==================== block 1
### src/rtl/corners_pkg.sv
// Shared types for the corners extreme-point detector.
package corners_pkg;

  localparam int unsigned COORD_W = 16;

  typedef logic [COORD_W-1:0] coord_t;

  typedef struct packed {
    coord_t x;
    coord_t y;
  } point_t;

endpackage

### src/rtl/corners_if.sv
// Pixel stream and extreme-point result bundle between the binariser and the detector.
interface corners_if;
  import corners_pkg::*;

  coord_t width;
  coord_t height;
  logic   in_write;
  logic   in_pixel;
  logic   out_write;
  logic   out_pixel;
  coord_t out_left_x;
  coord_t out_left_y;
  coord_t out_top_x;
  coord_t out_top_y;
  coord_t out_right_x;
  coord_t out_right_y;
  coord_t out_bottom_x;
  coord_t out_bottom_y;

  modport master (
    output width, height, in_write, in_pixel,
    input  out_write, out_pixel,
    input  out_left_x, out_left_y, out_top_x, out_top_y,
    input  out_right_x, out_right_y, out_bottom_x, out_bottom_y
  );

  modport slave (
    input  width, height, in_write, in_pixel,
    output out_write, out_pixel,
    output out_left_x, out_left_y, out_top_x, out_top_y,
    output out_right_x, out_right_y, out_bottom_x, out_bottom_y
  );

endinterface

### src/rtl/corners_raster_counter.sv
// Raster-order x/y position of the pixel currently offered, plus a last-pixel-of-frame flag.
module corners_raster_counter
  import corners_pkg::*;
(
  input  logic   clock,
  input  logic   reset_n,
  input  logic   in_write,
  input  coord_t width,
  input  coord_t height,
  output coord_t x,
  output coord_t y,
  output logic   frame_end
);

  coord_t x_q, x_d;
  coord_t y_q, y_d;
  logic   x_last, y_last;

  // NOTE: every variable gets a default at the top of always_comb so no path leaves it unassigned, which would infer a latch.
  always_comb begin
    x_d       = x_q;
    y_d       = y_q;
    x_last    = (x_q == coord_t'(width - 1'b1));
    y_last    = (y_q == coord_t'(height - 1'b1));
    frame_end = in_write && x_last && y_last;
    if (in_write) begin
      if (x_last) begin
        x_d = '0;
        y_d = y_last ? '0 : coord_t'(y_q + 1'b1);
      end else begin
        x_d = coord_t'(x_q + 1'b1);
      end
    end
  end

  // NOTE: state updates use non-blocking assignments so all flops sample the same pre-edge values.
  always_ff @(posedge clock) begin
    if (!reset_n) begin
      x_q <= '0;
      y_q <= '0;
    end else begin
      x_q <= x_d;
      y_q <= y_d;
    end
  end

  assign x = x_q;
  assign y = y_q;

endmodule

### src/rtl/corners.sv
// Streaming extreme-point detector: forwards pixels with one cycle delay and publishes the
// leftmost/topmost/rightmost/bottommost white pixel of each frame after its last pixel.
module corners
  import corners_pkg::*;
(
  input  logic clock,
  input  logic reset_n,
  corners_if.slave bus
);

  coord_t cur_x, cur_y;
  logic   frame_end;
  point_t cur;
  logic   hit;

  point_t left_q, left_d, top_q, top_d, right_q, right_d, bottom_q, bottom_d;
  point_t nxt_left, nxt_top, nxt_right, nxt_bottom;
  logic   found_q, found_d, nxt_found;
  point_t out_left_q, out_left_d, out_top_q, out_top_d;
  point_t out_right_q, out_right_d, out_bottom_q, out_bottom_d;
  logic   write_q, write_d, pixel_q, pixel_d;

  corners_raster_counter u_counter (
    .clock     (clock),
    .reset_n   (reset_n),
    .in_write  (bus.in_write),
    .width     (bus.width),
    .height    (bus.height),
    .x         (cur_x),
    .y         (cur_y),
    .frame_end (frame_end)
  );

  always_comb begin
    cur        = '{x: cur_x, y: cur_y};
    hit        = bus.in_write && bus.in_pixel;
    write_d    = bus.in_write;
    pixel_d    = bus.in_pixel;
    nxt_left   = left_q;
    nxt_top    = top_q;
    nxt_right  = right_q;
    nxt_bottom = bottom_q;
    nxt_found  = found_q;

    if (hit) begin
      if (!found_q) begin
        nxt_left   = cur;
        nxt_top    = cur;
        nxt_right  = cur;
        nxt_bottom = cur;
        nxt_found  = 1'b1;
      end else begin
        // Strict compares keep the earliest pixel in raster order on ties.
        if (cur.x < left_q.x)   nxt_left   = cur;
        if (cur.x > right_q.x)  nxt_right  = cur;
        if (cur.y > bottom_q.y) nxt_bottom = cur;
      end
    end

    left_d       = nxt_left;
    top_d        = nxt_top;
    right_d      = nxt_right;
    bottom_d     = nxt_bottom;
    found_d      = nxt_found;
    out_left_d   = out_left_q;
    out_top_d    = out_top_q;
    out_right_d  = out_right_q;
    out_bottom_d = out_bottom_q;

    // The last pixel's own update is folded in before publishing.
    if (frame_end) begin
      out_left_d   = nxt_found ? nxt_left   : '0;
      out_top_d    = nxt_found ? nxt_top    : '0;
      out_right_d  = nxt_found ? nxt_right  : '0;
      out_bottom_d = nxt_found ? nxt_bottom : '0;
      left_d       = '0;
      top_d        = '0;
      right_d      = '0;
      bottom_d     = '0;
      found_d      = 1'b0;
    end
  end

  always_ff @(posedge clock) begin
    if (!reset_n) begin
      left_q       <= '0;
      top_q        <= '0;
      right_q      <= '0;
      bottom_q     <= '0;
      found_q      <= 1'b0;
      out_left_q   <= '0;
      out_top_q    <= '0;
      out_right_q  <= '0;
      out_bottom_q <= '0;
      write_q      <= 1'b0;
      pixel_q      <= 1'b0;
    end else begin
      left_q       <= left_d;
      top_q        <= top_d;
      right_q      <= right_d;
      bottom_q     <= bottom_d;
      found_q      <= found_d;
      out_left_q   <= out_left_d;
      out_top_q    <= out_top_d;
      out_right_q  <= out_right_d;
      out_bottom_q <= out_bottom_d;
      write_q      <= write_d;
      pixel_q      <= pixel_d;
    end
  end

  assign bus.out_write    = write_q;
  assign bus.out_pixel    = pixel_q;
  assign bus.out_left_x   = out_left_q.x;
  assign bus.out_left_y   = out_left_q.y;
  assign bus.out_top_x    = out_top_q.x;
  assign bus.out_top_y    = out_top_q.y;
  assign bus.out_right_x  = out_right_q.x;
  assign bus.out_right_y  = out_right_q.y;
  assign bus.out_bottom_x = out_bottom_q.x;
  assign bus.out_bottom_y = out_bottom_q.y;

endmodule

### src/flat_wrapper.sv
// flat-port wrapper written by rule: the top's interface ports become plain ports
module corners_flat import corners_pkg::*;
  (clock, reset_n, bus_width, bus_height, bus_in_write, bus_in_pixel, bus_out_write, bus_out_pixel, bus_out_left_x, bus_out_left_y, bus_out_top_x, bus_out_top_y, bus_out_right_x, bus_out_right_y, bus_out_bottom_x, bus_out_bottom_y);
  corners_if bus_i ();
  input  logic clock;
  input  logic reset_n;
  input wire logic [$bits(bus_i.width)-1:0] bus_width;
  input wire logic [$bits(bus_i.height)-1:0] bus_height;
  input wire logic [$bits(bus_i.in_write)-1:0] bus_in_write;
  input wire logic [$bits(bus_i.in_pixel)-1:0] bus_in_pixel;
  output wire logic [$bits(bus_i.out_write)-1:0] bus_out_write;
  output wire logic [$bits(bus_i.out_pixel)-1:0] bus_out_pixel;
  output wire logic [$bits(bus_i.out_left_x)-1:0] bus_out_left_x;
  output wire logic [$bits(bus_i.out_left_y)-1:0] bus_out_left_y;
  output wire logic [$bits(bus_i.out_top_x)-1:0] bus_out_top_x;
  output wire logic [$bits(bus_i.out_top_y)-1:0] bus_out_top_y;
  output wire logic [$bits(bus_i.out_right_x)-1:0] bus_out_right_x;
  output wire logic [$bits(bus_i.out_right_y)-1:0] bus_out_right_y;
  output wire logic [$bits(bus_i.out_bottom_x)-1:0] bus_out_bottom_x;
  output wire logic [$bits(bus_i.out_bottom_y)-1:0] bus_out_bottom_y;
  assign bus_i.width = bus_width;
  assign bus_i.height = bus_height;
  assign bus_i.in_write = bus_in_write;
  assign bus_i.in_pixel = bus_in_pixel;
  assign bus_out_write = bus_i.out_write;
  assign bus_out_pixel = bus_i.out_pixel;
  assign bus_out_left_x = bus_i.out_left_x;
  assign bus_out_left_y = bus_i.out_left_y;
  assign bus_out_top_x = bus_i.out_top_x;
  assign bus_out_top_y = bus_i.out_top_y;
  assign bus_out_right_x = bus_i.out_right_x;
  assign bus_out_right_y = bus_i.out_right_y;
  assign bus_out_bottom_x = bus_i.out_bottom_x;
  assign bus_out_bottom_y = bus_i.out_bottom_y;
  corners u_core (.clock(clock), .reset_n(reset_n), .bus(bus_i));
endmodule
### config.mk
export PLATFORM = sky130hd
export DESIGN_NAME = corners_flat
export DESIGN_NICKNAME = d
export VERILOG_FILES = /design/src/rtl/corners_pkg.sv /design/src/rtl/corners_if.sv /design/src/rtl/corners_raster_counter.sv /design/src/rtl/corners.sv /design/src/flat_wrapper.sv
export SDC_FILE = /design/constraint.sdc
export NUM_CORES = 1
export LEC_CHECK = 0
export CAP_MARGIN = 10
export CORE_AREA = 2 2 164 166
export CTS_BUF_LIST = sky130_fd_sc_hd__clkbuf_2
export DETAILED_ROUTE_END_ITERATION = 7
export DIE_AREA = 0 0 166 168
export PLACE_DENSITY = 0.72
export SYNTH_ARGS = -nofsm -noshare
export SYNTH_HDL_FRONTEND = slang
export SYNTH_SLANG_ARGS = --single-unit
### constraint.sdc
create_clock -name clock -period 4.3 [get_ports clock]
set_clock_uncertainty 0.05 [all_clocks]
set_input_delay 0.86 -clock clock [delete_from_list [all_inputs] [get_ports clock]]
set_output_delay 0.86 -clock clock [all_outputs]
set_load 0.02 [all_outputs]
==================== block 2
## src/rtl/generic_step_counter_bank.sv

```systemverilog
// Bank of CHANNELS independent WIDTH-bit counters advanced by per-request steps,
// with a valid/ready request port and a one-deep registered response stage.
// Build option: define GENERIC_STEP_COUNTER_SAT_EN for saturating counters (default wraps).
module generic_step_counter_bank #(
  parameter int WIDTH      = 10,
  parameter int STEP_WIDTH = 4,
  parameter int CHANNELS   = 4,
  parameter int CH_WIDTH   = (CHANNELS > 1) ? $clog2(CHANNELS) : 1
) (
  input  logic                  i_clk,
  input  logic                  i_rst,
  input  logic                  i_clr,
  input  logic                  i_req_valid,
  output logic                  o_req_ready,
  input  logic [CH_WIDTH-1:0]   i_req_ch,
  input  logic [STEP_WIDTH-1:0] i_req_step,
  output logic                  o_rsp_valid,
  input  logic                  i_rsp_ready,
  output logic [CH_WIDTH-1:0]   o_rsp_ch,
  output logic [WIDTH-1:0]      o_rsp_value,
  output logic                  o_rsp_ovf,
  output logic                  o_rsp_err
);

  localparam logic [CH_WIDTH:0] CH_LIMIT = (CH_WIDTH+1)'(CHANNELS);

  logic [WIDTH-1:0]    cnt_q [CHANNELS];
  logic [WIDTH-1:0]    cur_cnt;
  logic [WIDTH:0]      sum;
  logic [WIDTH-1:0]    upd_value;
  logic                upd_ovf;
  logic                accept;
  logic                ch_ok;

  logic                rsp_valid_reg;
  logic [CH_WIDTH-1:0] rsp_ch_reg;
  logic [WIDTH-1:0]    rsp_value_reg;
  logic                rsp_ovf_reg;
  logic                rsp_err_reg;

  // Clear blocks new requests so a cleared counter is never updated in the same edge.
  assign o_req_ready = !i_clr && (!rsp_valid_reg || i_rsp_ready);
  assign accept      = i_req_valid && o_req_ready;
  assign ch_ok       = ({1'b0, i_req_ch} < CH_LIMIT);

  always_comb begin
    cur_cnt = '0;
    for (int i = 0; i < CHANNELS; i++) begin
      if (i_req_ch == CH_WIDTH'(i)) begin
        cur_cnt = cnt_q[i];
      end
    end
  end

  assign sum = {1'b0, cur_cnt} + (WIDTH+1)'(i_req_step);

`ifdef GENERIC_STEP_COUNTER_SAT_EN
  assign upd_value = sum[WIDTH] ? {WIDTH{1'b1}} : sum[WIDTH-1:0];
  assign upd_ovf   = sum[WIDTH];
`else
  assign upd_value = sum[WIDTH-1:0];
  assign upd_ovf   = sum[WIDTH];
`endif

  genvar gi;
  generate
    for (gi = 0; gi < CHANNELS; gi++) begin : g_chan
      logic [WIDTH-1:0] cnt_reg;

      always_ff @(posedge i_clk or posedge i_rst) begin
        if (i_rst) begin
          cnt_reg <= '0;
        end else if (i_clr) begin
          cnt_reg <= '0;
        end else if (accept && ch_ok && (i_req_ch == CH_WIDTH'(gi))) begin
          cnt_reg <= upd_value;
        end
      end

      assign cnt_q[gi] = cnt_reg;
    end
  endgenerate

  // Response is held until the consumer takes it; a new accept overwrites it in the same edge.
  always_ff @(posedge i_clk or posedge i_rst) begin
    if (i_rst) begin
      rsp_valid_reg <= 1'b0;
      rsp_ch_reg    <= '0;
      rsp_value_reg <= '0;
      rsp_ovf_reg   <= 1'b0;
      rsp_err_reg   <= 1'b0;
    end else if (accept) begin
      rsp_valid_reg <= 1'b1;
      rsp_ch_reg    <= i_req_ch;
      rsp_value_reg <= ch_ok ? upd_value : '0;
      rsp_ovf_reg   <= ch_ok && upd_ovf;
      rsp_err_reg   <= !ch_ok;
    end else if (i_rsp_ready) begin
      rsp_valid_reg <= 1'b0;
    end
  end

  assign o_rsp_valid = rsp_valid_reg;
  assign o_rsp_ch    = rsp_ch_reg;
  assign o_rsp_value = rsp_value_reg;
  assign o_rsp_ovf   = rsp_ovf_reg;
  assign o_rsp_err   = rsp_err_reg;

endmodule

```

## config.mk

```make
export PLATFORM = sky130hd
export DESIGN_NAME = generic_step_counter_bank
export DESIGN_NICKNAME = d
export VERILOG_FILES = /design/src/rtl/generic_step_counter_bank.sv
export SDC_FILE = /design/constraint.sdc
export NUM_CORES = 1
export LEC_CHECK = 0
export CAP_MARGIN = 20
export CORE_MARGIN = 4
export CORE_UTILIZATION = 50
export DETAILED_ROUTE_END_ITERATION = 6
export HOLD_SLACK_MARGIN = 0.12
export PLACE_DENSITY_LB_ADDON = 0.15
export SETUP_SLACK_MARGIN = 0.02
export SLEW_MARGIN = 15
export SYNTH_ARGS = -nofsm -noshare
export SYNTH_HDL_FRONTEND = slang
export SYNTH_SLANG_ARGS = --single-unit
```

## constraint.sdc

```tcl
create_clock -name i_clk -period 2.99 [get_ports i_clk]
set_clock_uncertainty 0.15 [all_clocks]
set_input_delay 0.299 -clock i_clk [delete_from_list [all_inputs] [get_ports i_clk]]
set_output_delay 0.299 -clock i_clk [all_outputs]
set_load 0.05 [all_outputs]
```

==================== block 3
==> src/rtl/letc_core_fetch.sv <==
`default_nettype none
// ============================================================================
// Module   : letc_core_fetch
// Purpose  : Instruction-fetch stage of the LETC core. Issues sequential
//            word requests to the instruction memory, buffers in-order
//            responses as {pc, instr} entries for decode, and handles
//            redirects by flushing the buffer and discarding stale
//            in-flight responses.
// Ports    : i_clk/i_rst        clock, asynchronous active-high reset
//            o_imem_req_*       request channel (valid/ready/addr)
//            i_imem_rsp_*       in-order response channel (valid/data)
//            i_redirect_*       fetch redirect (branch/jump/trap)
//            o_valid/i_ready    head handshake towards decode
//            o_pc/o_instr       head entry contents
//            o_misaligned       head entry is a misaligned-fetch marker
// Options  : `define LETC_FETCH_MISALIGN_CHECK_EN to halt fetch on a
//            misaligned redirect target and emit a marker entry; otherwise
//            the low two target bits are ignored.
// Revision : 1.0 - initial release
// ============================================================================
module letc_core_fetch #(
    parameter logic [31:0] RESET_PC   = 32'h0000_0000,
    parameter int unsigned FIFO_DEPTH = 2
) (
    input  logic        i_clk,
    input  logic        i_rst,
    output logic        o_imem_req_valid,
    input  logic        i_imem_req_ready,
    output logic [31:0] o_imem_req_addr,
    input  logic        i_imem_rsp_valid,
    input  logic [31:0] i_imem_rsp_data,
    input  logic        i_redirect_valid,
    input  logic [31:0] i_redirect_pc,
    output logic        o_valid,
    input  logic        i_ready,
    output logic [31:0] o_pc,
    output logic [31:0] o_instr,
    output logic        o_misaligned
);

    localparam int unsigned c_cnt_w = $clog2(FIFO_DEPTH + 1);
    localparam int unsigned c_ptr_w = (FIFO_DEPTH > 1) ? $clog2(FIFO_DEPTH) : 1;
    localparam logic [c_cnt_w-1:0] c_depth    = c_cnt_w'(FIFO_DEPTH);
    localparam logic [c_ptr_w-1:0] c_last_ptr = c_ptr_w'(FIFO_DEPTH - 1);

    logic [31:0]        fetch_pc_q, fetch_pc_d;
    logic [31:0]        rsp_pc_q, rsp_pc_d;
    logic [c_cnt_w-1:0] inflight_q, inflight_d;
    logic [c_cnt_w-1:0] discard_q, discard_d;
    logic [c_cnt_w-1:0] count_q, count_d;
    logic [c_ptr_w-1:0] rd_ptr_q, rd_ptr_d;
    logic [c_ptr_w-1:0] wr_ptr_q, wr_ptr_d;
    logic [31:0]        pc_mem_q    [FIFO_DEPTH];
    logic [31:0]        instr_mem_q [FIFO_DEPTH];

    logic [31:0]        w_redir_pc;
    logic               w_halted;
    logic               w_mark_push;
    logic [c_cnt_w:0]   w_used;
    logic               w_credit;
    logic               w_accept;
    logic               w_rsp_push;
    logic               w_push;
    logic               w_pop;

    // Words in flight plus words buffered never exceed the buffer depth, so
    // every response is guaranteed a slot when it arrives.
    assign w_used   = {1'b0, inflight_q} + {1'b0, count_q};
    assign w_credit = w_used < {1'b0, c_depth};

    // Reset gating keeps the request invisible while reset is held.
    assign o_imem_req_valid = !i_rst && w_credit && !i_redirect_valid && !w_halted;
    assign o_imem_req_addr  = fetch_pc_q;
    assign w_accept         = o_imem_req_valid && i_imem_req_ready;

    assign w_rsp_push = i_imem_rsp_valid && (discard_q == '0) && !i_redirect_valid;
    assign w_push     = w_rsp_push || w_mark_push;
    assign w_pop      = o_valid && i_ready && !i_redirect_valid;

    assign o_valid = (count_q != '0);
    assign o_pc    = pc_mem_q[rd_ptr_q];
    assign o_instr = instr_mem_q[rd_ptr_q];

    always_comb begin
        fetch_pc_d = fetch_pc_q;
        rsp_pc_d   = rsp_pc_q;
        inflight_d = inflight_q + c_cnt_w'(w_accept) - c_cnt_w'(i_imem_rsp_valid);
        discard_d  = discard_q;
        count_d    = count_q;
        rd_ptr_d   = rd_ptr_q;
        wr_ptr_d   = wr_ptr_q;

        if (i_redirect_valid) begin
            // Everything still outstanding after this cycle belongs to the
            // old path; no request is accepted in a redirect cycle.
            fetch_pc_d = w_redir_pc;
            rsp_pc_d   = w_redir_pc;
            discard_d  = inflight_q - c_cnt_w'(i_imem_rsp_valid);
            count_d    = '0;
            rd_ptr_d   = '0;
            wr_ptr_d   = '0;
        end else begin
            if (w_accept) begin
                fetch_pc_d = fetch_pc_q + 32'd4;
            end
            if (i_imem_rsp_valid && (discard_q != '0)) begin
                discard_d = discard_q - c_cnt_w'(1);
            end
            if (w_rsp_push) begin
                rsp_pc_d = rsp_pc_q + 32'd4;
            end
            if (w_push) begin
                wr_ptr_d = (wr_ptr_q == c_last_ptr) ? '0 : wr_ptr_q + c_ptr_w'(1);
            end
            if (w_pop) begin
                rd_ptr_d = (rd_ptr_q == c_last_ptr) ? '0 : rd_ptr_q + c_ptr_w'(1);
            end
            count_d = count_q + c_cnt_w'(w_push) - c_cnt_w'(w_pop);
        end
    end

    always_ff @(posedge i_clk or posedge i_rst) begin
        if (i_rst) begin
            fetch_pc_q <= RESET_PC;
            rsp_pc_q   <= RESET_PC;
            inflight_q <= '0;
            discard_q  <= '0;
            count_q    <= '0;
            rd_ptr_q   <= '0;
            wr_ptr_q   <= '0;
        end else begin
            fetch_pc_q <= fetch_pc_d;
            rsp_pc_q   <= rsp_pc_d;
            inflight_q <= inflight_d;
            discard_q  <= discard_d;
            count_q    <= count_d;
            rd_ptr_q   <= rd_ptr_d;
            wr_ptr_q   <= wr_ptr_d;
        end
    end

    // Buffer storage carries no reset; o_valid qualifies it.
    always_ff @(posedge i_clk) begin
        if (w_push) begin
            pc_mem_q[wr_ptr_q]    <= rsp_pc_q;
            instr_mem_q[wr_ptr_q] <= w_mark_push ? 32'd0 : i_imem_rsp_data;
        end
    end

`ifdef LETC_FETCH_MISALIGN_CHECK_EN
    logic w_redir_mis;
    logic halted_q, halted_d;
    logic mark_pend_q, mark_pend_d;
    logic mis_mem_q [FIFO_DEPTH];

    assign w_redir_pc  = i_redirect_pc;
    assign w_redir_mis = |i_redirect_pc[1:0];
    assign w_halted    = halted_q;
    // While halted no requests issue, so discard reaching zero means the
    // old path has fully drained and the buffer is empty.
    assign w_mark_push = mark_pend_q && (discard_q == '0) && !i_redirect_valid;

    always_comb begin
        halted_d    = halted_q;
        mark_pend_d = mark_pend_q;
        if (i_redirect_valid) begin
            halted_d    = w_redir_mis;
            mark_pend_d = w_redir_mis;
        end else if (w_mark_push) begin
            mark_pend_d = 1'b0;
        end
    end

    always_ff @(posedge i_clk or posedge i_rst) begin
        if (i_rst) begin
            halted_q    <= 1'b0;
            mark_pend_q <= 1'b0;
        end else begin
            halted_q    <= halted_d;
            mark_pend_q <= mark_pend_d;
        end
    end

    always_ff @(posedge i_clk) begin
        if (w_push) begin
            mis_mem_q[wr_ptr_q] <= w_mark_push;
        end
    end

    assign o_misaligned = o_valid && mis_mem_q[rd_ptr_q];
`else
    logic w_unused;

    assign w_redir_pc   = {i_redirect_pc[31:2], 2'b00};
    assign w_unused     = ^i_redirect_pc[1:0];
    assign w_halted     = 1'b0;
    assign w_mark_push  = 1'b0;
    assign o_misaligned = 1'b0;
`endif

endmodule
`default_nettype wire
==> config.mk <==
export PLATFORM = sky130hd
export DESIGN_NAME = letc_core_fetch
export DESIGN_NICKNAME = d
export VERILOG_FILES = /design/src/rtl/letc_core_fetch.sv
export SDC_FILE = /design/constraint.sdc
export NUM_CORES = 1
export LEC_CHECK = 0
export CORE_ASPECT_RATIO = 0.8
export CORE_MARGIN = 10
export CORE_UTILIZATION = 45
export CTS_CLUSTER_SIZE = 16
export DETAILED_ROUTE_END_ITERATION = 12
export PLACE_DENSITY = 0.71
export RECOVER_POWER = 25
export SLEW_MARGIN = 15
export SYNTH_ARGS = -nofsm -noshare
export SYNTH_HDL_FRONTEND = slang
export SYNTH_SLANG_ARGS = --single-unit
export TNS_END_PERCENT = 50
==> constraint.sdc <==
create_clock -name i_clk -period 4.1 [get_ports i_clk]
set_input_delay 0.615 -clock i_clk [delete_from_list [all_inputs] [get_ports i_clk]]
set_output_delay 0.615 -clock i_clk [all_outputs]
set_load 0.02 [all_outputs]
==================== block 4
<file path="src/rtl/fetch_unit_pkg.sv">
// Shared definitions for the instruction fetch unit.
// Contents:
//   INSTR_W        - width of an instruction word
//   fetch_state_t  - fetch sequencer states
//   align_word()   - clears the byte-offset bits of an address
package fetch_unit_pkg;

  localparam int INSTR_W = 32;

  typedef enum logic [1:0] {
    IDLE = 2'd0,
    REQ  = 2'd1,
    WAIT = 2'd2,
    HOLD = 2'd3
  } fetch_state_t;

  function automatic logic [31:0] align_word(input logic [31:0] addr);
    return addr & 32'hFFFF_FFFC;
  endfunction

endpackage

</file>
<file path="src/rtl/fetch_unit_pc_reg.sv">
// Program counter register for the fetch unit.
// Ports:
//   clk          - clock, rising edge
//   rst_n        - asynchronous active-low reset, loads RESET_PC
//   load_i       - load a redirect target (takes priority over inc_i)
//   load_addr_i  - redirect target, forced word aligned
//   inc_i        - advance by one instruction (modulo 2^32)
//   pc_o         - current fetch address
module pc_reg
  import fetch_unit_pkg::*;
#(
  parameter logic [31:0] RESET_PC = 32'h0000_0000
) (
  input  logic        clk,
  input  logic        rst_n,
  input  logic        load_i,
  input  logic [31:0] load_addr_i,
  input  logic        inc_i,
  output logic [31:0] pc_o
);

  logic [31:0] pc_q, pc_d;

  always_comb begin
    pc_d = pc_q;
    if (load_i) begin
      pc_d = align_word(load_addr_i);
    end else if (inc_i) begin
      pc_d = pc_q + 32'd4;
    end
  end

  always_ff @(posedge clk or negedge rst_n) begin
    if (!rst_n) begin
      pc_q <= RESET_PC;
    end else begin
      pc_q <= pc_d;
    end
  end

  assign pc_o = pc_q;

endmodule

</file>
<file path="src/rtl/fetch_unit.sv">
// Instruction fetch unit: issues one request at a time to instruction
// memory, captures the returned word into the IF/ID register and handles
// stalls (freeze) and redirects (branch_taken).
// Ports:
//   clk, rst_n                 - clock and async active-low reset
//   freeze                     - stall: holds IF/ID and the PC advance
//   branch_taken, branch_addr  - one-cycle redirect request and target
//   imem_req, imem_addr        - request and word-aligned address
//   imem_gnt                   - request accepted this cycle
//   imem_rvalid, imem_rdata    - in-order read response
//   if_valid, if_pc, if_instr  - IF/ID register contents
module fetch_unit
  import fetch_unit_pkg::*;
#(
  parameter logic [31:0] RESET_PC = 32'h0000_0000
) (
  input  logic               clk,
  input  logic               rst_n,
  input  logic               freeze,
  input  logic               branch_taken,
  input  logic [31:0]        branch_addr,
  output logic               imem_req,
  output logic [31:0]        imem_addr,
  input  logic               imem_gnt,
  input  logic               imem_rvalid,
  input  logic [INSTR_W-1:0] imem_rdata,
  output logic               if_valid,
  output logic [31:0]        if_pc,
  output logic [INSTR_W-1:0] if_instr
);

  fetch_state_t        state_q, state_d;
  logic                kill_q, kill_d;
  logic [INSTR_W-1:0]  buf_q, buf_d;
  logic                if_valid_q, if_valid_d;
  logic [31:0]         if_pc_q, if_pc_d;
  logic [INSTR_W-1:0]  if_instr_q, if_instr_d;

  logic                pc_load, pc_inc;
  logic [31:0]         pc;
  logic                deliver;
  logic [INSTR_W-1:0]  deliver_data;

  pc_reg #(
    .RESET_PC (RESET_PC)
  ) u_pc_reg (
    .clk         (clk),
    .rst_n       (rst_n),
    .load_i      (pc_load),
    .load_addr_i (branch_addr),
    .inc_i       (pc_inc),
    .pc_o        (pc)
  );

  // Sequencer. kill marks a granted request whose response must be
  // dropped because a redirect overtook it.
  always_comb begin
    state_d      = state_q;
    kill_d       = kill_q;
    buf_d        = buf_q;
    pc_load      = 1'b0;
    pc_inc       = 1'b0;
    deliver      = 1'b0;
    deliver_data = buf_q;

    case (state_q)
      IDLE: begin
        state_d = REQ;
      end
      REQ: begin
        if (branch_taken) begin
          pc_load = 1'b1;
          if (imem_gnt) begin
            state_d = WAIT;
            kill_d  = 1'b1;
          end
        end else if (imem_gnt) begin
          state_d = WAIT;
        end
      end
      WAIT: begin
        if (branch_taken) begin
          pc_load = 1'b1;
          if (imem_rvalid) begin
            state_d = REQ;
            kill_d  = 1'b0;
          end else begin
            kill_d  = 1'b1;
          end
        end else if (imem_rvalid) begin
          state_d = REQ;
          if (kill_q) begin
            kill_d = 1'b0;
          end else if (freeze) begin
            buf_d   = imem_rdata;
            state_d = HOLD;
          end else begin
            deliver      = 1'b1;
            deliver_data = imem_rdata;
            pc_inc       = 1'b1;
          end
        end
      end
      HOLD: begin
        if (branch_taken) begin
          pc_load = 1'b1;
          buf_d   = '0;
          state_d = REQ;
        end else if (!freeze) begin
          deliver      = 1'b1;
          deliver_data = buf_q;
          pc_inc       = 1'b1;
          state_d      = REQ;
        end
      end
      default: begin
        state_d = IDLE;
      end
    endcase
  end

  // IF/ID register: flush beats freeze, freeze beats a new delivery,
  // and with nothing delivered the register becomes a bubble.
  always_comb begin
    if_valid_d = if_valid_q;
    if_pc_d    = if_pc_q;
    if_instr_d = if_instr_q;
    if (branch_taken) begin
      if_valid_d = 1'b0;
    end else if (!freeze) begin
      if (deliver) begin
        if_valid_d = 1'b1;
        if_pc_d    = pc;
        if_instr_d = deliver_data;
      end else begin
        if_valid_d = 1'b0;
      end
    end
  end

  always_ff @(posedge clk or negedge rst_n) begin
    if (!rst_n) begin
      state_q    <= IDLE;
      kill_q     <= 1'b0;
      buf_q      <= '0;
      if_valid_q <= 1'b0;
      if_pc_q    <= '0;
      if_instr_q <= '0;
    end else begin
      state_q    <= state_d;
      kill_q     <= kill_d;
      buf_q      <= buf_d;
      if_valid_q <= if_valid_d;
      if_pc_q    <= if_pc_d;
      if_instr_q <= if_instr_d;
    end
  end

  assign imem_req  = (state_q == REQ);
  assign imem_addr = pc;
  assign if_valid  = if_valid_q;
  assign if_pc     = if_pc_q;
  assign if_instr  = if_instr_q;

endmodule

</file>
<file path="config.mk">
export PLATFORM = sky130hd
export DESIGN_NAME = fetch_unit
export DESIGN_NICKNAME = d
export VERILOG_FILES = /design/src/rtl/fetch_unit_pkg.sv /design/src/rtl/fetch_unit_pc_reg.sv /design/src/rtl/fetch_unit.sv
export SDC_FILE = /design/constraint.sdc
export NUM_CORES = 1
export LEC_CHECK = 0
export CAP_MARGIN = 5
export CORE_MARGIN = 2
export CORE_UTILIZATION = 30
export CTS_BUF_LIST = sky130_fd_sc_hd__clkbuf_2
export CTS_CLUSTER_DIAMETER = 50
export CTS_CLUSTER_SIZE = 12
export DETAILED_ROUTE_END_ITERATION = 8
export PLACE_DENSITY = 0.6
export SLEW_MARGIN = 20
export SYNTH_ARGS = -nofsm -noshare
export SYNTH_HDL_FRONTEND = slang
export SYNTH_SLANG_ARGS = --single-unit
</file>
<file path="constraint.sdc">
create_clock -name clk -period 6.2 [get_ports clk]
set_input_delay 1.24 -clock clk [delete_from_list [all_inputs] [get_ports clk]]
set_output_delay 1.24 -clock clk [all_outputs]
set_load 0.05 [all_outputs]
</file>

==> layout pictures side by side <==
Where the registers sit.
Other sequential cells in the stronger grey, the rest of the logic in the fainter grey.
(a)
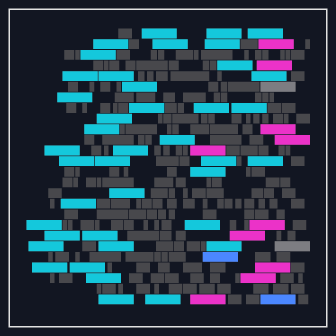
(b)
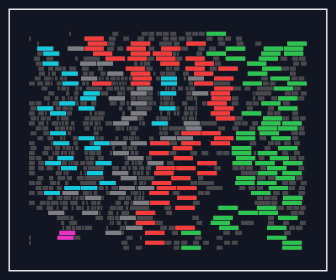
(c)
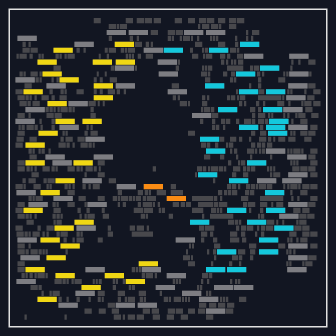
- fewest cells: (a)
- most sequential cells: (b)
For block 3, see (b).
For block 2, see (a).
For block 4, see (c).

Key to (b):
`o_imem_req_addr` -> cyan  # sequential cells 30
`count_q` -> magenta  # sequential cells 2
`pc_mem_q` -> red  # sequential cells 60
`instr_mem_q` -> green  # sequential cells 64, where a vertical strip on the right

**Block 3: close-up of the layout**

Region (18, 82) to (68, 132) um. Cells in grey, sequential cells in the stronger grey; small squares are vias.
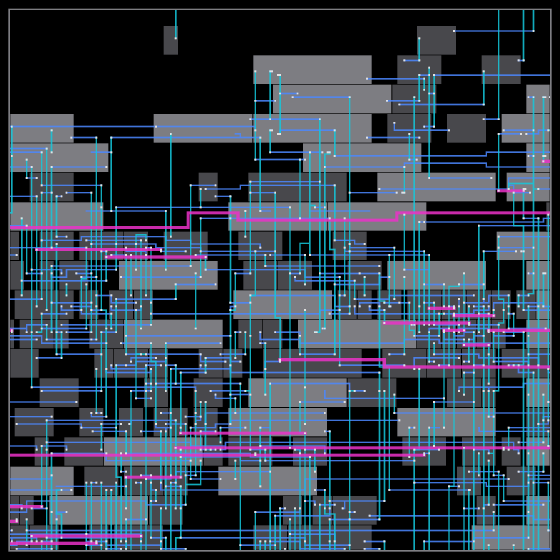
M3 -> magenta
M1 -> blue
M2 -> cyan
sequential cells in the window = 24
netlist names of flops here include = `o_imem_req_addr` (11), `rsp_pc_q` (7), `pc_mem_q` (6)
cells with their middle in the window = 117
most frequent = dfrtp_1 (18), mux2_2 (11), nand3_1 (9)

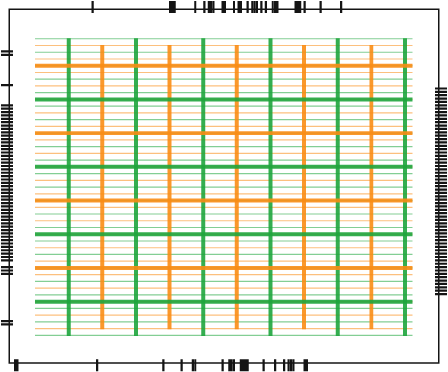
**Above:** block 3 (floorplan with the power grid).
Pins as bars on the die edge.
VDD -> orange
VSS -> green
rows = 44
signal pins = 169
met4 straps = 11

==> impl_results.html, block 3 <==
<h2>Synthesis and place &amp; route</h2>
<table>
<tr><th>Metric</th><th>Value</th></tr>
<tr><th colspan="2">Critical path</th></tr>
<tr><td>Critical Path RT</td><td>3.48 ns</td></tr>
<tr><td>Maximum fanout count along the critical path</td><td>33</td></tr>
<tr><td>CP delay by family, top</td><td>flip-flops</td></tr>
<tr><td>Reg2Reg Depth</td><td>10</td></tr>
<tr><th colspan="2">Die</th></tr>
<tr><td>Chip Footprint</td><td>24600 sq um</td></tr>
<tr><th colspan="2">Outcome</th></tr>
<tr><td>Result of the run</td><td>finished clean</td></tr>
<tr><th colspan="2">Yosys</th></tr>
<tr><td>Simple-gate share of the synthesized area</td><td>10.7%</td></tr>
<tr><td>Post-synth tally of flip-flops with integrated enable</td><td>124</td></tr>
<tr><td>Adder and majority gate portion of the synthesized area</td><td>1.43%</td></tr>
<tr><td>Cell count after synthesis</td><td>593</td></tr>
<tr><th colspan="2">Placed design</th></tr>
<tr><td>DPL Wire Length</td><td>14.4 mm</td></tr>
<tr><td>Count of input and output buffers</td><td>161</td></tr>
<tr><th colspan="2">Layout</th></tr>
<tr><td>Fraction of the core area covered by cells at the end of the flow</td><td>59.7%</td></tr>
<tr><td>Post-route insts no fill</td><td>1025</td></tr>
<tr><th colspan="2">Routing</th></tr>
<tr><td>Met3 WL</td><td>1.81 mm</td></tr>
<tr><td>Number of search-and-repair iterations in the first detailed-routing pass</td><td>5</td></tr>
<tr><th colspan="2">Clock network</th></tr>
<tr><td>Number of cells upsized or downsized after cts</td><td>0</td></tr>
<tr><td>Clk Tree Root Cell</td><td>sky130_fd_sc_hd__clkbuf_16</td></tr>
<tr><th colspan="2">Timing</th></tr>
<tr><td>Setup violation total in the final timing report</td><td>0</td></tr>
<tr><td>Unrepaired setup endpoints after global routing</td><td>no</td></tr>
<tr><th colspan="2">Pwr</th></tr>
<tr><td>Tot Pwr</td><td>5.42 mW</td></tr>
</table>
block 3: where the power goes:
group | internal [mW] | switching [mW] | total, mW | leakage [nW]
registers | 2.29 | 0.200 | 2.49 | 1.92
logic | 0.653 | 0.654 | 1.31 | 1.67
clock network | 0.916 | 0.708 | 1.62 | 0.287
block 3: cell type report:
cell class	instances	area [sq um]	area share, %
flip-flops and latches	192	5430	49.8
multi-input cells	368	2830	26.0
repair buffers	168	1690	15.5
clock buffers	19	443	4.07
well taps	253	317	2.91
clock inverters	13	136	1.25
inverters	11	41.3	0.379
diodes	1	2.50	0.0230
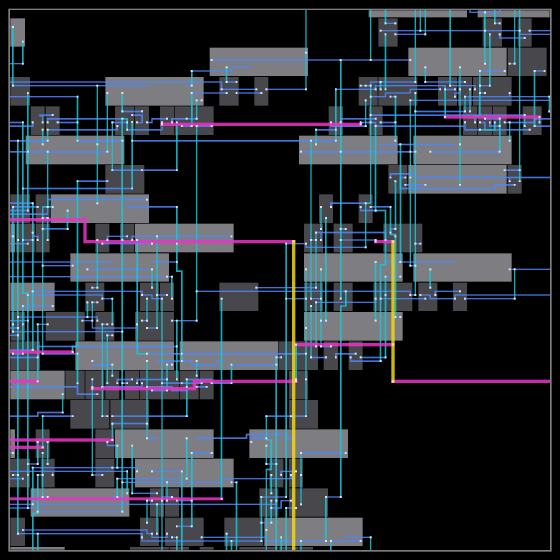
**Above:** block 4 (close-up of the layout).
Region (11, 84) to (61, 134) um. Cells in grey, sequential cells in the stronger grey; small squares are vias.
M4 -> yellow
M3 -> magenta
M1 -> blue
M2 -> cyan
netlist names of flops here include = `buf_q` (13), `if_instr` (8)
most frequent = nand2_1 (33), dfrtp_1 (21)
cells with their middle in the window = 101
sequential cells in the window = 21

==> impl_results.html, block 4 <==
<h2>Synthesis and place &amp; route</h2>
<table>
<tr><th>Metric</th><th>Value</th></tr>
<tr><th colspan="2">Outcome</th></tr>
<tr><td>Result of the run</td><td>finished clean</td></tr>
<tr><th colspan="2">Yosys</th></tr>
<tr><td>Top-count cell post-synth</td><td>sky130_fd_sc_hd__nand2_1</td></tr>
<tr><td>Top comb family, area</td><td>simple AND/OR/NAND/NOR gates</td></tr>
<tr><th colspan="2">Die</th></tr>
<tr><td>Number of I/O pins</td><td>168</td></tr>
<tr><td>Initial core utilization</td><td>30.6%</td></tr>
<tr><th colspan="2">Pwr</th></tr>
<tr><td>Clock Power</td><td>0.558 mW</td></tr>
<tr><td>Pint</td><td>2.13 mW</td></tr>
<tr><th colspan="2">Clock network</th></tr>
<tr><td>Clock latency reported for the late side of the worst-skew pair</td><td>0.72 ns</td></tr>
<tr><td>Clock tree from TritonCTS</td><td>done</td></tr>
<tr><td>Total clock sinks</td><td>128</td></tr>
<tr><th colspan="2">Routing</th></tr>
<tr><td>Routed length on met1</td><td>7.69 mm</td></tr>
<tr><td>DRC violations left</td><td>0</td></tr>
<tr><th colspan="2">Layout</th></tr>
<tr><td>Ratio of cells with drive above 1 in the final layout</td><td>6.30%</td></tr>
<tr><td>Highest-count logic cell in the final layout</td><td>sky130_fd_sc_hd__nand2_1</td></tr>
<tr><td>Post-route insts no fill</td><td>1074</td></tr>
<tr><td>Fraction of the core area covered by cells at the end of the flow</td><td>41.4%</td></tr>
<tr><th colspan="2">Global routing</th></tr>
<tr><td>Most congested layer reported by global routing</td><td>met2</td></tr>
<tr><td>Met2 demand-to-capacity share in global routing</td><td>25.3%</td></tr>
<tr><th colspan="2">Run</th></tr>
<tr><td>Maxcap violations</td><td>0</td></tr>
</table>
## block 4: worst max-delay path, cell delays in order (launching register included)
cell	delay, ns
sky130_fd_sc_hd__dfrtp_1	0.46
sky130_fd_sc_hd__inv_1	0.12
sky130_fd_sc_hd__ha_1	0.23
sky130_fd_sc_hd__clkdlybuf4s50_1	0.87
## block 4: cell type report
class	count	area, sq um	area share [%]
tap	265	332	4.12
timing repair buffer	167	1660	20.6
multi-input combinational	475	2580	32.0
sequential	128	3200	39.8
clock buffer	18	90.1	1.12
inverter	7	26.3	0.326
clock inverter	14	166	2.07
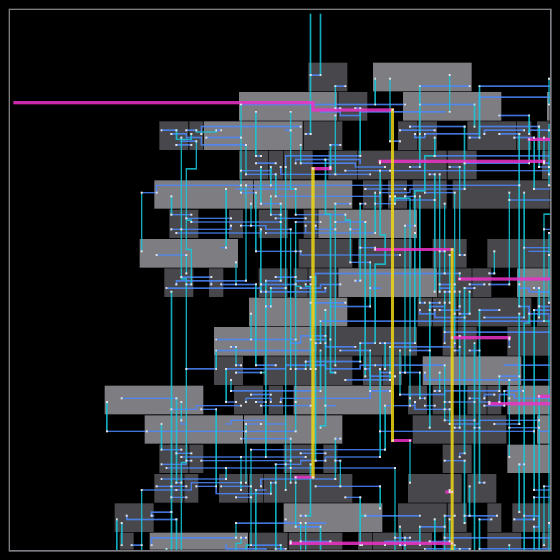
**Above:** block 2 (close-up of the layout).
Region (0, 31) to (50, 81) um. Cells in grey, sequential cells in the stronger grey; small squares are vias.
M1 -> blue
M3 -> magenta
M4 -> yellow
M2 -> cyan
most frequent = dfrtp_1 (18), nor2_1 (14), a211oi_1 (13)
netlist names of flops here include = `g_chan.cnt_reg` (18)
sequential cells in the window = 18
cells with their middle in the window = 99

==> impl_results.html, block 2 <==
<h2>Synthesis and place &amp; route</h2>
<table>
<tr><th>Metric</th><th>Value</th></tr>
<tr><th colspan="2">Pwr</th></tr>
<tr><td>Peak supply drop</td><td>0.291 mV</td></tr>
<tr><td>Leading power group</td><td>sequential cells</td></tr>
<tr><th colspan="2">Critical path</th></tr>
<tr><td>Source of the worst register-to-register timing path</td><td>g_chan[3].cnt_reg[1]</td></tr>
<tr><td>Launching element of the worst setup path</td><td>i_req_ch[1]</td></tr>
<tr><td>Critical path depth in cells</td><td>11</td></tr>
<tr><td>Endpoint of the most critical register-to-register path</td><td>g_chan[1].cnt_reg[5]</td></tr>
<tr><th colspan="2">Clock network</th></tr>
<tr><td>Number of hold-repair buffers added at the cts stage</td><td>0</td></tr>
<tr><td>Clock tree from TritonCTS</td><td>done</td></tr>
<tr><td>Clock buffers created by TritonCTS</td><td>5</td></tr>
<tr><th colspan="2">Global routing</th></tr>
<tr><td>Via count of the first global-routing pass</td><td>1932</td></tr>
<tr><th colspan="2">Die</th></tr>
<tr><td>Chip Footprint</td><td>6530 sq um</td></tr>
<tr><td>CORE AREA</td><td>5140 sq um</td></tr>
<tr><th colspan="2">Yosys</th></tr>
<tr><td>Post-synth tally of flip-flops with integrated enable</td><td>0</td></tr>
<tr><td>Portion of synthesized cell area occupied by the leading cell type</td><td>51.0%</td></tr>
<tr><td>Yosys cell types</td><td>35</td></tr>
<tr><th colspan="2">Layout</th></tr>
<tr><td>Combinational gate area</td><td>1200 sq um</td></tr>
<tr><td>Post-route design area</td><td>3200 sq um</td></tr>
<tr><td>Clock Buffer Count</td><td>6</td></tr>
<tr><th colspan="2">Timing</th></tr>
<tr><td>Setup violation total in the final timing report</td><td>0</td></tr>
<tr><th colspan="2">Placed design</th></tr>
<tr><td>Worst slack at placement</td><td>-0.159 ns</td></tr>
<tr><th colspan="2">Routing</th></tr>
<tr><td>Routed length on met1</td><td>2.56 mm</td></tr>
<tr><td>Highest Signal Layer</td><td>met4</td></tr>
<tr><td>Total routed wirelength</td><td>5.66 mm</td></tr>
<tr><td>DRC violations left</td><td>0</td></tr>
<tr><th colspan="2">Outcome</th></tr>
<tr><td>Result of the run</td><td>finished clean</td></tr>
</table>
## block 2: per-stage QoR
| stage | setup TNS [ns] | hold slack (ns) | instances |
|---|---|---|---|
| global placement | -0.676 | 0.313 | 329 |
| floorplan | 0 | 0.308 | 227 |
| finish | 0 | 0.333 | 337 |
| detailed placement | -1.86 | 0.323 | 329 |
| global route | 0 | 0.363 | 337 |
| CTS | 0 | 0.346 | 337 |
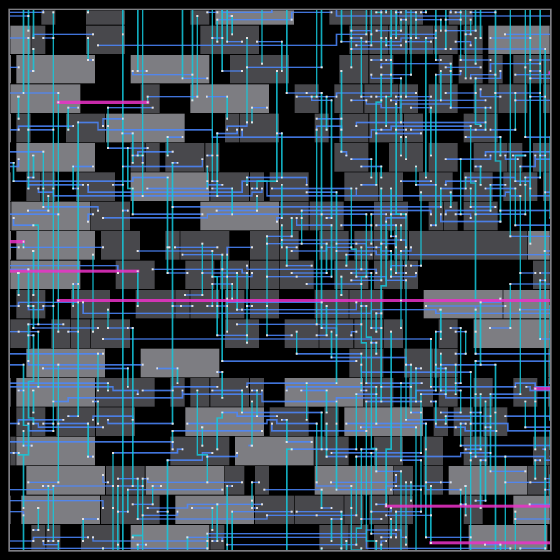
**Above:** block 1 (close-up of the layout).
Region (16, 101) to (66, 151) um. Cells in grey, sequential cells in the stronger grey; small squares are vias.
M1 -> blue
M3 -> magenta
M2 -> cyan
netlist names of flops here include = `u_core.left_q` (6), `u_core.right_q` (6), `u_core.top_q` (6)
sequential cells in the window = 32
most frequent = dfxtp_1 (32), nor2_1 (25), mux2i_1 (18)
cells with their middle in the window = 186

==> impl_results.html, block 1 <==
<h2>Synthesis and place &amp; route</h2>
<table>
<tr><th>Metric</th><th>Value</th></tr>
<tr><th colspan="2">Outcome</th></tr>
<tr><td>Result of the run</td><td>finished clean</td></tr>
<tr><th colspan="2">Layout</th></tr>
<tr><td>Fraction of the core area covered by cells at the end of the flow</td><td>61.4%</td></tr>
<tr><td>Post-route design area</td><td>16200 sq um</td></tr>
<tr><td>Ratio of cells with drive above 1 in the final layout</td><td>22.1%</td></tr>
<tr><td>Number of fill cells</td><td>2219</td></tr>
<tr><th colspan="2">Clock network</th></tr>
<tr><td>Clock tree from TritonCTS</td><td>done</td></tr>
<tr><td>CTS H-Tree Depth</td><td>3</td></tr>
<tr><th colspan="2">Critical path</th></tr>
<tr><td>Kind of end point of the critical path</td><td>register</td></tr>
<tr><td>Arrival @ worst endpoint</td><td>4.66 ns</td></tr>
<tr><td>Capture point of the critical path</td><td>u_core.bus.out_left_x[2]</td></tr>
<tr><th colspan="2">Yosys</th></tr>
<tr><td>Synthesized Nets</td><td>1306</td></tr>
<tr><td>Synthesized area divided by synthesized cell count</td><td>10.6 sq um</td></tr>
<tr><th colspan="2">Die</th></tr>
<tr><td>Chip Footprint</td><td>27900 sq um</td></tr>
<tr><td>Number of I/O pins</td><td>166</td></tr>
<tr><th colspan="2">Placed design</th></tr>
<tr><td>Cell area after placement</td><td>15400 sq um</td></tr>
<tr><td>Count of input and output buffers</td><td>165</td></tr>
<tr><th colspan="2">Routing</th></tr>
<tr><td>Number of search-and-repair iterations in the first detailed-routing pass</td><td>6</td></tr>
<tr><th colspan="2">Timing</th></tr>
<tr><td>Setup violation total in the final timing report</td><td>0</td></tr>
<tr><td>Post-route setup TNS</td><td>0 ns</td></tr>
<tr><th colspan="2">Worst hold path</th></tr>
<tr><td>Hold endpoint</td><td>u_core.bus.out_left_x[11]</td></tr>
</table>
block 1: power by group:
group          internal [mW]  switching [mW]  total, mW
Sequential              2.70          0.0103       2.71
Combinational          0.153           0.179      0.333
Clock                  0.952            1.11       2.06
Total                   3.80            1.30       5.10
block 1: layout by cell type, fill, tap and decap left out, drive strengths merged, types with 16 or more instances in the layout:
master,synthesis,routed
xor2,24,24
dfxtp,291,291
nand2,22,22
xnor2,34,34
nor2,168,168
ha,51,51
o2bb2ai,129,129
mux2i,133,133
a21oi,26,26
nand3,16,16
inv,55,56
clkbuf,55,104
buf,40,93
o21ai,23,23
nand4,16,16
clkdlybuf4s50,0,165

==================== block 5
**Block 5: gate families picked out**

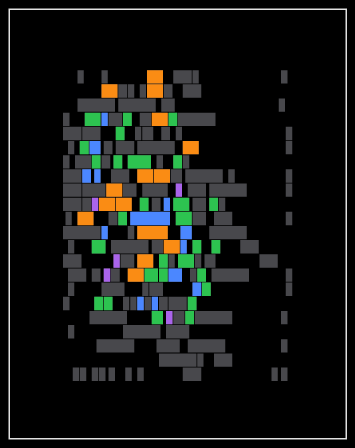

`src/rtl/mod_n_monitor.sv`:
```
// mod_n_monitor: locks onto a mod-N counter stream and flags broken steps; MOD_N_MONITOR_STATS_EN adds err/wrap counters
module mod_n_monitor #(
    parameter int WIDTH       = 9,
    parameter int N           = 500,
    parameter int LOCK_THRESH = 4,
    parameter int CW          = 16
) (
    input  logic             clk,
    input  logic             rst,
    input  logic             ce,
    input  logic [WIDTH-1:0] y_in,
    output logic             locked,
    output logic             err,
    output logic [CW-1:0]    err_cnt,
    output logic [CW-1:0]    wrap_cnt
);
    localparam int MW = $clog2(LOCK_THRESH + 1);
    localparam logic [WIDTH:0]   N_W  = N[WIDTH:0];
    localparam logic [WIDTH-1:0] LAST = WIDTH'(N - 1);
    localparam logic [MW-1:0]    LT   = MW'(LOCK_THRESH);
    typedef enum logic [1:0] {S_IDLE, S_ACQ, S_LOCKED} state_t;
    state_t           r_state;
    logic [WIDTH-1:0] r_exp;
    logic [MW-1:0]    r_match;
    logic             r_locked, r_err;
    logic             w_oor, w_hit, w_err_ev;
    logic [WIDTH-1:0] w_next;
    logic [MW-1:0]    w_match_inc;
    assign w_oor       = (N == (1 << WIDTH)) ? 1'b0 : ({1'b0, y_in} >= N_W);
    assign w_next      = (y_in == LAST) ? '0 : y_in + 1'b1;
    assign w_hit       = (y_in == r_exp);
    assign w_match_inc = r_match + 1'b1;
    assign w_err_ev    = ce && (r_state == S_LOCKED) && !w_hit;
    always_ff @(posedge clk) begin
        if (rst) begin
            r_state  <= S_IDLE;
            r_exp    <= '0;
            r_match  <= '0;
            r_locked <= 1'b0;
            r_err    <= 1'b0;
        end else begin
            r_err <= w_err_ev;
            if (ce) begin
                case (r_state)
                    S_IDLE: if (!w_oor) begin
                        r_exp   <= w_next;
                        r_match <= '0;
                        r_state <= S_ACQ;
                    end
                    S_ACQ: if (w_oor) begin
                        r_state <= S_IDLE;
                    end else if (w_hit) begin
                        r_exp   <= w_next;
                        r_match <= w_match_inc;
                        if (w_match_inc == LT) begin
                            r_state  <= S_LOCKED;
                            r_locked <= 1'b1;
                        end
                    end else begin
                        r_exp   <= w_next;
                        r_match <= '0;
                    end
                    S_LOCKED: begin
                        r_exp <= w_next;
                        if (!w_hit) begin
                            r_locked <= 1'b0;
                            r_match  <= '0;
                            r_state  <= w_oor ? S_IDLE : S_ACQ;
                        end
                    end
                    default: r_state <= S_IDLE;
                endcase
            end
        end
    end
    assign locked = r_locked;
    assign err    = r_err;
`ifdef MOD_N_MONITOR_STATS_EN
    // A hit on 0 while locked implies the previous sample was N-1, i.e. a wrap.
    logic          w_wrap_ev;
    logic [CW-1:0] r_err_cnt, r_wrap_cnt;
    assign w_wrap_ev = ce && (r_state == S_LOCKED) && w_hit && (y_in == '0);
    always_ff @(posedge clk) begin
        if (rst) begin
            r_err_cnt  <= '0;
            r_wrap_cnt <= '0;
        end else begin
            if (w_err_ev && !(&r_err_cnt)) r_err_cnt <= r_err_cnt + 1'b1;
            if (w_wrap_ev) r_wrap_cnt <= r_wrap_cnt + 1'b1;
        end
    end
    assign err_cnt  = r_err_cnt;
    assign wrap_cnt = r_wrap_cnt;
`else
    assign err_cnt  = '0;
    assign wrap_cnt = '0;
`endif
endmodule

```
`config.mk`:
```
export PLATFORM = sky130hd
export DESIGN_NAME = mod_n_monitor
export DESIGN_NICKNAME = d
export VERILOG_FILES = /design/src/rtl/mod_n_monitor.sv
export SDC_FILE = /design/constraint.sdc
export NUM_CORES = 1
export LEC_CHECK = 0
export CORE_ASPECT_RATIO = 1.4
export CORE_MARGIN = 10
export CORE_UTILIZATION = 47
export DETAILED_ROUTE_END_ITERATION = 10
export PLACE_DENSITY = 0.83
export SETUP_SLACK_MARGIN = 0.02
export SLEW_MARGIN = 20
export SYNTH_ARGS = -nofsm -noshare
export SYNTH_HDL_FRONTEND = slang
export SYNTH_SLANG_ARGS = --single-unit
export TNS_END_PERCENT = 1
```
`constraint.sdc`:
```
create_clock -name clk -period 3.45 [get_ports clk]
set_input_delay 0.69 -clock clk [delete_from_list [all_inputs] [get_ports clk]]
set_output_delay 0.69 -clock clk [all_outputs]
set_load 0.03 [all_outputs]
```
==================== block 6
--- src/rtl/decode_stage.sv ---
// rtl/decode_stage.sv - registered RV32 decode stage: R/I-ALU/load/store/branch formats
// Valid/ready skid-free register slice with flush and a saturating illegal-instruction counter.
module decode_stage #(
  parameter int unsigned XLEN     = 32,
  parameter bit          EN_ITYPE = 1'b1,
  parameter int unsigned CNT_W    = 8
) (
  input  logic             clk,
  input  logic             rst_n,
  input  logic             in_valid,
  output logic             in_ready,
  input  logic [31:0]      instr,
  input  logic             flush,
  output logic             out_valid,
  input  logic             out_ready,
  output logic             reg_write,
  output logic [3:0]       alu_control,
  output logic             alu_src_imm,
  output logic             mem_read,
  output logic             mem_write,
  output logic             branch,
  output logic [4:0]       rs1,
  output logic [4:0]       rs2,
  output logic [4:0]       rd,
  output logic [XLEN-1:0]  imm,
  output logic             illegal,
  output logic [CNT_W-1:0] illegal_cnt
);

  localparam logic [3:0] ALU_AND  = 4'b0000;
  localparam logic [3:0] ALU_OR   = 4'b0001;
  localparam logic [3:0] ALU_XOR  = 4'b0010;
  localparam logic [3:0] ALU_ADD  = 4'b0011;
  localparam logic [3:0] ALU_SUB  = 4'b0100;
  localparam logic [3:0] ALU_SLL  = 4'b0101;
  localparam logic [3:0] ALU_SRL  = 4'b0110;
  localparam logic [3:0] ALU_SRA  = 4'b0111;
  localparam logic [3:0] ALU_SLT  = 4'b1000;
  localparam logic [3:0] ALU_SLTU = 4'b1001;

  localparam logic [6:0] OP_R      = 7'b0110011;
  localparam logic [6:0] OP_I      = 7'b0010011;
  localparam logic [6:0] OP_LOAD   = 7'b0000011;
  localparam logic [6:0] OP_STORE  = 7'b0100011;
  localparam logic [6:0] OP_BRANCH = 7'b1100011;

  logic [6:0] opcode;
  logic [2:0] f3;
  logic [6:0] f7;
  assign opcode = instr[6:0];
  assign f3     = instr[14:12];
  assign f7     = instr[31:25];

  logic [XLEN-1:0] imm_i, imm_s, imm_b;
  assign imm_i = {{(XLEN-12){instr[31]}}, instr[31:20]};
  assign imm_s = {{(XLEN-12){instr[31]}}, instr[31:25], instr[11:7]};
  assign imm_b = {{(XLEN-13){instr[31]}}, instr[31], instr[7], instr[30:25], instr[11:8], 1'b0};

  logic [3:0]      f3_alu;
  logic            dec_rw, dec_src, dec_mr, dec_mw, dec_br, dec_ill;
  logic [3:0]      dec_alu;
  logic [XLEN-1:0] dec_imm;

  always_comb begin
    f3_alu = ALU_ADD;
    case (f3)
      3'b000: f3_alu = ALU_ADD;
      3'b001: f3_alu = ALU_SLL;
      3'b010: f3_alu = ALU_SLT;
      3'b011: f3_alu = ALU_SLTU;
      3'b100: f3_alu = ALU_XOR;
      3'b101: f3_alu = ALU_SRL;
      3'b110: f3_alu = ALU_OR;
      default: f3_alu = ALU_AND;
    endcase
  end

  always_comb begin
    dec_rw  = 1'b0;
    dec_src = 1'b0;
    dec_mr  = 1'b0;
    dec_mw  = 1'b0;
    dec_br  = 1'b0;
    dec_ill = 1'b0;
    dec_alu = ALU_ADD;
    dec_imm = '0;
    case (opcode)
      OP_R: begin
        dec_rw  = 1'b1;
        dec_alu = f3_alu;
        if (f7 == 7'b0100000 && f3 == 3'b000)      dec_alu = ALU_SUB;
        else if (f7 == 7'b0100000 && f3 == 3'b101) dec_alu = ALU_SRA;
        else if (f7 != 7'b0000000)                 dec_ill = 1'b1;
      end
      OP_I: begin
        if (EN_ITYPE) begin
          dec_rw  = 1'b1;
          dec_src = 1'b1;
          dec_imm = imm_i;
          dec_alu = f3_alu;
          // Only the shift encodings carry a funct7 field; the rest use all 12 bits as imm.
          if (f3 == 3'b001 && f7 != 7'b0000000) dec_ill = 1'b1;
          if (f3 == 3'b101) begin
            if (f7 == 7'b0100000)      dec_alu = ALU_SRA;
            else if (f7 != 7'b0000000) dec_ill = 1'b1;
          end
        end else begin
          dec_ill = 1'b1;
        end
      end
      OP_LOAD: begin
        dec_rw  = 1'b1;
        dec_mr  = 1'b1;
        dec_src = 1'b1;
        dec_imm = imm_i;
        if (f3 == 3'b011 || f3 == 3'b110 || f3 == 3'b111) dec_ill = 1'b1;
      end
      OP_STORE: begin
        dec_mw  = 1'b1;
        dec_src = 1'b1;
        dec_imm = imm_s;
        if (f3[2] || f3 == 3'b011) dec_ill = 1'b1;
      end
      OP_BRANCH: begin
        dec_br  = 1'b1;
        dec_imm = imm_b;
        case (f3[2:1])
          2'b00:   dec_alu = ALU_SUB;
          2'b01:   dec_ill = 1'b1;
          2'b10:   dec_alu = ALU_SLT;
          default: dec_alu = ALU_SLTU;
        endcase
      end
      default: dec_ill = 1'b1;
    endcase
    if (dec_ill) begin
      dec_rw  = 1'b0;
      dec_src = 1'b0;
      dec_mr  = 1'b0;
      dec_mw  = 1'b0;
      dec_br  = 1'b0;
      dec_alu = ALU_ADD;
      dec_imm = '0;
    end
  end

  logic accept;
  assign in_ready = !out_valid || out_ready;
  assign accept   = in_valid && in_ready && !flush;

  logic            valid_q, rw_q, src_q, mr_q, mw_q, br_q, ill_q;
  logic [3:0]      alu_q;
  logic [4:0]      rs1_q, rs2_q, rd_q;
  logic [XLEN-1:0] imm_q;
  logic [CNT_W-1:0] cnt_q;

  always_ff @(posedge clk or negedge rst_n) begin
    if (!rst_n) begin
      valid_q <= 1'b0;
      rw_q    <= 1'b0;
      src_q   <= 1'b0;
      mr_q    <= 1'b0;
      mw_q    <= 1'b0;
      br_q    <= 1'b0;
      ill_q   <= 1'b0;
      alu_q   <= 4'b0000;
      rs1_q   <= 5'd0;
      rs2_q   <= 5'd0;
      rd_q    <= 5'd0;
      imm_q   <= '0;
      cnt_q   <= '0;
    end else if (flush) begin
      valid_q <= 1'b0;
    end else if (accept) begin
      valid_q <= 1'b1;
      rw_q    <= dec_rw;
      src_q   <= dec_src;
      mr_q    <= dec_mr;
      mw_q    <= dec_mw;
      br_q    <= dec_br;
      ill_q   <= dec_ill;
      alu_q   <= dec_alu;
      rs1_q   <= instr[19:15];
      rs2_q   <= instr[24:20];
      rd_q    <= instr[11:7];
      imm_q   <= dec_imm;
      if (dec_ill && cnt_q != {CNT_W{1'b1}}) cnt_q <= cnt_q + 1'b1;
    end else if (valid_q && out_ready) begin
      valid_q <= 1'b0;
    end
  end

  assign out_valid   = valid_q;
  assign reg_write   = rw_q;
  assign alu_control = alu_q;
  assign alu_src_imm = src_q;
  assign mem_read    = mr_q;
  assign mem_write   = mw_q;
  assign branch      = br_q;
  assign rs1         = rs1_q;
  assign rs2         = rs2_q;
  assign rd          = rd_q;
  assign imm         = imm_q;
  assign illegal     = ill_q;
  assign illegal_cnt = cnt_q;

endmodule

--- config.mk ---
export PLATFORM = sky130hd
export DESIGN_NAME = decode_stage
export DESIGN_NICKNAME = d
export VERILOG_FILES = /design/src/rtl/decode_stage.sv
export SDC_FILE = /design/constraint.sdc
export NUM_CORES = 1
export LEC_CHECK = 0
export ABC_AREA = 1
export CAP_MARGIN = 5
export CORE_MARGIN = 10
export CORE_UTILIZATION = 44
export CTS_CLUSTER_SIZE = 28
export DETAILED_ROUTE_END_ITERATION = 16
export HOLD_SLACK_MARGIN = 0.03
export PLACE_DENSITY = 0.85
export SLEW_MARGIN = 15
export SYNTH_ARGS = -nofsm -noshare
export SYNTH_HDL_FRONTEND = slang
export SYNTH_SLANG_ARGS = --single-unit
export TNS_END_PERCENT = 100
--- constraint.sdc ---
create_clock -name clk -period 1.6 [get_ports clk]
set_clock_uncertainty 0.05 [all_clocks]
set_input_delay 0.32 -clock clk [delete_from_list [all_inputs] [get_ports clk]]
set_output_delay 0.32 -clock clk [all_outputs]
set_load 0.02 [all_outputs]
==================== block 7
$ cat src/rtl/cpu_run_ctrl_pkg.sv
// Shared types and constants for the CPU run controller.
// Optional build macro: CPU_RUN_CTRL_SIGNATURE_EN (see cpu_run_controller).
package cpu_run_ctrl_pkg;

  typedef enum logic [1:0] {
    IDLE       = 2'd0,
    RESET_HOLD = 2'd1,
    RUN        = 2'd2,
    DONE       = 2'd3
  } run_state_t;

  localparam logic [31:0] PASS_VALUE_DEF = 32'h0000_0001;

endpackage

$ cat src/rtl/run_stable_detector.sv
// Tracks how many consecutive cycles the watched bus has held its value.
// stable asserts once STABLE_CYCLES-1 unchanged samples have been seen.
module run_stable_detector #(
  parameter int DATA_WIDTH    = 32,
  parameter int STABLE_CYCLES = 8
) (
  input  logic                  clock,
  input  logic                  reset,
  input  logic                  clear,
  input  logic                  enable,
  input  logic [DATA_WIDTH-1:0] data,
  output logic                  stable
);

  localparam int SW = $clog2(STABLE_CYCLES) + 1;
  localparam logic [SW-1:0] LAST = SW'(STABLE_CYCLES - 1);

  logic [DATA_WIDTH-1:0] prev;
  logic [SW-1:0]         cnt;

  always_ff @(posedge clock or negedge reset) begin
    if (!reset) begin
      prev <= '0;
      cnt  <= '0;
    end else if (clear) begin
      prev <= data;
      cnt  <= '0;
    end else if (enable) begin
      prev <= data;
      if (data != prev)
        cnt <= '0;
      else if (cnt != LAST)
        cnt <= cnt + SW'(1);
    end
  end

  assign stable = (cnt == LAST);

endmodule

$ cat src/rtl/cpu_run_controller.sv
// Sequences a RISC-V core through reset hold, run and completion.
// Define CPU_RUN_CTRL_SIGNATURE_EN to add the running output signature.
module cpu_run_controller
  import cpu_run_ctrl_pkg::*;
#(
  parameter int DATA_WIDTH    = 32,
  parameter int RESET_CYCLES  = 5,
  parameter int MAX_CYCLES    = 50,
  parameter int STABLE_CYCLES = 8,
  parameter int CNT_WIDTH     = 16,
  parameter logic [DATA_WIDTH-1:0] PASS_VALUE =
    DATA_WIDTH'(PASS_VALUE_DEF)
) (
  input  logic                  clock,
  input  logic                  reset,
  input  logic                  start,
  input  logic [DATA_WIDTH-1:0] cpu_out,
  output logic                  cpu_reset,
  output logic                  running,
  output logic                  done,
  output logic                  pass,
  output logic                  timeout,
  output logic [CNT_WIDTH-1:0]  cycle_count,
  output logic [1:0]            state
`ifdef CPU_RUN_CTRL_SIGNATURE_EN
  ,
  output logic [DATA_WIDTH-1:0] signature
`endif
);

  localparam int HW = $clog2(RESET_CYCLES) + 1;
  localparam logic [HW-1:0] HOLD_LAST = HW'(RESET_CYCLES - 1);
  localparam logic [CNT_WIDTH-1:0] CNT_LAST =
    CNT_WIDTH'(MAX_CYCLES - 1);

  run_state_t    st, nx;
  logic [HW-1:0] hold;
  logic          stable;
  logic          is_pass;
  logic          at_max;
  logic          enter_hold;
  logic          enter_run;

  assign is_pass    = (cpu_out == PASS_VALUE);
  assign at_max     = (cycle_count == CNT_LAST);
  assign enter_hold = (nx == RESET_HOLD) && (st != RESET_HOLD);
  assign enter_run  = (st == RESET_HOLD) && (nx == RUN);

  run_stable_detector #(
    .DATA_WIDTH    (DATA_WIDTH),
    .STABLE_CYCLES (STABLE_CYCLES)
  ) u_stable (
    .clock  (clock),
    .reset  (reset),
    .clear  (enter_run),
    .enable (st == RUN),
    .data   (cpu_out),
    .stable (stable)
  );

  always_ff @(posedge clock or negedge reset) begin
    if (!reset) st <= IDLE;
    else        st <= nx;
  end

  always_comb begin
    nx = st;
    unique case (st)
      IDLE:       if (start) nx = RESET_HOLD;
      RESET_HOLD: if (hold == HOLD_LAST) nx = RUN;
      RUN:        if (is_pass || stable || at_max) nx = DONE;
      DONE:       if (start) nx = RESET_HOLD;
      default:    nx = IDLE;
    endcase
  end

  always_ff @(posedge clock or negedge reset) begin
    if (!reset) begin
      hold        <= '0;
      cycle_count <= '0;
      pass        <= 1'b0;
      timeout     <= 1'b0;
    end else if (enter_hold) begin
      hold        <= '0;
      cycle_count <= '0;
      pass        <= 1'b0;
      timeout     <= 1'b0;
    end else if (st == RESET_HOLD) begin
      hold <= hold + HW'(1);
    end else if (st == RUN) begin
      // The exiting cycle keeps its count so DONE reports it.
      if (nx == DONE) begin
        pass    <= is_pass;
        timeout <= !is_pass && !stable && at_max;
      end else if (cycle_count != '1) begin
        cycle_count <= cycle_count + CNT_WIDTH'(1);
      end
    end
  end

`ifdef CPU_RUN_CTRL_SIGNATURE_EN
  always_ff @(posedge clock or negedge reset) begin
    if (!reset)
      signature <= '0;
    else if (enter_hold)
      signature <= '0;
    else if (st == RUN)
      signature <= {signature[DATA_WIDTH-2:0],
                    signature[DATA_WIDTH-1]} ^ cpu_out;
  end
`endif

  assign cpu_reset = (st != RUN);
  assign running   = (st == RUN);
  assign done      = (st == DONE);
  assign state     = st;

endmodule

$ cat config.mk
export PLATFORM = sky130hd
export DESIGN_NAME = cpu_run_controller
export DESIGN_NICKNAME = d
export VERILOG_FILES = /design/src/rtl/cpu_run_ctrl_pkg.sv /design/src/rtl/run_stable_detector.sv /design/src/rtl/cpu_run_controller.sv
export SDC_FILE = /design/constraint.sdc
export NUM_CORES = 1
export LEC_CHECK = 0
export ABC_AREA = 1
export CAP_MARGIN = 25
export CORE_MARGIN = 8
export CORE_UTILIZATION = 60
export CTS_CLUSTER_SIZE = 12
export DETAILED_ROUTE_END_ITERATION = 10
export DONT_BUFFER_PORTS = 1
export HOLD_SLACK_MARGIN = 0.02
export PLACE_DENSITY = 0.79
export SLEW_MARGIN = 20
export SYNTH_ARGS = -nofsm -noshare
export SYNTH_HDL_FRONTEND = slang
export SYNTH_SLANG_ARGS = --single-unit
$ cat constraint.sdc
create_clock -name clock -period 2.6 [get_ports clock]
set_input_delay 0.39 -clock clock [delete_from_list [all_inputs] [get_ports clock]]
set_output_delay 0.39 -clock clock [all_outputs]
set_load 0.1 [all_outputs]
==================== block 8
===== src/rtl/gf_mul_iter.sv =====
// rtl/gf_mul_iter.sv - iterative GF(2^WIDTH) multiplier, LANES operands times one shared coefficient
// Shift-and-add with polynomial reduction, BITS_PER_CYCLE coefficient bits per clock.
module gf_mul_iter #(
   parameter int                 WIDTH          = 8,
   parameter logic [WIDTH-1:0]   POLY           = 8'h1B,
   parameter int                 LANES          = 4,
   parameter int                 BITS_PER_CYCLE = 1
) (
   input  logic                     clk,
   input  logic                     rst_n,
   input  logic                     in_valid,
   output logic                     in_ready,
   input  logic [LANES*WIDTH-1:0]   in_a,
   input  logic [WIDTH-1:0]         in_b,
   output logic                     out_valid,
   input  logic                     out_ready,
   output logic [LANES*WIDTH-1:0]   out_p,
   output logic                     busy
);

   localparam int ITER = WIDTH / BITS_PER_CYCLE;
   localparam int CW   = (ITER > 1) ? $clog2(ITER) : 1;
   localparam logic [CW-1:0] LAST = CW'(ITER - 1);

   if (BITS_PER_CYCLE < 1 || (WIDTH % BITS_PER_CYCLE) != 0) begin : g_bpc_check
      $error("gf_mul_iter: BITS_PER_CYCLE must divide WIDTH");
   end

   typedef enum logic [1:0] {IDLE, RUN, DONE} state_t;

   state_t                        state, state_next;
   logic [LANES-1:0][WIDTH-1:0]   a_reg, a_nxt;
   logic [LANES-1:0][WIDTH-1:0]   acc, acc_nxt;
   logic [WIDTH-1:0]              b_reg, b_nxt;
   logic [CW-1:0]                 cnt;

   function automatic logic [WIDTH-1:0] xtime(input logic [WIDTH-1:0] x);
      logic [WIDTH-1:0] s;
      s = x << 1;
      return x[WIDTH-1] ? (s ^ POLY) : s;
   endfunction

   // One iteration cycle unrolls BITS_PER_CYCLE shift-and-add steps.
   always_comb begin
      a_nxt   = a_reg;
      b_nxt   = b_reg;
      acc_nxt = acc;
      for (int s = 0; s < BITS_PER_CYCLE; s++) begin
         for (int i = 0; i < LANES; i++) begin
            if (b_nxt[0]) acc_nxt[i] = acc_nxt[i] ^ a_nxt[i];
            a_nxt[i] = xtime(a_nxt[i]);
         end
         b_nxt = b_nxt >> 1;
      end
   end

   always_ff @(posedge clk or negedge rst_n) begin
      if (!rst_n) state <= IDLE;
      else        state <= state_next;
   end

   always_comb begin
      state_next = state;
      case (state)
         IDLE:    if (in_valid)     state_next = RUN;
         RUN:     if (cnt == LAST)  state_next = DONE;
         DONE:    if (out_ready)    state_next = IDLE;
         default:                   state_next = IDLE;
      endcase
   end

   always_ff @(posedge clk or negedge rst_n) begin
      if (!rst_n) begin
         a_reg <= '0;
         b_reg <= '0;
         acc   <= '0;
         cnt   <= '0;
         out_p <= '0;
      end else begin
         case (state)
            IDLE: if (in_valid) begin
               a_reg <= in_a;
               b_reg <= in_b;
               acc   <= '0;
               cnt   <= '0;
            end
            RUN: begin
               a_reg <= a_nxt;
               b_reg <= b_nxt;
               acc   <= acc_nxt;
               cnt   <= cnt + 1'b1;
               if (cnt == LAST) out_p <= acc_nxt;
            end
            default: ;
         endcase
      end
   end

   assign in_ready  = (state == IDLE);
   assign busy      = (state != IDLE);
   assign out_valid = (state == DONE);

endmodule


===== config.mk =====
export PLATFORM = sky130hd
export DESIGN_NAME = gf_mul_iter
export DESIGN_NICKNAME = d
export VERILOG_FILES = /design/src/rtl/gf_mul_iter.sv
export SDC_FILE = /design/constraint.sdc
export NUM_CORES = 1
export LEC_CHECK = 0
export CORE_MARGIN = 1.5
export CORE_UTILIZATION = 45
export CTS_CLUSTER_DIAMETER = 60
export DETAILED_ROUTE_END_ITERATION = 10
export GPL_TIMING_DRIVEN = 0
export PLACE_DENSITY = 0.79
export SLEW_MARGIN = 20
export SYNTH_ARGS = -nofsm -noshare
export SYNTH_HDL_FRONTEND = slang
export SYNTH_SLANG_ARGS = --single-unit

===== constraint.sdc =====
create_clock -name clk -period 1.4 [get_ports clk]
set_input_delay 0.21 -clock clk [delete_from_list [all_inputs] [get_ports clk]]
set_output_delay 0.21 -clock clk [all_outputs]
set_load 0.005 [all_outputs]


==> notes/layouts.md <==
Pictures saved along the way, in no particular order.

Gate families picked out.
picture 1
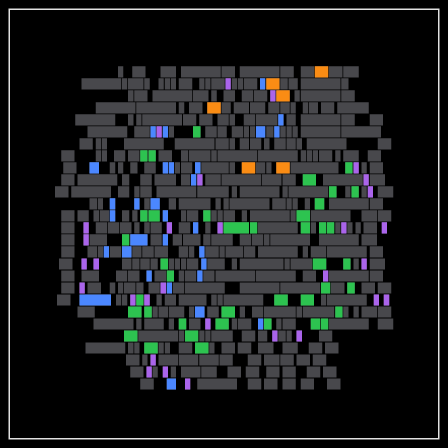
picture 2
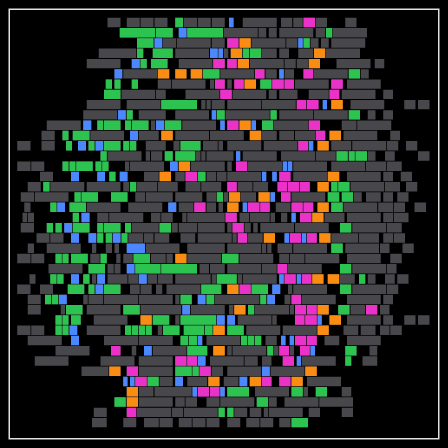
picture 3
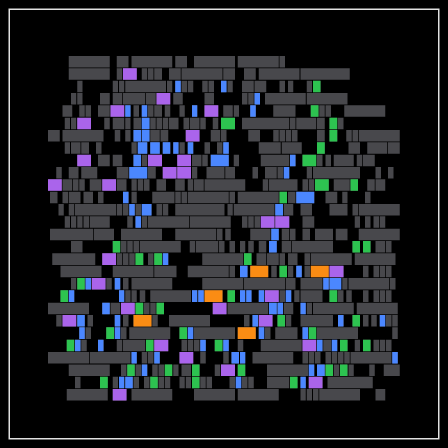
picture 3: block 7
picture 2: block 8
picture 1: block 6
The one with the most cells is picture 2.

Key to picture 2:
nor cells -> blue  # cells 73, most used nor2b_1
xor and xnor cells -> orange  # cells 44, most used xor2_1
non-inverting ao/oa cells -> magenta  # cells 64, most used a22o_1
aoi and oai cells -> green  # cells 143, most used o21ai_1, where spread over the die

**Block 7: where the registers sit**

Other sequential cells in the stronger grey, the rest of the logic in the fainter grey.
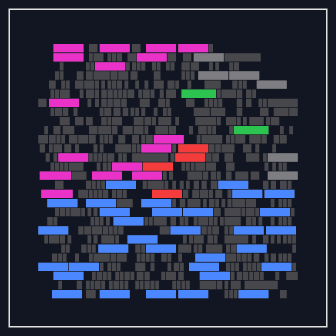
`state` -> green  # sequential cells 2
`cycle_count` -> magenta  # sequential cells 16
`u_stable.prev` -> blue  # sequential cells 32
`u_stable.cnt` -> red  # sequential cells 4, where middle
not coloured = 6

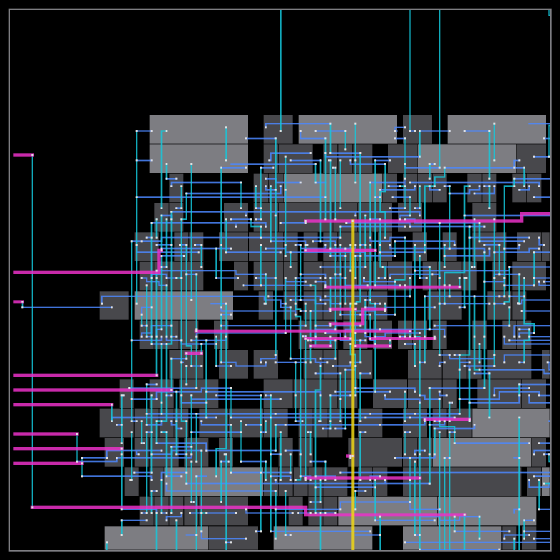
**Above:** block 7 (close-up of the layout).
Region (0, 44) to (50, 94) um. Cells in grey, sequential cells in the stronger grey; small squares are vias.
M3 -> magenta
M2 -> cyan
M1 -> blue
M4 -> yellow
cells with their middle in the window = 170
sequential cells in the window = 15
most frequent = nand2_1 (47), inv_1 (25), nand4_1 (20)
netlist names of flops here include = `cycle_count` (14), `u_stable.cnt` (1)

==> impl_results.html, block 7 <==
<h2>Synthesis and place &amp; route</h2>
<table>
<tr><th>Metric</th><th>Value</th></tr>
<tr><th colspan="2">Yosys</th></tr>
<tr><td>Cell Area, Synth</td><td>3680 sq um</td></tr>
<tr><td>Biggest area consumer among synthesized cells</td><td>sky130_fd_sc_hd__dfrtp_1</td></tr>
<tr><td>Top flip-flop cell by instance count after synthesis</td><td>sky130_fd_sc_hd__dfrtp_1</td></tr>
<tr><td>Xor+xnor area frac</td><td>6.89%</td></tr>
<tr><td>Area reported by Yosys stat</td><td>3680 sq um</td></tr>
<tr><th colspan="2">Critical path</th></tr>
<tr><td>Launching element of the worst setup path</td><td>state[1]</td></tr>
<tr><th colspan="2">Timing</th></tr>
<tr><td>Slew margin rel.</td><td>39.9%</td></tr>
<tr><td>Achievable frequency</td><td>0.410 GHz</td></tr>
<tr><th colspan="2">Global routing</th></tr>
<tr><td>Most congested layer reported by global routing</td><td>met2</td></tr>
<tr><td>Met3 track utilization from global routing</td><td>6.51%</td></tr>
<tr><td>Via count of the first global-routing pass</td><td>3122</td></tr>
<tr><th colspan="2">Layout</th></tr>
<tr><td>Area overhead of the layout relative to synthesis</td><td>14.5%</td></tr>
<tr><td>Cell type taking the most area</td><td>logic gates</td></tr>
<tr><td>Final sequential cell count</td><td>60</td></tr>
<tr><td>Post-route design area</td><td>4220 sq um</td></tr>
<tr><td>Area taken by flip-flops and latches</td><td>1510 sq um</td></tr>
<tr><th colspan="2">Placed design</th></tr>
<tr><td>Number of cells after detailed placement</td><td>587</td></tr>
<tr><th colspan="2">Run</th></tr>
<tr><td>Number of warnings in the stage logs</td><td>30</td></tr>
<tr><th colspan="2">Routing</th></tr>
<tr><td>Vias</td><td>3185</td></tr>
<tr><td>Met2 wire len</td><td>3.93 mm</td></tr>
<tr><th colspan="2">Outcome</th></tr>
<tr><td>Result of the run</td><td>finished clean</td></tr>
</table>
==> block 7: registers in the layout (all words and copies together) (netlist names) <==
signal	count
u_stable.prev	32
timeout	1
state	2
hold	4
pass	1
u_stable.cnt	4
cycle_count	16
==> block 7: worst max-delay path, cell delays in order (launching register included) <==
cell and delay, ns:
sky130_fd_sc_hd__dfrtp_4 0.40, sky130_fd_sc_hd__buf_4 0.31, sky130_fd_sc_hd__ha_4 0.42, sky130_fd_sc_hd__clkinvlp_4 0.27, sky130_fd_sc_hd__buf_4 0.29
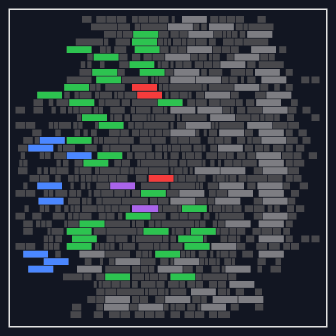
**Above:** block 8 (where the registers sit).
Other sequential cells in the stronger grey, the rest of the logic in the fainter grey.
`cnt` -> red  # sequential cells 3
`a_reg` -> green  # sequential cells 32
`b_reg` -> blue  # sequential cells 8
`state` -> purple  # sequential cells 2

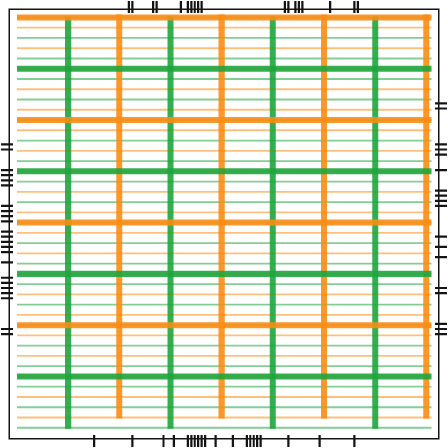
**Above:** block 8 (floorplan with the power grid).
Pins as bars on the die edge.
VSS -> green
VDD -> orange
rows = 40
signal pins = 79
met4 straps = 8
met1 rails = 41
met5 straps = 8

==> impl_results.html, block 8 <==
<h2>Synthesis and place &amp; route</h2>
<table>
<tr><th>Metric</th><th>Value</th></tr>
<tr><th colspan="2">Yosys</th></tr>
<tr><td>Cell count after synthesis</td><td>558</td></tr>
<tr><th colspan="2">Critical path</th></tr>
<tr><td>Crit path launch type</td><td>register</td></tr>
<tr><td>Reg-to-reg slack, setup</td><td>-0.31 ns</td></tr>
<tr><th colspan="2">Global routing</th></tr>
<tr><td>Total routing resource utilization after global routing</td><td>28.5%</td></tr>
<tr><th colspan="2">Clock network</th></tr>
<tr><td>Worst-path clk slew</td><td>0.08 ns</td></tr>
<tr><td>Clk Tree Root Cell</td><td>sky130_fd_sc_hd__clkbuf_16</td></tr>
<tr><th colspan="2">Outcome</th></tr>
<tr><td>Result of the run</td><td>complete, but fails checks</td></tr>
<tr><td>Violated checks</td><td>negative setup slack</td></tr>
<tr><th colspan="2">Pwr</th></tr>
<tr><td>Part of the total power dissipated in the clock network</td><td>13.6%</td></tr>
<tr><td>Peak supply drop</td><td>0.993 mV</td></tr>
<tr><td>Power of the sequential group</td><td>6.14 mW</td></tr>
<tr><td>Switching component of the power</td><td>8.09 mW</td></tr>
<tr><th colspan="2">Die</th></tr>
<tr><td>Chip Footprint</td><td>12900 sq um</td></tr>
<tr><th colspan="2">Layout</th></tr>
<tr><td>Final clock-cell share</td><td>3.73%</td></tr>
<tr><td>Number of inverters outside the clock class in the layout</td><td>3</td></tr>
<tr><th colspan="2">Routing</th></tr>
<tr><td>Met2 wire len</td><td>9.28 mm</td></tr>
<tr><th colspan="2">Placed design</th></tr>
<tr><td>Number of cells after detailed placement</td><td>783</td></tr>
<tr><th colspan="2">Timing</th></tr>
<tr><td>Final worst-path setup slack</td><td>-0.307 ns</td></tr>
<tr><td>Shortest clock period the worst path allows after layout</td><td>1.71 ns</td></tr>
<tr><td>Final worst path period share</td><td>122%</td></tr>
<tr><td>Setup violation total in the final timing report</td><td>111</td></tr>
</table>
[block 8: worst max-delay path, cell delays in order, from the launching register on]
cell and delay, ns:
sky130_fd_sc_hd__dfrtp_1 0.41, sky130_fd_sc_hd__buf_6 0.14, sky130_fd_sc_hd__buf_6 0.13, sky130_fd_sc_hd__nor2b_4 0.15
sky130_fd_sc_hd__buf_6 0.14, sky130_fd_sc_hd__buf_16 0.13, sky130_fd_sc_hd__buf_8 0.10, sky130_fd_sc_hd__nand3_1 0.09
sky130_fd_sc_hd__mux2i_1 0.29
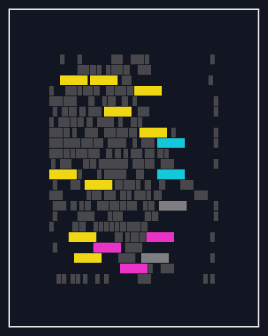
**Above:** block 5 (where the registers sit).
Other sequential cells in the stronger grey, the rest of the logic in the fainter grey.
`r_state` -> cyan  # sequential cells 2
`r_exp` -> yellow  # sequential cells 9
`r_match` -> magenta  # sequential cells 3

## Picture notes: 'gate families picked out' of block 5
xor and xnor cells -> orange  # cells 15, most used xnor2_1
nor cells -> blue  # cells 13, most used nor2_1, where middle
inv cells -> purple  # cells 5, most used inv_1
aoi and oai cells -> green  # cells 28, most used a21oi_1, where middle

==> impl_results.html, block 5 <==
<h2>Synthesis and place &amp; route</h2>
<table>
<tr><th>Metric</th><th>Value</th></tr>
<tr><th colspan="2">Outcome</th></tr>
<tr><td>Result of the run</td><td>finished clean</td></tr>
<tr><th colspan="2">Timing</th></tr>
<tr><td>Hold slack</td><td>0.479 ns</td></tr>
<tr><td>Achievable frequency</td><td>0.400 GHz</td></tr>
<tr><td>Final-report max-slew violation count</td><td>0</td></tr>
<tr><td>Final worst-path setup slack</td><td>0.950 ns</td></tr>
<tr><th colspan="2">Yosys</th></tr>
<tr><td>Yosys cell types</td><td>39</td></tr>
<tr><td>Adder and majority gate portion of the synthesized area</td><td>3.85%</td></tr>
<tr><td>Top flip-flop cell by instance count after synthesis</td><td>sky130_fd_sc_hd__dfxtp_1</td></tr>
<tr><td>Cell Area, Synth</td><td>1300 sq um</td></tr>
<tr><td>Total of warnings raised by yosys</td><td>0</td></tr>
<tr><th colspan="2">Layout</th></tr>
<tr><td>Most frequent cells in the layout</td><td>32 x sky130_fd_sc_hd__conb_1, 16 x sky130_fd_sc_hd__nand2_1, 16 x sky130_fd_sc_hd__dfxtp_1, 13 x sky130_fd_sc_hd__a21oi_1, 13 x sky130_fd_sc_hd__clkdlybuf4s50_1</td></tr>
<tr><td>Number of inserted diodes</td><td>0</td></tr>
<tr><td>Post-route design area</td><td>1350 sq um</td></tr>
<tr><th colspan="2">Run</th></tr>
<tr><td>Maxcap violations</td><td>0</td></tr>
<tr><th colspan="2">Pwr</th></tr>
<tr><td>Power dissipated in combinational cells</td><td>0.119 mW</td></tr>
<tr><td>Switching component of the power</td><td>0.162 mW</td></tr>
<tr><td>Part of the total power dissipated in sequential elements</td><td>43.9%</td></tr>
<tr><th colspan="2">Die</th></tr>
<tr><td>Die height</td><td>82.2 um</td></tr>
<tr><th colspan="2">Routing</th></tr>
<tr><td>Highest Signal Layer</td><td>met4</td></tr>
<tr><td>DRC violations left</td><td>0</td></tr>
<tr><td>Met3 WL</td><td>199 um</td></tr>
<tr><th colspan="2">Clock network</th></tr>
<tr><td>Total clock sinks</td><td>16</td></tr>
</table>
## block 5: critical path, cell delays in order
cell and delay [ns]:
sky130_fd_sc_hd__clkdlybuf4s50_1 0.62, sky130_fd_sc_hd__o211ai_2 0.28, sky130_fd_sc_hd__nor2_1 0.12, sky130_fd_sc_hd__a21o_1 0.32, sky130_fd_sc_hd__or4_1 0.56, sky130_fd_sc_hd__a21oi_1 0.14
## block 5: layout make-up
class	count	area (sq um)
clock buffers	4	36.3
fillers	261	1290
inverters	5	18.8
multi-input cells	135	797
flip-flops and latches	16	320
well taps	36	45.0
repair buffers	13	130
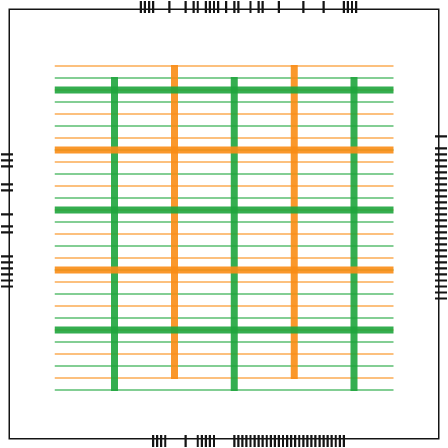
**Above:** block 6 (floorplan with the power grid).
Pins as bars on the die edge.
VDD -> orange
VSS -> green
signal pins = 104
met5 straps = 5
met4 straps = 5

==> impl_results.html, block 6 <==
<h2>Synthesis and place &amp; route</h2>
<table>
<tr><th>Metric</th><th>Value</th></tr>
<tr><th colspan="2">Pwr</th></tr>
<tr><td>Peak supply drop</td><td>0.482 mV</td></tr>
<tr><td>Logic gate share of total power</td><td>26.6%</td></tr>
<tr><td>Clock Power</td><td>0.934 mW</td></tr>
<tr><td>Proportion of total power due to net switching</td><td>31.3%</td></tr>
<tr><th colspan="2">Layout</th></tr>
<tr><td>Ratio of cells with drive above 1 in the final layout</td><td>23.0%</td></tr>
<tr><td>Number of fill cells</td><td>432</td></tr>
<tr><td>Number of inverters outside the clock class in the layout</td><td>30</td></tr>
<tr><td>Comb area share</td><td>29.2%</td></tr>
<tr><th colspan="2">Clock network</th></tr>
<tr><td>Number of cells upsized or downsized after cts</td><td>92</td></tr>
<tr><td>Worst-path clk slew</td><td>0.09 ns</td></tr>
<tr><th colspan="2">Timing</th></tr>
<tr><td>Final-report max-slew violation count</td><td>0</td></tr>
<tr><th colspan="2">Yosys</th></tr>
<tr><td>Total of warnings raised by yosys</td><td>0</td></tr>
<tr><th colspan="2">Die</th></tr>
<tr><td>Floorplan row count</td><td>27</td></tr>
<tr><td>Die x size</td><td>97 um</td></tr>
<tr><th colspan="2">Global routing</th></tr>
<tr><td>Initial antenna violation count</td><td>0</td></tr>
<tr><td>Met2 demand-to-capacity share in global routing</td><td>30.1%</td></tr>
<tr><td>Total routing resource utilization after global routing</td><td>16.6%</td></tr>
<tr><td>Met3 track utilization from global routing</td><td>3.48%</td></tr>
<tr><th colspan="2">Routing</th></tr>
<tr><td>Via count normalized by instance count</td><td>4.92</td></tr>
<tr><th colspan="2">Critical path</th></tr>
<tr><td>Crit path launch type</td><td>register</td></tr>
<tr><td>Endpoint of the most critical register-to-register path</td><td>illegal_cnt[3]</td></tr>
<tr><td>Maximum fanout count along the critical path</td><td>3</td></tr>
<tr><th colspan="2">Placed design</th></tr>
<tr><td>Cell area after placement</td><td>3890 sq um</td></tr>
<tr><td>Placer congestion estimate</td><td>0.880</td></tr>
<tr><th colspan="2">Outcome</th></tr>
<tr><td>Result of the run</td><td>finished clean</td></tr>
</table>
block 6: critical path, stage by stage, from the launching register on:
cell and delay (ns):
sky130_fd_sc_hd__dfrtp_1 0.41, sky130_fd_sc_hd__buf_4 0.16, sky130_fd_sc_hd__dlygate4sd2_1 0.32
block 6: worst min path at each step:
stage	start	endpoint	cells past startpoint
after global routing	instr[25]	imm[5]	3
final	instr[25]	imm[5]	3
after global placement	rst_n	illegal_cnt[5]	1
after detailed placement	rst_n	illegal_cnt[3]	1
after CTS	rst_n	illegal_cnt[3]	2
after floorplan	rst_n	alu_control[0]	0

==================== block 9
**Block 9: floorplan with the power grid**

Pins as bars on the die edge.
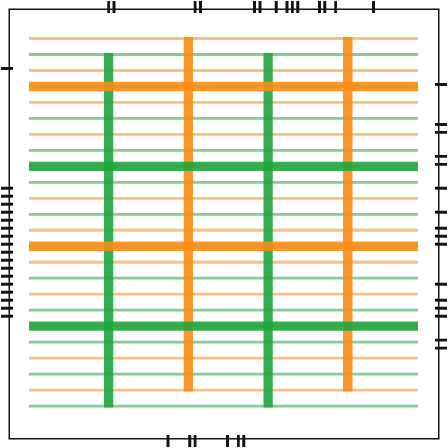

$ cat src/rtl/int_ack_sequencer.sv
// Interrupt acknowledge sequencer for an 8259-compatible PIC: priority resolution,
// INT generation, two-pulse INTA protocol, in-service register and vector drive.
module int_ack_sequencer (
   input  logic       clock,
   input  logic       reset_n,
   input  logic       write_initial_command_word_1,
   input  logic [7:0] interrupt_request_register,
   input  logic [7:0] interrupt_mask,
   input  logic       interrupt_acknowledge_n,
   input  logic       end_of_interrupt,
   input  logic       auto_eoi_config,
   input  logic [4:0] interrupt_vector_base,
   output logic       interrupt_to_cpu,
   output logic       freeze,
   output logic [7:0] clear_interrupt_request,
   output logic [7:0] in_service_register,
   output logic [7:0] data_bus_out,
   output logic       data_bus_out_enable
);

   typedef enum logic [1:0] {S_IDLE, S_ACK1, S_GAP, S_ACK2} state_t;

   state_t     r_state;
   logic       r_inta_q;
   logic       r_inta_armed;
   logic [2:0] r_level;
   logic       r_spurious;
   logic       r_int;
   logic       r_freeze;
   logic [7:0] r_clear;
   logic [7:0] r_isr;
   logic [7:0] r_dbo;
   logic       r_dboe;

   logic [7:0] w_eligible;
   logic [2:0] w_win_idx;
   logic       w_win_any;
   logic [2:0] w_isr_idx;
   logic       w_isr_any;
   logic       w_win_valid;
   logic       w_fall;
   logic       w_rise;
   logic [7:0] w_eoi_mask;
   logic [7:0] w_ack_set;
   logic [7:0] w_auto_clr;
   logic [7:0] w_isr_next;

   assign w_eligible = interrupt_request_register & ~interrupt_mask;

   // Scan downward so the lowest set index is the last one written.
   always_comb begin
      // NOTE: every always_comb output gets a default first so no latch is inferred.
      w_win_idx = 3'd0;
      w_win_any = 1'b0;
      w_isr_idx = 3'd0;
      w_isr_any = 1'b0;
      for (int i = 7; i >= 0; i--) begin
         if (w_eligible[i]) begin
            w_win_idx = 3'(i);
            w_win_any = 1'b1;
         end
         if (r_isr[i]) begin
            w_isr_idx = 3'(i);
            w_isr_any = 1'b1;
         end
      end
   end

   assign w_win_valid = w_win_any && (!w_isr_any || (w_win_idx < w_isr_idx));

   // The armed flag blocks a fall when INTA is already low as reset releases.
   assign w_fall = r_inta_q & r_inta_armed & ~interrupt_acknowledge_n;
   assign w_rise = ~r_inta_q & interrupt_acknowledge_n;

   assign w_eoi_mask = end_of_interrupt ? (r_isr & (~r_isr + 8'd1)) : 8'h00;
   assign w_ack_set  = (r_state == S_IDLE && w_fall && w_win_valid) ?
                       (8'h01 << w_win_idx) : 8'h00;
   assign w_auto_clr = (r_state == S_ACK2 && w_rise && auto_eoi_config && !r_spurious) ?
                       (8'h01 << r_level) : 8'h00;
   assign w_isr_next = (r_isr & ~w_eoi_mask & ~w_auto_clr) | w_ack_set;

   // NOTE: sequential state uses non-blocking assignments only.
   always_ff @(posedge clock or negedge reset_n) begin
      if (!reset_n) begin
         r_state      <= S_IDLE;
         r_inta_q     <= 1'b1;
         r_inta_armed <= 1'b0;
         r_level      <= 3'd0;
         r_spurious   <= 1'b0;
         r_int        <= 1'b0;
         r_freeze     <= 1'b0;
         r_clear      <= 8'h00;
         r_isr        <= 8'h00;
         r_dbo        <= 8'h00;
         r_dboe       <= 1'b0;
      end else begin
         r_inta_q <= interrupt_acknowledge_n;
         if (interrupt_acknowledge_n)
            r_inta_armed <= 1'b1;
         if (write_initial_command_word_1) begin
            r_state    <= S_IDLE;
            r_level    <= 3'd0;
            r_spurious <= 1'b0;
            r_int      <= 1'b0;
            r_freeze   <= 1'b0;
            r_clear    <= 8'h00;
            r_isr      <= 8'h00;
            r_dbo      <= 8'h00;
            r_dboe     <= 1'b0;
         end else begin
            r_clear <= w_ack_set;
            r_isr   <= w_isr_next;
            case (r_state)
               S_IDLE: begin
                  if (w_fall) begin
                     r_level    <= w_win_valid ? w_win_idx : 3'd7;
                     r_spurious <= !w_win_valid;
                     r_freeze   <= 1'b1;
                     r_int      <= 1'b0;
                     r_state    <= S_ACK1;
                  end else begin
                     r_int <= w_win_valid;
                  end
               end
               S_ACK1: begin
                  if (w_rise)
                     r_state <= S_GAP;
               end
               S_GAP: begin
                  if (w_fall) begin
                     r_dbo   <= {interrupt_vector_base, r_level};
                     r_dboe  <= 1'b1;
                     r_state <= S_ACK2;
                  end
               end
               S_ACK2: begin
                  if (w_rise) begin
                     r_dboe   <= 1'b0;
                     r_freeze <= 1'b0;
                     r_state  <= S_IDLE;
                  end
               end
               default: r_state <= S_IDLE;
            endcase
         end
      end
   end

   assign interrupt_to_cpu        = r_int;
   assign freeze                  = r_freeze;
   assign clear_interrupt_request = r_clear;
   assign in_service_register     = r_isr;
   assign data_bus_out            = r_dbo;
   assign data_bus_out_enable     = r_dboe;

endmodule

$ cat config.mk
export PLATFORM = sky130hd
export DESIGN_NAME = int_ack_sequencer
export DESIGN_NICKNAME = d
export VERILOG_FILES = /design/src/rtl/int_ack_sequencer.sv
export SDC_FILE = /design/constraint.sdc
export NUM_CORES = 1
export LEC_CHECK = 0
export CAP_MARGIN = 10
export CORE_MARGIN = 3
export CORE_UTILIZATION = 43
export CTS_CLUSTER_DIAMETER = 60
export CTS_CLUSTER_SIZE = 28
export DETAILED_ROUTE_END_ITERATION = 7
export PLACE_DENSITY = 0.81
export SLEW_MARGIN = 5
export SYNTH_ARGS = -nofsm -noshare
export SYNTH_HDL_FRONTEND = slang
export SYNTH_SLANG_ARGS = --single-unit
export TNS_END_PERCENT = 30
$ cat constraint.sdc
create_clock -name clock -period 1.9 [get_ports clock]
set_input_delay 0.285 -clock clock [delete_from_list [all_inputs] [get_ports clock]]
set_output_delay 0.285 -clock clock [all_outputs]
set_load 0.02 [all_outputs]
==================== block 10
--- src/rtl/reset_request_debouncer_pkg.sv ---
// ---------------------------------------------------------------------------
// reset_request_debouncer_pkg
//
// Shared definitions for the reset-request debouncer:
//   - deb_state_t    : debounce FSM state encoding
//   - DEFAULT_CNT_W  : default width of the debounce counter
//   - released_level : raw btn_in level that means "not pressed"
// ---------------------------------------------------------------------------
package reset_request_debouncer_pkg;

    localparam int unsigned DEFAULT_CNT_W = 16;

    typedef enum logic [1:0] {
        ST_IDLE      = 2'd0,
        ST_PRESS_CHK = 2'd1,
        ST_HELD      = 2'd2,
        ST_REL_CHK   = 2'd3
    } deb_state_t;

    // An active-low button rests high, an active-high button rests low.
    function automatic logic released_level(input logic active_low);
        return active_low;
    endfunction

endpackage

--- src/rtl/reset_request_debouncer_sync_ff.sv ---
// ---------------------------------------------------------------------------
// sync_ff
//
// Parameterised-depth flop synchroniser for asynchronous single-bit inputs
// (buttons, UART RX, ...). All stages load RESET_VAL on reset so the
// output starts at the input's idle level instead of producing a false edge.
//
// Parameters:
//   STAGES    : number of flops in series (>= 2)
//   RESET_VAL : value loaded into every stage on reset
// Ports:
//   clk   in  : sampling clock
//   reset in  : synchronous, active-high
//   d     in  : asynchronous input
//   q     out : synchronised output, STAGES cycles of latency
// ---------------------------------------------------------------------------
module sync_ff #(
    parameter int unsigned STAGES    = 2,
    parameter logic        RESET_VAL = 1'b0
) (
    input  logic clk,
    input  logic reset,
    input  logic d,
    output logic q
);

    logic [STAGES-1:0] stages;

    always_ff @(posedge clk) begin
        if (reset) begin
            stages <= {STAGES{RESET_VAL}};
        end else begin
            stages <= {stages[STAGES-2:0], d};
        end
    end

    assign q = stages[STAGES-1];

endmodule

--- src/rtl/reset_request_debouncer.sv ---
// ---------------------------------------------------------------------------
// reset_request_debouncer
//
// Turns the raw board reset push-button into a clean reset request for the
// reset-stretching stage. The button is synchronised, normalised to
// "1 = pressed", and fed to a debounce FSM that only changes the accepted
// level after a run of consecutive stable samples.
//
// Optional feature (macro RESET_REQUEST_POR_EN): a power-on request holds
// req_out high during reset and for POR_CYCLES cycles afterwards, so the
// stretcher fires at start-up without a button press. Without the macro the
// counter is not built and req_out follows btn_level.
//
// Valid/ready: this block has no handshakes; every output is a plain level
// or a single-cycle strobe, registered on clk.
//
// Ports:
//   clk         in  : sole clock
//   reset       in  : synchronous, active-high
//   btn_in      in  : raw asynchronous button input
//   req_out     out : reset request level (btn_level OR power-on request)
//   btn_level   out : debounced pressed level, active-high
//   press_pulse out : one-cycle strobe aligned with btn_level rising
//   busy        out : high while a press or release is being qualified
//   dbg_state   out : current debounce FSM state
// ---------------------------------------------------------------------------
module reset_request_debouncer
    import reset_request_debouncer_pkg::*;
#(
    parameter int unsigned SYNC_STAGES     = 2,
    parameter int unsigned CNT_W           = DEFAULT_CNT_W,
    parameter int unsigned DEBOUNCE_CYCLES = 1000,
    parameter bit          BTN_ACTIVE_LOW  = 1'b1,
    parameter int unsigned POR_CYCLES      = 16
) (
    input  logic       clk,
    input  logic       reset,
    input  logic       btn_in,
    output logic       req_out,
    output logic       btn_level,
    output logic       press_pulse,
    output logic       busy,
    output deb_state_t dbg_state
);

    // Elaboration-time guards on the legal parameter ranges.
    if (SYNC_STAGES < 2 || SYNC_STAGES > 4) begin : g_bad_sync_stages
        $error("SYNC_STAGES must be in 2..4");
    end
    if (DEBOUNCE_CYCLES < 1 || 64'(DEBOUNCE_CYCLES) >= (64'd1 << CNT_W)) begin : g_bad_debounce
        $error("DEBOUNCE_CYCLES must be in 1..2^CNT_W-1");
    end
    if (POR_CYCLES < 1) begin : g_bad_por
        $error("POR_CYCLES must be at least 1");
    end

    localparam logic [CNT_W-1:0] DB_MAX  = CNT_W'(DEBOUNCE_CYCLES);
    localparam logic [CNT_W-1:0] CNT_ONE = CNT_W'(1);

    // -----------------------------------------------------------------------
    // Synchroniser and polarity normalisation (s = 1 means pressed)
    // -----------------------------------------------------------------------
    logic sync_q;
    logic s;

    sync_ff #(
        .STAGES    (SYNC_STAGES),
        .RESET_VAL (released_level(BTN_ACTIVE_LOW))
    ) u_sync (
        .clk   (clk),
        .reset (reset),
        .d     (btn_in),
        .q     (sync_q)
    );

    assign s = BTN_ACTIVE_LOW ? ~sync_q : sync_q;

    // -----------------------------------------------------------------------
    // Debounce FSM
    // -----------------------------------------------------------------------
    deb_state_t       state;
    logic [CNT_W-1:0] cnt;

    always_ff @(posedge clk) begin
        if (reset) begin
            state       <= ST_IDLE;
            cnt         <= '0;
            btn_level   <= 1'b0;
            busy        <= 1'b0;
            press_pulse <= 1'b0;
        end else begin
            press_pulse <= 1'b0;
            case (state)
                ST_IDLE: begin
                    if (s) begin
                        state <= ST_PRESS_CHK;
                        cnt   <= CNT_ONE;
                        busy  <= 1'b1;
                    end
                end
                ST_PRESS_CHK: begin
                    if (!s) begin
                        state <= ST_IDLE;
                        cnt   <= '0;
                        busy  <= 1'b0;
                    end else if (cnt == DB_MAX) begin
                        state       <= ST_HELD;
                        cnt         <= '0;
                        busy        <= 1'b0;
                        btn_level   <= 1'b1;
                        press_pulse <= 1'b1;
                    end else begin
                        // cnt < DB_MAX here, so it can never pass DB_MAX.
                        cnt <= cnt + CNT_ONE;
                    end
                end
                ST_HELD: begin
                    if (!s) begin
                        state <= ST_REL_CHK;
                        cnt   <= CNT_ONE;
                        busy  <= 1'b1;
                    end
                end
                ST_REL_CHK: begin
                    if (s) begin
                        state <= ST_HELD;
                        cnt   <= '0;
                        busy  <= 1'b0;
                    end else if (cnt == DB_MAX) begin
                        state     <= ST_IDLE;
                        cnt       <= '0;
                        busy      <= 1'b0;
                        btn_level <= 1'b0;
                    end else begin
                        cnt <= cnt + CNT_ONE;
                    end
                end
                default: begin
                    state     <= ST_IDLE;
                    cnt       <= '0;
                    busy      <= 1'b0;
                    btn_level <= 1'b0;
                end
            endcase
        end
    end

    assign dbg_state = state;

    // Level the FSM will hold after this edge; lets req_out be registered
    // in step with btn_level instead of lagging it by a cycle.
    logic level_nxt;

    always_comb begin
        level_nxt = btn_level;
        case (state)
            ST_PRESS_CHK: if (s && cnt == DB_MAX)  level_nxt = 1'b1;
            ST_REL_CHK:   if (!s && cnt == DB_MAX) level_nxt = 1'b0;
            default:      ;
        endcase
    end

    // -----------------------------------------------------------------------
    // Power-on request
    // -----------------------------------------------------------------------
    logic req_reset_val;
    logic por_hold;

`ifdef RESET_REQUEST_POR_EN
    localparam int unsigned POR_W = $clog2(POR_CYCLES + 1);

    logic [POR_W-1:0] por_cnt;

    // Loaded during reset, then counts down once per cycle and parks at 0.
    always_ff @(posedge clk) begin
        if (reset) begin
            por_cnt <= POR_W'(POR_CYCLES);
        end else if (por_cnt != '0) begin
            por_cnt <= por_cnt - POR_W'(1);
        end
    end

    // One post-reset cycle of request per remaining count.
    assign por_hold      = (por_cnt != '0);
    assign req_reset_val = 1'b1;
`else
    assign por_hold      = 1'b0;
    assign req_reset_val = 1'b0;
`endif

    always_ff @(posedge clk) begin
        if (reset) begin
            req_out <= req_reset_val;
        end else begin
            req_out <= level_nxt | por_hold;
        end
    end

endmodule
--- config.mk ---
export PLATFORM = sky130hd
export DESIGN_NAME = reset_request_debouncer
export DESIGN_NICKNAME = d
export VERILOG_FILES = /design/src/rtl/reset_request_debouncer_pkg.sv /design/src/rtl/reset_request_debouncer_sync_ff.sv /design/src/rtl/reset_request_debouncer.sv
export SDC_FILE = /design/constraint.sdc
export NUM_CORES = 1
export LEC_CHECK = 0
export CAP_MARGIN = 40
export CORE_MARGIN = 5
export CORE_UTILIZATION = 50
export CTS_CLUSTER_DIAMETER = 200
export DETAILED_ROUTE_END_ITERATION = 10
export GPL_ROUTABILITY_DRIVEN = 0
export GPL_TIMING_DRIVEN = 0
export PLACE_DENSITY = 0.7
export SYNTH_ARGS = -nofsm -noshare
export SYNTH_HDL_FRONTEND = slang
export SYNTH_HIERARCHICAL = 1
export SYNTH_SLANG_ARGS = --single-unit
--- constraint.sdc ---
create_clock -name clk -period 3.05 [get_ports clk]
set_input_delay 0.61 -clock clk [delete_from_list [all_inputs] [get_ports clk]]
set_output_delay 0.61 -clock clk [all_outputs]
set_load 0.005 [all_outputs]

==> layout pictures side by side <==
Gate families picked out.
shot_01.png
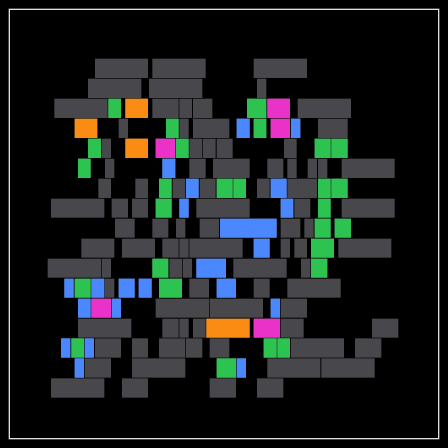
shot_02.png
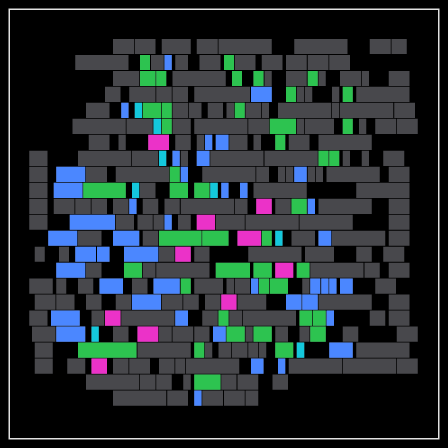
shot_02.png: block 9
shot_01.png: block 10

**Block 9: clock nets**

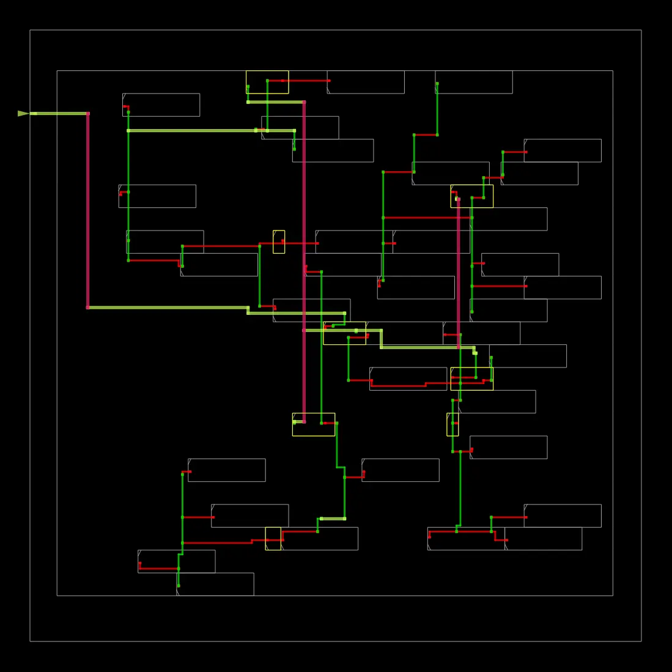
final sequential cell count: 35
Clock Power: 0.531 mW
total clock sinks: 35

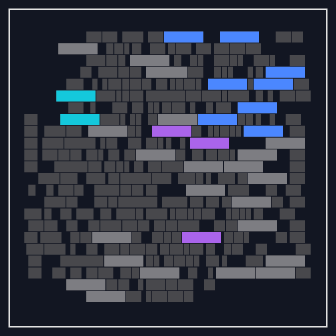
**Above:** block 9 (where the registers sit).
Other sequential cells in the stronger grey, the rest of the logic in the fainter grey.
`r_level` -> purple  # sequential cells 3
`data_bus_out` -> blue  # sequential cells 8, where top right
`r_state` -> cyan  # sequential cells 2

About 'floorplan with the power grid' of block 9:
VSS -> green
VDD -> orange
met4 straps = 4
signal pins = 54
rows = 23
met5 straps = 4
met1 rails = 24

==> impl_results.html, block 9 <==
<h2>Synthesis and place &amp; route</h2>
<table>
<tr><th>Metric</th><th>Value</th></tr>
<tr><th colspan="2">Timing</th></tr>
<tr><td>Final worst-path setup slack</td><td>-0.0635 ns</td></tr>
<tr><td>Final hold violation count</td><td>0</td></tr>
<tr><td>Final worst path period share</td><td>103%</td></tr>
<tr><td>Setup violation total in the final timing report</td><td>14</td></tr>
<tr><th colspan="2">Critical path</th></tr>
<tr><td>Reg-to-reg slack, setup</td><td>-0.06 ns</td></tr>
<tr><th colspan="2">Yosys</th></tr>
<tr><td>Post-synth tally of flip-flops with integrated enable</td><td>0</td></tr>
<tr><td>Area reported by Yosys stat</td><td>1920 sq um</td></tr>
<tr><td>Cell types with the highest counts after synthesis</td><td>34 x sky130_fd_sc_hd__dfrtp_1, 25 x sky130_fd_sc_hd__nand2_1, 23 x sky130_fd_sc_hd__nor2_1, 15 x sky130_fd_sc_hd__a21oi_1</td></tr>
<tr><th colspan="2">Pwr</th></tr>
<tr><td>Tot Pwr</td><td>2.13 mW</td></tr>
<tr><th colspan="2">Global routing</th></tr>
<tr><td>Largest net degree at the start of global routing</td><td>36</td></tr>
<tr><th colspan="2">Outcome</th></tr>
<tr><td>Result of the run</td><td>complete, but fails checks</td></tr>
<tr><td>Violated checks</td><td>negative setup slack</td></tr>
<tr><th colspan="2">Routing</th></tr>
<tr><td>Total routed wirelength</td><td>5.52 mm</td></tr>
<tr><th colspan="2">Layout</th></tr>
<tr><td>Post-route insts no fill</td><td>348</td></tr>
<tr><td>Ratio of cells with drive above 1 in the final layout</td><td>30.9%</td></tr>
<tr><th colspan="2">Placed design</th></tr>
<tr><td>Worst slack at placement</td><td>-0.740 ns</td></tr>
<tr><th colspan="2">Die</th></tr>
<tr><td>Initial core utilization</td><td>46.4%</td></tr>
<tr><th colspan="2">Clock network</th></tr>
<tr><td>Longest Clk Path Bufs</td><td>2</td></tr>
</table>
[block 9: worst reg2reg max path: cells and delay by family, from the launching register on]
kind,cells,cell delay (ns)
AOI/OAI and AO/OA,5,1.02
adders and majority gates,1,0.24
DFF,1,0.37
and+or+nand+nor,2,0.21
[block 9: area by class of cell]
class                   instances  area share [%]
well taps                      50            2.07
multi-input cells             153            38.1
inverters                       8           0.992
clock buffers                   7            2.52
clock inverters                 1           0.165
repair buffers                 94            27.1
flip-flops and latches         35            29.0
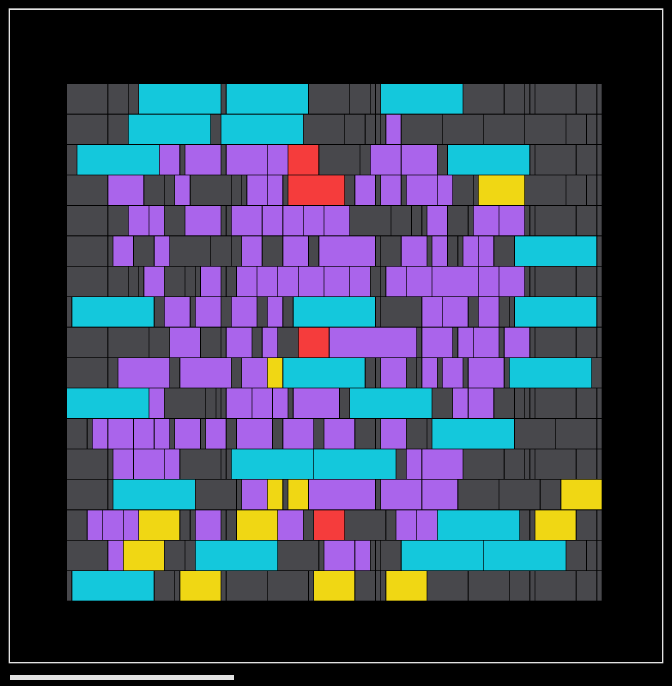
**Above:** block 10 (cell classes on the final placement).
Scale bar: 20 um. Fill, decap, tap and diode cells in grey.
remaining buffers and delay cells -> yellow  # cells 12, share of their area 8.1%
registers -> cyan  # cells 24, share of their area 38%
remaining logic cells -> purple  # cells 106, share of their area 52%
clock drivers and dummy loads -> red  # cells 4, share of their area 2.8%

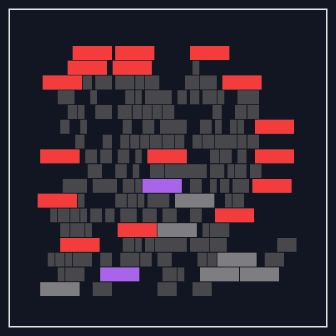
**Above:** block 10 (where the registers sit).
Other sequential cells in the stronger grey, the rest of the logic in the fainter grey.
`u_sync/stages` -> purple  # sequential cells 2
`cnt` -> red  # sequential cells 16
not coloured = 6

==> impl_results.html, block 10 <==
<h2>Synthesis and place &amp; route</h2>
<table>
<tr><th>Metric</th><th>Value</th></tr>
<tr><th colspan="2">Outcome</th></tr>
<tr><td>Result of the run</td><td>finished clean</td></tr>
<tr><th colspan="2">Critical path</th></tr>
<tr><td>Arrival @ worst endpoint</td><td>2.25 ns</td></tr>
<tr><td>Kind of end point of the critical path</td><td>register</td></tr>
<tr><th colspan="2">Pwr</th></tr>
<tr><td>Pint</td><td>0.410 mW</td></tr>
<tr><td>Leakage power</td><td>0.462 nW</td></tr>
<tr><td>Part of the total power dissipated in the clock network</td><td>33.0%</td></tr>
<tr><td>Leading power group</td><td>sequential cells</td></tr>
<tr><td>Power dissipated in combinational cells</td><td>0.0327 mW</td></tr>
<tr><th colspan="2">Clock network</th></tr>
<tr><td>CTS H-Tree Depth</td><td>1</td></tr>
<tr><td>Clock tree from TritonCTS</td><td>done</td></tr>
<tr><th colspan="2">Yosys</th></tr>
<tr><td>Total of warnings raised by yosys</td><td>6</td></tr>
<tr><td>Yosys cell types</td><td>40</td></tr>
<tr><td>Top comb family, area</td><td>simple AND/OR/NAND/NOR gates</td></tr>
<tr><td>Yosys stat cell total</td><td>134</td></tr>
<tr><th colspan="2">Timing</th></tr>
<tr><td>Final worst path period share</td><td>65.8%</td></tr>
<tr><td>Post-route setup TNS</td><td>0 ns</td></tr>
<tr><th colspan="2">Die</th></tr>
<tr><td>CORE AREA</td><td>2210 sq um</td></tr>
<tr><th colspan="2">Layout</th></tr>
<tr><td>Post-route insts no fill</td><td>174</td></tr>
<tr><td>Comb area share</td><td>49.0%</td></tr>
<tr><td>Number of inverters outside the clock class in the layout</td><td>4</td></tr>
<tr><th colspan="2">Run</th></tr>
<tr><td>Maxcap violations</td><td>0</td></tr>
<tr><td>Number of warnings in the stage logs</td><td>27</td></tr>
<tr><th colspan="2">Placed design</th></tr>
<tr><td>Count of input and output buffers</td><td>8</td></tr>
</table>
==> block 10: layer usage <==
metal  vias up  GRT usage [%]  part of all wire, %
li1        517              -                    -
met1       474           20.8                   47
met4         0           6.95                  2.2
met3         5           2.67                  4.6
met5         -              0                    0
met2        24           25.4                   46
==> block 10: cells by family (layout without fill, tap and decap cells) <==
logic type	Yosys count	count (layout)
and+or+nand+nor	62	62
AOI/OAI and AO/OA	32	32
DFF	24	24
buffers and inverters	8	20
xor gates and xnor gates	4	4
adders and majority gates	2	2
muxes	2	2

==================== block 11
**Block 11: clock nets**

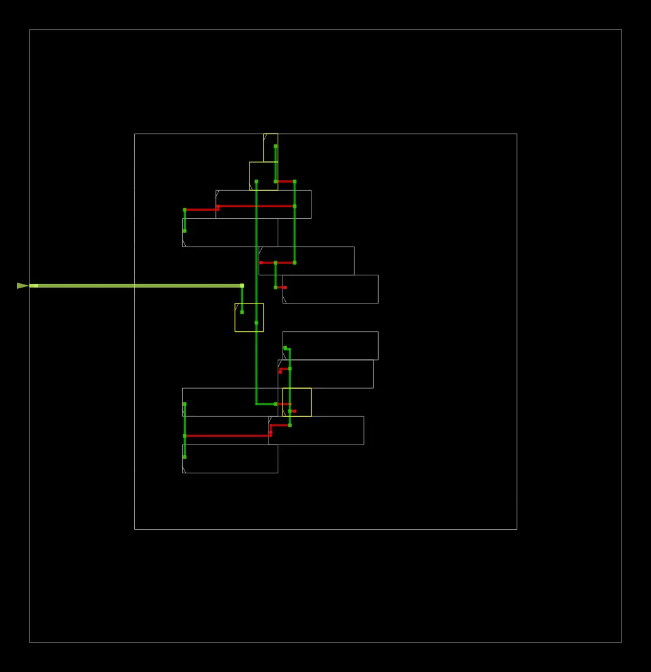

[src/rtl/gray_2_bin.sv]
// ---------------------------------------------------------------------------
// gray_2_bin
//
// Purpose:
//   Gray-code to binary converter for values arriving from a synchroniser,
//   such as async FIFO read/write pointers that have crossed a clock domain.
//   It gives two views of the same conversion:
//     - bin_o: a zero-latency combinational result;
//     - bin_q_o / valid_q_o: a registered copy for logic in the clk_i domain.
//
// Optional build feature (macro GRAY_2_BIN_STEP_CHECK_EN):
//   When the macro is defined, the block remembers the last accepted code.
//   It raises step_err_o for one cycle whenever two consecutive accepted codes
//   differ in more than one bit. A legal Gray stream never does that.
//   When the macro is undefined, step_err_o is tied to 0 and the step-check
//   registers do not exist.
//
// Handshake:
//   valid_i qualifies gray_i for one rising edge of clk_i. There is no
//   backpressure, so every cycle with valid_i=1 is accepted.
//   valid_q_o is high for exactly the one cycle after an accepted gray_i, and
//   bin_q_o carries that sample's result. With no new sample, bin_q_o holds.
//
// Ports:
//   clk_i       in   1      clock, rising edge
//   arst_i      in   1      asynchronous reset, active high
//   gray_i      in   WIDTH  Gray-coded input value
//   valid_i     in   1      qualifies gray_i for the registered path/checker
//   bin_o       out  WIDTH  combinational binary equivalent of gray_i
//   bin_q_o     out  WIDTH  registered binary result of last accepted gray_i
//   valid_q_o   out  1      one-cycle strobe after each accepted gray_i
//   step_err_o  out  1      registered Gray step-violation pulse
//
// Parameters:
//   WIDTH  bit width of the code (>= 1; odd and even widths both work)
// ---------------------------------------------------------------------------
module gray_2_bin #(
    parameter int WIDTH = 8
) (
    input  logic             clk_i,
    input  logic             arst_i,
    input  logic [WIDTH-1:0] gray_i,
    input  logic             valid_i,
    output logic [WIDTH-1:0] bin_o,
    output logic [WIDTH-1:0] bin_q_o,
    output logic             valid_q_o,
    output logic             step_err_o
);

    // -----------------------------------------------------------------------
    // Combinational conversion
    // -----------------------------------------------------------------------
    // bin[i] is the XOR of gray[WIDTH-1:i]. Shifting right by i puts exactly
    // those bits at the bottom, with zeros above, so a reduction XOR of the
    // shifted word gives bin[i]. Every bit has its own reduction over gray_i,
    // so this does not form a ripple chain through bin itself.
    // An X/Z on gray bit j reaches only the reductions for bits i <= j. That
    // matches the intended X propagation, with no masking.
    logic [WIDTH-1:0] w_bin;

    always_comb begin
        w_bin = '0;
        for (int i = 0; i < WIDTH; i++) begin
            w_bin[i] = ^(gray_i >> i);
        end
    end

    assign bin_o = w_bin;

    // -----------------------------------------------------------------------
    // Registered, valid-qualified copy
    // -----------------------------------------------------------------------
    logic [WIDTH-1:0] r_bin_q;
    logic             r_valid_q;

    always_ff @(posedge clk_i or posedge arst_i) begin
        if (arst_i) begin
            r_bin_q   <= '0;
            r_valid_q <= 1'b0;
        end else begin
            r_valid_q <= valid_i;
            if (valid_i) begin
                r_bin_q <= w_bin;
            end
        end
    end

    assign bin_q_o   = r_bin_q;
    assign valid_q_o = r_valid_q;

`ifdef GRAY_2_BIN_STEP_CHECK_EN
    // -----------------------------------------------------------------------
    // Gray step checker
    // -----------------------------------------------------------------------
    // r_have_prev stays clear until the first sample is accepted after
    // reset. That sample has no predecessor, so it can never flag.
    logic [WIDTH-1:0] r_prev_gray;
    logic             r_have_prev;
    logic             r_step_err;
    logic [WIDTH-1:0] w_diff;
    logic [WIDTH-1:0] w_diff_lsb_cleared;
    logic             w_multi_bit;

    // Two or more differing bits is the same as the XOR still being nonzero
    // after its lowest set bit is cleared. This avoids a full popcount.
    assign w_diff             = gray_i ^ r_prev_gray;
    assign w_diff_lsb_cleared = w_diff & (w_diff - {{(WIDTH-1){1'b0}}, 1'b1});
    assign w_multi_bit        = |w_diff_lsb_cleared;

    always_ff @(posedge clk_i or posedge arst_i) begin
        if (arst_i) begin
            r_prev_gray <= '0;
            r_have_prev <= 1'b0;
            r_step_err  <= 1'b0;
        end else begin
            // Default: a pulse lasts one cycle and idle cycles never flag.
            r_step_err <= 1'b0;
            if (valid_i) begin
                r_step_err  <= r_have_prev & w_multi_bit;
                r_prev_gray <= gray_i;
                r_have_prev <= 1'b1;
            end
        end
    end

    assign step_err_o = r_step_err;
`else
    assign step_err_o = 1'b0;
`endif

endmodule

[config.mk]
export PLATFORM = sky130hd
export DESIGN_NAME = gray_2_bin
export DESIGN_NICKNAME = d
export VERILOG_FILES = /design/src/rtl/gray_2_bin.sv
export SDC_FILE = /design/constraint.sdc
export NUM_CORES = 1
export LEC_CHECK = 0
export CORE_AREA = 10 10 47 49
export DETAILED_ROUTE_END_ITERATION = 16
export DIE_AREA = 0 0 57 59
export MAX_ROUTING_LAYER = met4
export PLACE_DENSITY = 0.81
export RECOVER_POWER = 50
export SYNTH_ARGS = -nofsm -noshare
export SYNTH_HDL_FRONTEND = slang
export SYNTH_SLANG_ARGS = --single-unit
[constraint.sdc]
create_clock -name clk_i -period 2.82 [get_ports clk_i]
set_input_delay 0.282 -clock clk_i [delete_from_list [all_inputs] [get_ports clk_i]]
set_output_delay 0.282 -clock clk_i [all_outputs]
set_load 0.1 [all_outputs]
==================== block 12
===== src/rtl/onewire_pkg.sv =====
// Shared 1-Wire definitions: standard timing constants (in microseconds) and
// the reset/presence sequencer state encoding.
package onewire_pkg;

    // Reset / presence timing
    localparam int OW_T_RSTL_US   = 480;
    localparam int OW_T_SAMPLE_US = 70;
    localparam int OW_T_RSTH_US   = 480;

    // Slot timing for the read/write slot blocks
    localparam int OW_T_SLOT_US   = 60;
    localparam int OW_T_LOW1_US   = 6;
    localparam int OW_T_LOW0_US   = 60;
    localparam int OW_T_RDV_US    = 15;
    localparam int OW_T_REC_US    = 1;

    typedef enum logic [1:0] {
        IDLE        = 2'd0,
        RST_LOW     = 2'd1,
        WAIT_SAMPLE = 2'd2,
        RECOVER     = 2'd3
    } ow_state_t;

    function automatic int ow_max(input int a, input int b);
        return (a > b) ? a : b;
    endfunction

endpackage


===== src/rtl/onewire_us_tick.sv =====
// Microsecond time base: counts 0..CLKS_PER_US-1 and flags the last cycle of
// each microsecond. clr restarts the count so a new interval begins aligned.
module onewire_us_tick #(
    parameter int CLKS_PER_US = 1
) (
    input  logic clk,
    input  logic rst_n,
    input  logic clr,
    output logic us_tick
);

    localparam int PW = (CLKS_PER_US > 1) ? $clog2(CLKS_PER_US) : 1;
    localparam logic [PW-1:0] PRESC_LAST = PW'(CLKS_PER_US - 1);

    logic [PW-1:0] presc_reg;

    always_ff @(posedge clk or negedge rst_n) begin
        if (!rst_n) begin
            presc_reg <= '0;
        end else if (clr || (presc_reg == PRESC_LAST)) begin
            presc_reg <= '0;
        end else begin
            presc_reg <= presc_reg + 1'b1;
        end
    end

    // Depends only on the register, so the FSM may feed clr from its next state
    assign us_tick = (presc_reg == PRESC_LAST);

endmodule


===== src/rtl/onewire_reset_master.sv =====
// 1-Wire bus master reset/presence sequencer: drives the reset pulse, releases
// the line, samples the slave presence pulse and flags a stuck-low bus.
module onewire_reset_master
    import onewire_pkg::*;
#(
    parameter int CLKS_PER_US = 1,
    parameter int T_RSTL_US   = OW_T_RSTL_US,
    parameter int T_SAMPLE_US = OW_T_SAMPLE_US,
    parameter int T_RSTH_US   = OW_T_RSTH_US
) (
    input  logic clk,
    input  logic rst_n,
    input  logic start,
    input  logic bus_in,
    output logic bus_drive_low,
    output logic busy,
    output logic done,
    output logic presence,
    output logic bus_fault
);

    localparam int SYNC_STAGES  = 2;
    localparam int T_RECOVER_US = T_RSTH_US - T_SAMPLE_US;
    localparam int CNT_W        = $clog2(ow_max(T_RSTL_US, T_RSTH_US) + 1);

    localparam logic [CNT_W-1:0] RSTL_LAST    = CNT_W'(T_RSTL_US - 1);
    localparam logic [CNT_W-1:0] SAMPLE_LAST  = CNT_W'(T_SAMPLE_US - 1);
    localparam logic [CNT_W-1:0] RECOVER_LAST = CNT_W'(T_RECOVER_US - 1);

    logic [SYNC_STAGES-1:0] sync_reg;
    logic                   bus_s;

    ow_state_t  state_reg, state_next;
    logic [CNT_W-1:0] us_cnt_reg, us_cnt_next;
    logic busy_reg, busy_next;
    logic drive_reg, drive_next;
    logic done_reg, done_next;
    logic presence_reg, presence_next;
    logic fault_reg, fault_next;
    logic us_tick;
    logic tick_clr;

    always_ff @(posedge clk or negedge rst_n) begin
        if (!rst_n) begin
            sync_reg <= '0;
        end else begin
            sync_reg <= {sync_reg[SYNC_STAGES-2:0], bus_in};
        end
    end

    assign bus_s = sync_reg[SYNC_STAGES-1];

    onewire_us_tick #(
        .CLKS_PER_US (CLKS_PER_US)
    ) u_us_tick (
        .clk     (clk),
        .rst_n   (rst_n),
        .clr     (tick_clr),
        .us_tick (us_tick)
    );

    always_ff @(posedge clk or negedge rst_n) begin
        if (!rst_n) begin
            state_reg    <= IDLE;
            us_cnt_reg   <= '0;
            busy_reg     <= 1'b0;
            drive_reg    <= 1'b0;
            done_reg     <= 1'b0;
            presence_reg <= 1'b0;
            fault_reg    <= 1'b0;
        end else begin
            state_reg    <= state_next;
            us_cnt_reg   <= us_cnt_next;
            busy_reg     <= busy_next;
            drive_reg    <= drive_next;
            done_reg     <= done_next;
            presence_reg <= presence_next;
            fault_reg    <= fault_next;
        end
    end

    always_comb begin
        state_next    = state_reg;
        busy_next     = busy_reg;
        drive_next    = drive_reg;
        done_next     = 1'b0;
        presence_next = presence_reg;
        fault_next    = fault_reg;
        us_cnt_next   = us_tick ? (us_cnt_reg + 1'b1) : us_cnt_reg;

        case (state_reg)
            IDLE: begin
                drive_next = 1'b0;
                if (start) begin
                    state_next    = RST_LOW;
                    busy_next     = 1'b1;
                    drive_next    = 1'b1;
                    presence_next = 1'b0;
                    fault_next    = 1'b0;
                end
            end
            RST_LOW: begin
                if (us_tick && (us_cnt_reg == RSTL_LAST)) begin
                    state_next = WAIT_SAMPLE;
                    drive_next = 1'b0;
                end
            end
            WAIT_SAMPLE: begin
                if (us_tick && (us_cnt_reg == SAMPLE_LAST)) begin
                    state_next    = RECOVER;
                    presence_next = ~bus_s;
                end
            end
            RECOVER: begin
                // A line still low after the whole recovery window means a shorted bus
                if (us_tick && (us_cnt_reg == RECOVER_LAST)) begin
                    state_next = IDLE;
                    fault_next = ~bus_s;
                    busy_next  = 1'b0;
                    done_next  = 1'b1;
                end
            end
            default: begin
                state_next = IDLE;
                busy_next  = 1'b0;
                drive_next = 1'b0;
            end
        endcase

        // Every interval starts from a fresh microsecond boundary
        tick_clr = (state_reg == IDLE) || (state_next != state_reg);
        if (tick_clr) begin
            us_cnt_next = '0;
        end
    end

    assign bus_drive_low = drive_reg;
    assign busy          = busy_reg;
    assign done          = done_reg;
    assign presence      = presence_reg;
    assign bus_fault     = fault_reg;

endmodule

===== config.mk =====
export PLATFORM = sky130hd
export DESIGN_NAME = onewire_reset_master
export DESIGN_NICKNAME = d
export VERILOG_FILES = /design/src/rtl/onewire_pkg.sv /design/src/rtl/onewire_us_tick.sv /design/src/rtl/onewire_reset_master.sv
export SDC_FILE = /design/constraint.sdc
export NUM_CORES = 1
export LEC_CHECK = 0
export CAP_MARGIN = 15
export CORE_UTILIZATION = 54
export DETAILED_ROUTE_END_ITERATION = 16
export MAX_ROUTING_LAYER = met4
export PLACE_DENSITY = 0.74
export SLEW_MARGIN = 20
export SYNTH_ARGS = -nofsm -noshare
export SYNTH_HDL_FRONTEND = slang
export SYNTH_SLANG_ARGS = --single-unit

===== constraint.sdc =====
create_clock -name clk -period 1.8 [get_ports clk]
set_input_delay 0.45 -clock clk [delete_from_list [all_inputs] [get_ports clk]]
set_output_delay 0.45 -clock clk [all_outputs]
set_load 0.01 [all_outputs]

==================== block 13
--- src/rtl/uart_tx_arbiter_if.sv ---
// Bundle of requester, UART-TX and status signals around the TX arbiter.
// The master modport is the arbiter's view; slave is the surrounding system's view.
interface uart_tx_arbiter_if #(
    parameter int NUM_REQ = 4,
    parameter int ID_W    = 2
);
    logic [NUM_REQ-1:0]   req_valid;
    logic [8*NUM_REQ-1:0] req_data;
    logic [NUM_REQ-1:0]   req_accept;
    logic                 tx_dv;
    logic [7:0]           tx_data;
    logic                 tx_done;
    logic                 busy;
    logic [ID_W-1:0]      grant_id;
    logic [15:0]          sent_count;
    logic                 timeout_err;
    logic                 err_clr;

    modport master (
        input  req_valid,
        input  req_data,
        input  tx_done,
        input  err_clr,
        output req_accept,
        output tx_dv,
        output tx_data,
        output busy,
        output grant_id,
        output sent_count,
        output timeout_err
    );

    modport slave (
        output req_valid,
        output req_data,
        output tx_done,
        output err_clr,
        input  req_accept,
        input  tx_dv,
        input  tx_data,
        input  busy,
        input  grant_id,
        input  sent_count,
        input  timeout_err
    );
endinterface

--- src/rtl/uart_tx_arbiter.sv ---
// Round-robin arbiter sharing one UART transmitter among NUM_REQ byte requesters,
// with a done/timeout wait per byte and simple status outputs.
module uart_tx_arbiter #(
    parameter int NUM_REQ        = 4,
    parameter int ID_W           = 2,
    parameter int TIMEOUT_CYCLES = 100000,
    parameter int TMR_W          = 17
) (
    input  logic              clk,
    input  logic              rst,
    uart_tx_arbiter_if.master bus
);

    typedef enum logic [1:0] {
        ST_IDLE = 2'd0,
        ST_LOAD = 2'd1,
        ST_WAIT = 2'd2
    } state_e;

    localparam logic [ID_W:0]    NUM_REQ_W = (ID_W+1)'(NUM_REQ);
    localparam logic [TMR_W-1:0] TMR_LAST  = TMR_W'(TIMEOUT_CYCLES - 1);

    // Fold a sum of two indices (each < NUM_REQ) back into 0..NUM_REQ-1.
    function automatic logic [ID_W-1:0] wrap_idx(input logic [ID_W:0] sum);
        logic [ID_W:0] r;
        if (sum >= NUM_REQ_W) begin
            r = sum - NUM_REQ_W;
        end else begin
            r = sum;
        end
        return r[ID_W-1:0];
    endfunction

    // Returns {found, index}; scanning offsets high-to-low lets the lowest offset win.
    function automatic logic [ID_W:0] rr_pick(input logic [NUM_REQ-1:0] valid,
                                              input logic [ID_W-1:0]    ptr);
        logic [ID_W:0]   result;
        logic [ID_W-1:0] idx;
        result = {(ID_W+1){1'b0}};
        for (int k = NUM_REQ - 1; k >= 0; k--) begin
            idx = wrap_idx({1'b0, ptr} + (ID_W+1)'(k));
            if (valid[idx]) begin
                result = {1'b1, idx};
            end else begin
                result = result;
            end
        end
        return result;
    endfunction

    state_e               state_q,       state_d;
    logic [ID_W-1:0]      rr_ptr_q,      rr_ptr_d;
    logic                 tx_dv_q,       tx_dv_d;
    logic [7:0]           tx_data_q,     tx_data_d;
    logic [NUM_REQ-1:0]   req_accept_q,  req_accept_d;
    logic [ID_W-1:0]      grant_id_q,    grant_id_d;
    logic [15:0]          sent_count_q,  sent_count_d;
    logic                 timeout_err_q, timeout_err_d;
    logic [TMR_W-1:0]     timer_q,       timer_d;

    logic [ID_W:0]        pick_s;
    logic                 pick_found_s;
    logic [ID_W-1:0]      pick_idx_s;
    logic                 timeout_hit_s;

    assign pick_s       = rr_pick(bus.req_valid, rr_ptr_q);
    assign pick_found_s = pick_s[ID_W];
    assign pick_idx_s   = pick_s[ID_W-1:0];

    // Next-state and registered-output computation for the grant FSM.
    always_comb begin
        state_d       = state_q;
        rr_ptr_d      = rr_ptr_q;
        tx_dv_d       = 1'b0;
        tx_data_d     = tx_data_q;
        req_accept_d  = {NUM_REQ{1'b0}};
        grant_id_d    = grant_id_q;
        sent_count_d  = sent_count_q;
        timer_d       = timer_q;
        timeout_hit_s = 1'b0;

        case (state_q)
            ST_IDLE: begin
                if (pick_found_s) begin
                    tx_data_d    = bus.req_data[{pick_idx_s, 3'b000} +: 8];
                    grant_id_d   = pick_idx_s;
                    req_accept_d = {{(NUM_REQ-1){1'b0}}, 1'b1} << pick_idx_s;
                    tx_dv_d      = 1'b1;
                    rr_ptr_d     = wrap_idx({1'b0, pick_idx_s} + {{ID_W{1'b0}}, 1'b1});
                    state_d      = ST_LOAD;
                end else begin
                    state_d = ST_IDLE;
                end
            end
            ST_LOAD: begin
                timer_d = {TMR_W{1'b0}};
                state_d = ST_WAIT;
            end
            ST_WAIT: begin
                // Done takes priority over a timeout landing on the same edge.
                if (bus.tx_done) begin
                    sent_count_d = sent_count_q + 16'd1;
                    state_d      = ST_IDLE;
                end else if (timer_q == TMR_LAST) begin
                    timeout_hit_s = 1'b1;
                    state_d       = ST_IDLE;
                end else begin
                    timer_d = timer_q + {{(TMR_W-1){1'b0}}, 1'b1};
                end
            end
            default: begin
                state_d = ST_IDLE;
            end
        endcase

        // A timeout on the same edge as err_clr leaves the flag set.
        if (timeout_hit_s) begin
            timeout_err_d = 1'b1;
        end else if (bus.err_clr) begin
            timeout_err_d = 1'b0;
        end else begin
            timeout_err_d = timeout_err_q;
        end
    end

    // State and output registers; reset abandons any byte in flight.
    always_ff @(posedge clk or posedge rst) begin
        if (rst) begin
            state_q       <= ST_IDLE;
            rr_ptr_q      <= {ID_W{1'b0}};
            tx_dv_q       <= 1'b0;
            tx_data_q     <= 8'h00;
            req_accept_q  <= {NUM_REQ{1'b0}};
            grant_id_q    <= {ID_W{1'b0}};
            sent_count_q  <= 16'h0000;
            timeout_err_q <= 1'b0;
            timer_q       <= {TMR_W{1'b0}};
        end else begin
            state_q       <= state_d;
            rr_ptr_q      <= rr_ptr_d;
            tx_dv_q       <= tx_dv_d;
            tx_data_q     <= tx_data_d;
            req_accept_q  <= req_accept_d;
            grant_id_q    <= grant_id_d;
            sent_count_q  <= sent_count_d;
            timeout_err_q <= timeout_err_d;
            timer_q       <= timer_d;
        end
    end

    assign bus.req_accept  = req_accept_q;
    assign bus.tx_dv       = tx_dv_q;
    assign bus.tx_data     = tx_data_q;
    assign bus.grant_id    = grant_id_q;
    assign bus.sent_count  = sent_count_q;
    assign bus.timeout_err = timeout_err_q;
    assign bus.busy        = (state_q != ST_IDLE);

endmodule

--- src/flat_wrapper.sv ---
// flat-port wrapper written by rule: the top's interface ports become plain ports
module uart_tx_arbiter_flat 
#(
    parameter int NUM_REQ        = 4,
    parameter int ID_W           = 2,
    parameter int TIMEOUT_CYCLES = 100000,
    parameter int TMR_W          = 17
)
  (clk, rst, bus_req_valid, bus_req_data, bus_tx_done, bus_err_clr, bus_req_accept, bus_tx_dv, bus_tx_data, bus_busy, bus_grant_id, bus_sent_count, bus_timeout_err);
  uart_tx_arbiter_if #(.NUM_REQ(NUM_REQ), .ID_W(ID_W)) bus_i ();
  input  logic clk;
  input  logic rst;
  input wire logic [$bits(bus_i.req_valid)-1:0] bus_req_valid;
  input wire logic [$bits(bus_i.req_data)-1:0] bus_req_data;
  input wire logic [$bits(bus_i.tx_done)-1:0] bus_tx_done;
  input wire logic [$bits(bus_i.err_clr)-1:0] bus_err_clr;
  output wire logic [$bits(bus_i.req_accept)-1:0] bus_req_accept;
  output wire logic [$bits(bus_i.tx_dv)-1:0] bus_tx_dv;
  output wire logic [$bits(bus_i.tx_data)-1:0] bus_tx_data;
  output wire logic [$bits(bus_i.busy)-1:0] bus_busy;
  output wire logic [$bits(bus_i.grant_id)-1:0] bus_grant_id;
  output wire logic [$bits(bus_i.sent_count)-1:0] bus_sent_count;
  output wire logic [$bits(bus_i.timeout_err)-1:0] bus_timeout_err;
  assign bus_i.req_valid = bus_req_valid;
  assign bus_i.req_data = bus_req_data;
  assign bus_i.tx_done = bus_tx_done;
  assign bus_i.err_clr = bus_err_clr;
  assign bus_req_accept = bus_i.req_accept;
  assign bus_tx_dv = bus_i.tx_dv;
  assign bus_tx_data = bus_i.tx_data;
  assign bus_busy = bus_i.busy;
  assign bus_grant_id = bus_i.grant_id;
  assign bus_sent_count = bus_i.sent_count;
  assign bus_timeout_err = bus_i.timeout_err;
  uart_tx_arbiter #(.NUM_REQ(NUM_REQ), .ID_W(ID_W), .TIMEOUT_CYCLES(TIMEOUT_CYCLES), .TMR_W(TMR_W)) u_core (.clk(clk), .rst(rst), .bus(bus_i));
endmodule
--- config.mk ---
export PLATFORM = sky130hd
export DESIGN_NAME = uart_tx_arbiter_flat
export DESIGN_NICKNAME = d
export VERILOG_FILES = /design/src/rtl/uart_tx_arbiter_if.sv /design/src/rtl/uart_tx_arbiter.sv /design/src/flat_wrapper.sv
export SDC_FILE = /design/constraint.sdc
export NUM_CORES = 1
export LEC_CHECK = 0
export CAP_MARGIN = 10
export CELL_PAD_IN_SITES_DETAIL_PLACEMENT = 1
export CELL_PAD_IN_SITES_GLOBAL_PLACEMENT = 2
export CORE_ASPECT_RATIO = 1.75
export CORE_MARGIN = 2
export CORE_UTILIZATION = 33
export CTS_BUF_LIST = sky130_fd_sc_hd__clkbuf_8
export CTS_CLUSTER_DIAMETER = 80
export DETAILED_ROUTE_END_ITERATION = 6
export GPL_TIMING_DRIVEN = 0
export PLACE_DENSITY_LB_ADDON = 0.1
export SLEW_MARGIN = 10
export SYNTH_ARGS = -nofsm -noshare
export SYNTH_HDL_FRONTEND = slang
export SYNTH_SLANG_ARGS = --single-unit
--- constraint.sdc ---
create_clock -name clk -period 4.69 [get_ports clk]
set_clock_uncertainty 0.1 [all_clocks]
set_input_delay 0.7035 -clock clk [delete_from_list [all_inputs] [get_ports clk]]
set_output_delay 0.7035 -clock clk [all_outputs]
set_load 0.02 [all_outputs]
==================== block 14
--- config.mk ---
export PLATFORM = sky130hd
export DESIGN_NAME = gray_wptr_gen
export DESIGN_NICKNAME = d
export VERILOG_FILES = /design/src/rtl/gray_wptr_gen.sv
export SDC_FILE = /design/constraint.sdc
export NUM_CORES = 1
export LEC_CHECK = 0
export ABC_AREA = 1
export CAP_MARGIN = 20
export CORE_MARGIN = 2
export CORE_UTILIZATION = 55
export DETAILED_ROUTE_END_ITERATION = 8
export DONT_BUFFER_PORTS = 1
export PLACE_DENSITY = 0.76
export SLEW_MARGIN = 10
export SYNTH_ARGS = -nofsm -noshare
export SYNTH_HDL_FRONTEND = slang
export SYNTH_SLANG_ARGS = --single-unit
--- constraint.sdc ---
create_clock -name clk -period 5.62 [get_ports clk]
set_clock_uncertainty 0.1 [all_clocks]
set_input_delay 1.124 -clock clk [delete_from_list [all_inputs] [get_ports clk]]
set_output_delay 1.124 -clock clk [all_outputs]
set_load 0.02 [all_outputs]
--- src/rtl/gray_wptr_gen.sv ---
// Write-side pointer and full-flag generator for an asynchronous FIFO (write clock domain).
// It keeps a binary write counter and a registered Gray copy of it for the read domain. The
// read domain's Gray pointer is synchronised locally and used to derive the full, almost-full,
// fill-level and overflow outputs.
//
// Ports:
//   clk             write-domain clock
//   rst_n           asynchronous active-low reset
//   wr_en           write request from the producer
//   rptr_gray_async Gray-coded read pointer from the read domain (asynchronous)
//   waddr           RAM write address; RAM write enable is wr_en & ~full
//   wptr_gray       registered Gray write pointer for the read-domain synchroniser
//   full            FIFO full; writes are refused while high
//   almost_full     registered level >= AF_THRESH
//   level           registered fill count, 0..2**ADDR_WIDTH
//   overflow        one-cycle pulse per write request made while full
module gray_wptr_gen #(
  parameter int unsigned ADDR_WIDTH  = 4,
  parameter int unsigned SYNC_STAGES = 2,
  parameter int unsigned AF_THRESH   = 2**ADDR_WIDTH - 1
) (
  input  logic                  clk,
  input  logic                  rst_n,
  input  logic                  wr_en,
  input  logic [ADDR_WIDTH:0]   rptr_gray_async,
  output logic [ADDR_WIDTH-1:0] waddr,
  output logic [ADDR_WIDTH:0]   wptr_gray,
  output logic                  full,
  output logic                  almost_full,
  output logic [ADDR_WIDTH:0]   level,
  output logic                  overflow
);

  localparam int unsigned P = ADDR_WIDTH + 1;

  logic [P-1:0] wbin_q, wbin_d;
  logic [P-1:0] wgray_q, wgray_d;
  logic [P-1:0] sync_q [SYNC_STAGES];
  logic [P-1:0] rq_gray, rq_bin;
  logic [P-1:0] level_q, level_d;
  logic         full_q, full_d;
  logic         af_q, af_d;
  logic         ovf_q, ovf_d;
  logic         push;

  // Push qualification uses the registered full, so a refused write never moves the pointer.
  assign push = wr_en & ~full_q;

  assign rq_gray = sync_q[SYNC_STAGES-1];

  always_comb begin
    rq_bin        = '0;
    rq_bin[P-1]   = rq_gray[P-1];
    for (int i = int'(P) - 2; i >= 0; i--) begin
      rq_bin[i] = rq_bin[i+1] ^ rq_gray[i];
    end
  end

  always_comb begin
    wbin_d  = wbin_q + {{(P-1){1'b0}}, push};
    wgray_d = (wbin_d >> 1) ^ wbin_d;
    // Full when the write pointer is exactly one lap ahead: top two Gray bits inverted.
    full_d  = (wgray_d == {~rq_gray[P-1:P-2], rq_gray[P-3:0]});
    level_d = wbin_d - rq_bin;
    af_d    = (32'(level_d) >= AF_THRESH);
    ovf_d   = wr_en & full_q;
  end

  always_ff @(posedge clk or negedge rst_n) begin
    if (!rst_n) begin
      wbin_q  <= '0;
      wgray_q <= '0;
      level_q <= '0;
      full_q  <= 1'b0;
      af_q    <= 1'b0;
      ovf_q   <= 1'b0;
    end else begin
      wbin_q  <= wbin_d;
      wgray_q <= wgray_d;
      level_q <= level_d;
      full_q  <= full_d;
      af_q    <= af_d;
      ovf_q   <= ovf_d;
    end
  end

  // Read-pointer synchroniser chain.
  always_ff @(posedge clk or negedge rst_n) begin
    if (!rst_n) begin
      for (int i = 0; i < int'(SYNC_STAGES); i++) begin
        sync_q[i] <= '0;
      end
    end else begin
      sync_q[0] <= rptr_gray_async;
      for (int i = 1; i < int'(SYNC_STAGES); i++) begin
        sync_q[i] <= sync_q[i-1];
      end
    end
  end

  assign waddr       = wbin_q[ADDR_WIDTH-1:0];
  assign wptr_gray   = wgray_q;
  assign full        = full_q;
  assign almost_full = af_q;
  assign level       = level_q;
  assign overflow    = ovf_q;

endmodule

**Block 12: gate families picked out**

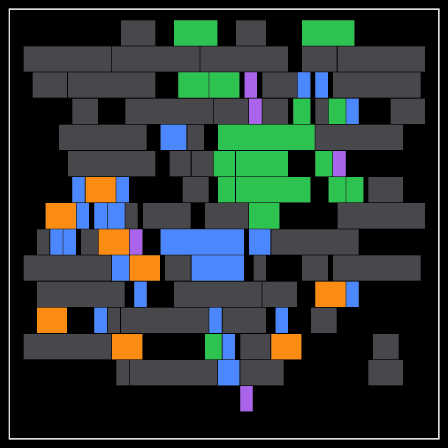
inv cells -> purple  # cells 5, most used inv_1
aoi and oai cells -> green  # cells 16, most used o21ai_0
xor and xnor cells -> orange  # cells 8, most used xnor2_1
nor cells -> blue  # cells 22, most used nor2_1

==> impl_results.html, block 12 <==
<h2>Synthesis and place &amp; route</h2>
<table>
<tr><th>Metric</th><th>Value</th></tr>
<tr><th colspan="2">Global routing</th></tr>
<tr><td>Total overflow reported by the global router</td><td>0</td></tr>
<tr><th colspan="2">Clock network</th></tr>
<tr><td>Worst-path clk slew</td><td>0.10 ns</td></tr>
<tr><th colspan="2">Die</th></tr>
<tr><td>Chip Footprint</td><td>1980 sq um</td></tr>
<tr><td>Initial core utilization</td><td>57.2%</td></tr>
<tr><td># Taps</td><td>25</td></tr>
<tr><th colspan="2">Outcome</th></tr>
<tr><td>Result of the run</td><td>finished clean</td></tr>
<tr><th colspan="2">Yosys</th></tr>
<tr><td>Largest cells by area after synthesis</td><td>sky130_fd_sc_hd__dfrtp_1 49%, sky130_fd_sc_hd__nor2_1 5.8%, sky130_fd_sc_hd__xnor2_1 4.5%</td></tr>
<tr><td>Area reported by Yosys stat</td><td>977 sq um</td></tr>
<tr><td>Total of warnings raised by yosys</td><td>0</td></tr>
<tr><th colspan="2">Layout</th></tr>
<tr><td>Post-layout nets</td><td>109</td></tr>
<tr><td>Highest-count logic cell in the final layout</td><td>sky130_fd_sc_hd__dfrtp_1</td></tr>
<tr><td>Fraction of standard cell area that is sequential</td><td>41.9%</td></tr>
<tr><td>Final sequential cell count</td><td>19</td></tr>
<tr><td>Number of inserted diodes</td><td>0</td></tr>
<tr><th colspan="2">Routing</th></tr>
<tr><td>Vias</td><td>676</td></tr>
<tr><td>DRT iter0 DRCs</td><td>13</td></tr>
<tr><td>DRC violations left</td><td>0</td></tr>
<tr><td>Via count normalized by instance count</td><td>5.32</td></tr>
<tr><td>Count of antenna-violating nets left after detailed routing</td><td>0</td></tr>
<tr><th colspan="2">Timing</th></tr>
<tr><td>Setup violation total in the final timing report</td><td>0</td></tr>
<tr><th colspan="2">Worst hold path</th></tr>
<tr><td>Worst min-delay path category</td><td>register to register</td></tr>
</table>
## block 12: critical path: cells and delay by family (launching register included)
family                   cells  cell delay [ns]
AND-OR/OR-AND                3             0.65
adder cells (fa/ha/maj)      1             0.24
flip-flops                   1             0.43
AND/OR/NAND/NOR              1             0.28
## block 12: stage by stage
stage                     utilization [%]  hold slack, ns  std cells
final                                66.5           0.358        127
after global routing                 66.5           0.368        127
after CTS                            65.6           0.364        126
after detailed placement             63.7           0.340        122
after global placement               63.7           0.334        122
after floorplan                         -           0.154         89
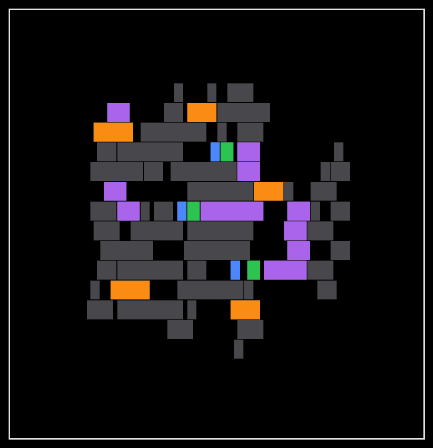
**Above:** block 11 (gate families picked out).
mux cells -> orange  # cells 5, most used mux2_2
nor cells -> blue  # cells 3, most used nor2_1
xor and xnor cells -> purple  # cells 10, most used xnor2_1
aoi and oai cells -> green  # cells 3, most used a21oi_1

Notes on 'clock nets' of block 11 above:
Clock Buffer Count: 4
clock buffers created by TritonCTS: 3
total clock sinks: 9
Worst Clk Skew: 0 ns
clock latency reported for the late side of the worst-skew pair: 0.25 ns

==> impl_results.html, block 11 <==
<h2>Synthesis and place &amp; route</h2>
<table>
<tr><th>Metric</th><th>Value</th></tr>
<tr><th colspan="2">Outcome</th></tr>
<tr><td>Result of the run</td><td>finished clean</td></tr>
<tr><th colspan="2">Clock network</th></tr>
<tr><td>CTS H-Tree Depth</td><td>1</td></tr>
<tr><th colspan="2">Timing</th></tr>
<tr><td>Achievable frequency</td><td>0.416 GHz</td></tr>
<tr><td>Final worst path period share</td><td>85.2%</td></tr>
<tr><td>Post-route setup TNS</td><td>0 ns</td></tr>
<tr><th colspan="2">Layout</th></tr>
<tr><td>Number of inserted diodes</td><td>0</td></tr>
<tr><td>Comb area share</td><td>27.3%</td></tr>
<tr><td>Final clock-cell share</td><td>3.52%</td></tr>
<tr><th colspan="2">Yosys</th></tr>
<tr><td>Portion of synthesized cell area occupied by the leading cell type</td><td>48.6%</td></tr>
<tr><td>Xor+xnor area frac</td><td>23.8%</td></tr>
<tr><td>Biggest area consumer among synthesized cells</td><td>sky130_fd_sc_hd__dfrtp_1</td></tr>
<tr><td>Top flip-flop cell by instance count after synthesis</td><td>sky130_fd_sc_hd__dfrtp_1</td></tr>
<tr><td>Portion of the post-synthesis area used by sequential elements</td><td>48.6%</td></tr>
<tr><th colspan="2">Routing</th></tr>
<tr><td>Total routed wirelength</td><td>1.12 mm</td></tr>
<tr><td>DRC violations left</td><td>0</td></tr>
<tr><td>Via count normalized by instance count</td><td>4.29</td></tr>
<tr><th colspan="2">Critical path</th></tr>
<tr><td>Worst path bufs/invs</td><td>3</td></tr>
<tr><td>Reg-to-reg slack, setup</td><td>2.06 ns</td></tr>
<tr><td>Source of the worst register-to-register timing path</td><td>bin_q_o[1]</td></tr>
<tr><td>Capture point of the critical path</td><td>bin_o[0]</td></tr>
<tr><td>Cell with the biggest individual delay on the critical path</td><td>sky130_fd_sc_hd__clkdlybuf4s50_1</td></tr>
<tr><th colspan="2">Global routing</th></tr>
<tr><td>Total routing resource utilization after global routing</td><td>6.70%</td></tr>
<tr><th colspan="2">Die</th></tr>
<tr><td>Chip Footprint</td><td>3360 sq um</td></tr>
<tr><th colspan="2">Placed design</th></tr>
<tr><td>Count of input and output buffers</td><td>27</td></tr>
<tr><td>Cell area after placement</td><td>742 sq um</td></tr>
</table>
==> block 11: routing by layer <==
| layer | track usage, % | share of wire [%] | wire, um | vias to the layer above |
|---|---|---|---|---|
| met3 | 3.43 | 11 | 127 | 0 |
| met2 | 9.30 | 44 | 486 | 20 |
| li1 | - | - | - | 170 |
| met5 | - | 0 | 0 | - |
| met4 | 3.02 | 0 | 0 | 0 |
| met1 | 7.84 | 45 | 503 | 162 |
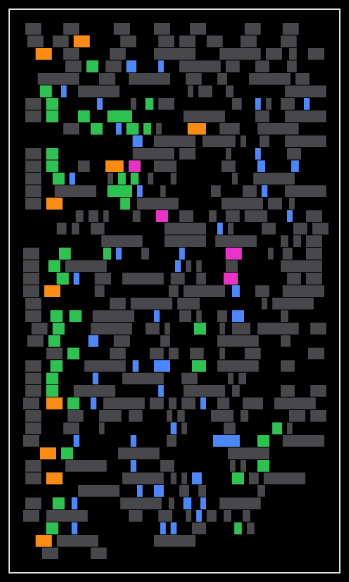
**Above:** block 13 (gate families picked out).
nor cells -> blue  # cells 45, most used nor2_1
non-inverting ao/oa cells -> magenta  # cells 4, most used o21a_1, where middle
aoi and oai cells -> green  # cells 40, most used a211oi_1
mux cells -> orange  # cells 10, most used mux2i_1

==> impl_results.html, block 13 <==
<h2>Synthesis and place &amp; route</h2>
<table>
<tr><th>Metric</th><th>Value</th></tr>
<tr><th colspan="2">Layout</th></tr>
<tr><td>Post-route design area</td><td>3580 sq um</td></tr>
<tr><td>Final clock-cell share</td><td>2.34%</td></tr>
<tr><td>Ratio of cells with drive above 1 in the final layout</td><td>6.74%</td></tr>
<tr><td>Non-clock buffer share of cell area</td><td>22.0%</td></tr>
<tr><td>Combinational gate area</td><td>1240 sq um</td></tr>
<tr><td>Area taken by flip-flops and latches</td><td>1330 sq um</td></tr>
<tr><td>Post-route insts no fill</td><td>431</td></tr>
<tr><th colspan="2">Placed design</th></tr>
<tr><td>Number of cells after detailed placement</td><td>423</td></tr>
<tr><th colspan="2">Clock network</th></tr>
<tr><td>Total clock sinks</td><td>53</td></tr>
<tr><td>Worst-path clk slew</td><td>0.10 ns</td></tr>
<tr><th colspan="2">Routing</th></tr>
<tr><td>Met2 wire len</td><td>3.89 mm</td></tr>
<tr><td>Total routed wirelength</td><td>6.67 mm</td></tr>
<tr><th colspan="2">Critical path</th></tr>
<tr><td>Reg-to-reg slack, setup</td><td>2.41 ns</td></tr>
<tr><td>Worst path bufs/invs</td><td>3</td></tr>
<tr><td>Critical Setup Path Class</td><td>register to output pin</td></tr>
<tr><td>Worst stage delay on the critical path</td><td>0.56 ns</td></tr>
<tr><td>Crit path launch type</td><td>register</td></tr>
<tr><td>Endpoint of the most critical register-to-register path</td><td>u_core.bus.tx_data[3]</td></tr>
<tr><th colspan="2">Die</th></tr>
<tr><td>Initial core utilization</td><td>33.7%</td></tr>
<tr><td>CORE AREA</td><td>7860 sq um</td></tr>
<tr><th colspan="2">Global routing</th></tr>
<tr><td>Total overflow reported by the global router</td><td>0</td></tr>
<tr><td>Initial antenna violation count</td><td>0</td></tr>
<tr><td>Total routing resource utilization after global routing</td><td>16.9%</td></tr>
<tr><th colspan="2">Timing</th></tr>
<tr><td>Final-report max-slew violation count</td><td>0</td></tr>
<tr><td>Shortest clock period the worst path allows after layout</td><td>2.68 ns</td></tr>
<tr><th colspan="2">Yosys</th></tr>
<tr><td>Share of synthesized area spent on multiplexers</td><td>3.88%</td></tr>
<tr><td>Number of register bits inferred by synthesis</td><td>53</td></tr>
<tr><td>Total of warnings raised by yosys</td><td>0</td></tr>
<tr><th colspan="2">Outcome</th></tr>
<tr><td>Result of the run</td><td>finished clean</td></tr>
</table>
[block 13: per-layer routing]
| layer | global-route usage (%) | up-vias |
|---|---|---|
| met5 | 0 | - |
| met2 | 32.4 | 52 |
| met1 | 17.3 | 1090 |
| met4 | 5.66 | 0 |
| met3 | 4.27 | 7 |
| li1 | - | 1081 |
[block 13: through the flow]
step                      util [%]  setup WS (ns)
after detailed placement      44.5           1.76
after floorplan                  -           2.58
final                         45.6           2.01
after global routing          45.6           1.89
after global placement        44.3           1.45
after CTS                     45.6           1.97
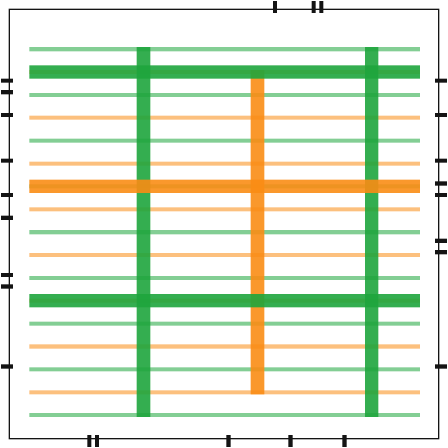
**Above:** block 14 (floorplan with the power grid).
Pins as bars on the die edge.
VSS -> green
VDD -> orange
met4 straps = 3
signal pins = 25
met1 rails = 17
met5 straps = 3

==> impl_results.html, block 14 <==
<h2>Synthesis and place &amp; route</h2>
<table>
<tr><th>Metric</th><th>Value</th></tr>
<tr><th colspan="2">Critical path</th></tr>
<tr><td>Kind of end point of the critical path</td><td>register</td></tr>
<tr><td>Critical Path RT</td><td>5.73 ns</td></tr>
<tr><td>Cell seen most often among critical-path stages</td><td>sky130_fd_sc_hd__ha_1</td></tr>
<tr><th colspan="2">Layout</th></tr>
<tr><td>Area overhead of the layout relative to synthesis</td><td>4.03%</td></tr>
<tr><th colspan="2">Die</th></tr>
<tr><td>Chip Footprint</td><td>2590 sq um</td></tr>
<tr><th colspan="2">Routing</th></tr>
<tr><td>Met3 WL</td><td>157 um</td></tr>
<tr><td>DRC violations left</td><td>0</td></tr>
<tr><td>Routed wire per std cell</td><td>12.7 um</td></tr>
<tr><th colspan="2">Timing</th></tr>
<tr><td>Post-route setup TNS</td><td>0 ns</td></tr>
<tr><td>Hold slack</td><td>0.264 ns</td></tr>
<tr><th colspan="2">Global routing</th></tr>
<tr><td>Largest net degree at the start of global routing</td><td>28</td></tr>
<tr><td>First-pass GRT wire length</td><td>3.42 mm</td></tr>
<tr><th colspan="2">Worst hold path</th></tr>
<tr><td>Startpoint of the most critical hold path</td><td>sync_q[5]</td></tr>
<tr><th colspan="2">Clock network</th></tr>
<tr><td>Total clock sinks</td><td>27</td></tr>
<tr><td>Number of hold-repair buffers added at the cts stage</td><td>0</td></tr>
<tr><td>CTS H-Tree Depth</td><td>1</td></tr>
<tr><th colspan="2">Yosys</th></tr>
<tr><td>Simple-gate share of the synthesized area</td><td>26.6%</td></tr>
<tr><td>Biggest area consumer among synthesized cells</td><td>sky130_fd_sc_hd__dfrtp_1</td></tr>
<tr><td>Synthesized area divided by synthesized cell count</td><td>9.38 sq um</td></tr>
<tr><td>Post-synth tally of flip-flops with integrated enable</td><td>0</td></tr>
<tr><td>Largest cells by area after synthesis</td><td>sky130_fd_sc_hd__dfrtp_1 56%, sky130_fd_sc_hd__nand2_1 11%, sky130_fd_sc_hd__nand3_1 6.6%</td></tr>
<tr><th colspan="2">Outcome</th></tr>
<tr><td>Result of the run</td><td>finished clean</td></tr>
</table>
## block 14: cell type report
class                   count  area (sq um)
clock buffers               4          26.3
fillers                   167           763
inverters                  18          67.6
multi-input cells          83           455
flip-flops and latches     27           676
well taps                  27          33.8

==================== block 15
**Block 15: where the registers sit**

Other sequential cells in the stronger grey, the rest of the logic in the fainter grey.
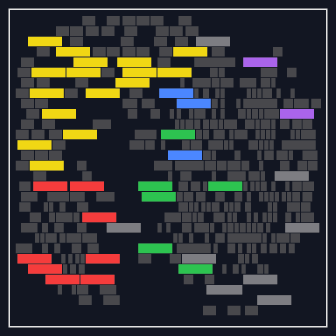

$ cat src/rtl/cic_interp_ctrl.sv
// Sequencer for a multi-stage CIC interpolator: input-rate comb strobe, output-rate
// integrator enable, upstream sample pull with zero-stuff on underrun, fill/flush/clear.
module cic_interp_ctrl #(
  parameter int ISZ        = 16,
  parameter int RATIO_W    = 6,
  parameter int NUM_STAGES = 4,
  parameter int UCNT_W     = 8
) (
  input  logic               clk,
  input  logic               reset,
  input  logic               enable,
  input  logic [RATIO_W-1:0] ratio,
  input  logic [ISZ-1:0]     s_data,
  input  logic               s_valid,
  output logic               s_ready,
  output logic [ISZ-1:0]     cic_in,
  output logic               cic_in_stb,
  output logic               cic_out_stb,
  output logic               cic_clr,
  output logic               out_valid,
  output logic               busy,
  output logic               underrun,
  output logic [UCNT_W-1:0]  underrun_cnt
);

  localparam int CNT_W = $clog2(NUM_STAGES + 3);
  localparam logic [CNT_W-1:0]   STB_LAST  = CNT_W'(NUM_STAGES + 1);
  localparam logic [CNT_W-1:0]   STB_DONE  = CNT_W'(NUM_STAGES + 2);
  localparam logic [RATIO_W-1:0] RATIO_MIN = RATIO_W'(2);

  typedef enum logic [1:0] {IDLE, FILL, RUN, FLUSH} state_t;

  state_t              state, state_d;
  logic [RATIO_W-1:0]  phase, phase_d;
  logic [RATIO_W-1:0]  ratio_q, ratio_d;
  logic [CNT_W-1:0]    cnt, cnt_d;
  logic [ISZ-1:0]      cic_in_d;
  logic                out_valid_d;
  logic                underrun_d;
  logic [UCNT_W-1:0]   ucnt_d;
  logic                phase_last;
  logic                feeding;

  assign busy        = (state != IDLE);
  assign cic_in_stb  = busy && (phase == '0);
  assign cic_out_stb = busy;
  assign feeding     = (state == FILL) || (state == RUN);
  assign s_ready     = cic_in_stb && feeding;
  assign phase_last  = (phase == ratio_q - RATIO_W'(1));

  always_ff @(posedge clk or negedge reset) begin
    if (!reset) begin
      state        <= IDLE;
      phase        <= '0;
      ratio_q      <= RATIO_MIN;
      cnt          <= '0;
      cic_in       <= '0;
      out_valid    <= 1'b0;
      underrun     <= 1'b0;
      underrun_cnt <= '0;
    end else begin
      state        <= state_d;
      phase        <= phase_d;
      ratio_q      <= ratio_d;
      cnt          <= cnt_d;
      cic_in       <= cic_in_d;
      out_valid    <= out_valid_d;
      underrun     <= underrun_d;
      underrun_cnt <= ucnt_d;
    end
  end

  always_comb begin
    state_d     = state;
    phase_d     = busy ? (phase_last ? '0 : phase + RATIO_W'(1)) : '0;
    ratio_d     = ratio_q;
    cnt_d       = cnt;
    cic_in_d    = cic_in;
    out_valid_d = out_valid;
    underrun_d  = 1'b0;
    ucnt_d      = underrun_cnt;
    cic_clr     = 1'b0;

    if (s_ready) begin
      if (s_valid) begin
        cic_in_d = s_data;
      end else begin
        cic_in_d   = '0;
        underrun_d = 1'b1;
        if (underrun_cnt != '1) ucnt_d = underrun_cnt + UCNT_W'(1);
      end
    end else if (cic_in_stb) begin
      cic_in_d = '0;
    end

    case (state)
      IDLE: begin
        if (enable) begin
          state_d = FILL;
          // gated so every output reads 0 while reset is held
          cic_clr = reset;
          ratio_d = (ratio < RATIO_MIN) ? RATIO_MIN : ratio;
          cnt_d   = '0;
        end
      end
      FILL: begin
        if (cic_in_stb) begin
          cnt_d = cnt + CNT_W'(1);
          if (cnt == STB_LAST) begin
            state_d     = RUN;
            cnt_d       = '0;
            out_valid_d = 1'b1;
          end
        end else if (!enable && phase_last) begin
          state_d = FLUSH;
          cnt_d   = '0;
        end
      end
      RUN: begin
        if (!enable && phase_last) state_d = FLUSH;
      end
      FLUSH: begin
        if (cnt == STB_DONE) begin
          state_d = IDLE;
          phase_d = '0;
          cnt_d   = '0;
          cic_clr = 1'b1;
        end else if (cic_in_stb) begin
          cnt_d = cnt + CNT_W'(1);
          // drop out_valid on the last zero strobe so it is already low in the clear cycle
          if (cnt == STB_LAST) out_valid_d = 1'b0;
        end
      end
      default: state_d = IDLE;
    endcase
  end

endmodule

$ cat config.mk
export PLATFORM = sky130hd
export DESIGN_NAME = cic_interp_ctrl
export DESIGN_NICKNAME = d
export VERILOG_FILES = /design/src/rtl/cic_interp_ctrl.sv
export SDC_FILE = /design/constraint.sdc
export NUM_CORES = 1
export LEC_CHECK = 0
export ABC_AREA = 1
export CAP_MARGIN = 25
export CORE_UTILIZATION = 34
export DETAILED_ROUTE_END_ITERATION = 6
export PLACE_DENSITY = 0.7
export SYNTH_ARGS = -nofsm -noshare
export SYNTH_HDL_FRONTEND = slang
export SYNTH_SLANG_ARGS = --single-unit
$ cat constraint.sdc
create_clock -name clk -period 1.9 [get_ports clk]
set_input_delay 0.475 -clock clk [delete_from_list [all_inputs] [get_ports clk]]
set_output_delay 0.475 -clock clk [all_outputs]
set_load 0.03 [all_outputs]
==================== block 16
`src/rtl/apb_uart_tx_pkg.sv`:
```
// Shared definitions for the APB UART transmitter.
// Holds the register offsets decoded from paddr[3:0], the serializer state
// encoding, and a helper that maps a latched divisor to its bit period.
package apb_uart_tx_pkg;

    localparam logic [3:0] UART_DATA   = 4'h0;
    localparam logic [3:0] UART_STATUS = 4'h4;
    localparam logic [3:0] UART_DIV    = 4'h8;
    localparam logic [3:0] UART_CTRL   = 4'hC;

    typedef enum logic [1:0] {
        ST_IDLE  = 2'd0,
        ST_START = 2'd1,
        ST_DATA  = 2'd2,
        ST_STOP  = 2'd3
    } uart_state_e;

    // A divisor of zero would never complete a bit, so it behaves as one.
    function automatic logic [15:0] bit_period(input logic [15:0] div);
        if (div == 16'd0) begin
            return 16'd1;
        end else begin
            return div;
        end
    endfunction

endpackage

```
`src/rtl/sync_fifo.sv`:
```
// Synchronous first-word-fall-through FIFO.
// Ports:
//   clk, rst_n          clock, asynchronous active-low reset
//   push, push_data     write request and data (ignored when full)
//   pop, pop_data       read request (ignored when empty); pop_data shows head
//   full, empty, level  occupancy flags and count 0..DEPTH
// DEPTH must be a power of two, at least 2. Pointers carry one extra wrap
// bit so full and empty are distinguishable without a separate counter.
module sync_fifo #(
    parameter int WIDTH = 8,
    parameter int DEPTH = 8
) (
    input  logic                       clk,
    input  logic                       rst_n,
    input  logic                       push,
    input  logic [WIDTH-1:0]           push_data,
    input  logic                       pop,
    output logic [WIDTH-1:0]           pop_data,
    output logic                       full,
    output logic                       empty,
    output logic [$clog2(DEPTH):0]     level
);

    localparam int AW = $clog2(DEPTH);

    logic [AW:0]      wr_ptr_r;
    logic [AW:0]      rd_ptr_r;
    logic [WIDTH-1:0] mem_r [DEPTH];
    logic             push_ok_s;
    logic             pop_ok_s;

    assign full      = (wr_ptr_r[AW] != rd_ptr_r[AW]) &&
                       (wr_ptr_r[AW-1:0] == rd_ptr_r[AW-1:0]);
    assign empty     = (wr_ptr_r == rd_ptr_r);
    assign level     = wr_ptr_r - rd_ptr_r;
    assign pop_data  = mem_r[rd_ptr_r[AW-1:0]];
    // Fullness is judged on the pre-edge state, so a push into a full FIFO
    // is dropped even when a pop happens in the same cycle.
    assign push_ok_s = push & ~full;
    assign pop_ok_s  = pop & ~empty;

    // Read and write pointers; they wrap naturally through the extra bit.
    always_ff @(posedge clk or negedge rst_n) begin
        if (!rst_n) begin
            wr_ptr_r <= '0;
            rd_ptr_r <= '0;
        end else begin
            if (push_ok_s) begin
                wr_ptr_r <= wr_ptr_r + {{AW{1'b0}}, 1'b1};
            end
            if (pop_ok_s) begin
                rd_ptr_r <= rd_ptr_r + {{AW{1'b0}}, 1'b1};
            end
        end
    end

    // Storage array, cleared on reset so no stale byte can ever be sent.
    always_ff @(posedge clk or negedge rst_n) begin
        if (!rst_n) begin
            for (int i = 0; i < DEPTH; i++) begin
                mem_r[i] <= '0;
            end
        end else if (push_ok_s) begin
            mem_r[wr_ptr_r[AW-1:0]] <= push_data;
        end
    end

endmodule

```
`src/rtl/apb_uart_tx.sv`:
```
// APB slave UART transmitter: byte FIFO feeding an 8N1 serializer.
// Ports:
//   clk, rst_n                      clock, asynchronous active-low reset
//   paddr, pdata, psel, penable,
//   pwrite, pstb                    APB request (only paddr[3:0] decoded)
//   prdata, pready, perr            APB response, zero wait states
//   tx                              serial output, idles high, from a flop
//   irq                             level interrupt: enabled, FIFO empty, idle
// Registers: DATA (push), STATUS (full/empty/busy/level), DIV, CTRL.
module apb_uart_tx
    import apb_uart_tx_pkg::*;
#(
    parameter int          ADDR_WIDTH  = 32,
    parameter int          DATA_WIDTH  = 32,
    parameter int          FIFO_DEPTH  = 8,
    parameter logic [15:0] DEFAULT_DIV = 16'd868
) (
    input  logic                  clk,
    input  logic                  rst_n,
    input  logic [ADDR_WIDTH-1:0] paddr,
    input  logic [DATA_WIDTH-1:0] pdata,
    output logic [DATA_WIDTH-1:0] prdata,
    input  logic                  psel,
    input  logic                  penable,
    input  logic                  pwrite,
    input  logic [3:0]            pstb,
    output logic                  pready,
    output logic                  perr,
    output logic                  tx,
    output logic                  irq
);

    localparam int LW = $clog2(FIFO_DEPTH) + 1;

    // APB decode
    logic          access_s;
    logic [3:0]    offset_s;
    logic          aligned_s;
    logic          wr_s;
    logic          rd_s;
    logic          err_s;
    logic [31:0]   rdata_s;
    logic          unused_s;

    // Registers
    logic [15:0]   div_r;
    logic          irq_en_r;

    // FIFO
    logic          push_s;
    logic          pop_s;
    logic [7:0]    pop_data_s;
    logic          full_s;
    logic          empty_s;
    logic [LW-1:0] level_s;
    logic [3:0]    level4_s;

    // Serializer
    uart_state_e   state_r;
    uart_state_e   next_state_s;
    logic [7:0]    shift_r;
    logic [2:0]    bit_cnt_r;
    logic [15:0]   baud_cnt_r;
    logic [15:0]   div_lat_r;
    logic          bit_done_s;
    logic          last_bit_s;
    logic          busy_s;
    logic          tx_next_s;
    logic          tx_r;

    assign access_s  = psel & penable;
    assign offset_s  = paddr[3:0];
    assign aligned_s = (paddr[1:0] == 2'b00);
    assign wr_s      = access_s & pwrite & aligned_s;
    assign rd_s      = access_s & ~pwrite & aligned_s;
    assign push_s    = wr_s & (offset_s == UART_DATA) & pstb[0] & ~full_s;
    assign pready    = access_s;
    assign perr      = access_s & err_s;
    assign level4_s  = 4'(level_s);
    assign unused_s  = ^{paddr[ADDR_WIDTH-1:4], pdata[DATA_WIDTH-1:16], pstb[3:2]};

    // Slave error classification for the current access.
    always_comb begin
        err_s = 1'b0;
        if (!aligned_s) begin
            err_s = 1'b1;
        end else if (pwrite && (offset_s == UART_STATUS)) begin
            err_s = 1'b1;
        end else if (pwrite && (offset_s == UART_DATA) && (full_s || !pstb[0])) begin
            err_s = 1'b1;
        end else begin
            err_s = 1'b0;
        end
    end

    // Read data mux; DATA and unmapped offsets read as zero.
    always_comb begin
        rdata_s = 32'h0;
        case (offset_s)
            UART_STATUS: rdata_s = {24'h0, level4_s, 1'b0, busy_s, empty_s, full_s};
            UART_DIV:    rdata_s = {16'h0, div_r};
            UART_CTRL:   rdata_s = {31'h0, irq_en_r};
            default:     rdata_s = 32'h0;
        endcase
    end

    assign prdata = rd_s ? DATA_WIDTH'(rdata_s) : {DATA_WIDTH{1'b0}};

    // Baud divisor register with per-byte write strobes.
    always_ff @(posedge clk or negedge rst_n) begin
        if (!rst_n) begin
            div_r <= DEFAULT_DIV;
        end else if (wr_s && (offset_s == UART_DIV)) begin
            if (pstb[0]) begin
                div_r[7:0] <= pdata[7:0];
            end
            if (pstb[1]) begin
                div_r[15:8] <= pdata[15:8];
            end
        end
    end

    // Control register: interrupt enable.
    always_ff @(posedge clk or negedge rst_n) begin
        if (!rst_n) begin
            irq_en_r <= 1'b0;
        end else if (wr_s && (offset_s == UART_CTRL) && pstb[0]) begin
            irq_en_r <= pdata[0];
        end
    end

    sync_fifo #(
        .WIDTH (8),
        .DEPTH (FIFO_DEPTH)
    ) u_fifo (
        .clk       (clk),
        .rst_n     (rst_n),
        .push      (push_s),
        .push_data (pdata[7:0]),
        .pop       (pop_s),
        .pop_data  (pop_data_s),
        .full      (full_s),
        .empty     (empty_s),
        .level     (level_s)
    );

    // The divisor is sampled at pop time, so DIV writes mid-frame only
    // affect the following frame.
    assign bit_done_s = (baud_cnt_r == (bit_period(div_lat_r) - 16'd1));
    assign last_bit_s = (bit_cnt_r == 3'd7);
    assign busy_s     = (state_r != ST_IDLE);
    assign irq        = irq_en_r & empty_s & ~busy_s;
    assign tx         = tx_r;

    // Serializer state register.
    always_ff @(posedge clk or negedge rst_n) begin
        if (!rst_n) begin
            state_r <= ST_IDLE;
        end else begin
            state_r <= next_state_s;
        end
    end

    // Serializer next-state logic.
    always_comb begin
        next_state_s = state_r;
        case (state_r)
            ST_IDLE: begin
                if (!empty_s) begin
                    next_state_s = ST_START;
                end else begin
                    next_state_s = ST_IDLE;
                end
            end
            ST_START: begin
                if (bit_done_s) begin
                    next_state_s = ST_DATA;
                end else begin
                    next_state_s = ST_START;
                end
            end
            ST_DATA: begin
                if (bit_done_s && last_bit_s) begin
                    next_state_s = ST_STOP;
                end else begin
                    next_state_s = ST_DATA;
                end
            end
            ST_STOP: begin
                if (bit_done_s && !empty_s) begin
                    next_state_s = ST_START;
                end else if (bit_done_s) begin
                    next_state_s = ST_IDLE;
                end else begin
                    next_state_s = ST_STOP;
                end
            end
            default: next_state_s = ST_IDLE;
        endcase
    end

    // Serializer outputs: FIFO pop and the value tx takes after this edge.
    // tx is computed one cycle ahead so the pin itself comes from a flop.
    always_comb begin
        pop_s     = 1'b0;
        tx_next_s = 1'b1;
        case (state_r)
            ST_IDLE: begin
                if (!empty_s) begin
                    pop_s     = 1'b1;
                    tx_next_s = 1'b0;
                end else begin
                    tx_next_s = 1'b1;
                end
            end
            ST_START: begin
                if (bit_done_s) begin
                    tx_next_s = shift_r[0];
                end else begin
                    tx_next_s = 1'b0;
                end
            end
            ST_DATA: begin
                if (bit_done_s && last_bit_s) begin
                    tx_next_s = 1'b1;
                end else if (bit_done_s) begin
                    tx_next_s = shift_r[1];
                end else begin
                    tx_next_s = shift_r[0];
                end
            end
            ST_STOP: begin
                if (bit_done_s && !empty_s) begin
                    pop_s     = 1'b1;
                    tx_next_s = 1'b0;
                end else begin
                    tx_next_s = 1'b1;
                end
            end
            default: begin
                pop_s     = 1'b0;
                tx_next_s = 1'b1;
            end
        endcase
    end

    // Serializer datapath: byte/divisor latch, bit shifting and baud count.
    always_ff @(posedge clk or negedge rst_n) begin
        if (!rst_n) begin
            shift_r    <= 8'h00;
            bit_cnt_r  <= 3'd0;
            baud_cnt_r <= 16'd0;
            div_lat_r  <= 16'd1;
        end else if (pop_s) begin
            shift_r    <= pop_data_s;
            div_lat_r  <= div_r;
            bit_cnt_r  <= 3'd0;
            baud_cnt_r <= 16'd0;
        end else if (state_r == ST_IDLE) begin
            baud_cnt_r <= 16'd0;
        end else if (bit_done_s) begin
            baud_cnt_r <= 16'd0;
            if (state_r == ST_DATA) begin
                shift_r   <= {1'b0, shift_r[7:1]};
                bit_cnt_r <= bit_cnt_r + 3'd1;
            end
        end else begin
            baud_cnt_r <= baud_cnt_r + 16'd1;
        end
    end

    // Serial output flop; resets high so the line idles during reset.
    always_ff @(posedge clk or negedge rst_n) begin
        if (!rst_n) begin
            tx_r <= 1'b1;
        end else begin
            tx_r <= tx_next_s;
        end
    end

endmodule

```
`config.mk`:
```
export PLATFORM = sky130hd
export DESIGN_NAME = apb_uart_tx
export DESIGN_NICKNAME = d
export VERILOG_FILES = /design/src/rtl/apb_uart_tx_pkg.sv /design/src/rtl/sync_fifo.sv /design/src/rtl/apb_uart_tx.sv
export SDC_FILE = /design/constraint.sdc
export NUM_CORES = 1
export LEC_CHECK = 0
export ABC_CLOCK_PERIOD_IN_PS = 5800
export CAP_MARGIN = 20
export CELL_PAD_IN_SITES_DETAIL_PLACEMENT = 0
export CELL_PAD_IN_SITES_GLOBAL_PLACEMENT = 1
export CORE_ASPECT_RATIO = 0.8
export CORE_MARGIN = 3
export CORE_UTILIZATION = 47
export DETAILED_ROUTE_END_ITERATION = 8
export PLACE_DENSITY = 0.93
export REMOVE_ABC_BUFFERS = 1
export SYNTH_ARGS = -nofsm -noshare
export SYNTH_HDL_FRONTEND = slang
export SYNTH_SLANG_ARGS = --single-unit
```
`constraint.sdc`:
```
create_clock -name clk -period 5.8 [get_ports clk]
set_input_delay 0.87 -clock clk [delete_from_list [all_inputs] [get_ports clk]]
set_output_delay 0.87 -clock clk [all_outputs]
set_load 0.01 [all_outputs]
```

==> gallery <==
Clock nets.
Plate I
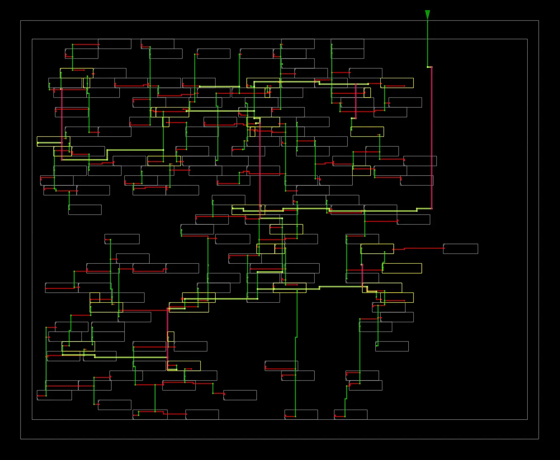
Plate II
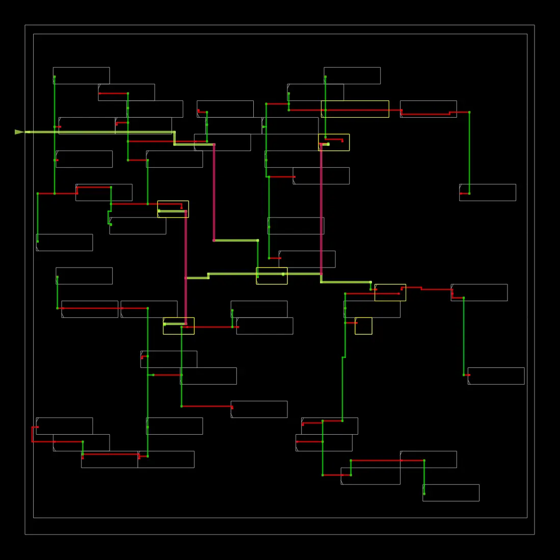
Block 16 is Plate I.
Block 15 is Plate II.

**Block 15: close-up of the layout**

Region (0, 33) to (50, 83) um. Cells in grey, sequential cells in the stronger grey; small squares are vias.
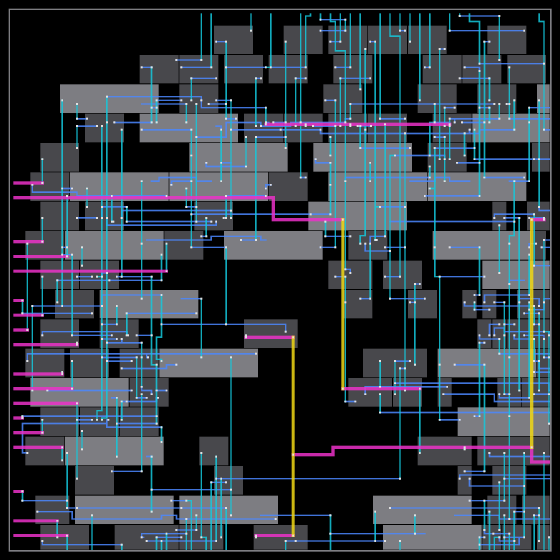
M3 -> magenta
M2 -> cyan
M1 -> blue
M4 -> yellow
most frequent = clkdlybuf4s50_1 (33), dfrtp_1 (24), a32o_1 (16)
netlist names of flops here include = `cic_in` (16), `cnt` (3), `phase` (3)
cells with their middle in the window = 109
sequential cells in the window = 24

## Picture notes: 'where the registers sit' of block 15
`cnt` -> blue  # sequential cells 3
`phase` -> green  # sequential cells 6, where middle
`cic_in` -> yellow  # sequential cells 16, where top left
`state` -> purple  # sequential cells 2
`underrun_cnt` -> red  # sequential cells 8, where bottom left

==> impl_results.html, block 15 <==
<h2>Synthesis and place &amp; route</h2>
<table>
<tr><th>Metric</th><th>Value</th></tr>
<tr><th colspan="2">Timing</th></tr>
<tr><td>Hold slack</td><td>0.280 ns</td></tr>
<tr><td>Final worst-path setup slack</td><td>-0.0550 ns</td></tr>
<tr><td>Unrepaired setup endpoints after global routing</td><td>yes</td></tr>
<tr><td>Setup violation total in the final timing report</td><td>3</td></tr>
<tr><th colspan="2">Global routing</th></tr>
<tr><td>Total routing resource utilization after global routing</td><td>16.1%</td></tr>
<tr><td>GR Layer Usage met1</td><td>19.6%</td></tr>
<tr><th colspan="2">Layout</th></tr>
<tr><td>Post-route design area</td><td>3390 sq um</td></tr>
<tr><th colspan="2">Pwr</th></tr>
<tr><td>Power dissipated in combinational cells</td><td>3.17 mW</td></tr>
<tr><td>Leakage power</td><td>1.70 nW</td></tr>
<tr><td>Pint</td><td>3.04 mW</td></tr>
<tr><td>Proportion of total power due to net switching</td><td>42.8%</td></tr>
<tr><td>Power per standard cell area</td><td>1570 nW/um^2</td></tr>
<tr><th colspan="2">Die</th></tr>
<tr><td>Floorplan row count</td><td>29</td></tr>
<tr><td>Chip Footprint</td><td>6900 sq um</td></tr>
<tr><td>Die height</td><td>83.1 um</td></tr>
<tr><th colspan="2">Critical path</th></tr>
<tr><td>Arrival @ worst endpoint</td><td>1.48 ns</td></tr>
<tr><th colspan="2">Routing</th></tr>
<tr><td>Number of search-and-repair iterations in the first detailed-routing pass</td><td>4</td></tr>
<tr><th colspan="2">Yosys</th></tr>
<tr><td>Top comb family, area</td><td>simple AND/OR/NAND/NOR gates</td></tr>
<tr><td>Post-synth tally of flip-flops with integrated enable</td><td>0</td></tr>
<tr><th colspan="2">Outcome</th></tr>
<tr><td>Violated checks</td><td>negative setup slack</td></tr>
<tr><td>Result of the run</td><td>complete, but fails checks</td></tr>
<tr><th colspan="2">Clock network</th></tr>
<tr><td>Clock buffers created by TritonCTS</td><td>5</td></tr>
</table>
[block 15: final timing paths]
path	from	to	depth (start not counted)
min in group clk	cic_in[11]	cic_in[11]	1
worst max register to register	phase[0]	underrun_cnt[6]	11
max in group asynchronous	reset	ratio_q[1]	2
worst min-delay path	reset	ratio_q[4]	2
worst max-delay path	phase[0]	s_ready	7
worst min register to register	cic_in[11]	cic_in[11]	1
[block 15: what timing repair did]
action / CTS / global route
endpoints found under the setup margin: 14 / 51
pin swaps: 15 / 15
gates resized: 27 / 24
buffers inserted: 20 / 5
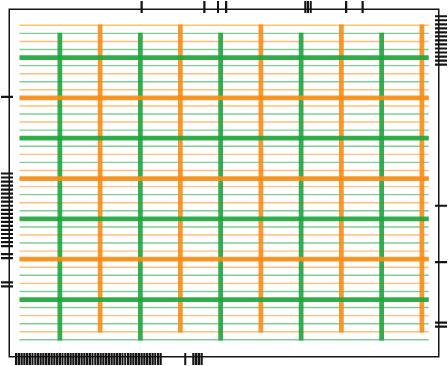
**Above:** block 16 (floorplan with the power grid).
Pins as bars on the die edge.
VDD -> orange
VSS -> green
met5 straps = 7
signal pins = 109
met1 rails = 40
met4 straps = 10
rows = 39

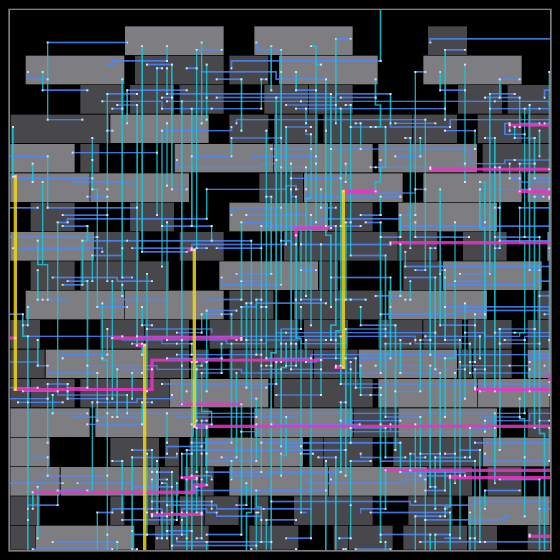
**Above:** block 16 (close-up of the layout).
Region (11, 63) to (61, 113) um. Cells in grey, sequential cells in the stronger grey; small squares are vias.
M4 -> yellow
M1 -> blue
M3 -> magenta
M2 -> cyan
most frequent = dfrtp_1 (39), mux2_2 (35), mux4_2 (8)
sequential cells in the window = 39
netlist names of flops here include = `u_fifo.mem_r` (33), `u_fifo.wr_ptr_r` (4), `shift_r` (2)
cells with their middle in the window = 123

==> impl_results.html, block 16 <==
<h2>Synthesis and place &amp; route</h2>
<table>
<tr><th>Metric</th><th>Value</th></tr>
<tr><th colspan="2">Outcome</th></tr>
<tr><td>Result of the run</td><td>finished clean</td></tr>
<tr><th colspan="2">Die</th></tr>
<tr><td>Chip Footprint</td><td>16800 sq um</td></tr>
<tr><th colspan="2">Timing</th></tr>
<tr><td>Shortest clock period the worst path allows after layout</td><td>4.89 ns</td></tr>
<tr><td>Worst-Margin Slew</td><td>1.03 ns</td></tr>
<tr><th colspan="2">Yosys</th></tr>
<tr><td>Post-synth tally of flip-flops with integrated enable</td><td>0</td></tr>
<tr><td>Number of register bits inferred by synthesis</td><td>135</td></tr>
<tr><td>Yosys cell types</td><td>66</td></tr>
<tr><th colspan="2">Clock network</th></tr>
<tr><td>Clk Tree Root Cell</td><td>sky130_fd_sc_hd__clkbuf_16</td></tr>
<tr><td>Clock latency reported for the late side of the worst-skew pair</td><td>0.42 ns</td></tr>
<tr><td>Worst-path clk slew</td><td>0.06 ns</td></tr>
<tr><td>Postcts setup bufs</td><td>0</td></tr>
<tr><th colspan="2">Layout</th></tr>
<tr><td>Combinational gate area</td><td>3560 sq um</td></tr>
<tr><td>Layout multi-input combinational cell count</td><td>418</td></tr>
<tr><td>Cell type taking the most area</td><td>logic gates</td></tr>
<tr><td>Final clock-cell share</td><td>7.25%</td></tr>
<tr><th colspan="2">Critical path</th></tr>
<tr><td>Source of the worst register-to-register timing path</td><td>div_lat_r[0]</td></tr>
<tr><td>Worst stage delay on the critical path</td><td>0.67 ns</td></tr>
<tr><td>Kind of end point of the critical path</td><td>register</td></tr>
<tr><th colspan="2">Global routing</th></tr>
<tr><td>Met3 track utilization from global routing</td><td>5.53%</td></tr>
<tr><td>Met2 demand-to-capacity share in global routing</td><td>31.2%</td></tr>
<tr><th colspan="2">Run</th></tr>
<tr><td>Number of warnings in the stage logs</td><td>74</td></tr>
<tr><th colspan="2">Placed design</th></tr>
<tr><td>Worst slack at placement</td><td>1.02 ns</td></tr>
</table>
[block 16: power by group]
part	leakage, nW	internal (mW)	total [mW]	switching (mW)
Combinational	1.79	0.805	1.78	0.978
Sequential	1.83	1.07	1.28	0.210
Clock	0.293	0.707	1.10	0.397
[block 16: critical path: cells and delay by family (launching register included)]
| family | cells | cell delay (ns) |
|---|---|---|
| AND-OR/OR-AND | 2 | 0.55 |
| buffers and inverters | 2 | 0.52 |
| multiplexers | 1 | 0.20 |
| AND/OR/NAND/NOR | 9 | 2.68 |
| flip-flops | 1 | 0.58 |
| adder cells (fa/ha/maj) | 1 | 0.26 |

==================== block 17
--- src/rtl/function_pipe_pkg.sv ---
`default_nettype none
// ============================================================================
// function_pipe_pkg : mode encoding and per-bit combine function for function_pipe_nbit
// Revision: 1.0
// ============================================================================
package function_pipe_pkg;

  typedef enum logic [1:0] {
    MODE_XOR  = 2'b00,
    MODE_XNOR = 2'b01,
    MODE_MAJ  = 2'b10,
    MODE_AND  = 2'b11
  } mode_e;

  function automatic logic f_combine(input logic part1, input logic part2,
                                     input logic gh, input mode_e mode);
    logic r;
    case (mode)
      MODE_XOR:  r = part1 ^ part2 ^ gh;
      MODE_XNOR: r = ~(part1 ^ part2 ^ gh);
      MODE_MAJ:  r = (part1 & part2) | (part1 & gh) | (part2 & gh);
      MODE_AND:  r = part1 & part2 & gh;
      default:   r = 1'b0;
    endcase
    return r;
  endfunction

endpackage
`default_nettype wire

--- src/rtl/fp_pipe_reg.sv ---
`default_nettype none
// ============================================================================
// fp_pipe_reg : single valid/ready register slice, W-bit payload, no skid buffer
// Revision: 1.0
// ============================================================================
module fp_pipe_reg #(
  parameter int W = 8
) (
  input  logic         clk,
  input  logic         rst_n,
  input  logic         in_valid,
  output logic         in_ready,
  input  logic [W-1:0] in_data,
  output logic         out_valid,
  input  logic         out_ready,
  output logic [W-1:0] out_data
);

  // Loading is allowed when empty or when the held item leaves this cycle.
  assign in_ready = !out_valid || out_ready;

  always_ff @(posedge clk or negedge rst_n) begin
    if (!rst_n) begin
      out_valid <= 1'b0;
      out_data  <= '0;
    end else if (in_ready) begin
      out_valid <= in_valid;
      out_data  <= in_data;
    end
  end

endmodule
`default_nettype wire

--- src/rtl/function_pipe_nbit.sv ---
`default_nettype none
// ============================================================================
// function_pipe_nbit : 2-stage pipelined y = ((a&b)|c)^((d&e)|f)^(g&h) with mode select
// Optional y_par output enabled by macro FUNCTION_PIPE_PARITY_EN.  Revision: 1.0
// ============================================================================
module function_pipe_nbit
  import function_pipe_pkg::*;
#(
  parameter int WIDTH = 8,
  parameter int CNT_W = 16
) (
  input  logic             clk,
  input  logic             rst_n,
  input  logic             in_valid,
  output logic             in_ready,
  input  logic [WIDTH-1:0] a,
  input  logic [WIDTH-1:0] b,
  input  logic [WIDTH-1:0] c,
  input  logic [WIDTH-1:0] d,
  input  logic [WIDTH-1:0] e,
  input  logic [WIDTH-1:0] f,
  input  logic [WIDTH-1:0] g,
  input  logic [WIDTH-1:0] h,
  input  logic [1:0]       mode,
  output logic             out_valid,
  input  logic             out_ready,
  output logic [WIDTH-1:0] y,
`ifdef FUNCTION_PIPE_PARITY_EN
  output logic             y_par,
`endif
  input  logic             cnt_clr,
  output logic [CNT_W-1:0] res_cnt
);

  localparam int S1_W = 3 * WIDTH + 2;
`ifdef FUNCTION_PIPE_PARITY_EN
  localparam int S2_W = WIDTH + 1;
`else
  localparam int S2_W = WIDTH;
`endif

  logic [S1_W-1:0]  s1_in;
  logic [S1_W-1:0]  s1_out;
  logic             s1_valid;
  logic             s2_ready;
  logic [WIDTH-1:0] s1_p1;
  logic [WIDTH-1:0] s1_p2;
  logic [WIDTH-1:0] s1_gh;
  mode_e            s1_mode;
  logic [WIDTH-1:0] y_next;
  logic [S2_W-1:0]  s2_in;
  logic [S2_W-1:0]  s2_out;

  assign s1_in = {(a & b) | c, (d & e) | f, g & h, mode};

  fp_pipe_reg #(.W(S1_W)) u_stage1 (
    .clk       (clk),
    .rst_n     (rst_n),
    .in_valid  (in_valid),
    .in_ready  (in_ready),
    .in_data   (s1_in),
    .out_valid (s1_valid),
    .out_ready (s2_ready),
    .out_data  (s1_out)
  );

  assign s1_p1   = s1_out[S1_W-1 -: WIDTH];
  assign s1_p2   = s1_out[2*WIDTH+1 -: WIDTH];
  assign s1_gh   = s1_out[WIDTH+1 -: WIDTH];
  assign s1_mode = mode_e'(s1_out[1:0]);

  for (genvar i = 0; i < WIDTH; i++) begin : g_bit
    assign y_next[i] = f_combine(s1_p1[i], s1_p2[i], s1_gh[i], s1_mode);
  end

`ifdef FUNCTION_PIPE_PARITY_EN
  assign s2_in = {^y_next, y_next};
  assign y_par = s2_out[WIDTH];
`else
  assign s2_in = y_next;
`endif
  assign y = s2_out[WIDTH-1:0];

  fp_pipe_reg #(.W(S2_W)) u_stage2 (
    .clk       (clk),
    .rst_n     (rst_n),
    .in_valid  (s1_valid),
    .in_ready  (s2_ready),
    .in_data   (s2_in),
    .out_valid (out_valid),
    .out_ready (out_ready),
    .out_data  (s2_out)
  );

  // Clear wins over a coincident output transfer.
  always_ff @(posedge clk or negedge rst_n) begin
    if (!rst_n) begin
      res_cnt <= '0;
    end else if (cnt_clr) begin
      res_cnt <= '0;
    end else if (out_valid && out_ready) begin
      res_cnt <= res_cnt + CNT_W'(1);
    end
  end

endmodule
`default_nettype wire

--- config.mk ---
export PLATFORM = sky130hd
export DESIGN_NAME = function_pipe_nbit
export DESIGN_NICKNAME = d
export VERILOG_FILES = /design/src/rtl/function_pipe_pkg.sv /design/src/rtl/fp_pipe_reg.sv /design/src/rtl/function_pipe_nbit.sv
export SDC_FILE = /design/constraint.sdc
export NUM_CORES = 1
export LEC_CHECK = 0
export CORE_UTILIZATION = 46
export CTS_CLUSTER_DIAMETER = 30
export CTS_CLUSTER_SIZE = 30
export DETAILED_ROUTE_END_ITERATION = 12
export GPL_TIMING_DRIVEN = 0
export HOLD_SLACK_MARGIN = 0.03
export PLACE_DENSITY_LB_ADDON = 0.08
export SETUP_SLACK_MARGIN = 0.3
export SLEW_MARGIN = 20
export SYNTH_ARGS = -nofsm -noshare
export SYNTH_HDL_FRONTEND = slang
export SYNTH_SLANG_ARGS = --single-unit
--- constraint.sdc ---
create_clock -name clk -period 1.9 [get_ports clk]
set_input_delay 0.38 -clock clk [delete_from_list [all_inputs] [get_ports clk]]
set_output_delay 0.38 -clock clk [all_outputs]
set_load 0.02 [all_outputs]
==================== block 18
[config.mk]
export PLATFORM = sky130hd
export DESIGN_NAME = mips_instr_issuer
export DESIGN_NICKNAME = d
export VERILOG_FILES = /design/src/rtl/mips_pkg.sv /design/src/rtl/mips_settle_timer.sv /design/src/rtl/mips_instr_issuer.sv
export SDC_FILE = /design/constraint.sdc
export NUM_CORES = 1
export LEC_CHECK = 0
export CAP_MARGIN = 5
export CORE_MARGIN = 2
export CORE_UTILIZATION = 48
export DETAILED_ROUTE_END_ITERATION = 8
export PLACE_DENSITY = 0.86
export SETUP_SLACK_MARGIN = 0.3
export SYNTH_ARGS = -nofsm -noshare
export SYNTH_HDL_FRONTEND = slang
export SYNTH_HIERARCHICAL = 1
export SYNTH_SLANG_ARGS = --single-unit
[constraint.sdc]
create_clock -name clk -period 4 [get_ports clk]
set_input_delay 1.2 -clock clk [delete_from_list [all_inputs] [get_ports clk]]
set_output_delay 1.2 -clock clk [all_outputs]
set_load 0.02 [all_outputs]
[src/rtl/mips_pkg.sv]
// Shared definitions for the MIPS R-type core, its ALU and the instruction issuer.
package mips_pkg;

  typedef enum logic [2:0] {
    ST_IDLE,
    ST_FETCH,
    ST_MEMWAIT,
    ST_SETTLE,
    ST_OUTPUT,
    ST_DONE
  } state_t;

  localparam logic [5:0]  OPCODE_RTYPE = 6'h00;
  localparam logic [31:0] HALT_WORD    = 32'hFFFF_FFFF;

  // Instruction field slice positions
  localparam int unsigned OPC_MSB   = 31;
  localparam int unsigned OPC_LSB   = 26;
  localparam int unsigned RS_MSB    = 25;
  localparam int unsigned RS_LSB    = 21;
  localparam int unsigned RT_MSB    = 20;
  localparam int unsigned RT_LSB    = 16;
  localparam int unsigned RD_MSB    = 15;
  localparam int unsigned RD_LSB    = 11;
  localparam int unsigned SHAMT_MSB = 10;
  localparam int unsigned SHAMT_LSB = 6;
  localparam int unsigned FUNCT_MSB = 5;
  localparam int unsigned FUNCT_LSB = 0;

  typedef struct packed {
    logic [5:0] opcode;
    logic [4:0] rs;
    logic [4:0] rt;
    logic [4:0] rd;
    logic [4:0] shamt;
    logic [5:0] funct;
  } rtype_t;

  // Settle counter width; covers SETTLE_CYC up to 15
  localparam int unsigned SETTLE_CNT_W = 4;

endpackage

[src/rtl/mips_settle_timer.sv]
// Load-and-count-down timer that paces sampling of the combinational core result.
module mips_settle_timer
  import mips_pkg::*;
(
  input  logic                    clk,
  input  logic                    rst_n,
  input  logic                    load,
  input  logic [SETTLE_CNT_W-1:0] load_val,
  input  logic                    en,
  output logic                    zero_c
);

  logic [SETTLE_CNT_W-1:0] count;

  always_ff @(posedge clk) begin
    if (!rst_n) begin
      count <= '0;
    end else if (load) begin
      count <= load_val;
    end else if (en && (count != '0)) begin
      count <= count - SETTLE_CNT_W'(1);
    end
  end

  assign zero_c = (count == '0);

endmodule

[src/rtl/mips_instr_issuer.sv]
// Sequential front end: fetches instruction words, presents them to the core one at a
// time and streams the captured results out through a valid/ready handshake.
module mips_instr_issuer
  import mips_pkg::*;
#(
  parameter int unsigned ADDR_W     = 8,
  parameter int unsigned SETTLE_CYC = 2,
  parameter logic [31:0] HALT_WORD  = mips_pkg::HALT_WORD
) (
  input  logic              clk,
  input  logic              rst_n,
  input  logic              start,
  input  logic [ADDR_W-1:0] start_pc,
  input  logic [ADDR_W:0]   max_count,
  output logic              imem_rd_en,
  output logic [ADDR_W-1:0] imem_addr,
  input  logic [31:0]       imem_rdata,
  output logic [31:0]       core_instr,
  input  logic [31:0]       core_result,
  output logic              res_valid,
  input  logic              res_ready,
  output logic [31:0]       res_data,
  output logic [ADDR_W-1:0] res_pc,
  output logic              busy,
  output logic              done,
  output logic [ADDR_W:0]   issued_count
);

  localparam logic [SETTLE_CNT_W-1:0] SETTLE_LOAD = SETTLE_CNT_W'(SETTLE_CYC - 1);

  state_t            state, state_d;
  logic [ADDR_W-1:0] pc, pc_d;
  logic [ADDR_W-1:0] imem_addr_d, res_pc_d;
  logic [ADDR_W:0]   issued_d, issued_inc;
  logic [31:0]       core_instr_d, res_data_d;
  logic              res_valid_d, imem_rd_en_d, busy_d, done_d;
  logic              tmr_load, tmr_en, tmr_zero;

  mips_settle_timer u_timer (
    .clk      (clk),
    .rst_n    (rst_n),
    .load     (tmr_load),
    .load_val (SETTLE_LOAD),
    .en       (tmr_en),
    .zero_c   (tmr_zero)
  );

  assign issued_inc = issued_count + (ADDR_W+1)'(1);

  // Next-state and next-register values
  always_comb begin
    state_d      = state;
    pc_d         = pc;
    issued_d     = issued_count;
    core_instr_d = core_instr;
    res_data_d   = res_data;
    res_pc_d     = res_pc;
    res_valid_d  = res_valid;
    tmr_load     = 1'b0;
    tmr_en       = 1'b0;

    case (state)
      ST_IDLE, ST_DONE: begin
        if (start) begin
          pc_d     = start_pc;
          issued_d = '0;
          state_d  = ST_FETCH;
        end
      end
      ST_FETCH: state_d = ST_MEMWAIT;
      ST_MEMWAIT: begin
        if (imem_rdata == HALT_WORD) begin
          state_d = ST_DONE;
        end else begin
          core_instr_d = imem_rdata;
          tmr_load     = 1'b1;
          state_d      = ST_SETTLE;
        end
      end
      ST_SETTLE: begin
        if (tmr_zero) begin
          res_data_d  = core_result;
          res_pc_d    = pc;
          res_valid_d = 1'b1;
          state_d     = ST_OUTPUT;
        end else begin
          tmr_en = 1'b1;
        end
      end
      ST_OUTPUT: begin
        if (res_valid && res_ready) begin
          res_valid_d = 1'b0;
          issued_d    = issued_inc;
          pc_d        = pc + ADDR_W'(1);
          // Full-width compare so a budget of 2^ADDR_W is reachable
          if ((max_count != '0) && (issued_inc == max_count)) state_d = ST_DONE;
          else                                                state_d = ST_FETCH;
        end
      end
      default: state_d = ST_IDLE;
    endcase

    imem_rd_en_d = (state_d == ST_FETCH);
    imem_addr_d  = (state_d == ST_FETCH) ? pc_d : imem_addr;
    busy_d       = (state_d != ST_IDLE) && (state_d != ST_DONE);
    done_d       = (state_d == ST_DONE);
  end

  always_ff @(posedge clk) begin
    if (!rst_n) begin
      state        <= ST_IDLE;
      pc           <= '0;
      imem_rd_en   <= 1'b0;
      imem_addr    <= '0;
      core_instr   <= '0;
      res_valid    <= 1'b0;
      res_data     <= '0;
      res_pc       <= '0;
      busy         <= 1'b0;
      done         <= 1'b0;
      issued_count <= '0;
    end else begin
      state        <= state_d;
      pc           <= pc_d;
      imem_rd_en   <= imem_rd_en_d;
      imem_addr    <= imem_addr_d;
      core_instr   <= core_instr_d;
      res_valid    <= res_valid_d;
      res_data     <= res_data_d;
      res_pc       <= res_pc_d;
      busy         <= busy_d;
      done         <= done_d;
      issued_count <= issued_d;
    end
  end

endmodule

==================== block 19
## src/rtl/carry_select_pkg.sv

```systemverilog
// Shared definitions for the multi-word carry-select add/subtract sequencer:
// limb width and the sequencer state encoding.
package carry_select_pkg;

    localparam int LIMB_W = 16;

    typedef enum logic [1:0] {
        S_IDLE = 2'd0,
        S_RUN  = 2'd1,
        S_DONE = 2'd2
    } state_e;

endpackage

```

## src/rtl/carry_select_adder_16bit.sv

```systemverilog
// 16-bit carry-select adder built from 4-bit blocks. Every block precomputes
// its sum for both possible incoming carries; the real carry only drives a
// mux chain, so no ripple runs through the block adders.
module carry_select_adder_16bit
    import carry_select_pkg::*;
(
    input  logic [LIMB_W-1:0] a,
    input  logic [LIMB_W-1:0] b,
    input  logic              c_in,
    output logic [LIMB_W-1:0] s,
    output logic              c_out
);

    localparam int BLK_W = 4;
    localparam int NBLK  = LIMB_W / BLK_W;

    logic [NBLK:0] carry;

    assign carry[0] = c_in;

    for (genvar g = 0; g < NBLK; g++) begin : g_blk
        logic [BLK_W:0] sum0;
        logic [BLK_W:0] sum1;

        // Both candidate sums; a+b is at most 2^(BLK_W+1)-2, so +1 cannot overflow.
        assign sum0 = {1'b0, a[g*BLK_W +: BLK_W]} + {1'b0, b[g*BLK_W +: BLK_W]};
        assign sum1 = sum0 + (BLK_W+1)'(1);

        assign s[g*BLK_W +: BLK_W] = carry[g] ? sum1[BLK_W-1:0] : sum0[BLK_W-1:0];
        assign carry[g+1]          = carry[g] ? sum1[BLK_W]     : sum0[BLK_W];
    end

    assign c_out = carry[NBLK];

endmodule

```

## src/rtl/carry_select_multiword_seq.sv

```systemverilog
// Multi-precision add/subtract sequencer. A WORDS*16-bit request is captured
// on the input handshake, then one 16-bit limb per cycle (LSB first) is pushed
// through a single shared carry-select adder, with the limb carry chained
// through carry_q. The full result is offered on the output handshake.
// Subtraction is done as A + ~B + ~borrow_in, so c_out=1 means "no borrow".
module carry_select_multiword_seq
    import carry_select_pkg::*;
#(
    parameter int WORDS = 4
) (
    input  logic                    clk,
    input  logic                    rst_n,
    input  logic                    in_valid,
    output logic                    in_ready,
    input  logic [LIMB_W*WORDS-1:0] op_a,
    input  logic [LIMB_W*WORDS-1:0] op_b,
    input  logic                    c_in,
    input  logic                    sub,
    output logic                    out_valid,
    input  logic                    out_ready,
    output logic [LIMB_W*WORDS-1:0] sum,
    output logic                    c_out,
    output logic                    ovf,
    output logic                    busy
);

    localparam int             IDX_W    = $clog2(WORDS);
    localparam logic [IDX_W-1:0] LAST_IDX = IDX_W'(WORDS - 1);

    state_e state_q;
    state_e state_d;

    logic [IDX_W-1:0]              idx_q;
    logic [WORDS-1:0][LIMB_W-1:0]  a_q;
    logic [WORDS-1:0][LIMB_W-1:0]  b_q;      // B already conditionally inverted
    logic [WORDS-1:0][LIMB_W-1:0]  sum_q;
    logic                          carry_q;
    logic                          c_out_q;
    logic                          ovf_q;

    logic                          accept;
    logic                          last_limb;
    logic [LIMB_W-1:0]             add_a;
    logic [LIMB_W-1:0]             add_b;
    logic [LIMB_W-1:0]             add_s;
    logic                          add_c_out;
    logic                          a_msb;
    logic                          b_msb;

    assign accept    = in_valid && in_ready;
    assign last_limb = (state_q == S_RUN) && (idx_q == LAST_IDX);

    // Limb mux into the shared adder; the limb index selects the active slice.
    assign add_a = a_q[idx_q];
    assign add_b = b_q[idx_q];

    carry_select_adder_16bit u_adder (
        .a     (add_a),
        .b     (add_b),
        .c_in  (carry_q),
        .s     (add_s),
        .c_out (add_c_out)
    );

    // Signed overflow of the whole word only depends on the top limb.
    assign a_msb = a_q[WORDS-1][LIMB_W-1];
    assign b_msb = b_q[WORDS-1][LIMB_W-1];

    // FSM state register.
    always_ff @(posedge clk or negedge rst_n) begin
        // NOTE: sequential state is always updated with non-blocking assignments
        // so every flop samples the pre-edge values regardless of block order.
        if (!rst_n) begin
            state_q <= S_IDLE;
        end else begin
            state_q <= state_d;
        end
    end

    // Next-state and handshake outputs, decoded purely from the current state.
    always_comb begin
        // NOTE: every output of this block gets a default first, so no path
        // through the case can leave one unassigned and infer a latch.
        state_d   = state_q;
        in_ready  = 1'b0;
        out_valid = 1'b0;
        busy      = 1'b1;
        case (state_q)
            S_IDLE: begin
                in_ready = 1'b1;
                busy     = 1'b0;
                if (in_valid) begin
                    state_d = S_RUN;
                end
            end
            S_RUN: begin
                if (idx_q == LAST_IDX) begin
                    state_d = S_DONE;
                end
            end
            S_DONE: begin
                out_valid = 1'b1;
                // Return to IDLE only; in_ready rises a cycle later (no bypass).
                if (out_ready) begin
                    state_d = S_IDLE;
                end
            end
            default: begin
                state_d = S_IDLE;
            end
        endcase
    end

    // Operand capture, limb counter, carry chain and result demux.
    always_ff @(posedge clk or negedge rst_n) begin
        // NOTE: the operand registers are reset too; they are few flops and a
        // known value keeps the adder inputs defined straight out of reset.
        if (!rst_n) begin
            a_q     <= '0;
            b_q     <= '0;
            sum_q   <= '0;
            idx_q   <= '0;
            carry_q <= 1'b0;
            c_out_q <= 1'b0;
            ovf_q   <= 1'b0;
        end else if (accept) begin
            a_q     <= op_a;
            b_q     <= op_b ^ {(LIMB_W*WORDS){sub}};
            carry_q <= c_in ^ sub;
            idx_q   <= '0;
        end else if (state_q == S_RUN) begin
            sum_q[idx_q] <= add_s;
            carry_q      <= add_c_out;
            if (last_limb) begin
                c_out_q <= add_c_out;
                ovf_q   <= (a_msb == b_msb) && (add_s[LIMB_W-1] != a_msb);
            end else begin
                idx_q <= idx_q + IDX_W'(1);
            end
        end
    end

    assign sum   = sum_q;
    assign c_out = c_out_q;
    assign ovf   = ovf_q;

endmodule

```

## config.mk

```make
export PLATFORM = sky130hd
export DESIGN_NAME = carry_select_multiword_seq
export DESIGN_NICKNAME = d
export VERILOG_FILES = /design/src/rtl/carry_select_pkg.sv /design/src/rtl/carry_select_adder_16bit.sv /design/src/rtl/carry_select_multiword_seq.sv
export SDC_FILE = /design/constraint.sdc
export NUM_CORES = 1
export LEC_CHECK = 0
export CORE_ASPECT_RATIO = 1.5
export CORE_MARGIN = 5
export CORE_UTILIZATION = 30
export DETAILED_ROUTE_END_ITERATION = 6
export PLACE_DENSITY_LB_ADDON = 0.3
export SETUP_SLACK_MARGIN = 0.05
export SYNTH_ARGS = -nofsm -noshare
export SYNTH_HDL_FRONTEND = slang
export SYNTH_SLANG_ARGS = --single-unit
```

## constraint.sdc

```tcl
create_clock -name clk -period 10.06 [get_ports clk]
set_input_delay 2.012 -clock clk [delete_from_list [all_inputs] [get_ports clk]]
set_output_delay 2.012 -clock clk [all_outputs]
set_load 0.03 [all_outputs]
```

==================== block 20
**src/rtl/wisc_mem_arb_pkg.sv**
```systemverilog
// Shared types and defaults for the WISC memory arbiter.
// Optional feature macro used by the arbiter: WISC_ARB_FAIR_EN (F anti-starvation).
package wisc_mem_arb_pkg;

  // Arbiter control states
  typedef enum logic [1:0] {
    IDLE  = 2'd0,
    WAIT  = 2'd1,
    ERROR = 2'd2
  } arb_state_e;

  // Which requester owns the in-flight transaction
  localparam logic OWN_F = 1'b0;
  localparam logic OWN_M = 1'b1;

  // Operation kind held alongside the address
  localparam logic OP_RD = 1'b0;
  localparam logic OP_WR = 1'b1;

  // Default widths and fairness threshold
  localparam int DEF_ADDR_W     = 16;
  localparam int DEF_DATA_W     = 16;
  localparam int DEF_STARVE_MAX = 4;

endpackage

```
**src/rtl/wisc_mem_arb_latch.sv**
```systemverilog
// Holds the granted request (address, write data, op, owner) for the
// duration of a mem_system transaction. Loaded only in the IDLE issue cycle.
module wisc_mem_arb_latch
  import wisc_mem_arb_pkg::*;
#(
  parameter int ADDR_W = DEF_ADDR_W,
  parameter int DATA_W = DEF_DATA_W
) (
  input  logic              clk,
  input  logic              rst,
  input  logic              en,
  input  logic [ADDR_W-1:0] addr_i,
  input  logic [DATA_W-1:0] wdata_i,
  input  logic              op_i,
  input  logic              owner_i,
  output logic [ADDR_W-1:0] addr_o,
  output logic [DATA_W-1:0] wdata_o,
  output logic              op_o,
  output logic              owner_o
);

  logic [ADDR_W-1:0] addr_q, addr_d;
  logic [DATA_W-1:0] wdata_q, wdata_d;
  logic              op_q, op_d;
  logic              owner_q, owner_d;

  // Capture the winner's request when enabled, otherwise hold
  always_comb begin
    addr_d  = addr_q;
    wdata_d = wdata_q;
    op_d    = op_q;
    owner_d = owner_q;
    if (en) begin
      addr_d  = addr_i;
      wdata_d = wdata_i;
      op_d    = op_i;
      owner_d = owner_i;
    end
  end

  // Request registers; cleared by reset so mem_addr/mem_wdata idle at zero
  always_ff @(posedge clk or posedge rst) begin
    if (rst) begin
      addr_q  <= '0;
      wdata_q <= '0;
      op_q    <= OP_RD;
      owner_q <= OWN_F;
    end else begin
      addr_q  <= addr_d;
      wdata_q <= wdata_d;
      op_q    <= op_d;
      owner_q <= owner_d;
    end
  end

  assign addr_o  = addr_q;
  assign wdata_o = wdata_q;
  assign op_o    = op_q;
  assign owner_o = owner_q;

endmodule

```
**src/rtl/wisc_mem_arbiter.sv**
```systemverilog
// Arbiter between the fetch port (F, read-only) and the memory-stage port
// (M, read/write) in front of the single shared mem_system. Turns level-held
// requests into one-cycle Rd/Wr issue pulses, holds Addr/DataIn until Done and
// steers DataOut plus a done pulse back to the owning requester.
// Optional feature: define WISC_ARB_FAIR_EN to let F win after STARVE_MAX
// consecutive M grants while F waits; without it M has strict priority.
module wisc_mem_arbiter
  import wisc_mem_arb_pkg::*;
#(
  parameter int ADDR_W     = DEF_ADDR_W,
  parameter int DATA_W     = DEF_DATA_W,
  parameter int STARVE_MAX = DEF_STARVE_MAX
) (
  input  logic              clk,
  input  logic              rst,
  // fetch port
  input  logic              f_rd,
  input  logic [ADDR_W-1:0] f_addr,
  output logic [DATA_W-1:0] f_data,
  output logic              f_done,
  output logic              f_stall,
  // memory-stage port
  input  logic              m_rd,
  input  logic              m_wr,
  input  logic [ADDR_W-1:0] m_addr,
  input  logic [DATA_W-1:0] m_wdata,
  output logic [DATA_W-1:0] m_data,
  output logic              m_done,
  output logic              m_stall,
  // mem_system side
  output logic [ADDR_W-1:0] mem_addr,
  output logic [DATA_W-1:0] mem_wdata,
  output logic              mem_rd,
  output logic              mem_wr,
  input  logic [DATA_W-1:0] mem_rdata,
  input  logic              mem_done,
  input  logic              mem_err,
  output logic              err
);

  // A threshold of zero would hand every contested slot to F
  if (STARVE_MAX < 1) begin : g_bad_starve_max
    $error("wisc_mem_arbiter: STARVE_MAX must be at least 1");
  end

  arb_state_e        state_q, state_d;
  logic              err_q, err_d;

  logic              m_req;
  logic              in_idle;
  logic              illegal;
  logic              f_force;
  logic              win_valid;
  logic              win_owner;
  logic              win_op;
  logic [ADDR_W-1:0] win_addr;
  logic [DATA_W-1:0] win_wdata;
  logic              issue_en;
  logic              done_any;
  logic              done_owner;

  logic [ADDR_W-1:0] lat_addr;
  logic [DATA_W-1:0] lat_wdata;
  logic              lat_op;
  logic              lat_owner;

  assign m_req = m_rd | m_wr;

  // Nothing is issued or acknowledged while reset is held, so outputs
  // clear the moment rst rises rather than at the next edge.
  assign in_idle = (state_q == IDLE) && !rst;

  // Simultaneous read and write from M is a protocol violation
  assign illegal = in_idle && m_rd && m_wr;

`ifdef WISC_ARB_FAIR_EN
  localparam int CNT_W = $clog2(STARVE_MAX + 1);

  logic [CNT_W-1:0] starve_q, starve_d;

  assign f_force = (starve_q == CNT_W'(STARVE_MAX));

  // Count M grants taken while F is waiting; any F grant or idle F resets it
  always_comb begin
    starve_d = starve_q;
    if (!f_rd) begin
      starve_d = '0;
    end else if (issue_en && (win_owner == OWN_F)) begin
      starve_d = '0;
    end else if (issue_en && (win_owner == OWN_M) && !f_force) begin
      starve_d = starve_q + CNT_W'(1);
    end
  end

  // Starvation counter register
  always_ff @(posedge clk or posedge rst) begin
    if (rst) begin
      starve_q <= '0;
    end else begin
      starve_q <= starve_d;
    end
  end
`else
  assign f_force = 1'b0;
`endif

  // Pick the requester to issue: M holds the older instruction so it wins,
  // unless F has been passed over too often and the fairness override fires.
  always_comb begin
    win_valid = 1'b0;
    win_owner = OWN_F;
    if (m_req && !(f_force && f_rd)) begin
      win_valid = 1'b1;
      win_owner = OWN_M;
    end else if (f_rd) begin
      win_valid = 1'b1;
      win_owner = OWN_F;
    end
  end

  // F only ever reads and never carries write data
  assign win_op    = (win_owner == OWN_M) ? (m_wr ? OP_WR : OP_RD) : OP_RD;
  assign win_addr  = (win_owner == OWN_M) ? m_addr : f_addr;
  assign win_wdata = (win_owner == OWN_M) ? m_wdata : '0;

  assign issue_en = in_idle && win_valid && !illegal;

  wisc_mem_arb_latch #(
    .ADDR_W (ADDR_W),
    .DATA_W (DATA_W)
  ) u_latch (
    .clk     (clk),
    .rst     (rst),
    .en      (issue_en),
    .addr_i  (win_addr),
    .wdata_i (win_wdata),
    .op_i    (win_op),
    .owner_i (win_owner),
    .addr_o  (lat_addr),
    .wdata_o (lat_wdata),
    .op_o    (lat_op),
    .owner_o (lat_owner)
  );

  // Issue pulse is combinational in the IDLE cycle; afterwards the cache
  // sees the latched request. DataIn is only meaningful for writes.
  assign mem_rd    = issue_en && (win_op == OP_RD);
  assign mem_wr    = issue_en && (win_op == OP_WR);
  assign mem_addr  = issue_en ? win_addr : lat_addr;
  assign mem_wdata = issue_en ? ((win_op == OP_WR) ? win_wdata : '0)
                              : ((lat_op == OP_WR) ? lat_wdata : '0);

  // Done is accepted in the issue cycle or in WAIT; an erroring cycle never
  // acknowledges. In the issue cycle the owner is the current winner.
  assign done_any   = mem_done && !mem_err && !rst &&
                      (issue_en || (state_q == WAIT));
  assign done_owner = issue_en ? win_owner : lat_owner;

  assign f_done  = done_any && (done_owner == OWN_F);
  assign m_done  = done_any && (done_owner == OWN_M);
  assign f_data  = f_done ? mem_rdata : '0;
  assign m_data  = m_done ? mem_rdata : '0;

  assign f_stall = f_rd & ~f_done;
  assign m_stall = (m_rd | m_wr) & ~m_done;

  assign err = err_q;

  // Next-state: errors dominate and are sticky until reset; a done in the
  // issue cycle keeps the arbiter in IDLE.
  always_comb begin
    state_d = state_q;
    err_d   = err_q;
    if (mem_err || illegal) begin
      state_d = ERROR;
      err_d   = 1'b1;
    end else begin
      case (state_q)
        IDLE:    if (issue_en && !mem_done) state_d = WAIT;
        WAIT:    if (mem_done) state_d = IDLE;
        ERROR:   state_d = ERROR;
        default: state_d = IDLE;
      endcase
    end
  end

  // Arbiter state and sticky error flag
  always_ff @(posedge clk or posedge rst) begin
    if (rst) begin
      state_q <= IDLE;
      err_q   <= 1'b0;
    end else begin
      state_q <= state_d;
      err_q   <= err_d;
    end
  end

endmodule

```
**config.mk**
```make
export PLATFORM = sky130hd
export DESIGN_NAME = wisc_mem_arbiter
export DESIGN_NICKNAME = d
export VERILOG_FILES = /design/src/rtl/wisc_mem_arb_pkg.sv /design/src/rtl/wisc_mem_arb_latch.sv /design/src/rtl/wisc_mem_arbiter.sv
export SDC_FILE = /design/constraint.sdc
export NUM_CORES = 1
export LEC_CHECK = 0
export CAP_MARGIN = 10
export CELL_PAD_IN_SITES_DETAIL_PLACEMENT = 0
export CELL_PAD_IN_SITES_GLOBAL_PLACEMENT = 1
export CORE_MARGIN = 8
export CORE_UTILIZATION = 25
export DETAILED_ROUTE_END_ITERATION = 12
export GPL_TIMING_DRIVEN = 0
export PLACE_DENSITY_LB_ADDON = 0.1
export SLEW_MARGIN = 30
export SYNTH_ARGS = -nofsm -noshare
export SYNTH_HDL_FRONTEND = slang
export SYNTH_SLANG_ARGS = --single-unit
```
**constraint.sdc**
```tcl
create_clock -name clk -period 2.2 [get_ports clk]
set_input_delay 0.44 -clock clk [delete_from_list [all_inputs] [get_ports clk]]
set_output_delay 0.44 -clock clk [all_outputs]
set_load 0.03 [all_outputs]
```
**Block 20: clock nets**

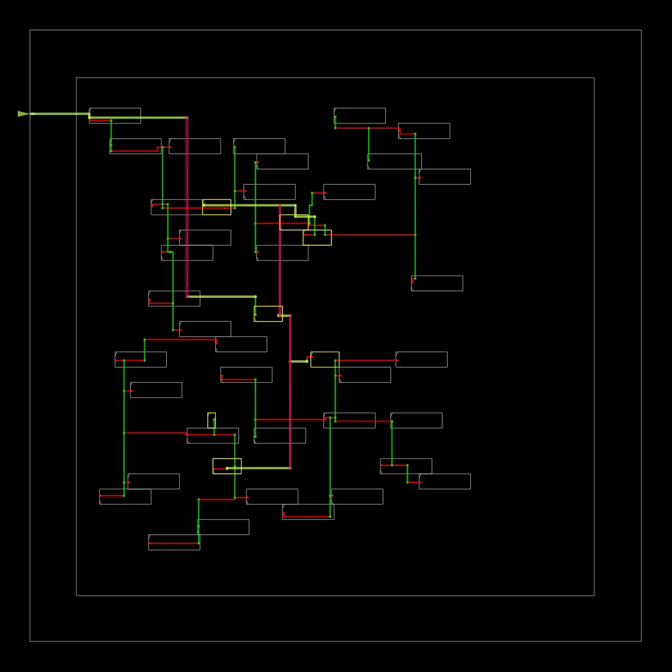
Clock Buffer Count: 7
clock buffers created by TritonCTS: 5

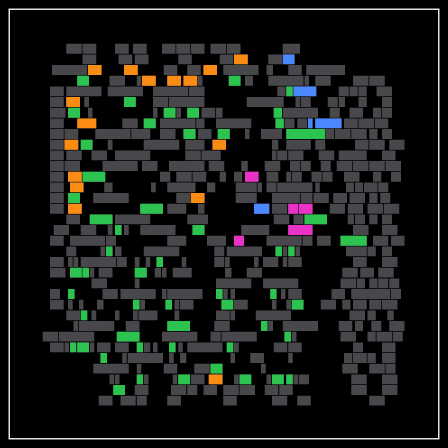
**Above:** block 20 (gate families picked out).
mux cells -> orange  # cells 16, most used mux2i_1
aoi and oai cells -> green  # cells 54, most used o21ai_2
non-inverting ao/oa cells -> magenta  # cells 5
nor cells -> blue  # cells 5

==> impl_results.html, block 20 <==
<h2>Synthesis and place &amp; route</h2>
<table>
<tr><th>Metric</th><th>Value</th></tr>
<tr><th colspan="2">Yosys</th></tr>
<tr><td>Xor+xnor area frac</td><td>0.404%</td></tr>
<tr><td>Cell Area, Synth</td><td>2170 sq um</td></tr>
<tr><td>Area reported by Yosys stat</td><td>2170 sq um</td></tr>
<tr><td>Largest cells by area after synthesis</td><td>sky130_fd_sc_hd__dfrtp_1 43%, sky130_fd_sc_hd__nand2_1 12%, sky130_fd_sc_hd__o21ai_0 11%</td></tr>
<tr><td>Cell count after synthesis</td><td>268</td></tr>
<tr><td>Share of synthesized area spent on multiplexers</td><td>7.38%</td></tr>
<tr><th colspan="2">Global routing</th></tr>
<tr><td>Largest net degree at the start of global routing</td><td>22</td></tr>
<tr><td>First-pass GRT wire length</td><td>14.0 mm</td></tr>
<tr><td>Total routing resource utilization after global routing</td><td>14.8%</td></tr>
<tr><th colspan="2">Routing</th></tr>
<tr><td>Highest Signal Layer</td><td>met4</td></tr>
<tr><td>Routed length on met1</td><td>3.87 mm</td></tr>
<tr><th colspan="2">Timing</th></tr>
<tr><td>Final worst-path setup slack</td><td>-0.265 ns</td></tr>
<tr><td>Worst-Margin Slew</td><td>0.542 ns</td></tr>
<tr><td>Achievable frequency</td><td>0.406 GHz</td></tr>
<tr><td>Setup violation total in the final timing report</td><td>68</td></tr>
<tr><th colspan="2">Layout</th></tr>
<tr><td>Number of inserted diodes</td><td>0</td></tr>
<tr><td>Area taken by flip-flops and latches</td><td>927 sq um</td></tr>
<tr><th colspan="2">Clock network</th></tr>
<tr><td>Number of hold-repair buffers added at the cts stage</td><td>0</td></tr>
<tr><td>Postcts setup bufs</td><td>17</td></tr>
<tr><th colspan="2">Outcome</th></tr>
<tr><td>Violated checks</td><td>negative setup slack</td></tr>
<tr><td>Result of the run</td><td>complete, but fails checks</td></tr>
<tr><th colspan="2">Critical path</th></tr>
<tr><td>Capture point of the critical path</td><td>f_data[11]</td></tr>
<tr><td>Maximum fanout count along the critical path</td><td>6</td></tr>
<tr><td>Cell seen most often among critical-path stages</td><td>sky130_fd_sc_hd__buf_6</td></tr>
<tr><td>Worst stage delay on the critical path</td><td>0.41 ns</td></tr>
</table>
[block 20: cell usage in the layout (no fill, tap or decap), drive strengths merged, types with 2 or more instances in the layout]
cell type	netlist	layout
a31oi	2	2
and2	2	2
and3	32	32
buf	9	104
clkbuf	15	30
clkdlybuf4s50	0	66
dfrtp	37	37
inv	4	4
mux2i	16	16
nand2	67	67
nand3	17	17
nor2	2	2
o21ai	49	49
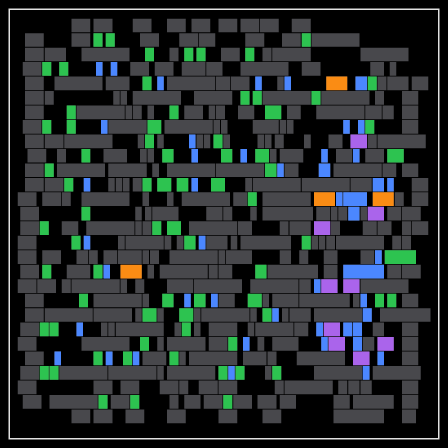
**Above:** block 17 (gate families picked out).
mux cells -> orange  # cells 4, most used mux2_2
aoi and oai cells -> green  # cells 72, most used a21oi_1
xor and xnor cells -> purple  # cells 9, most used xnor2_1
nor cells -> blue  # cells 47, most used nor2_1, where spread over the die

==> impl_results.html, block 17 <==
<h2>Synthesis and place &amp; route</h2>
<table>
<tr><th>Metric</th><th>Value</th></tr>
<tr><th colspan="2">Outcome</th></tr>
<tr><td>Result of the run</td><td>finished clean</td></tr>
<tr><th colspan="2">Yosys</th></tr>
<tr><td>Top flip-flop cell by instance count after synthesis</td><td>sky130_fd_sc_hd__dfrtp_1</td></tr>
<tr><td>Cell count after synthesis</td><td>314</td></tr>
<tr><td>Xor+xnor area frac</td><td>2.79%</td></tr>
<tr><td>Largest cells by area after synthesis</td><td>sky130_fd_sc_hd__dfrtp_1 46%, sky130_fd_sc_hd__a21oi_1 6.5%, sky130_fd_sc_hd__fa_1 5.7%</td></tr>
<tr><td>Cell types with the highest counts after synthesis</td><td>52 x sky130_fd_sc_hd__dfrtp_1, 37 x sky130_fd_sc_hd__a21oi_1, 37 x sky130_fd_sc_hd__inv_1, 37 x sky130_fd_sc_hd__nor2_1, 26 x sky130_fd_sc_hd__nand3_1</td></tr>
<tr><th colspan="2">Clock network</th></tr>
<tr><td>CTS H-Tree Depth</td><td>2</td></tr>
<tr><td>Worst-path clk slew</td><td>0.09 ns</td></tr>
<tr><th colspan="2">Layout</th></tr>
<tr><td>Area taken by flip-flops and latches</td><td>1310 sq um</td></tr>
<tr><th colspan="2">Global routing</th></tr>
<tr><td>Total overflow reported by the global router</td><td>0</td></tr>
<tr><th colspan="2">Timing</th></tr>
<tr><td>Worst-Margin Slew</td><td>0.664 ns</td></tr>
<tr><td>Final hold violation count</td><td>0</td></tr>
<tr><th colspan="2">Critical path</th></tr>
<tr><td>Crit path launch type</td><td>register</td></tr>
<tr><td>Cells along the critical path</td><td>nand2b_1 &gt; buf_6 &gt; or2_4 &gt; buf_6 &gt; buf_8 &gt; buf_6</td></tr>
<tr><th colspan="2">Die</th></tr>
<tr><td>Die x size</td><td>80.4 um</td></tr>
</table>
[block 17: cell type report]
cell class | count | area share, %
clock buffer | 8 | 2.17
tap | 75 | 2.26
sequential | 52 | 31.6
buffer | 15 | 2.35
multi-input combinational | 209 | 32.9
inverter | 38 | 3.53
timing repair buffer | 112 | 25.2
[block 17: sequential cells by signal (all words and copies together), names as in the netlist]
name,count
u_stage2.out_data,8
u_stage1.out_data,26
u_stage2.out_valid,1
res_cnt,16
u_stage1.out_valid,1
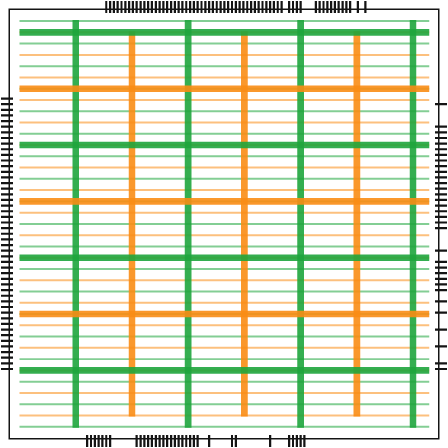
**Above:** block 18 (floorplan with the power grid).
Pins as bars on the die edge.
VSS -> green
VDD -> orange
rows = 36
met1 rails = 37
signal pins = 178
met5 straps = 7

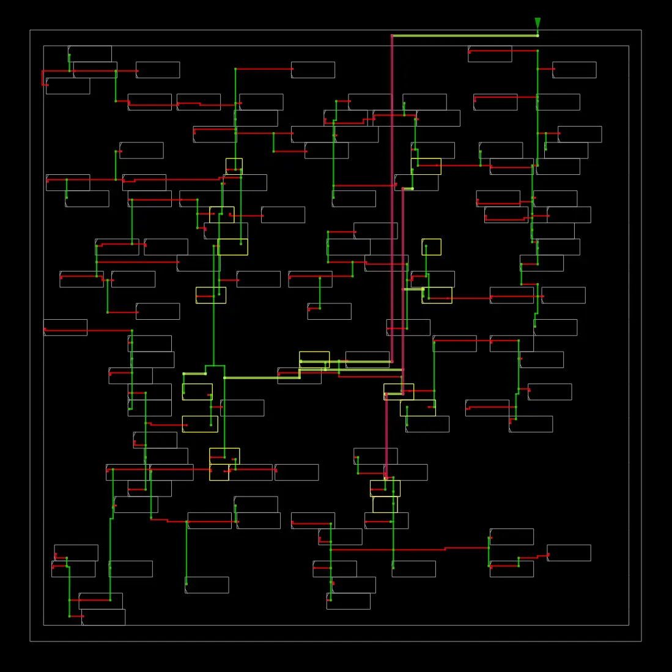
**Above:** block 18 (clock nets).
final sequential cell count: 108
total clock sinks: 108
clock latency reported for the late side of the worst-skew pair: 0.37 ns

==> impl_results.html, block 18 <==
<h2>Synthesis and place &amp; route</h2>
<table>
<tr><th>Metric</th><th>Value</th></tr>
<tr><th colspan="2">Outcome</th></tr>
<tr><td>Result of the run</td><td>finished clean</td></tr>
<tr><th colspan="2">Critical path</th></tr>
<tr><td>Launching element of the worst setup path</td><td>imem_rdata[14]</td></tr>
<tr><td>Endpoint of the most critical register-to-register path</td><td>imem_addr[3]</td></tr>
<tr><td>Maximum fanout count along the critical path</td><td>6</td></tr>
<tr><td>Arrival @ worst endpoint</td><td>3.30 ns</td></tr>
<tr><th colspan="2">Global routing</th></tr>
<tr><td>Met2 demand-to-capacity share in global routing</td><td>39.8%</td></tr>
<tr><th colspan="2">Layout</th></tr>
<tr><td>Fraction of standard cell area that is sequential</td><td>31.7%</td></tr>
<tr><td>Clock Buffer Count</td><td>9</td></tr>
<tr><th colspan="2">Yosys</th></tr>
<tr><td>Top-count cell post-synth</td><td>sky130_fd_sc_hd__dfxtp_1</td></tr>
<tr><td>Yosys stat cell total</td><td>556</td></tr>
<tr><td>Synthesized area divided by synthesized cell count</td><td>8.52 sq um</td></tr>
<tr><th colspan="2">Die</th></tr>
<tr><td>Die x size</td><td>103 um</td></tr>
<tr><th colspan="2">Routing</th></tr>
<tr><td>Highest Signal Layer</td><td>met4</td></tr>
</table>
## block 18: worst max-delay path, cell delays in order
cell and delay (ns):
sky130_fd_sc_hd__clkdlybuf4s50_1 0.50, sky130_fd_sc_hd__nand4_1 0.10, sky130_fd_sc_hd__nor4_1 0.60, sky130_fd_sc_hd__a2111oi_2 0.22, sky130_fd_sc_hd__a2111oi_0 0.47, sky130_fd_sc_hd__a41o_1 0.15
sky130_fd_sc_hd__a211oi_1 0.05
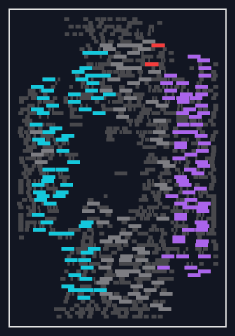
**Above:** block 19 (where the registers sit).
Other sequential cells in the stronger grey, the rest of the logic in the fainter grey.
`idx_q` -> red  # sequential cells 2
`sum` -> purple  # sequential cells 64
`b_q` -> cyan  # sequential cells 63

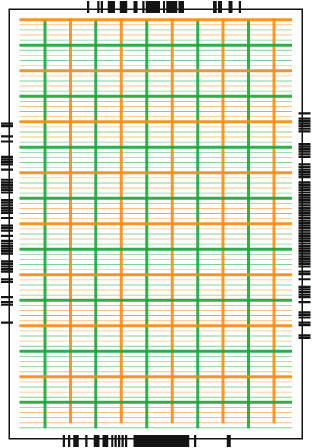
**Above:** block 19 (floorplan with the power grid).
Pins as bars on the die edge.
VDD -> orange
VSS -> green
rows = 80
met4 straps = 10

==> impl_results.html, block 19 <==
<h2>Synthesis and place &amp; route</h2>
<table>
<tr><th>Metric</th><th>Value</th></tr>
<tr><th colspan="2">Outcome</th></tr>
<tr><td>Result of the run</td><td>finished clean</td></tr>
<tr><th colspan="2">Layout</th></tr>
<tr><td>Post-route design area</td><td>12500 sq um</td></tr>
<tr><td>Clock Buffer Count</td><td>21</td></tr>
<tr><td>Fraction of standard cell area that is sequential</td><td>39.9%</td></tr>
<tr><th colspan="2">Yosys</th></tr>
<tr><td>Total of warnings raised by yosys</td><td>0</td></tr>
<tr><td>Largest cells by area after synthesis</td><td>sky130_fd_sc_hd__dfrtp_1 52%, sky130_fd_sc_hd__mux2_2 7.7%, sky130_fd_sc_hd__mux4_2 7.6%</td></tr>
<tr><th colspan="2">Clock network</th></tr>
<tr><td>Clock tree from TritonCTS</td><td>done</td></tr>
<tr><th colspan="2">Worst hold path</th></tr>
<tr><td>Worst min-delay path category</td><td>register to register</td></tr>
<tr><th colspan="2">Timing</th></tr>
<tr><td>Slew margin rel.</td><td>31.3%</td></tr>
<tr><td>Worst Clk Skew</td><td>0.0118 ns</td></tr>
<tr><th colspan="2">Placed design</th></tr>
<tr><td>Placer congestion estimate</td><td>0.762</td></tr>
<tr><th colspan="2">Routing</th></tr>
<tr><td>DRT iter0 DRCs</td><td>294</td></tr>
<tr><td>Count of antenna-violating nets left after detailed routing</td><td>0</td></tr>
</table>
[block 19: metal layers]
layer  global-route usage, %  routed length (um)  up-vias
met5                       0                   0        -
met3                    2.56                 907       25
met2                    24.2               12400      147
met1                    17.0               10200     3136
li1                        -                   -     3168
met4                    4.27                 436        0
[block 19: final timing paths]
check,depth (start not counted),end,start,slack [ns]
min reg2reg,2,sum[32],sum[32],0.48
min,2,sum[32],sum[32],0.48
max,16,ovf,idx_q[0],5.17
max reg2reg,16,ovf,idx_q[0],5.17
min in group asynchronous,1,b_q[56],rst_n,1.68
max in group asynchronous,2,a_q[26],rst_n,6.63


## Gallery

Clock nets.
panel A
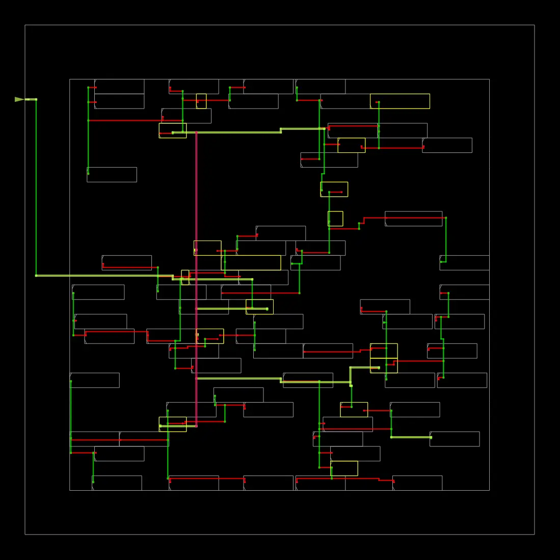
panel B
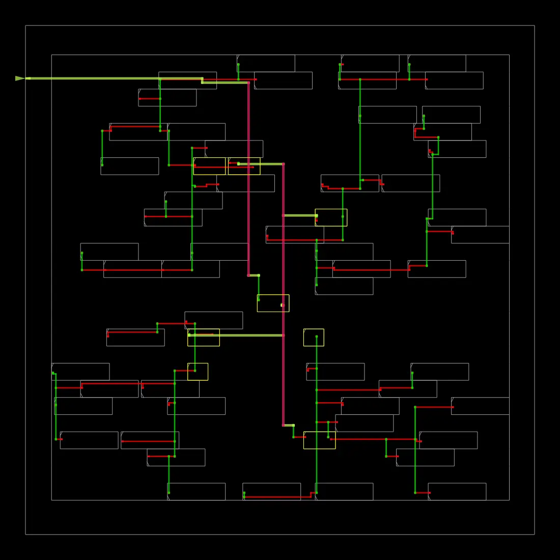
panel C
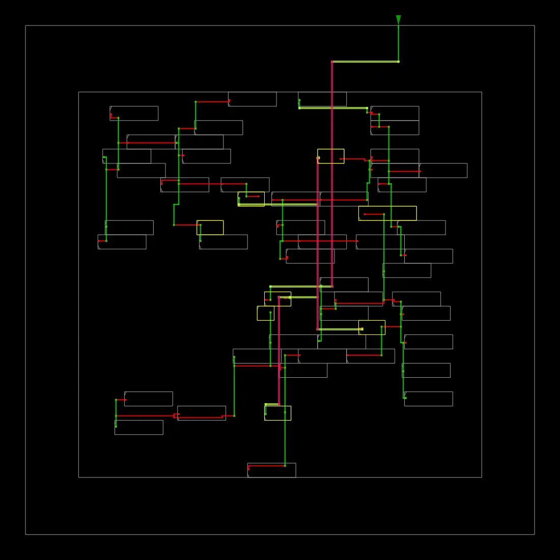
panel D
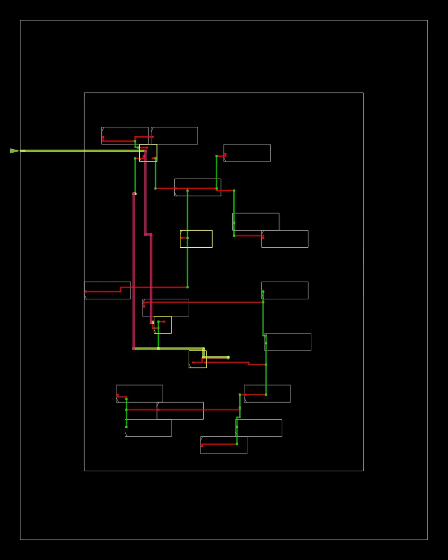
panel E
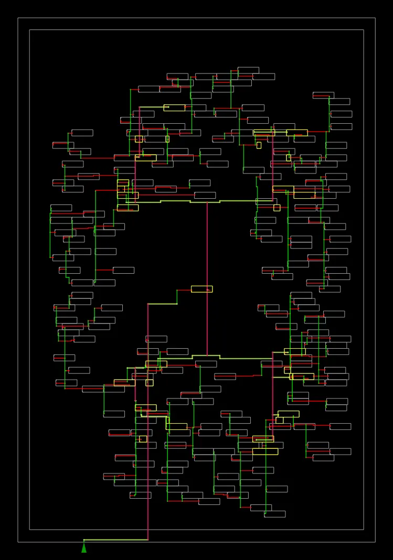
panel F
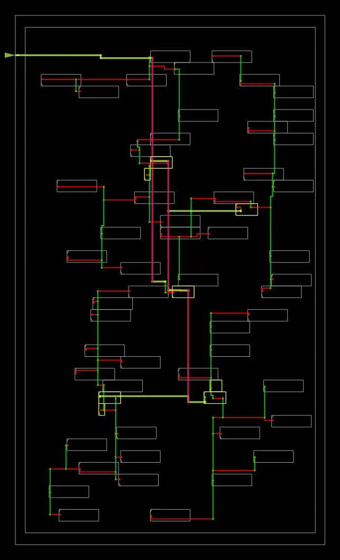
panel C: block 6
panel D: block 5
panel B: block 2
panel F: block 13
panel A: block 7
panel E: block 19


==> screenshots <==
Cell classes on the final placement.
image #1
Scale bar: 20 um. Fill, decap, tap and diode cells in grey.
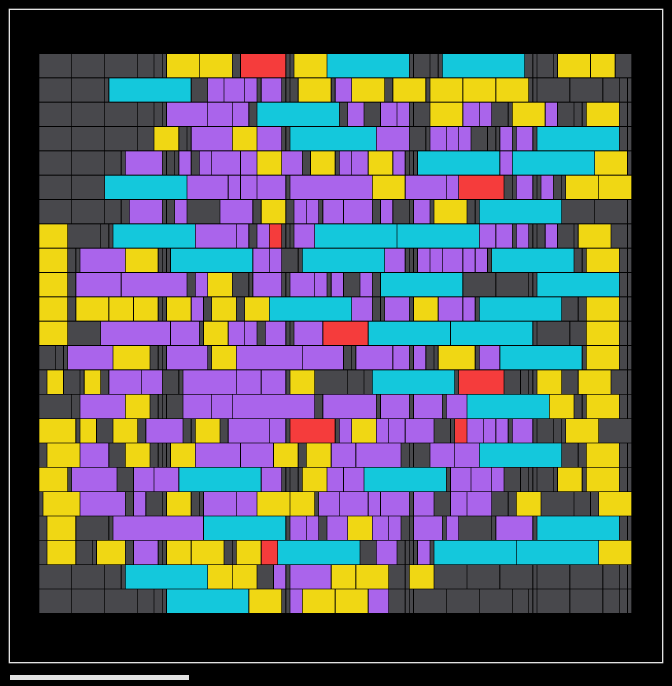
image #2
Scale bar: 50 um. Fill, decap, tap and diode cells in grey.
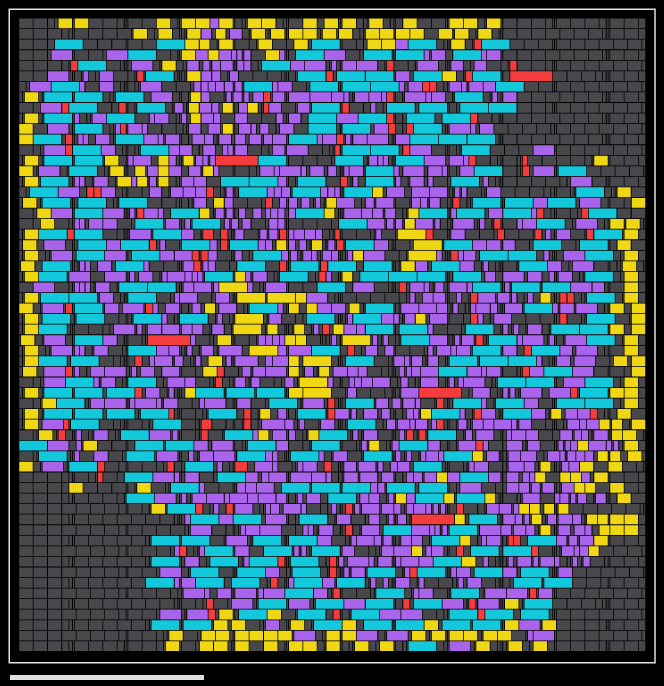
image #3
Scale bar: 20 um. Fill, decap, tap and diode cells in grey.
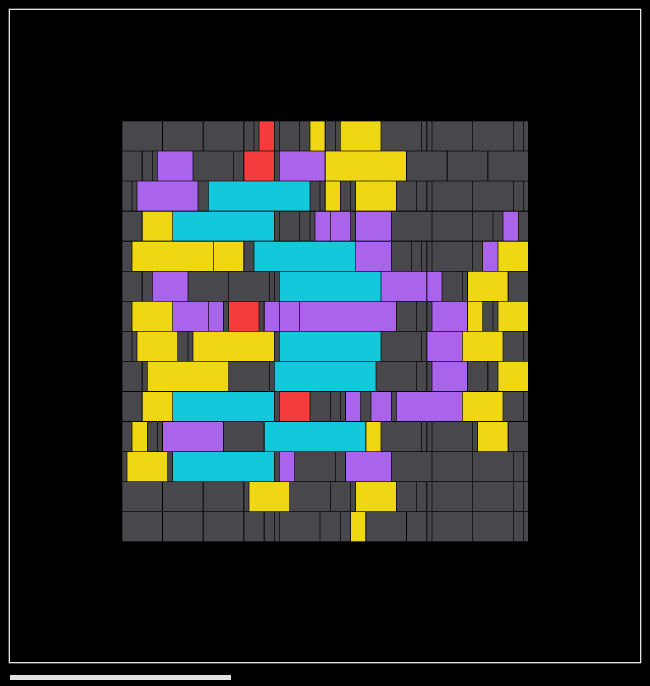
image #4
Scale bar: 10 um. Fill, decap, tap and diode cells in grey.
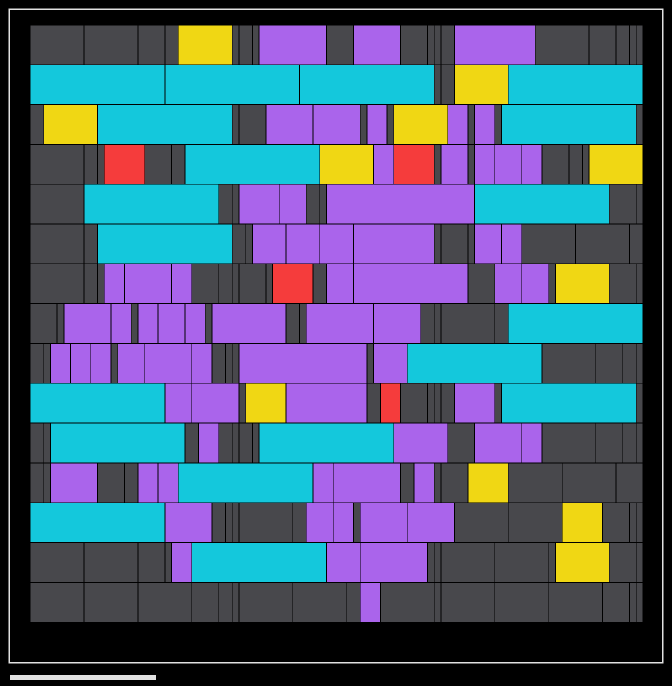
image #5
Scale bar: 20 um. Fill, decap, tap and diode cells in grey.
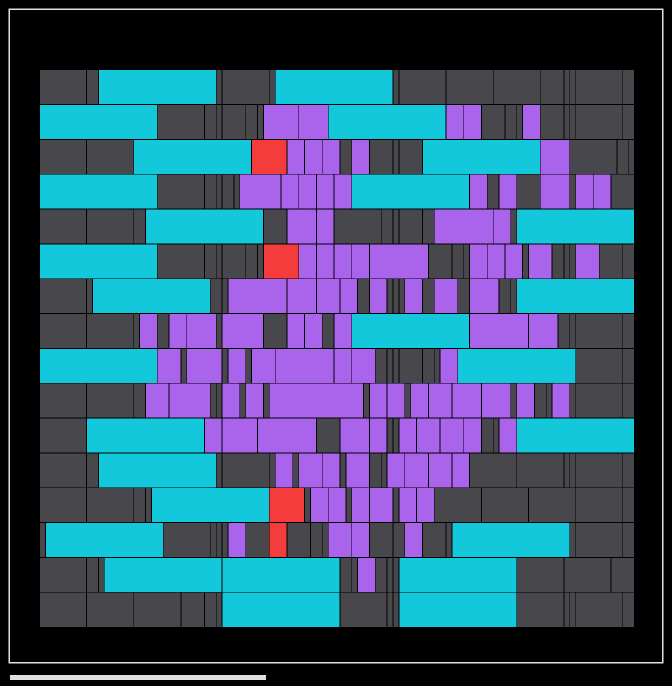
image #6
Scale bar: 20 um. Fill, decap, tap and diode cells in grey.
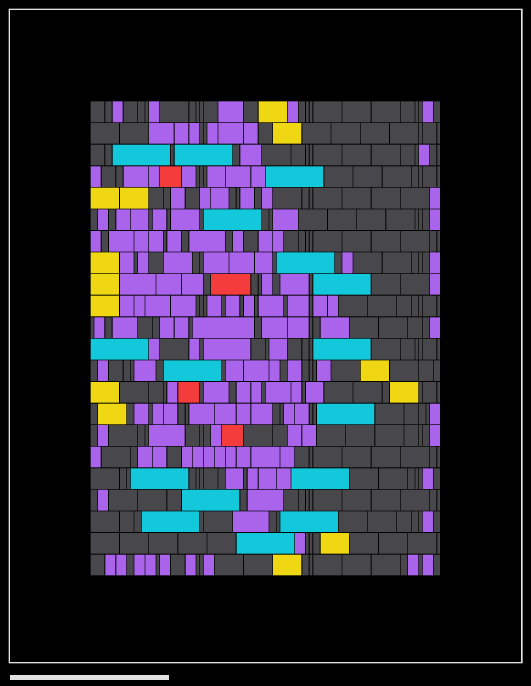
| picture | from |
|---|---|
| image #3 | block 11 |
| image #2 | block 1 |
| image #6 | block 5 |
| image #1 | block 9 |
| image #4 | block 12 |
| image #5 | block 14 |

Power is estimated from default activity; no workload was simulated.
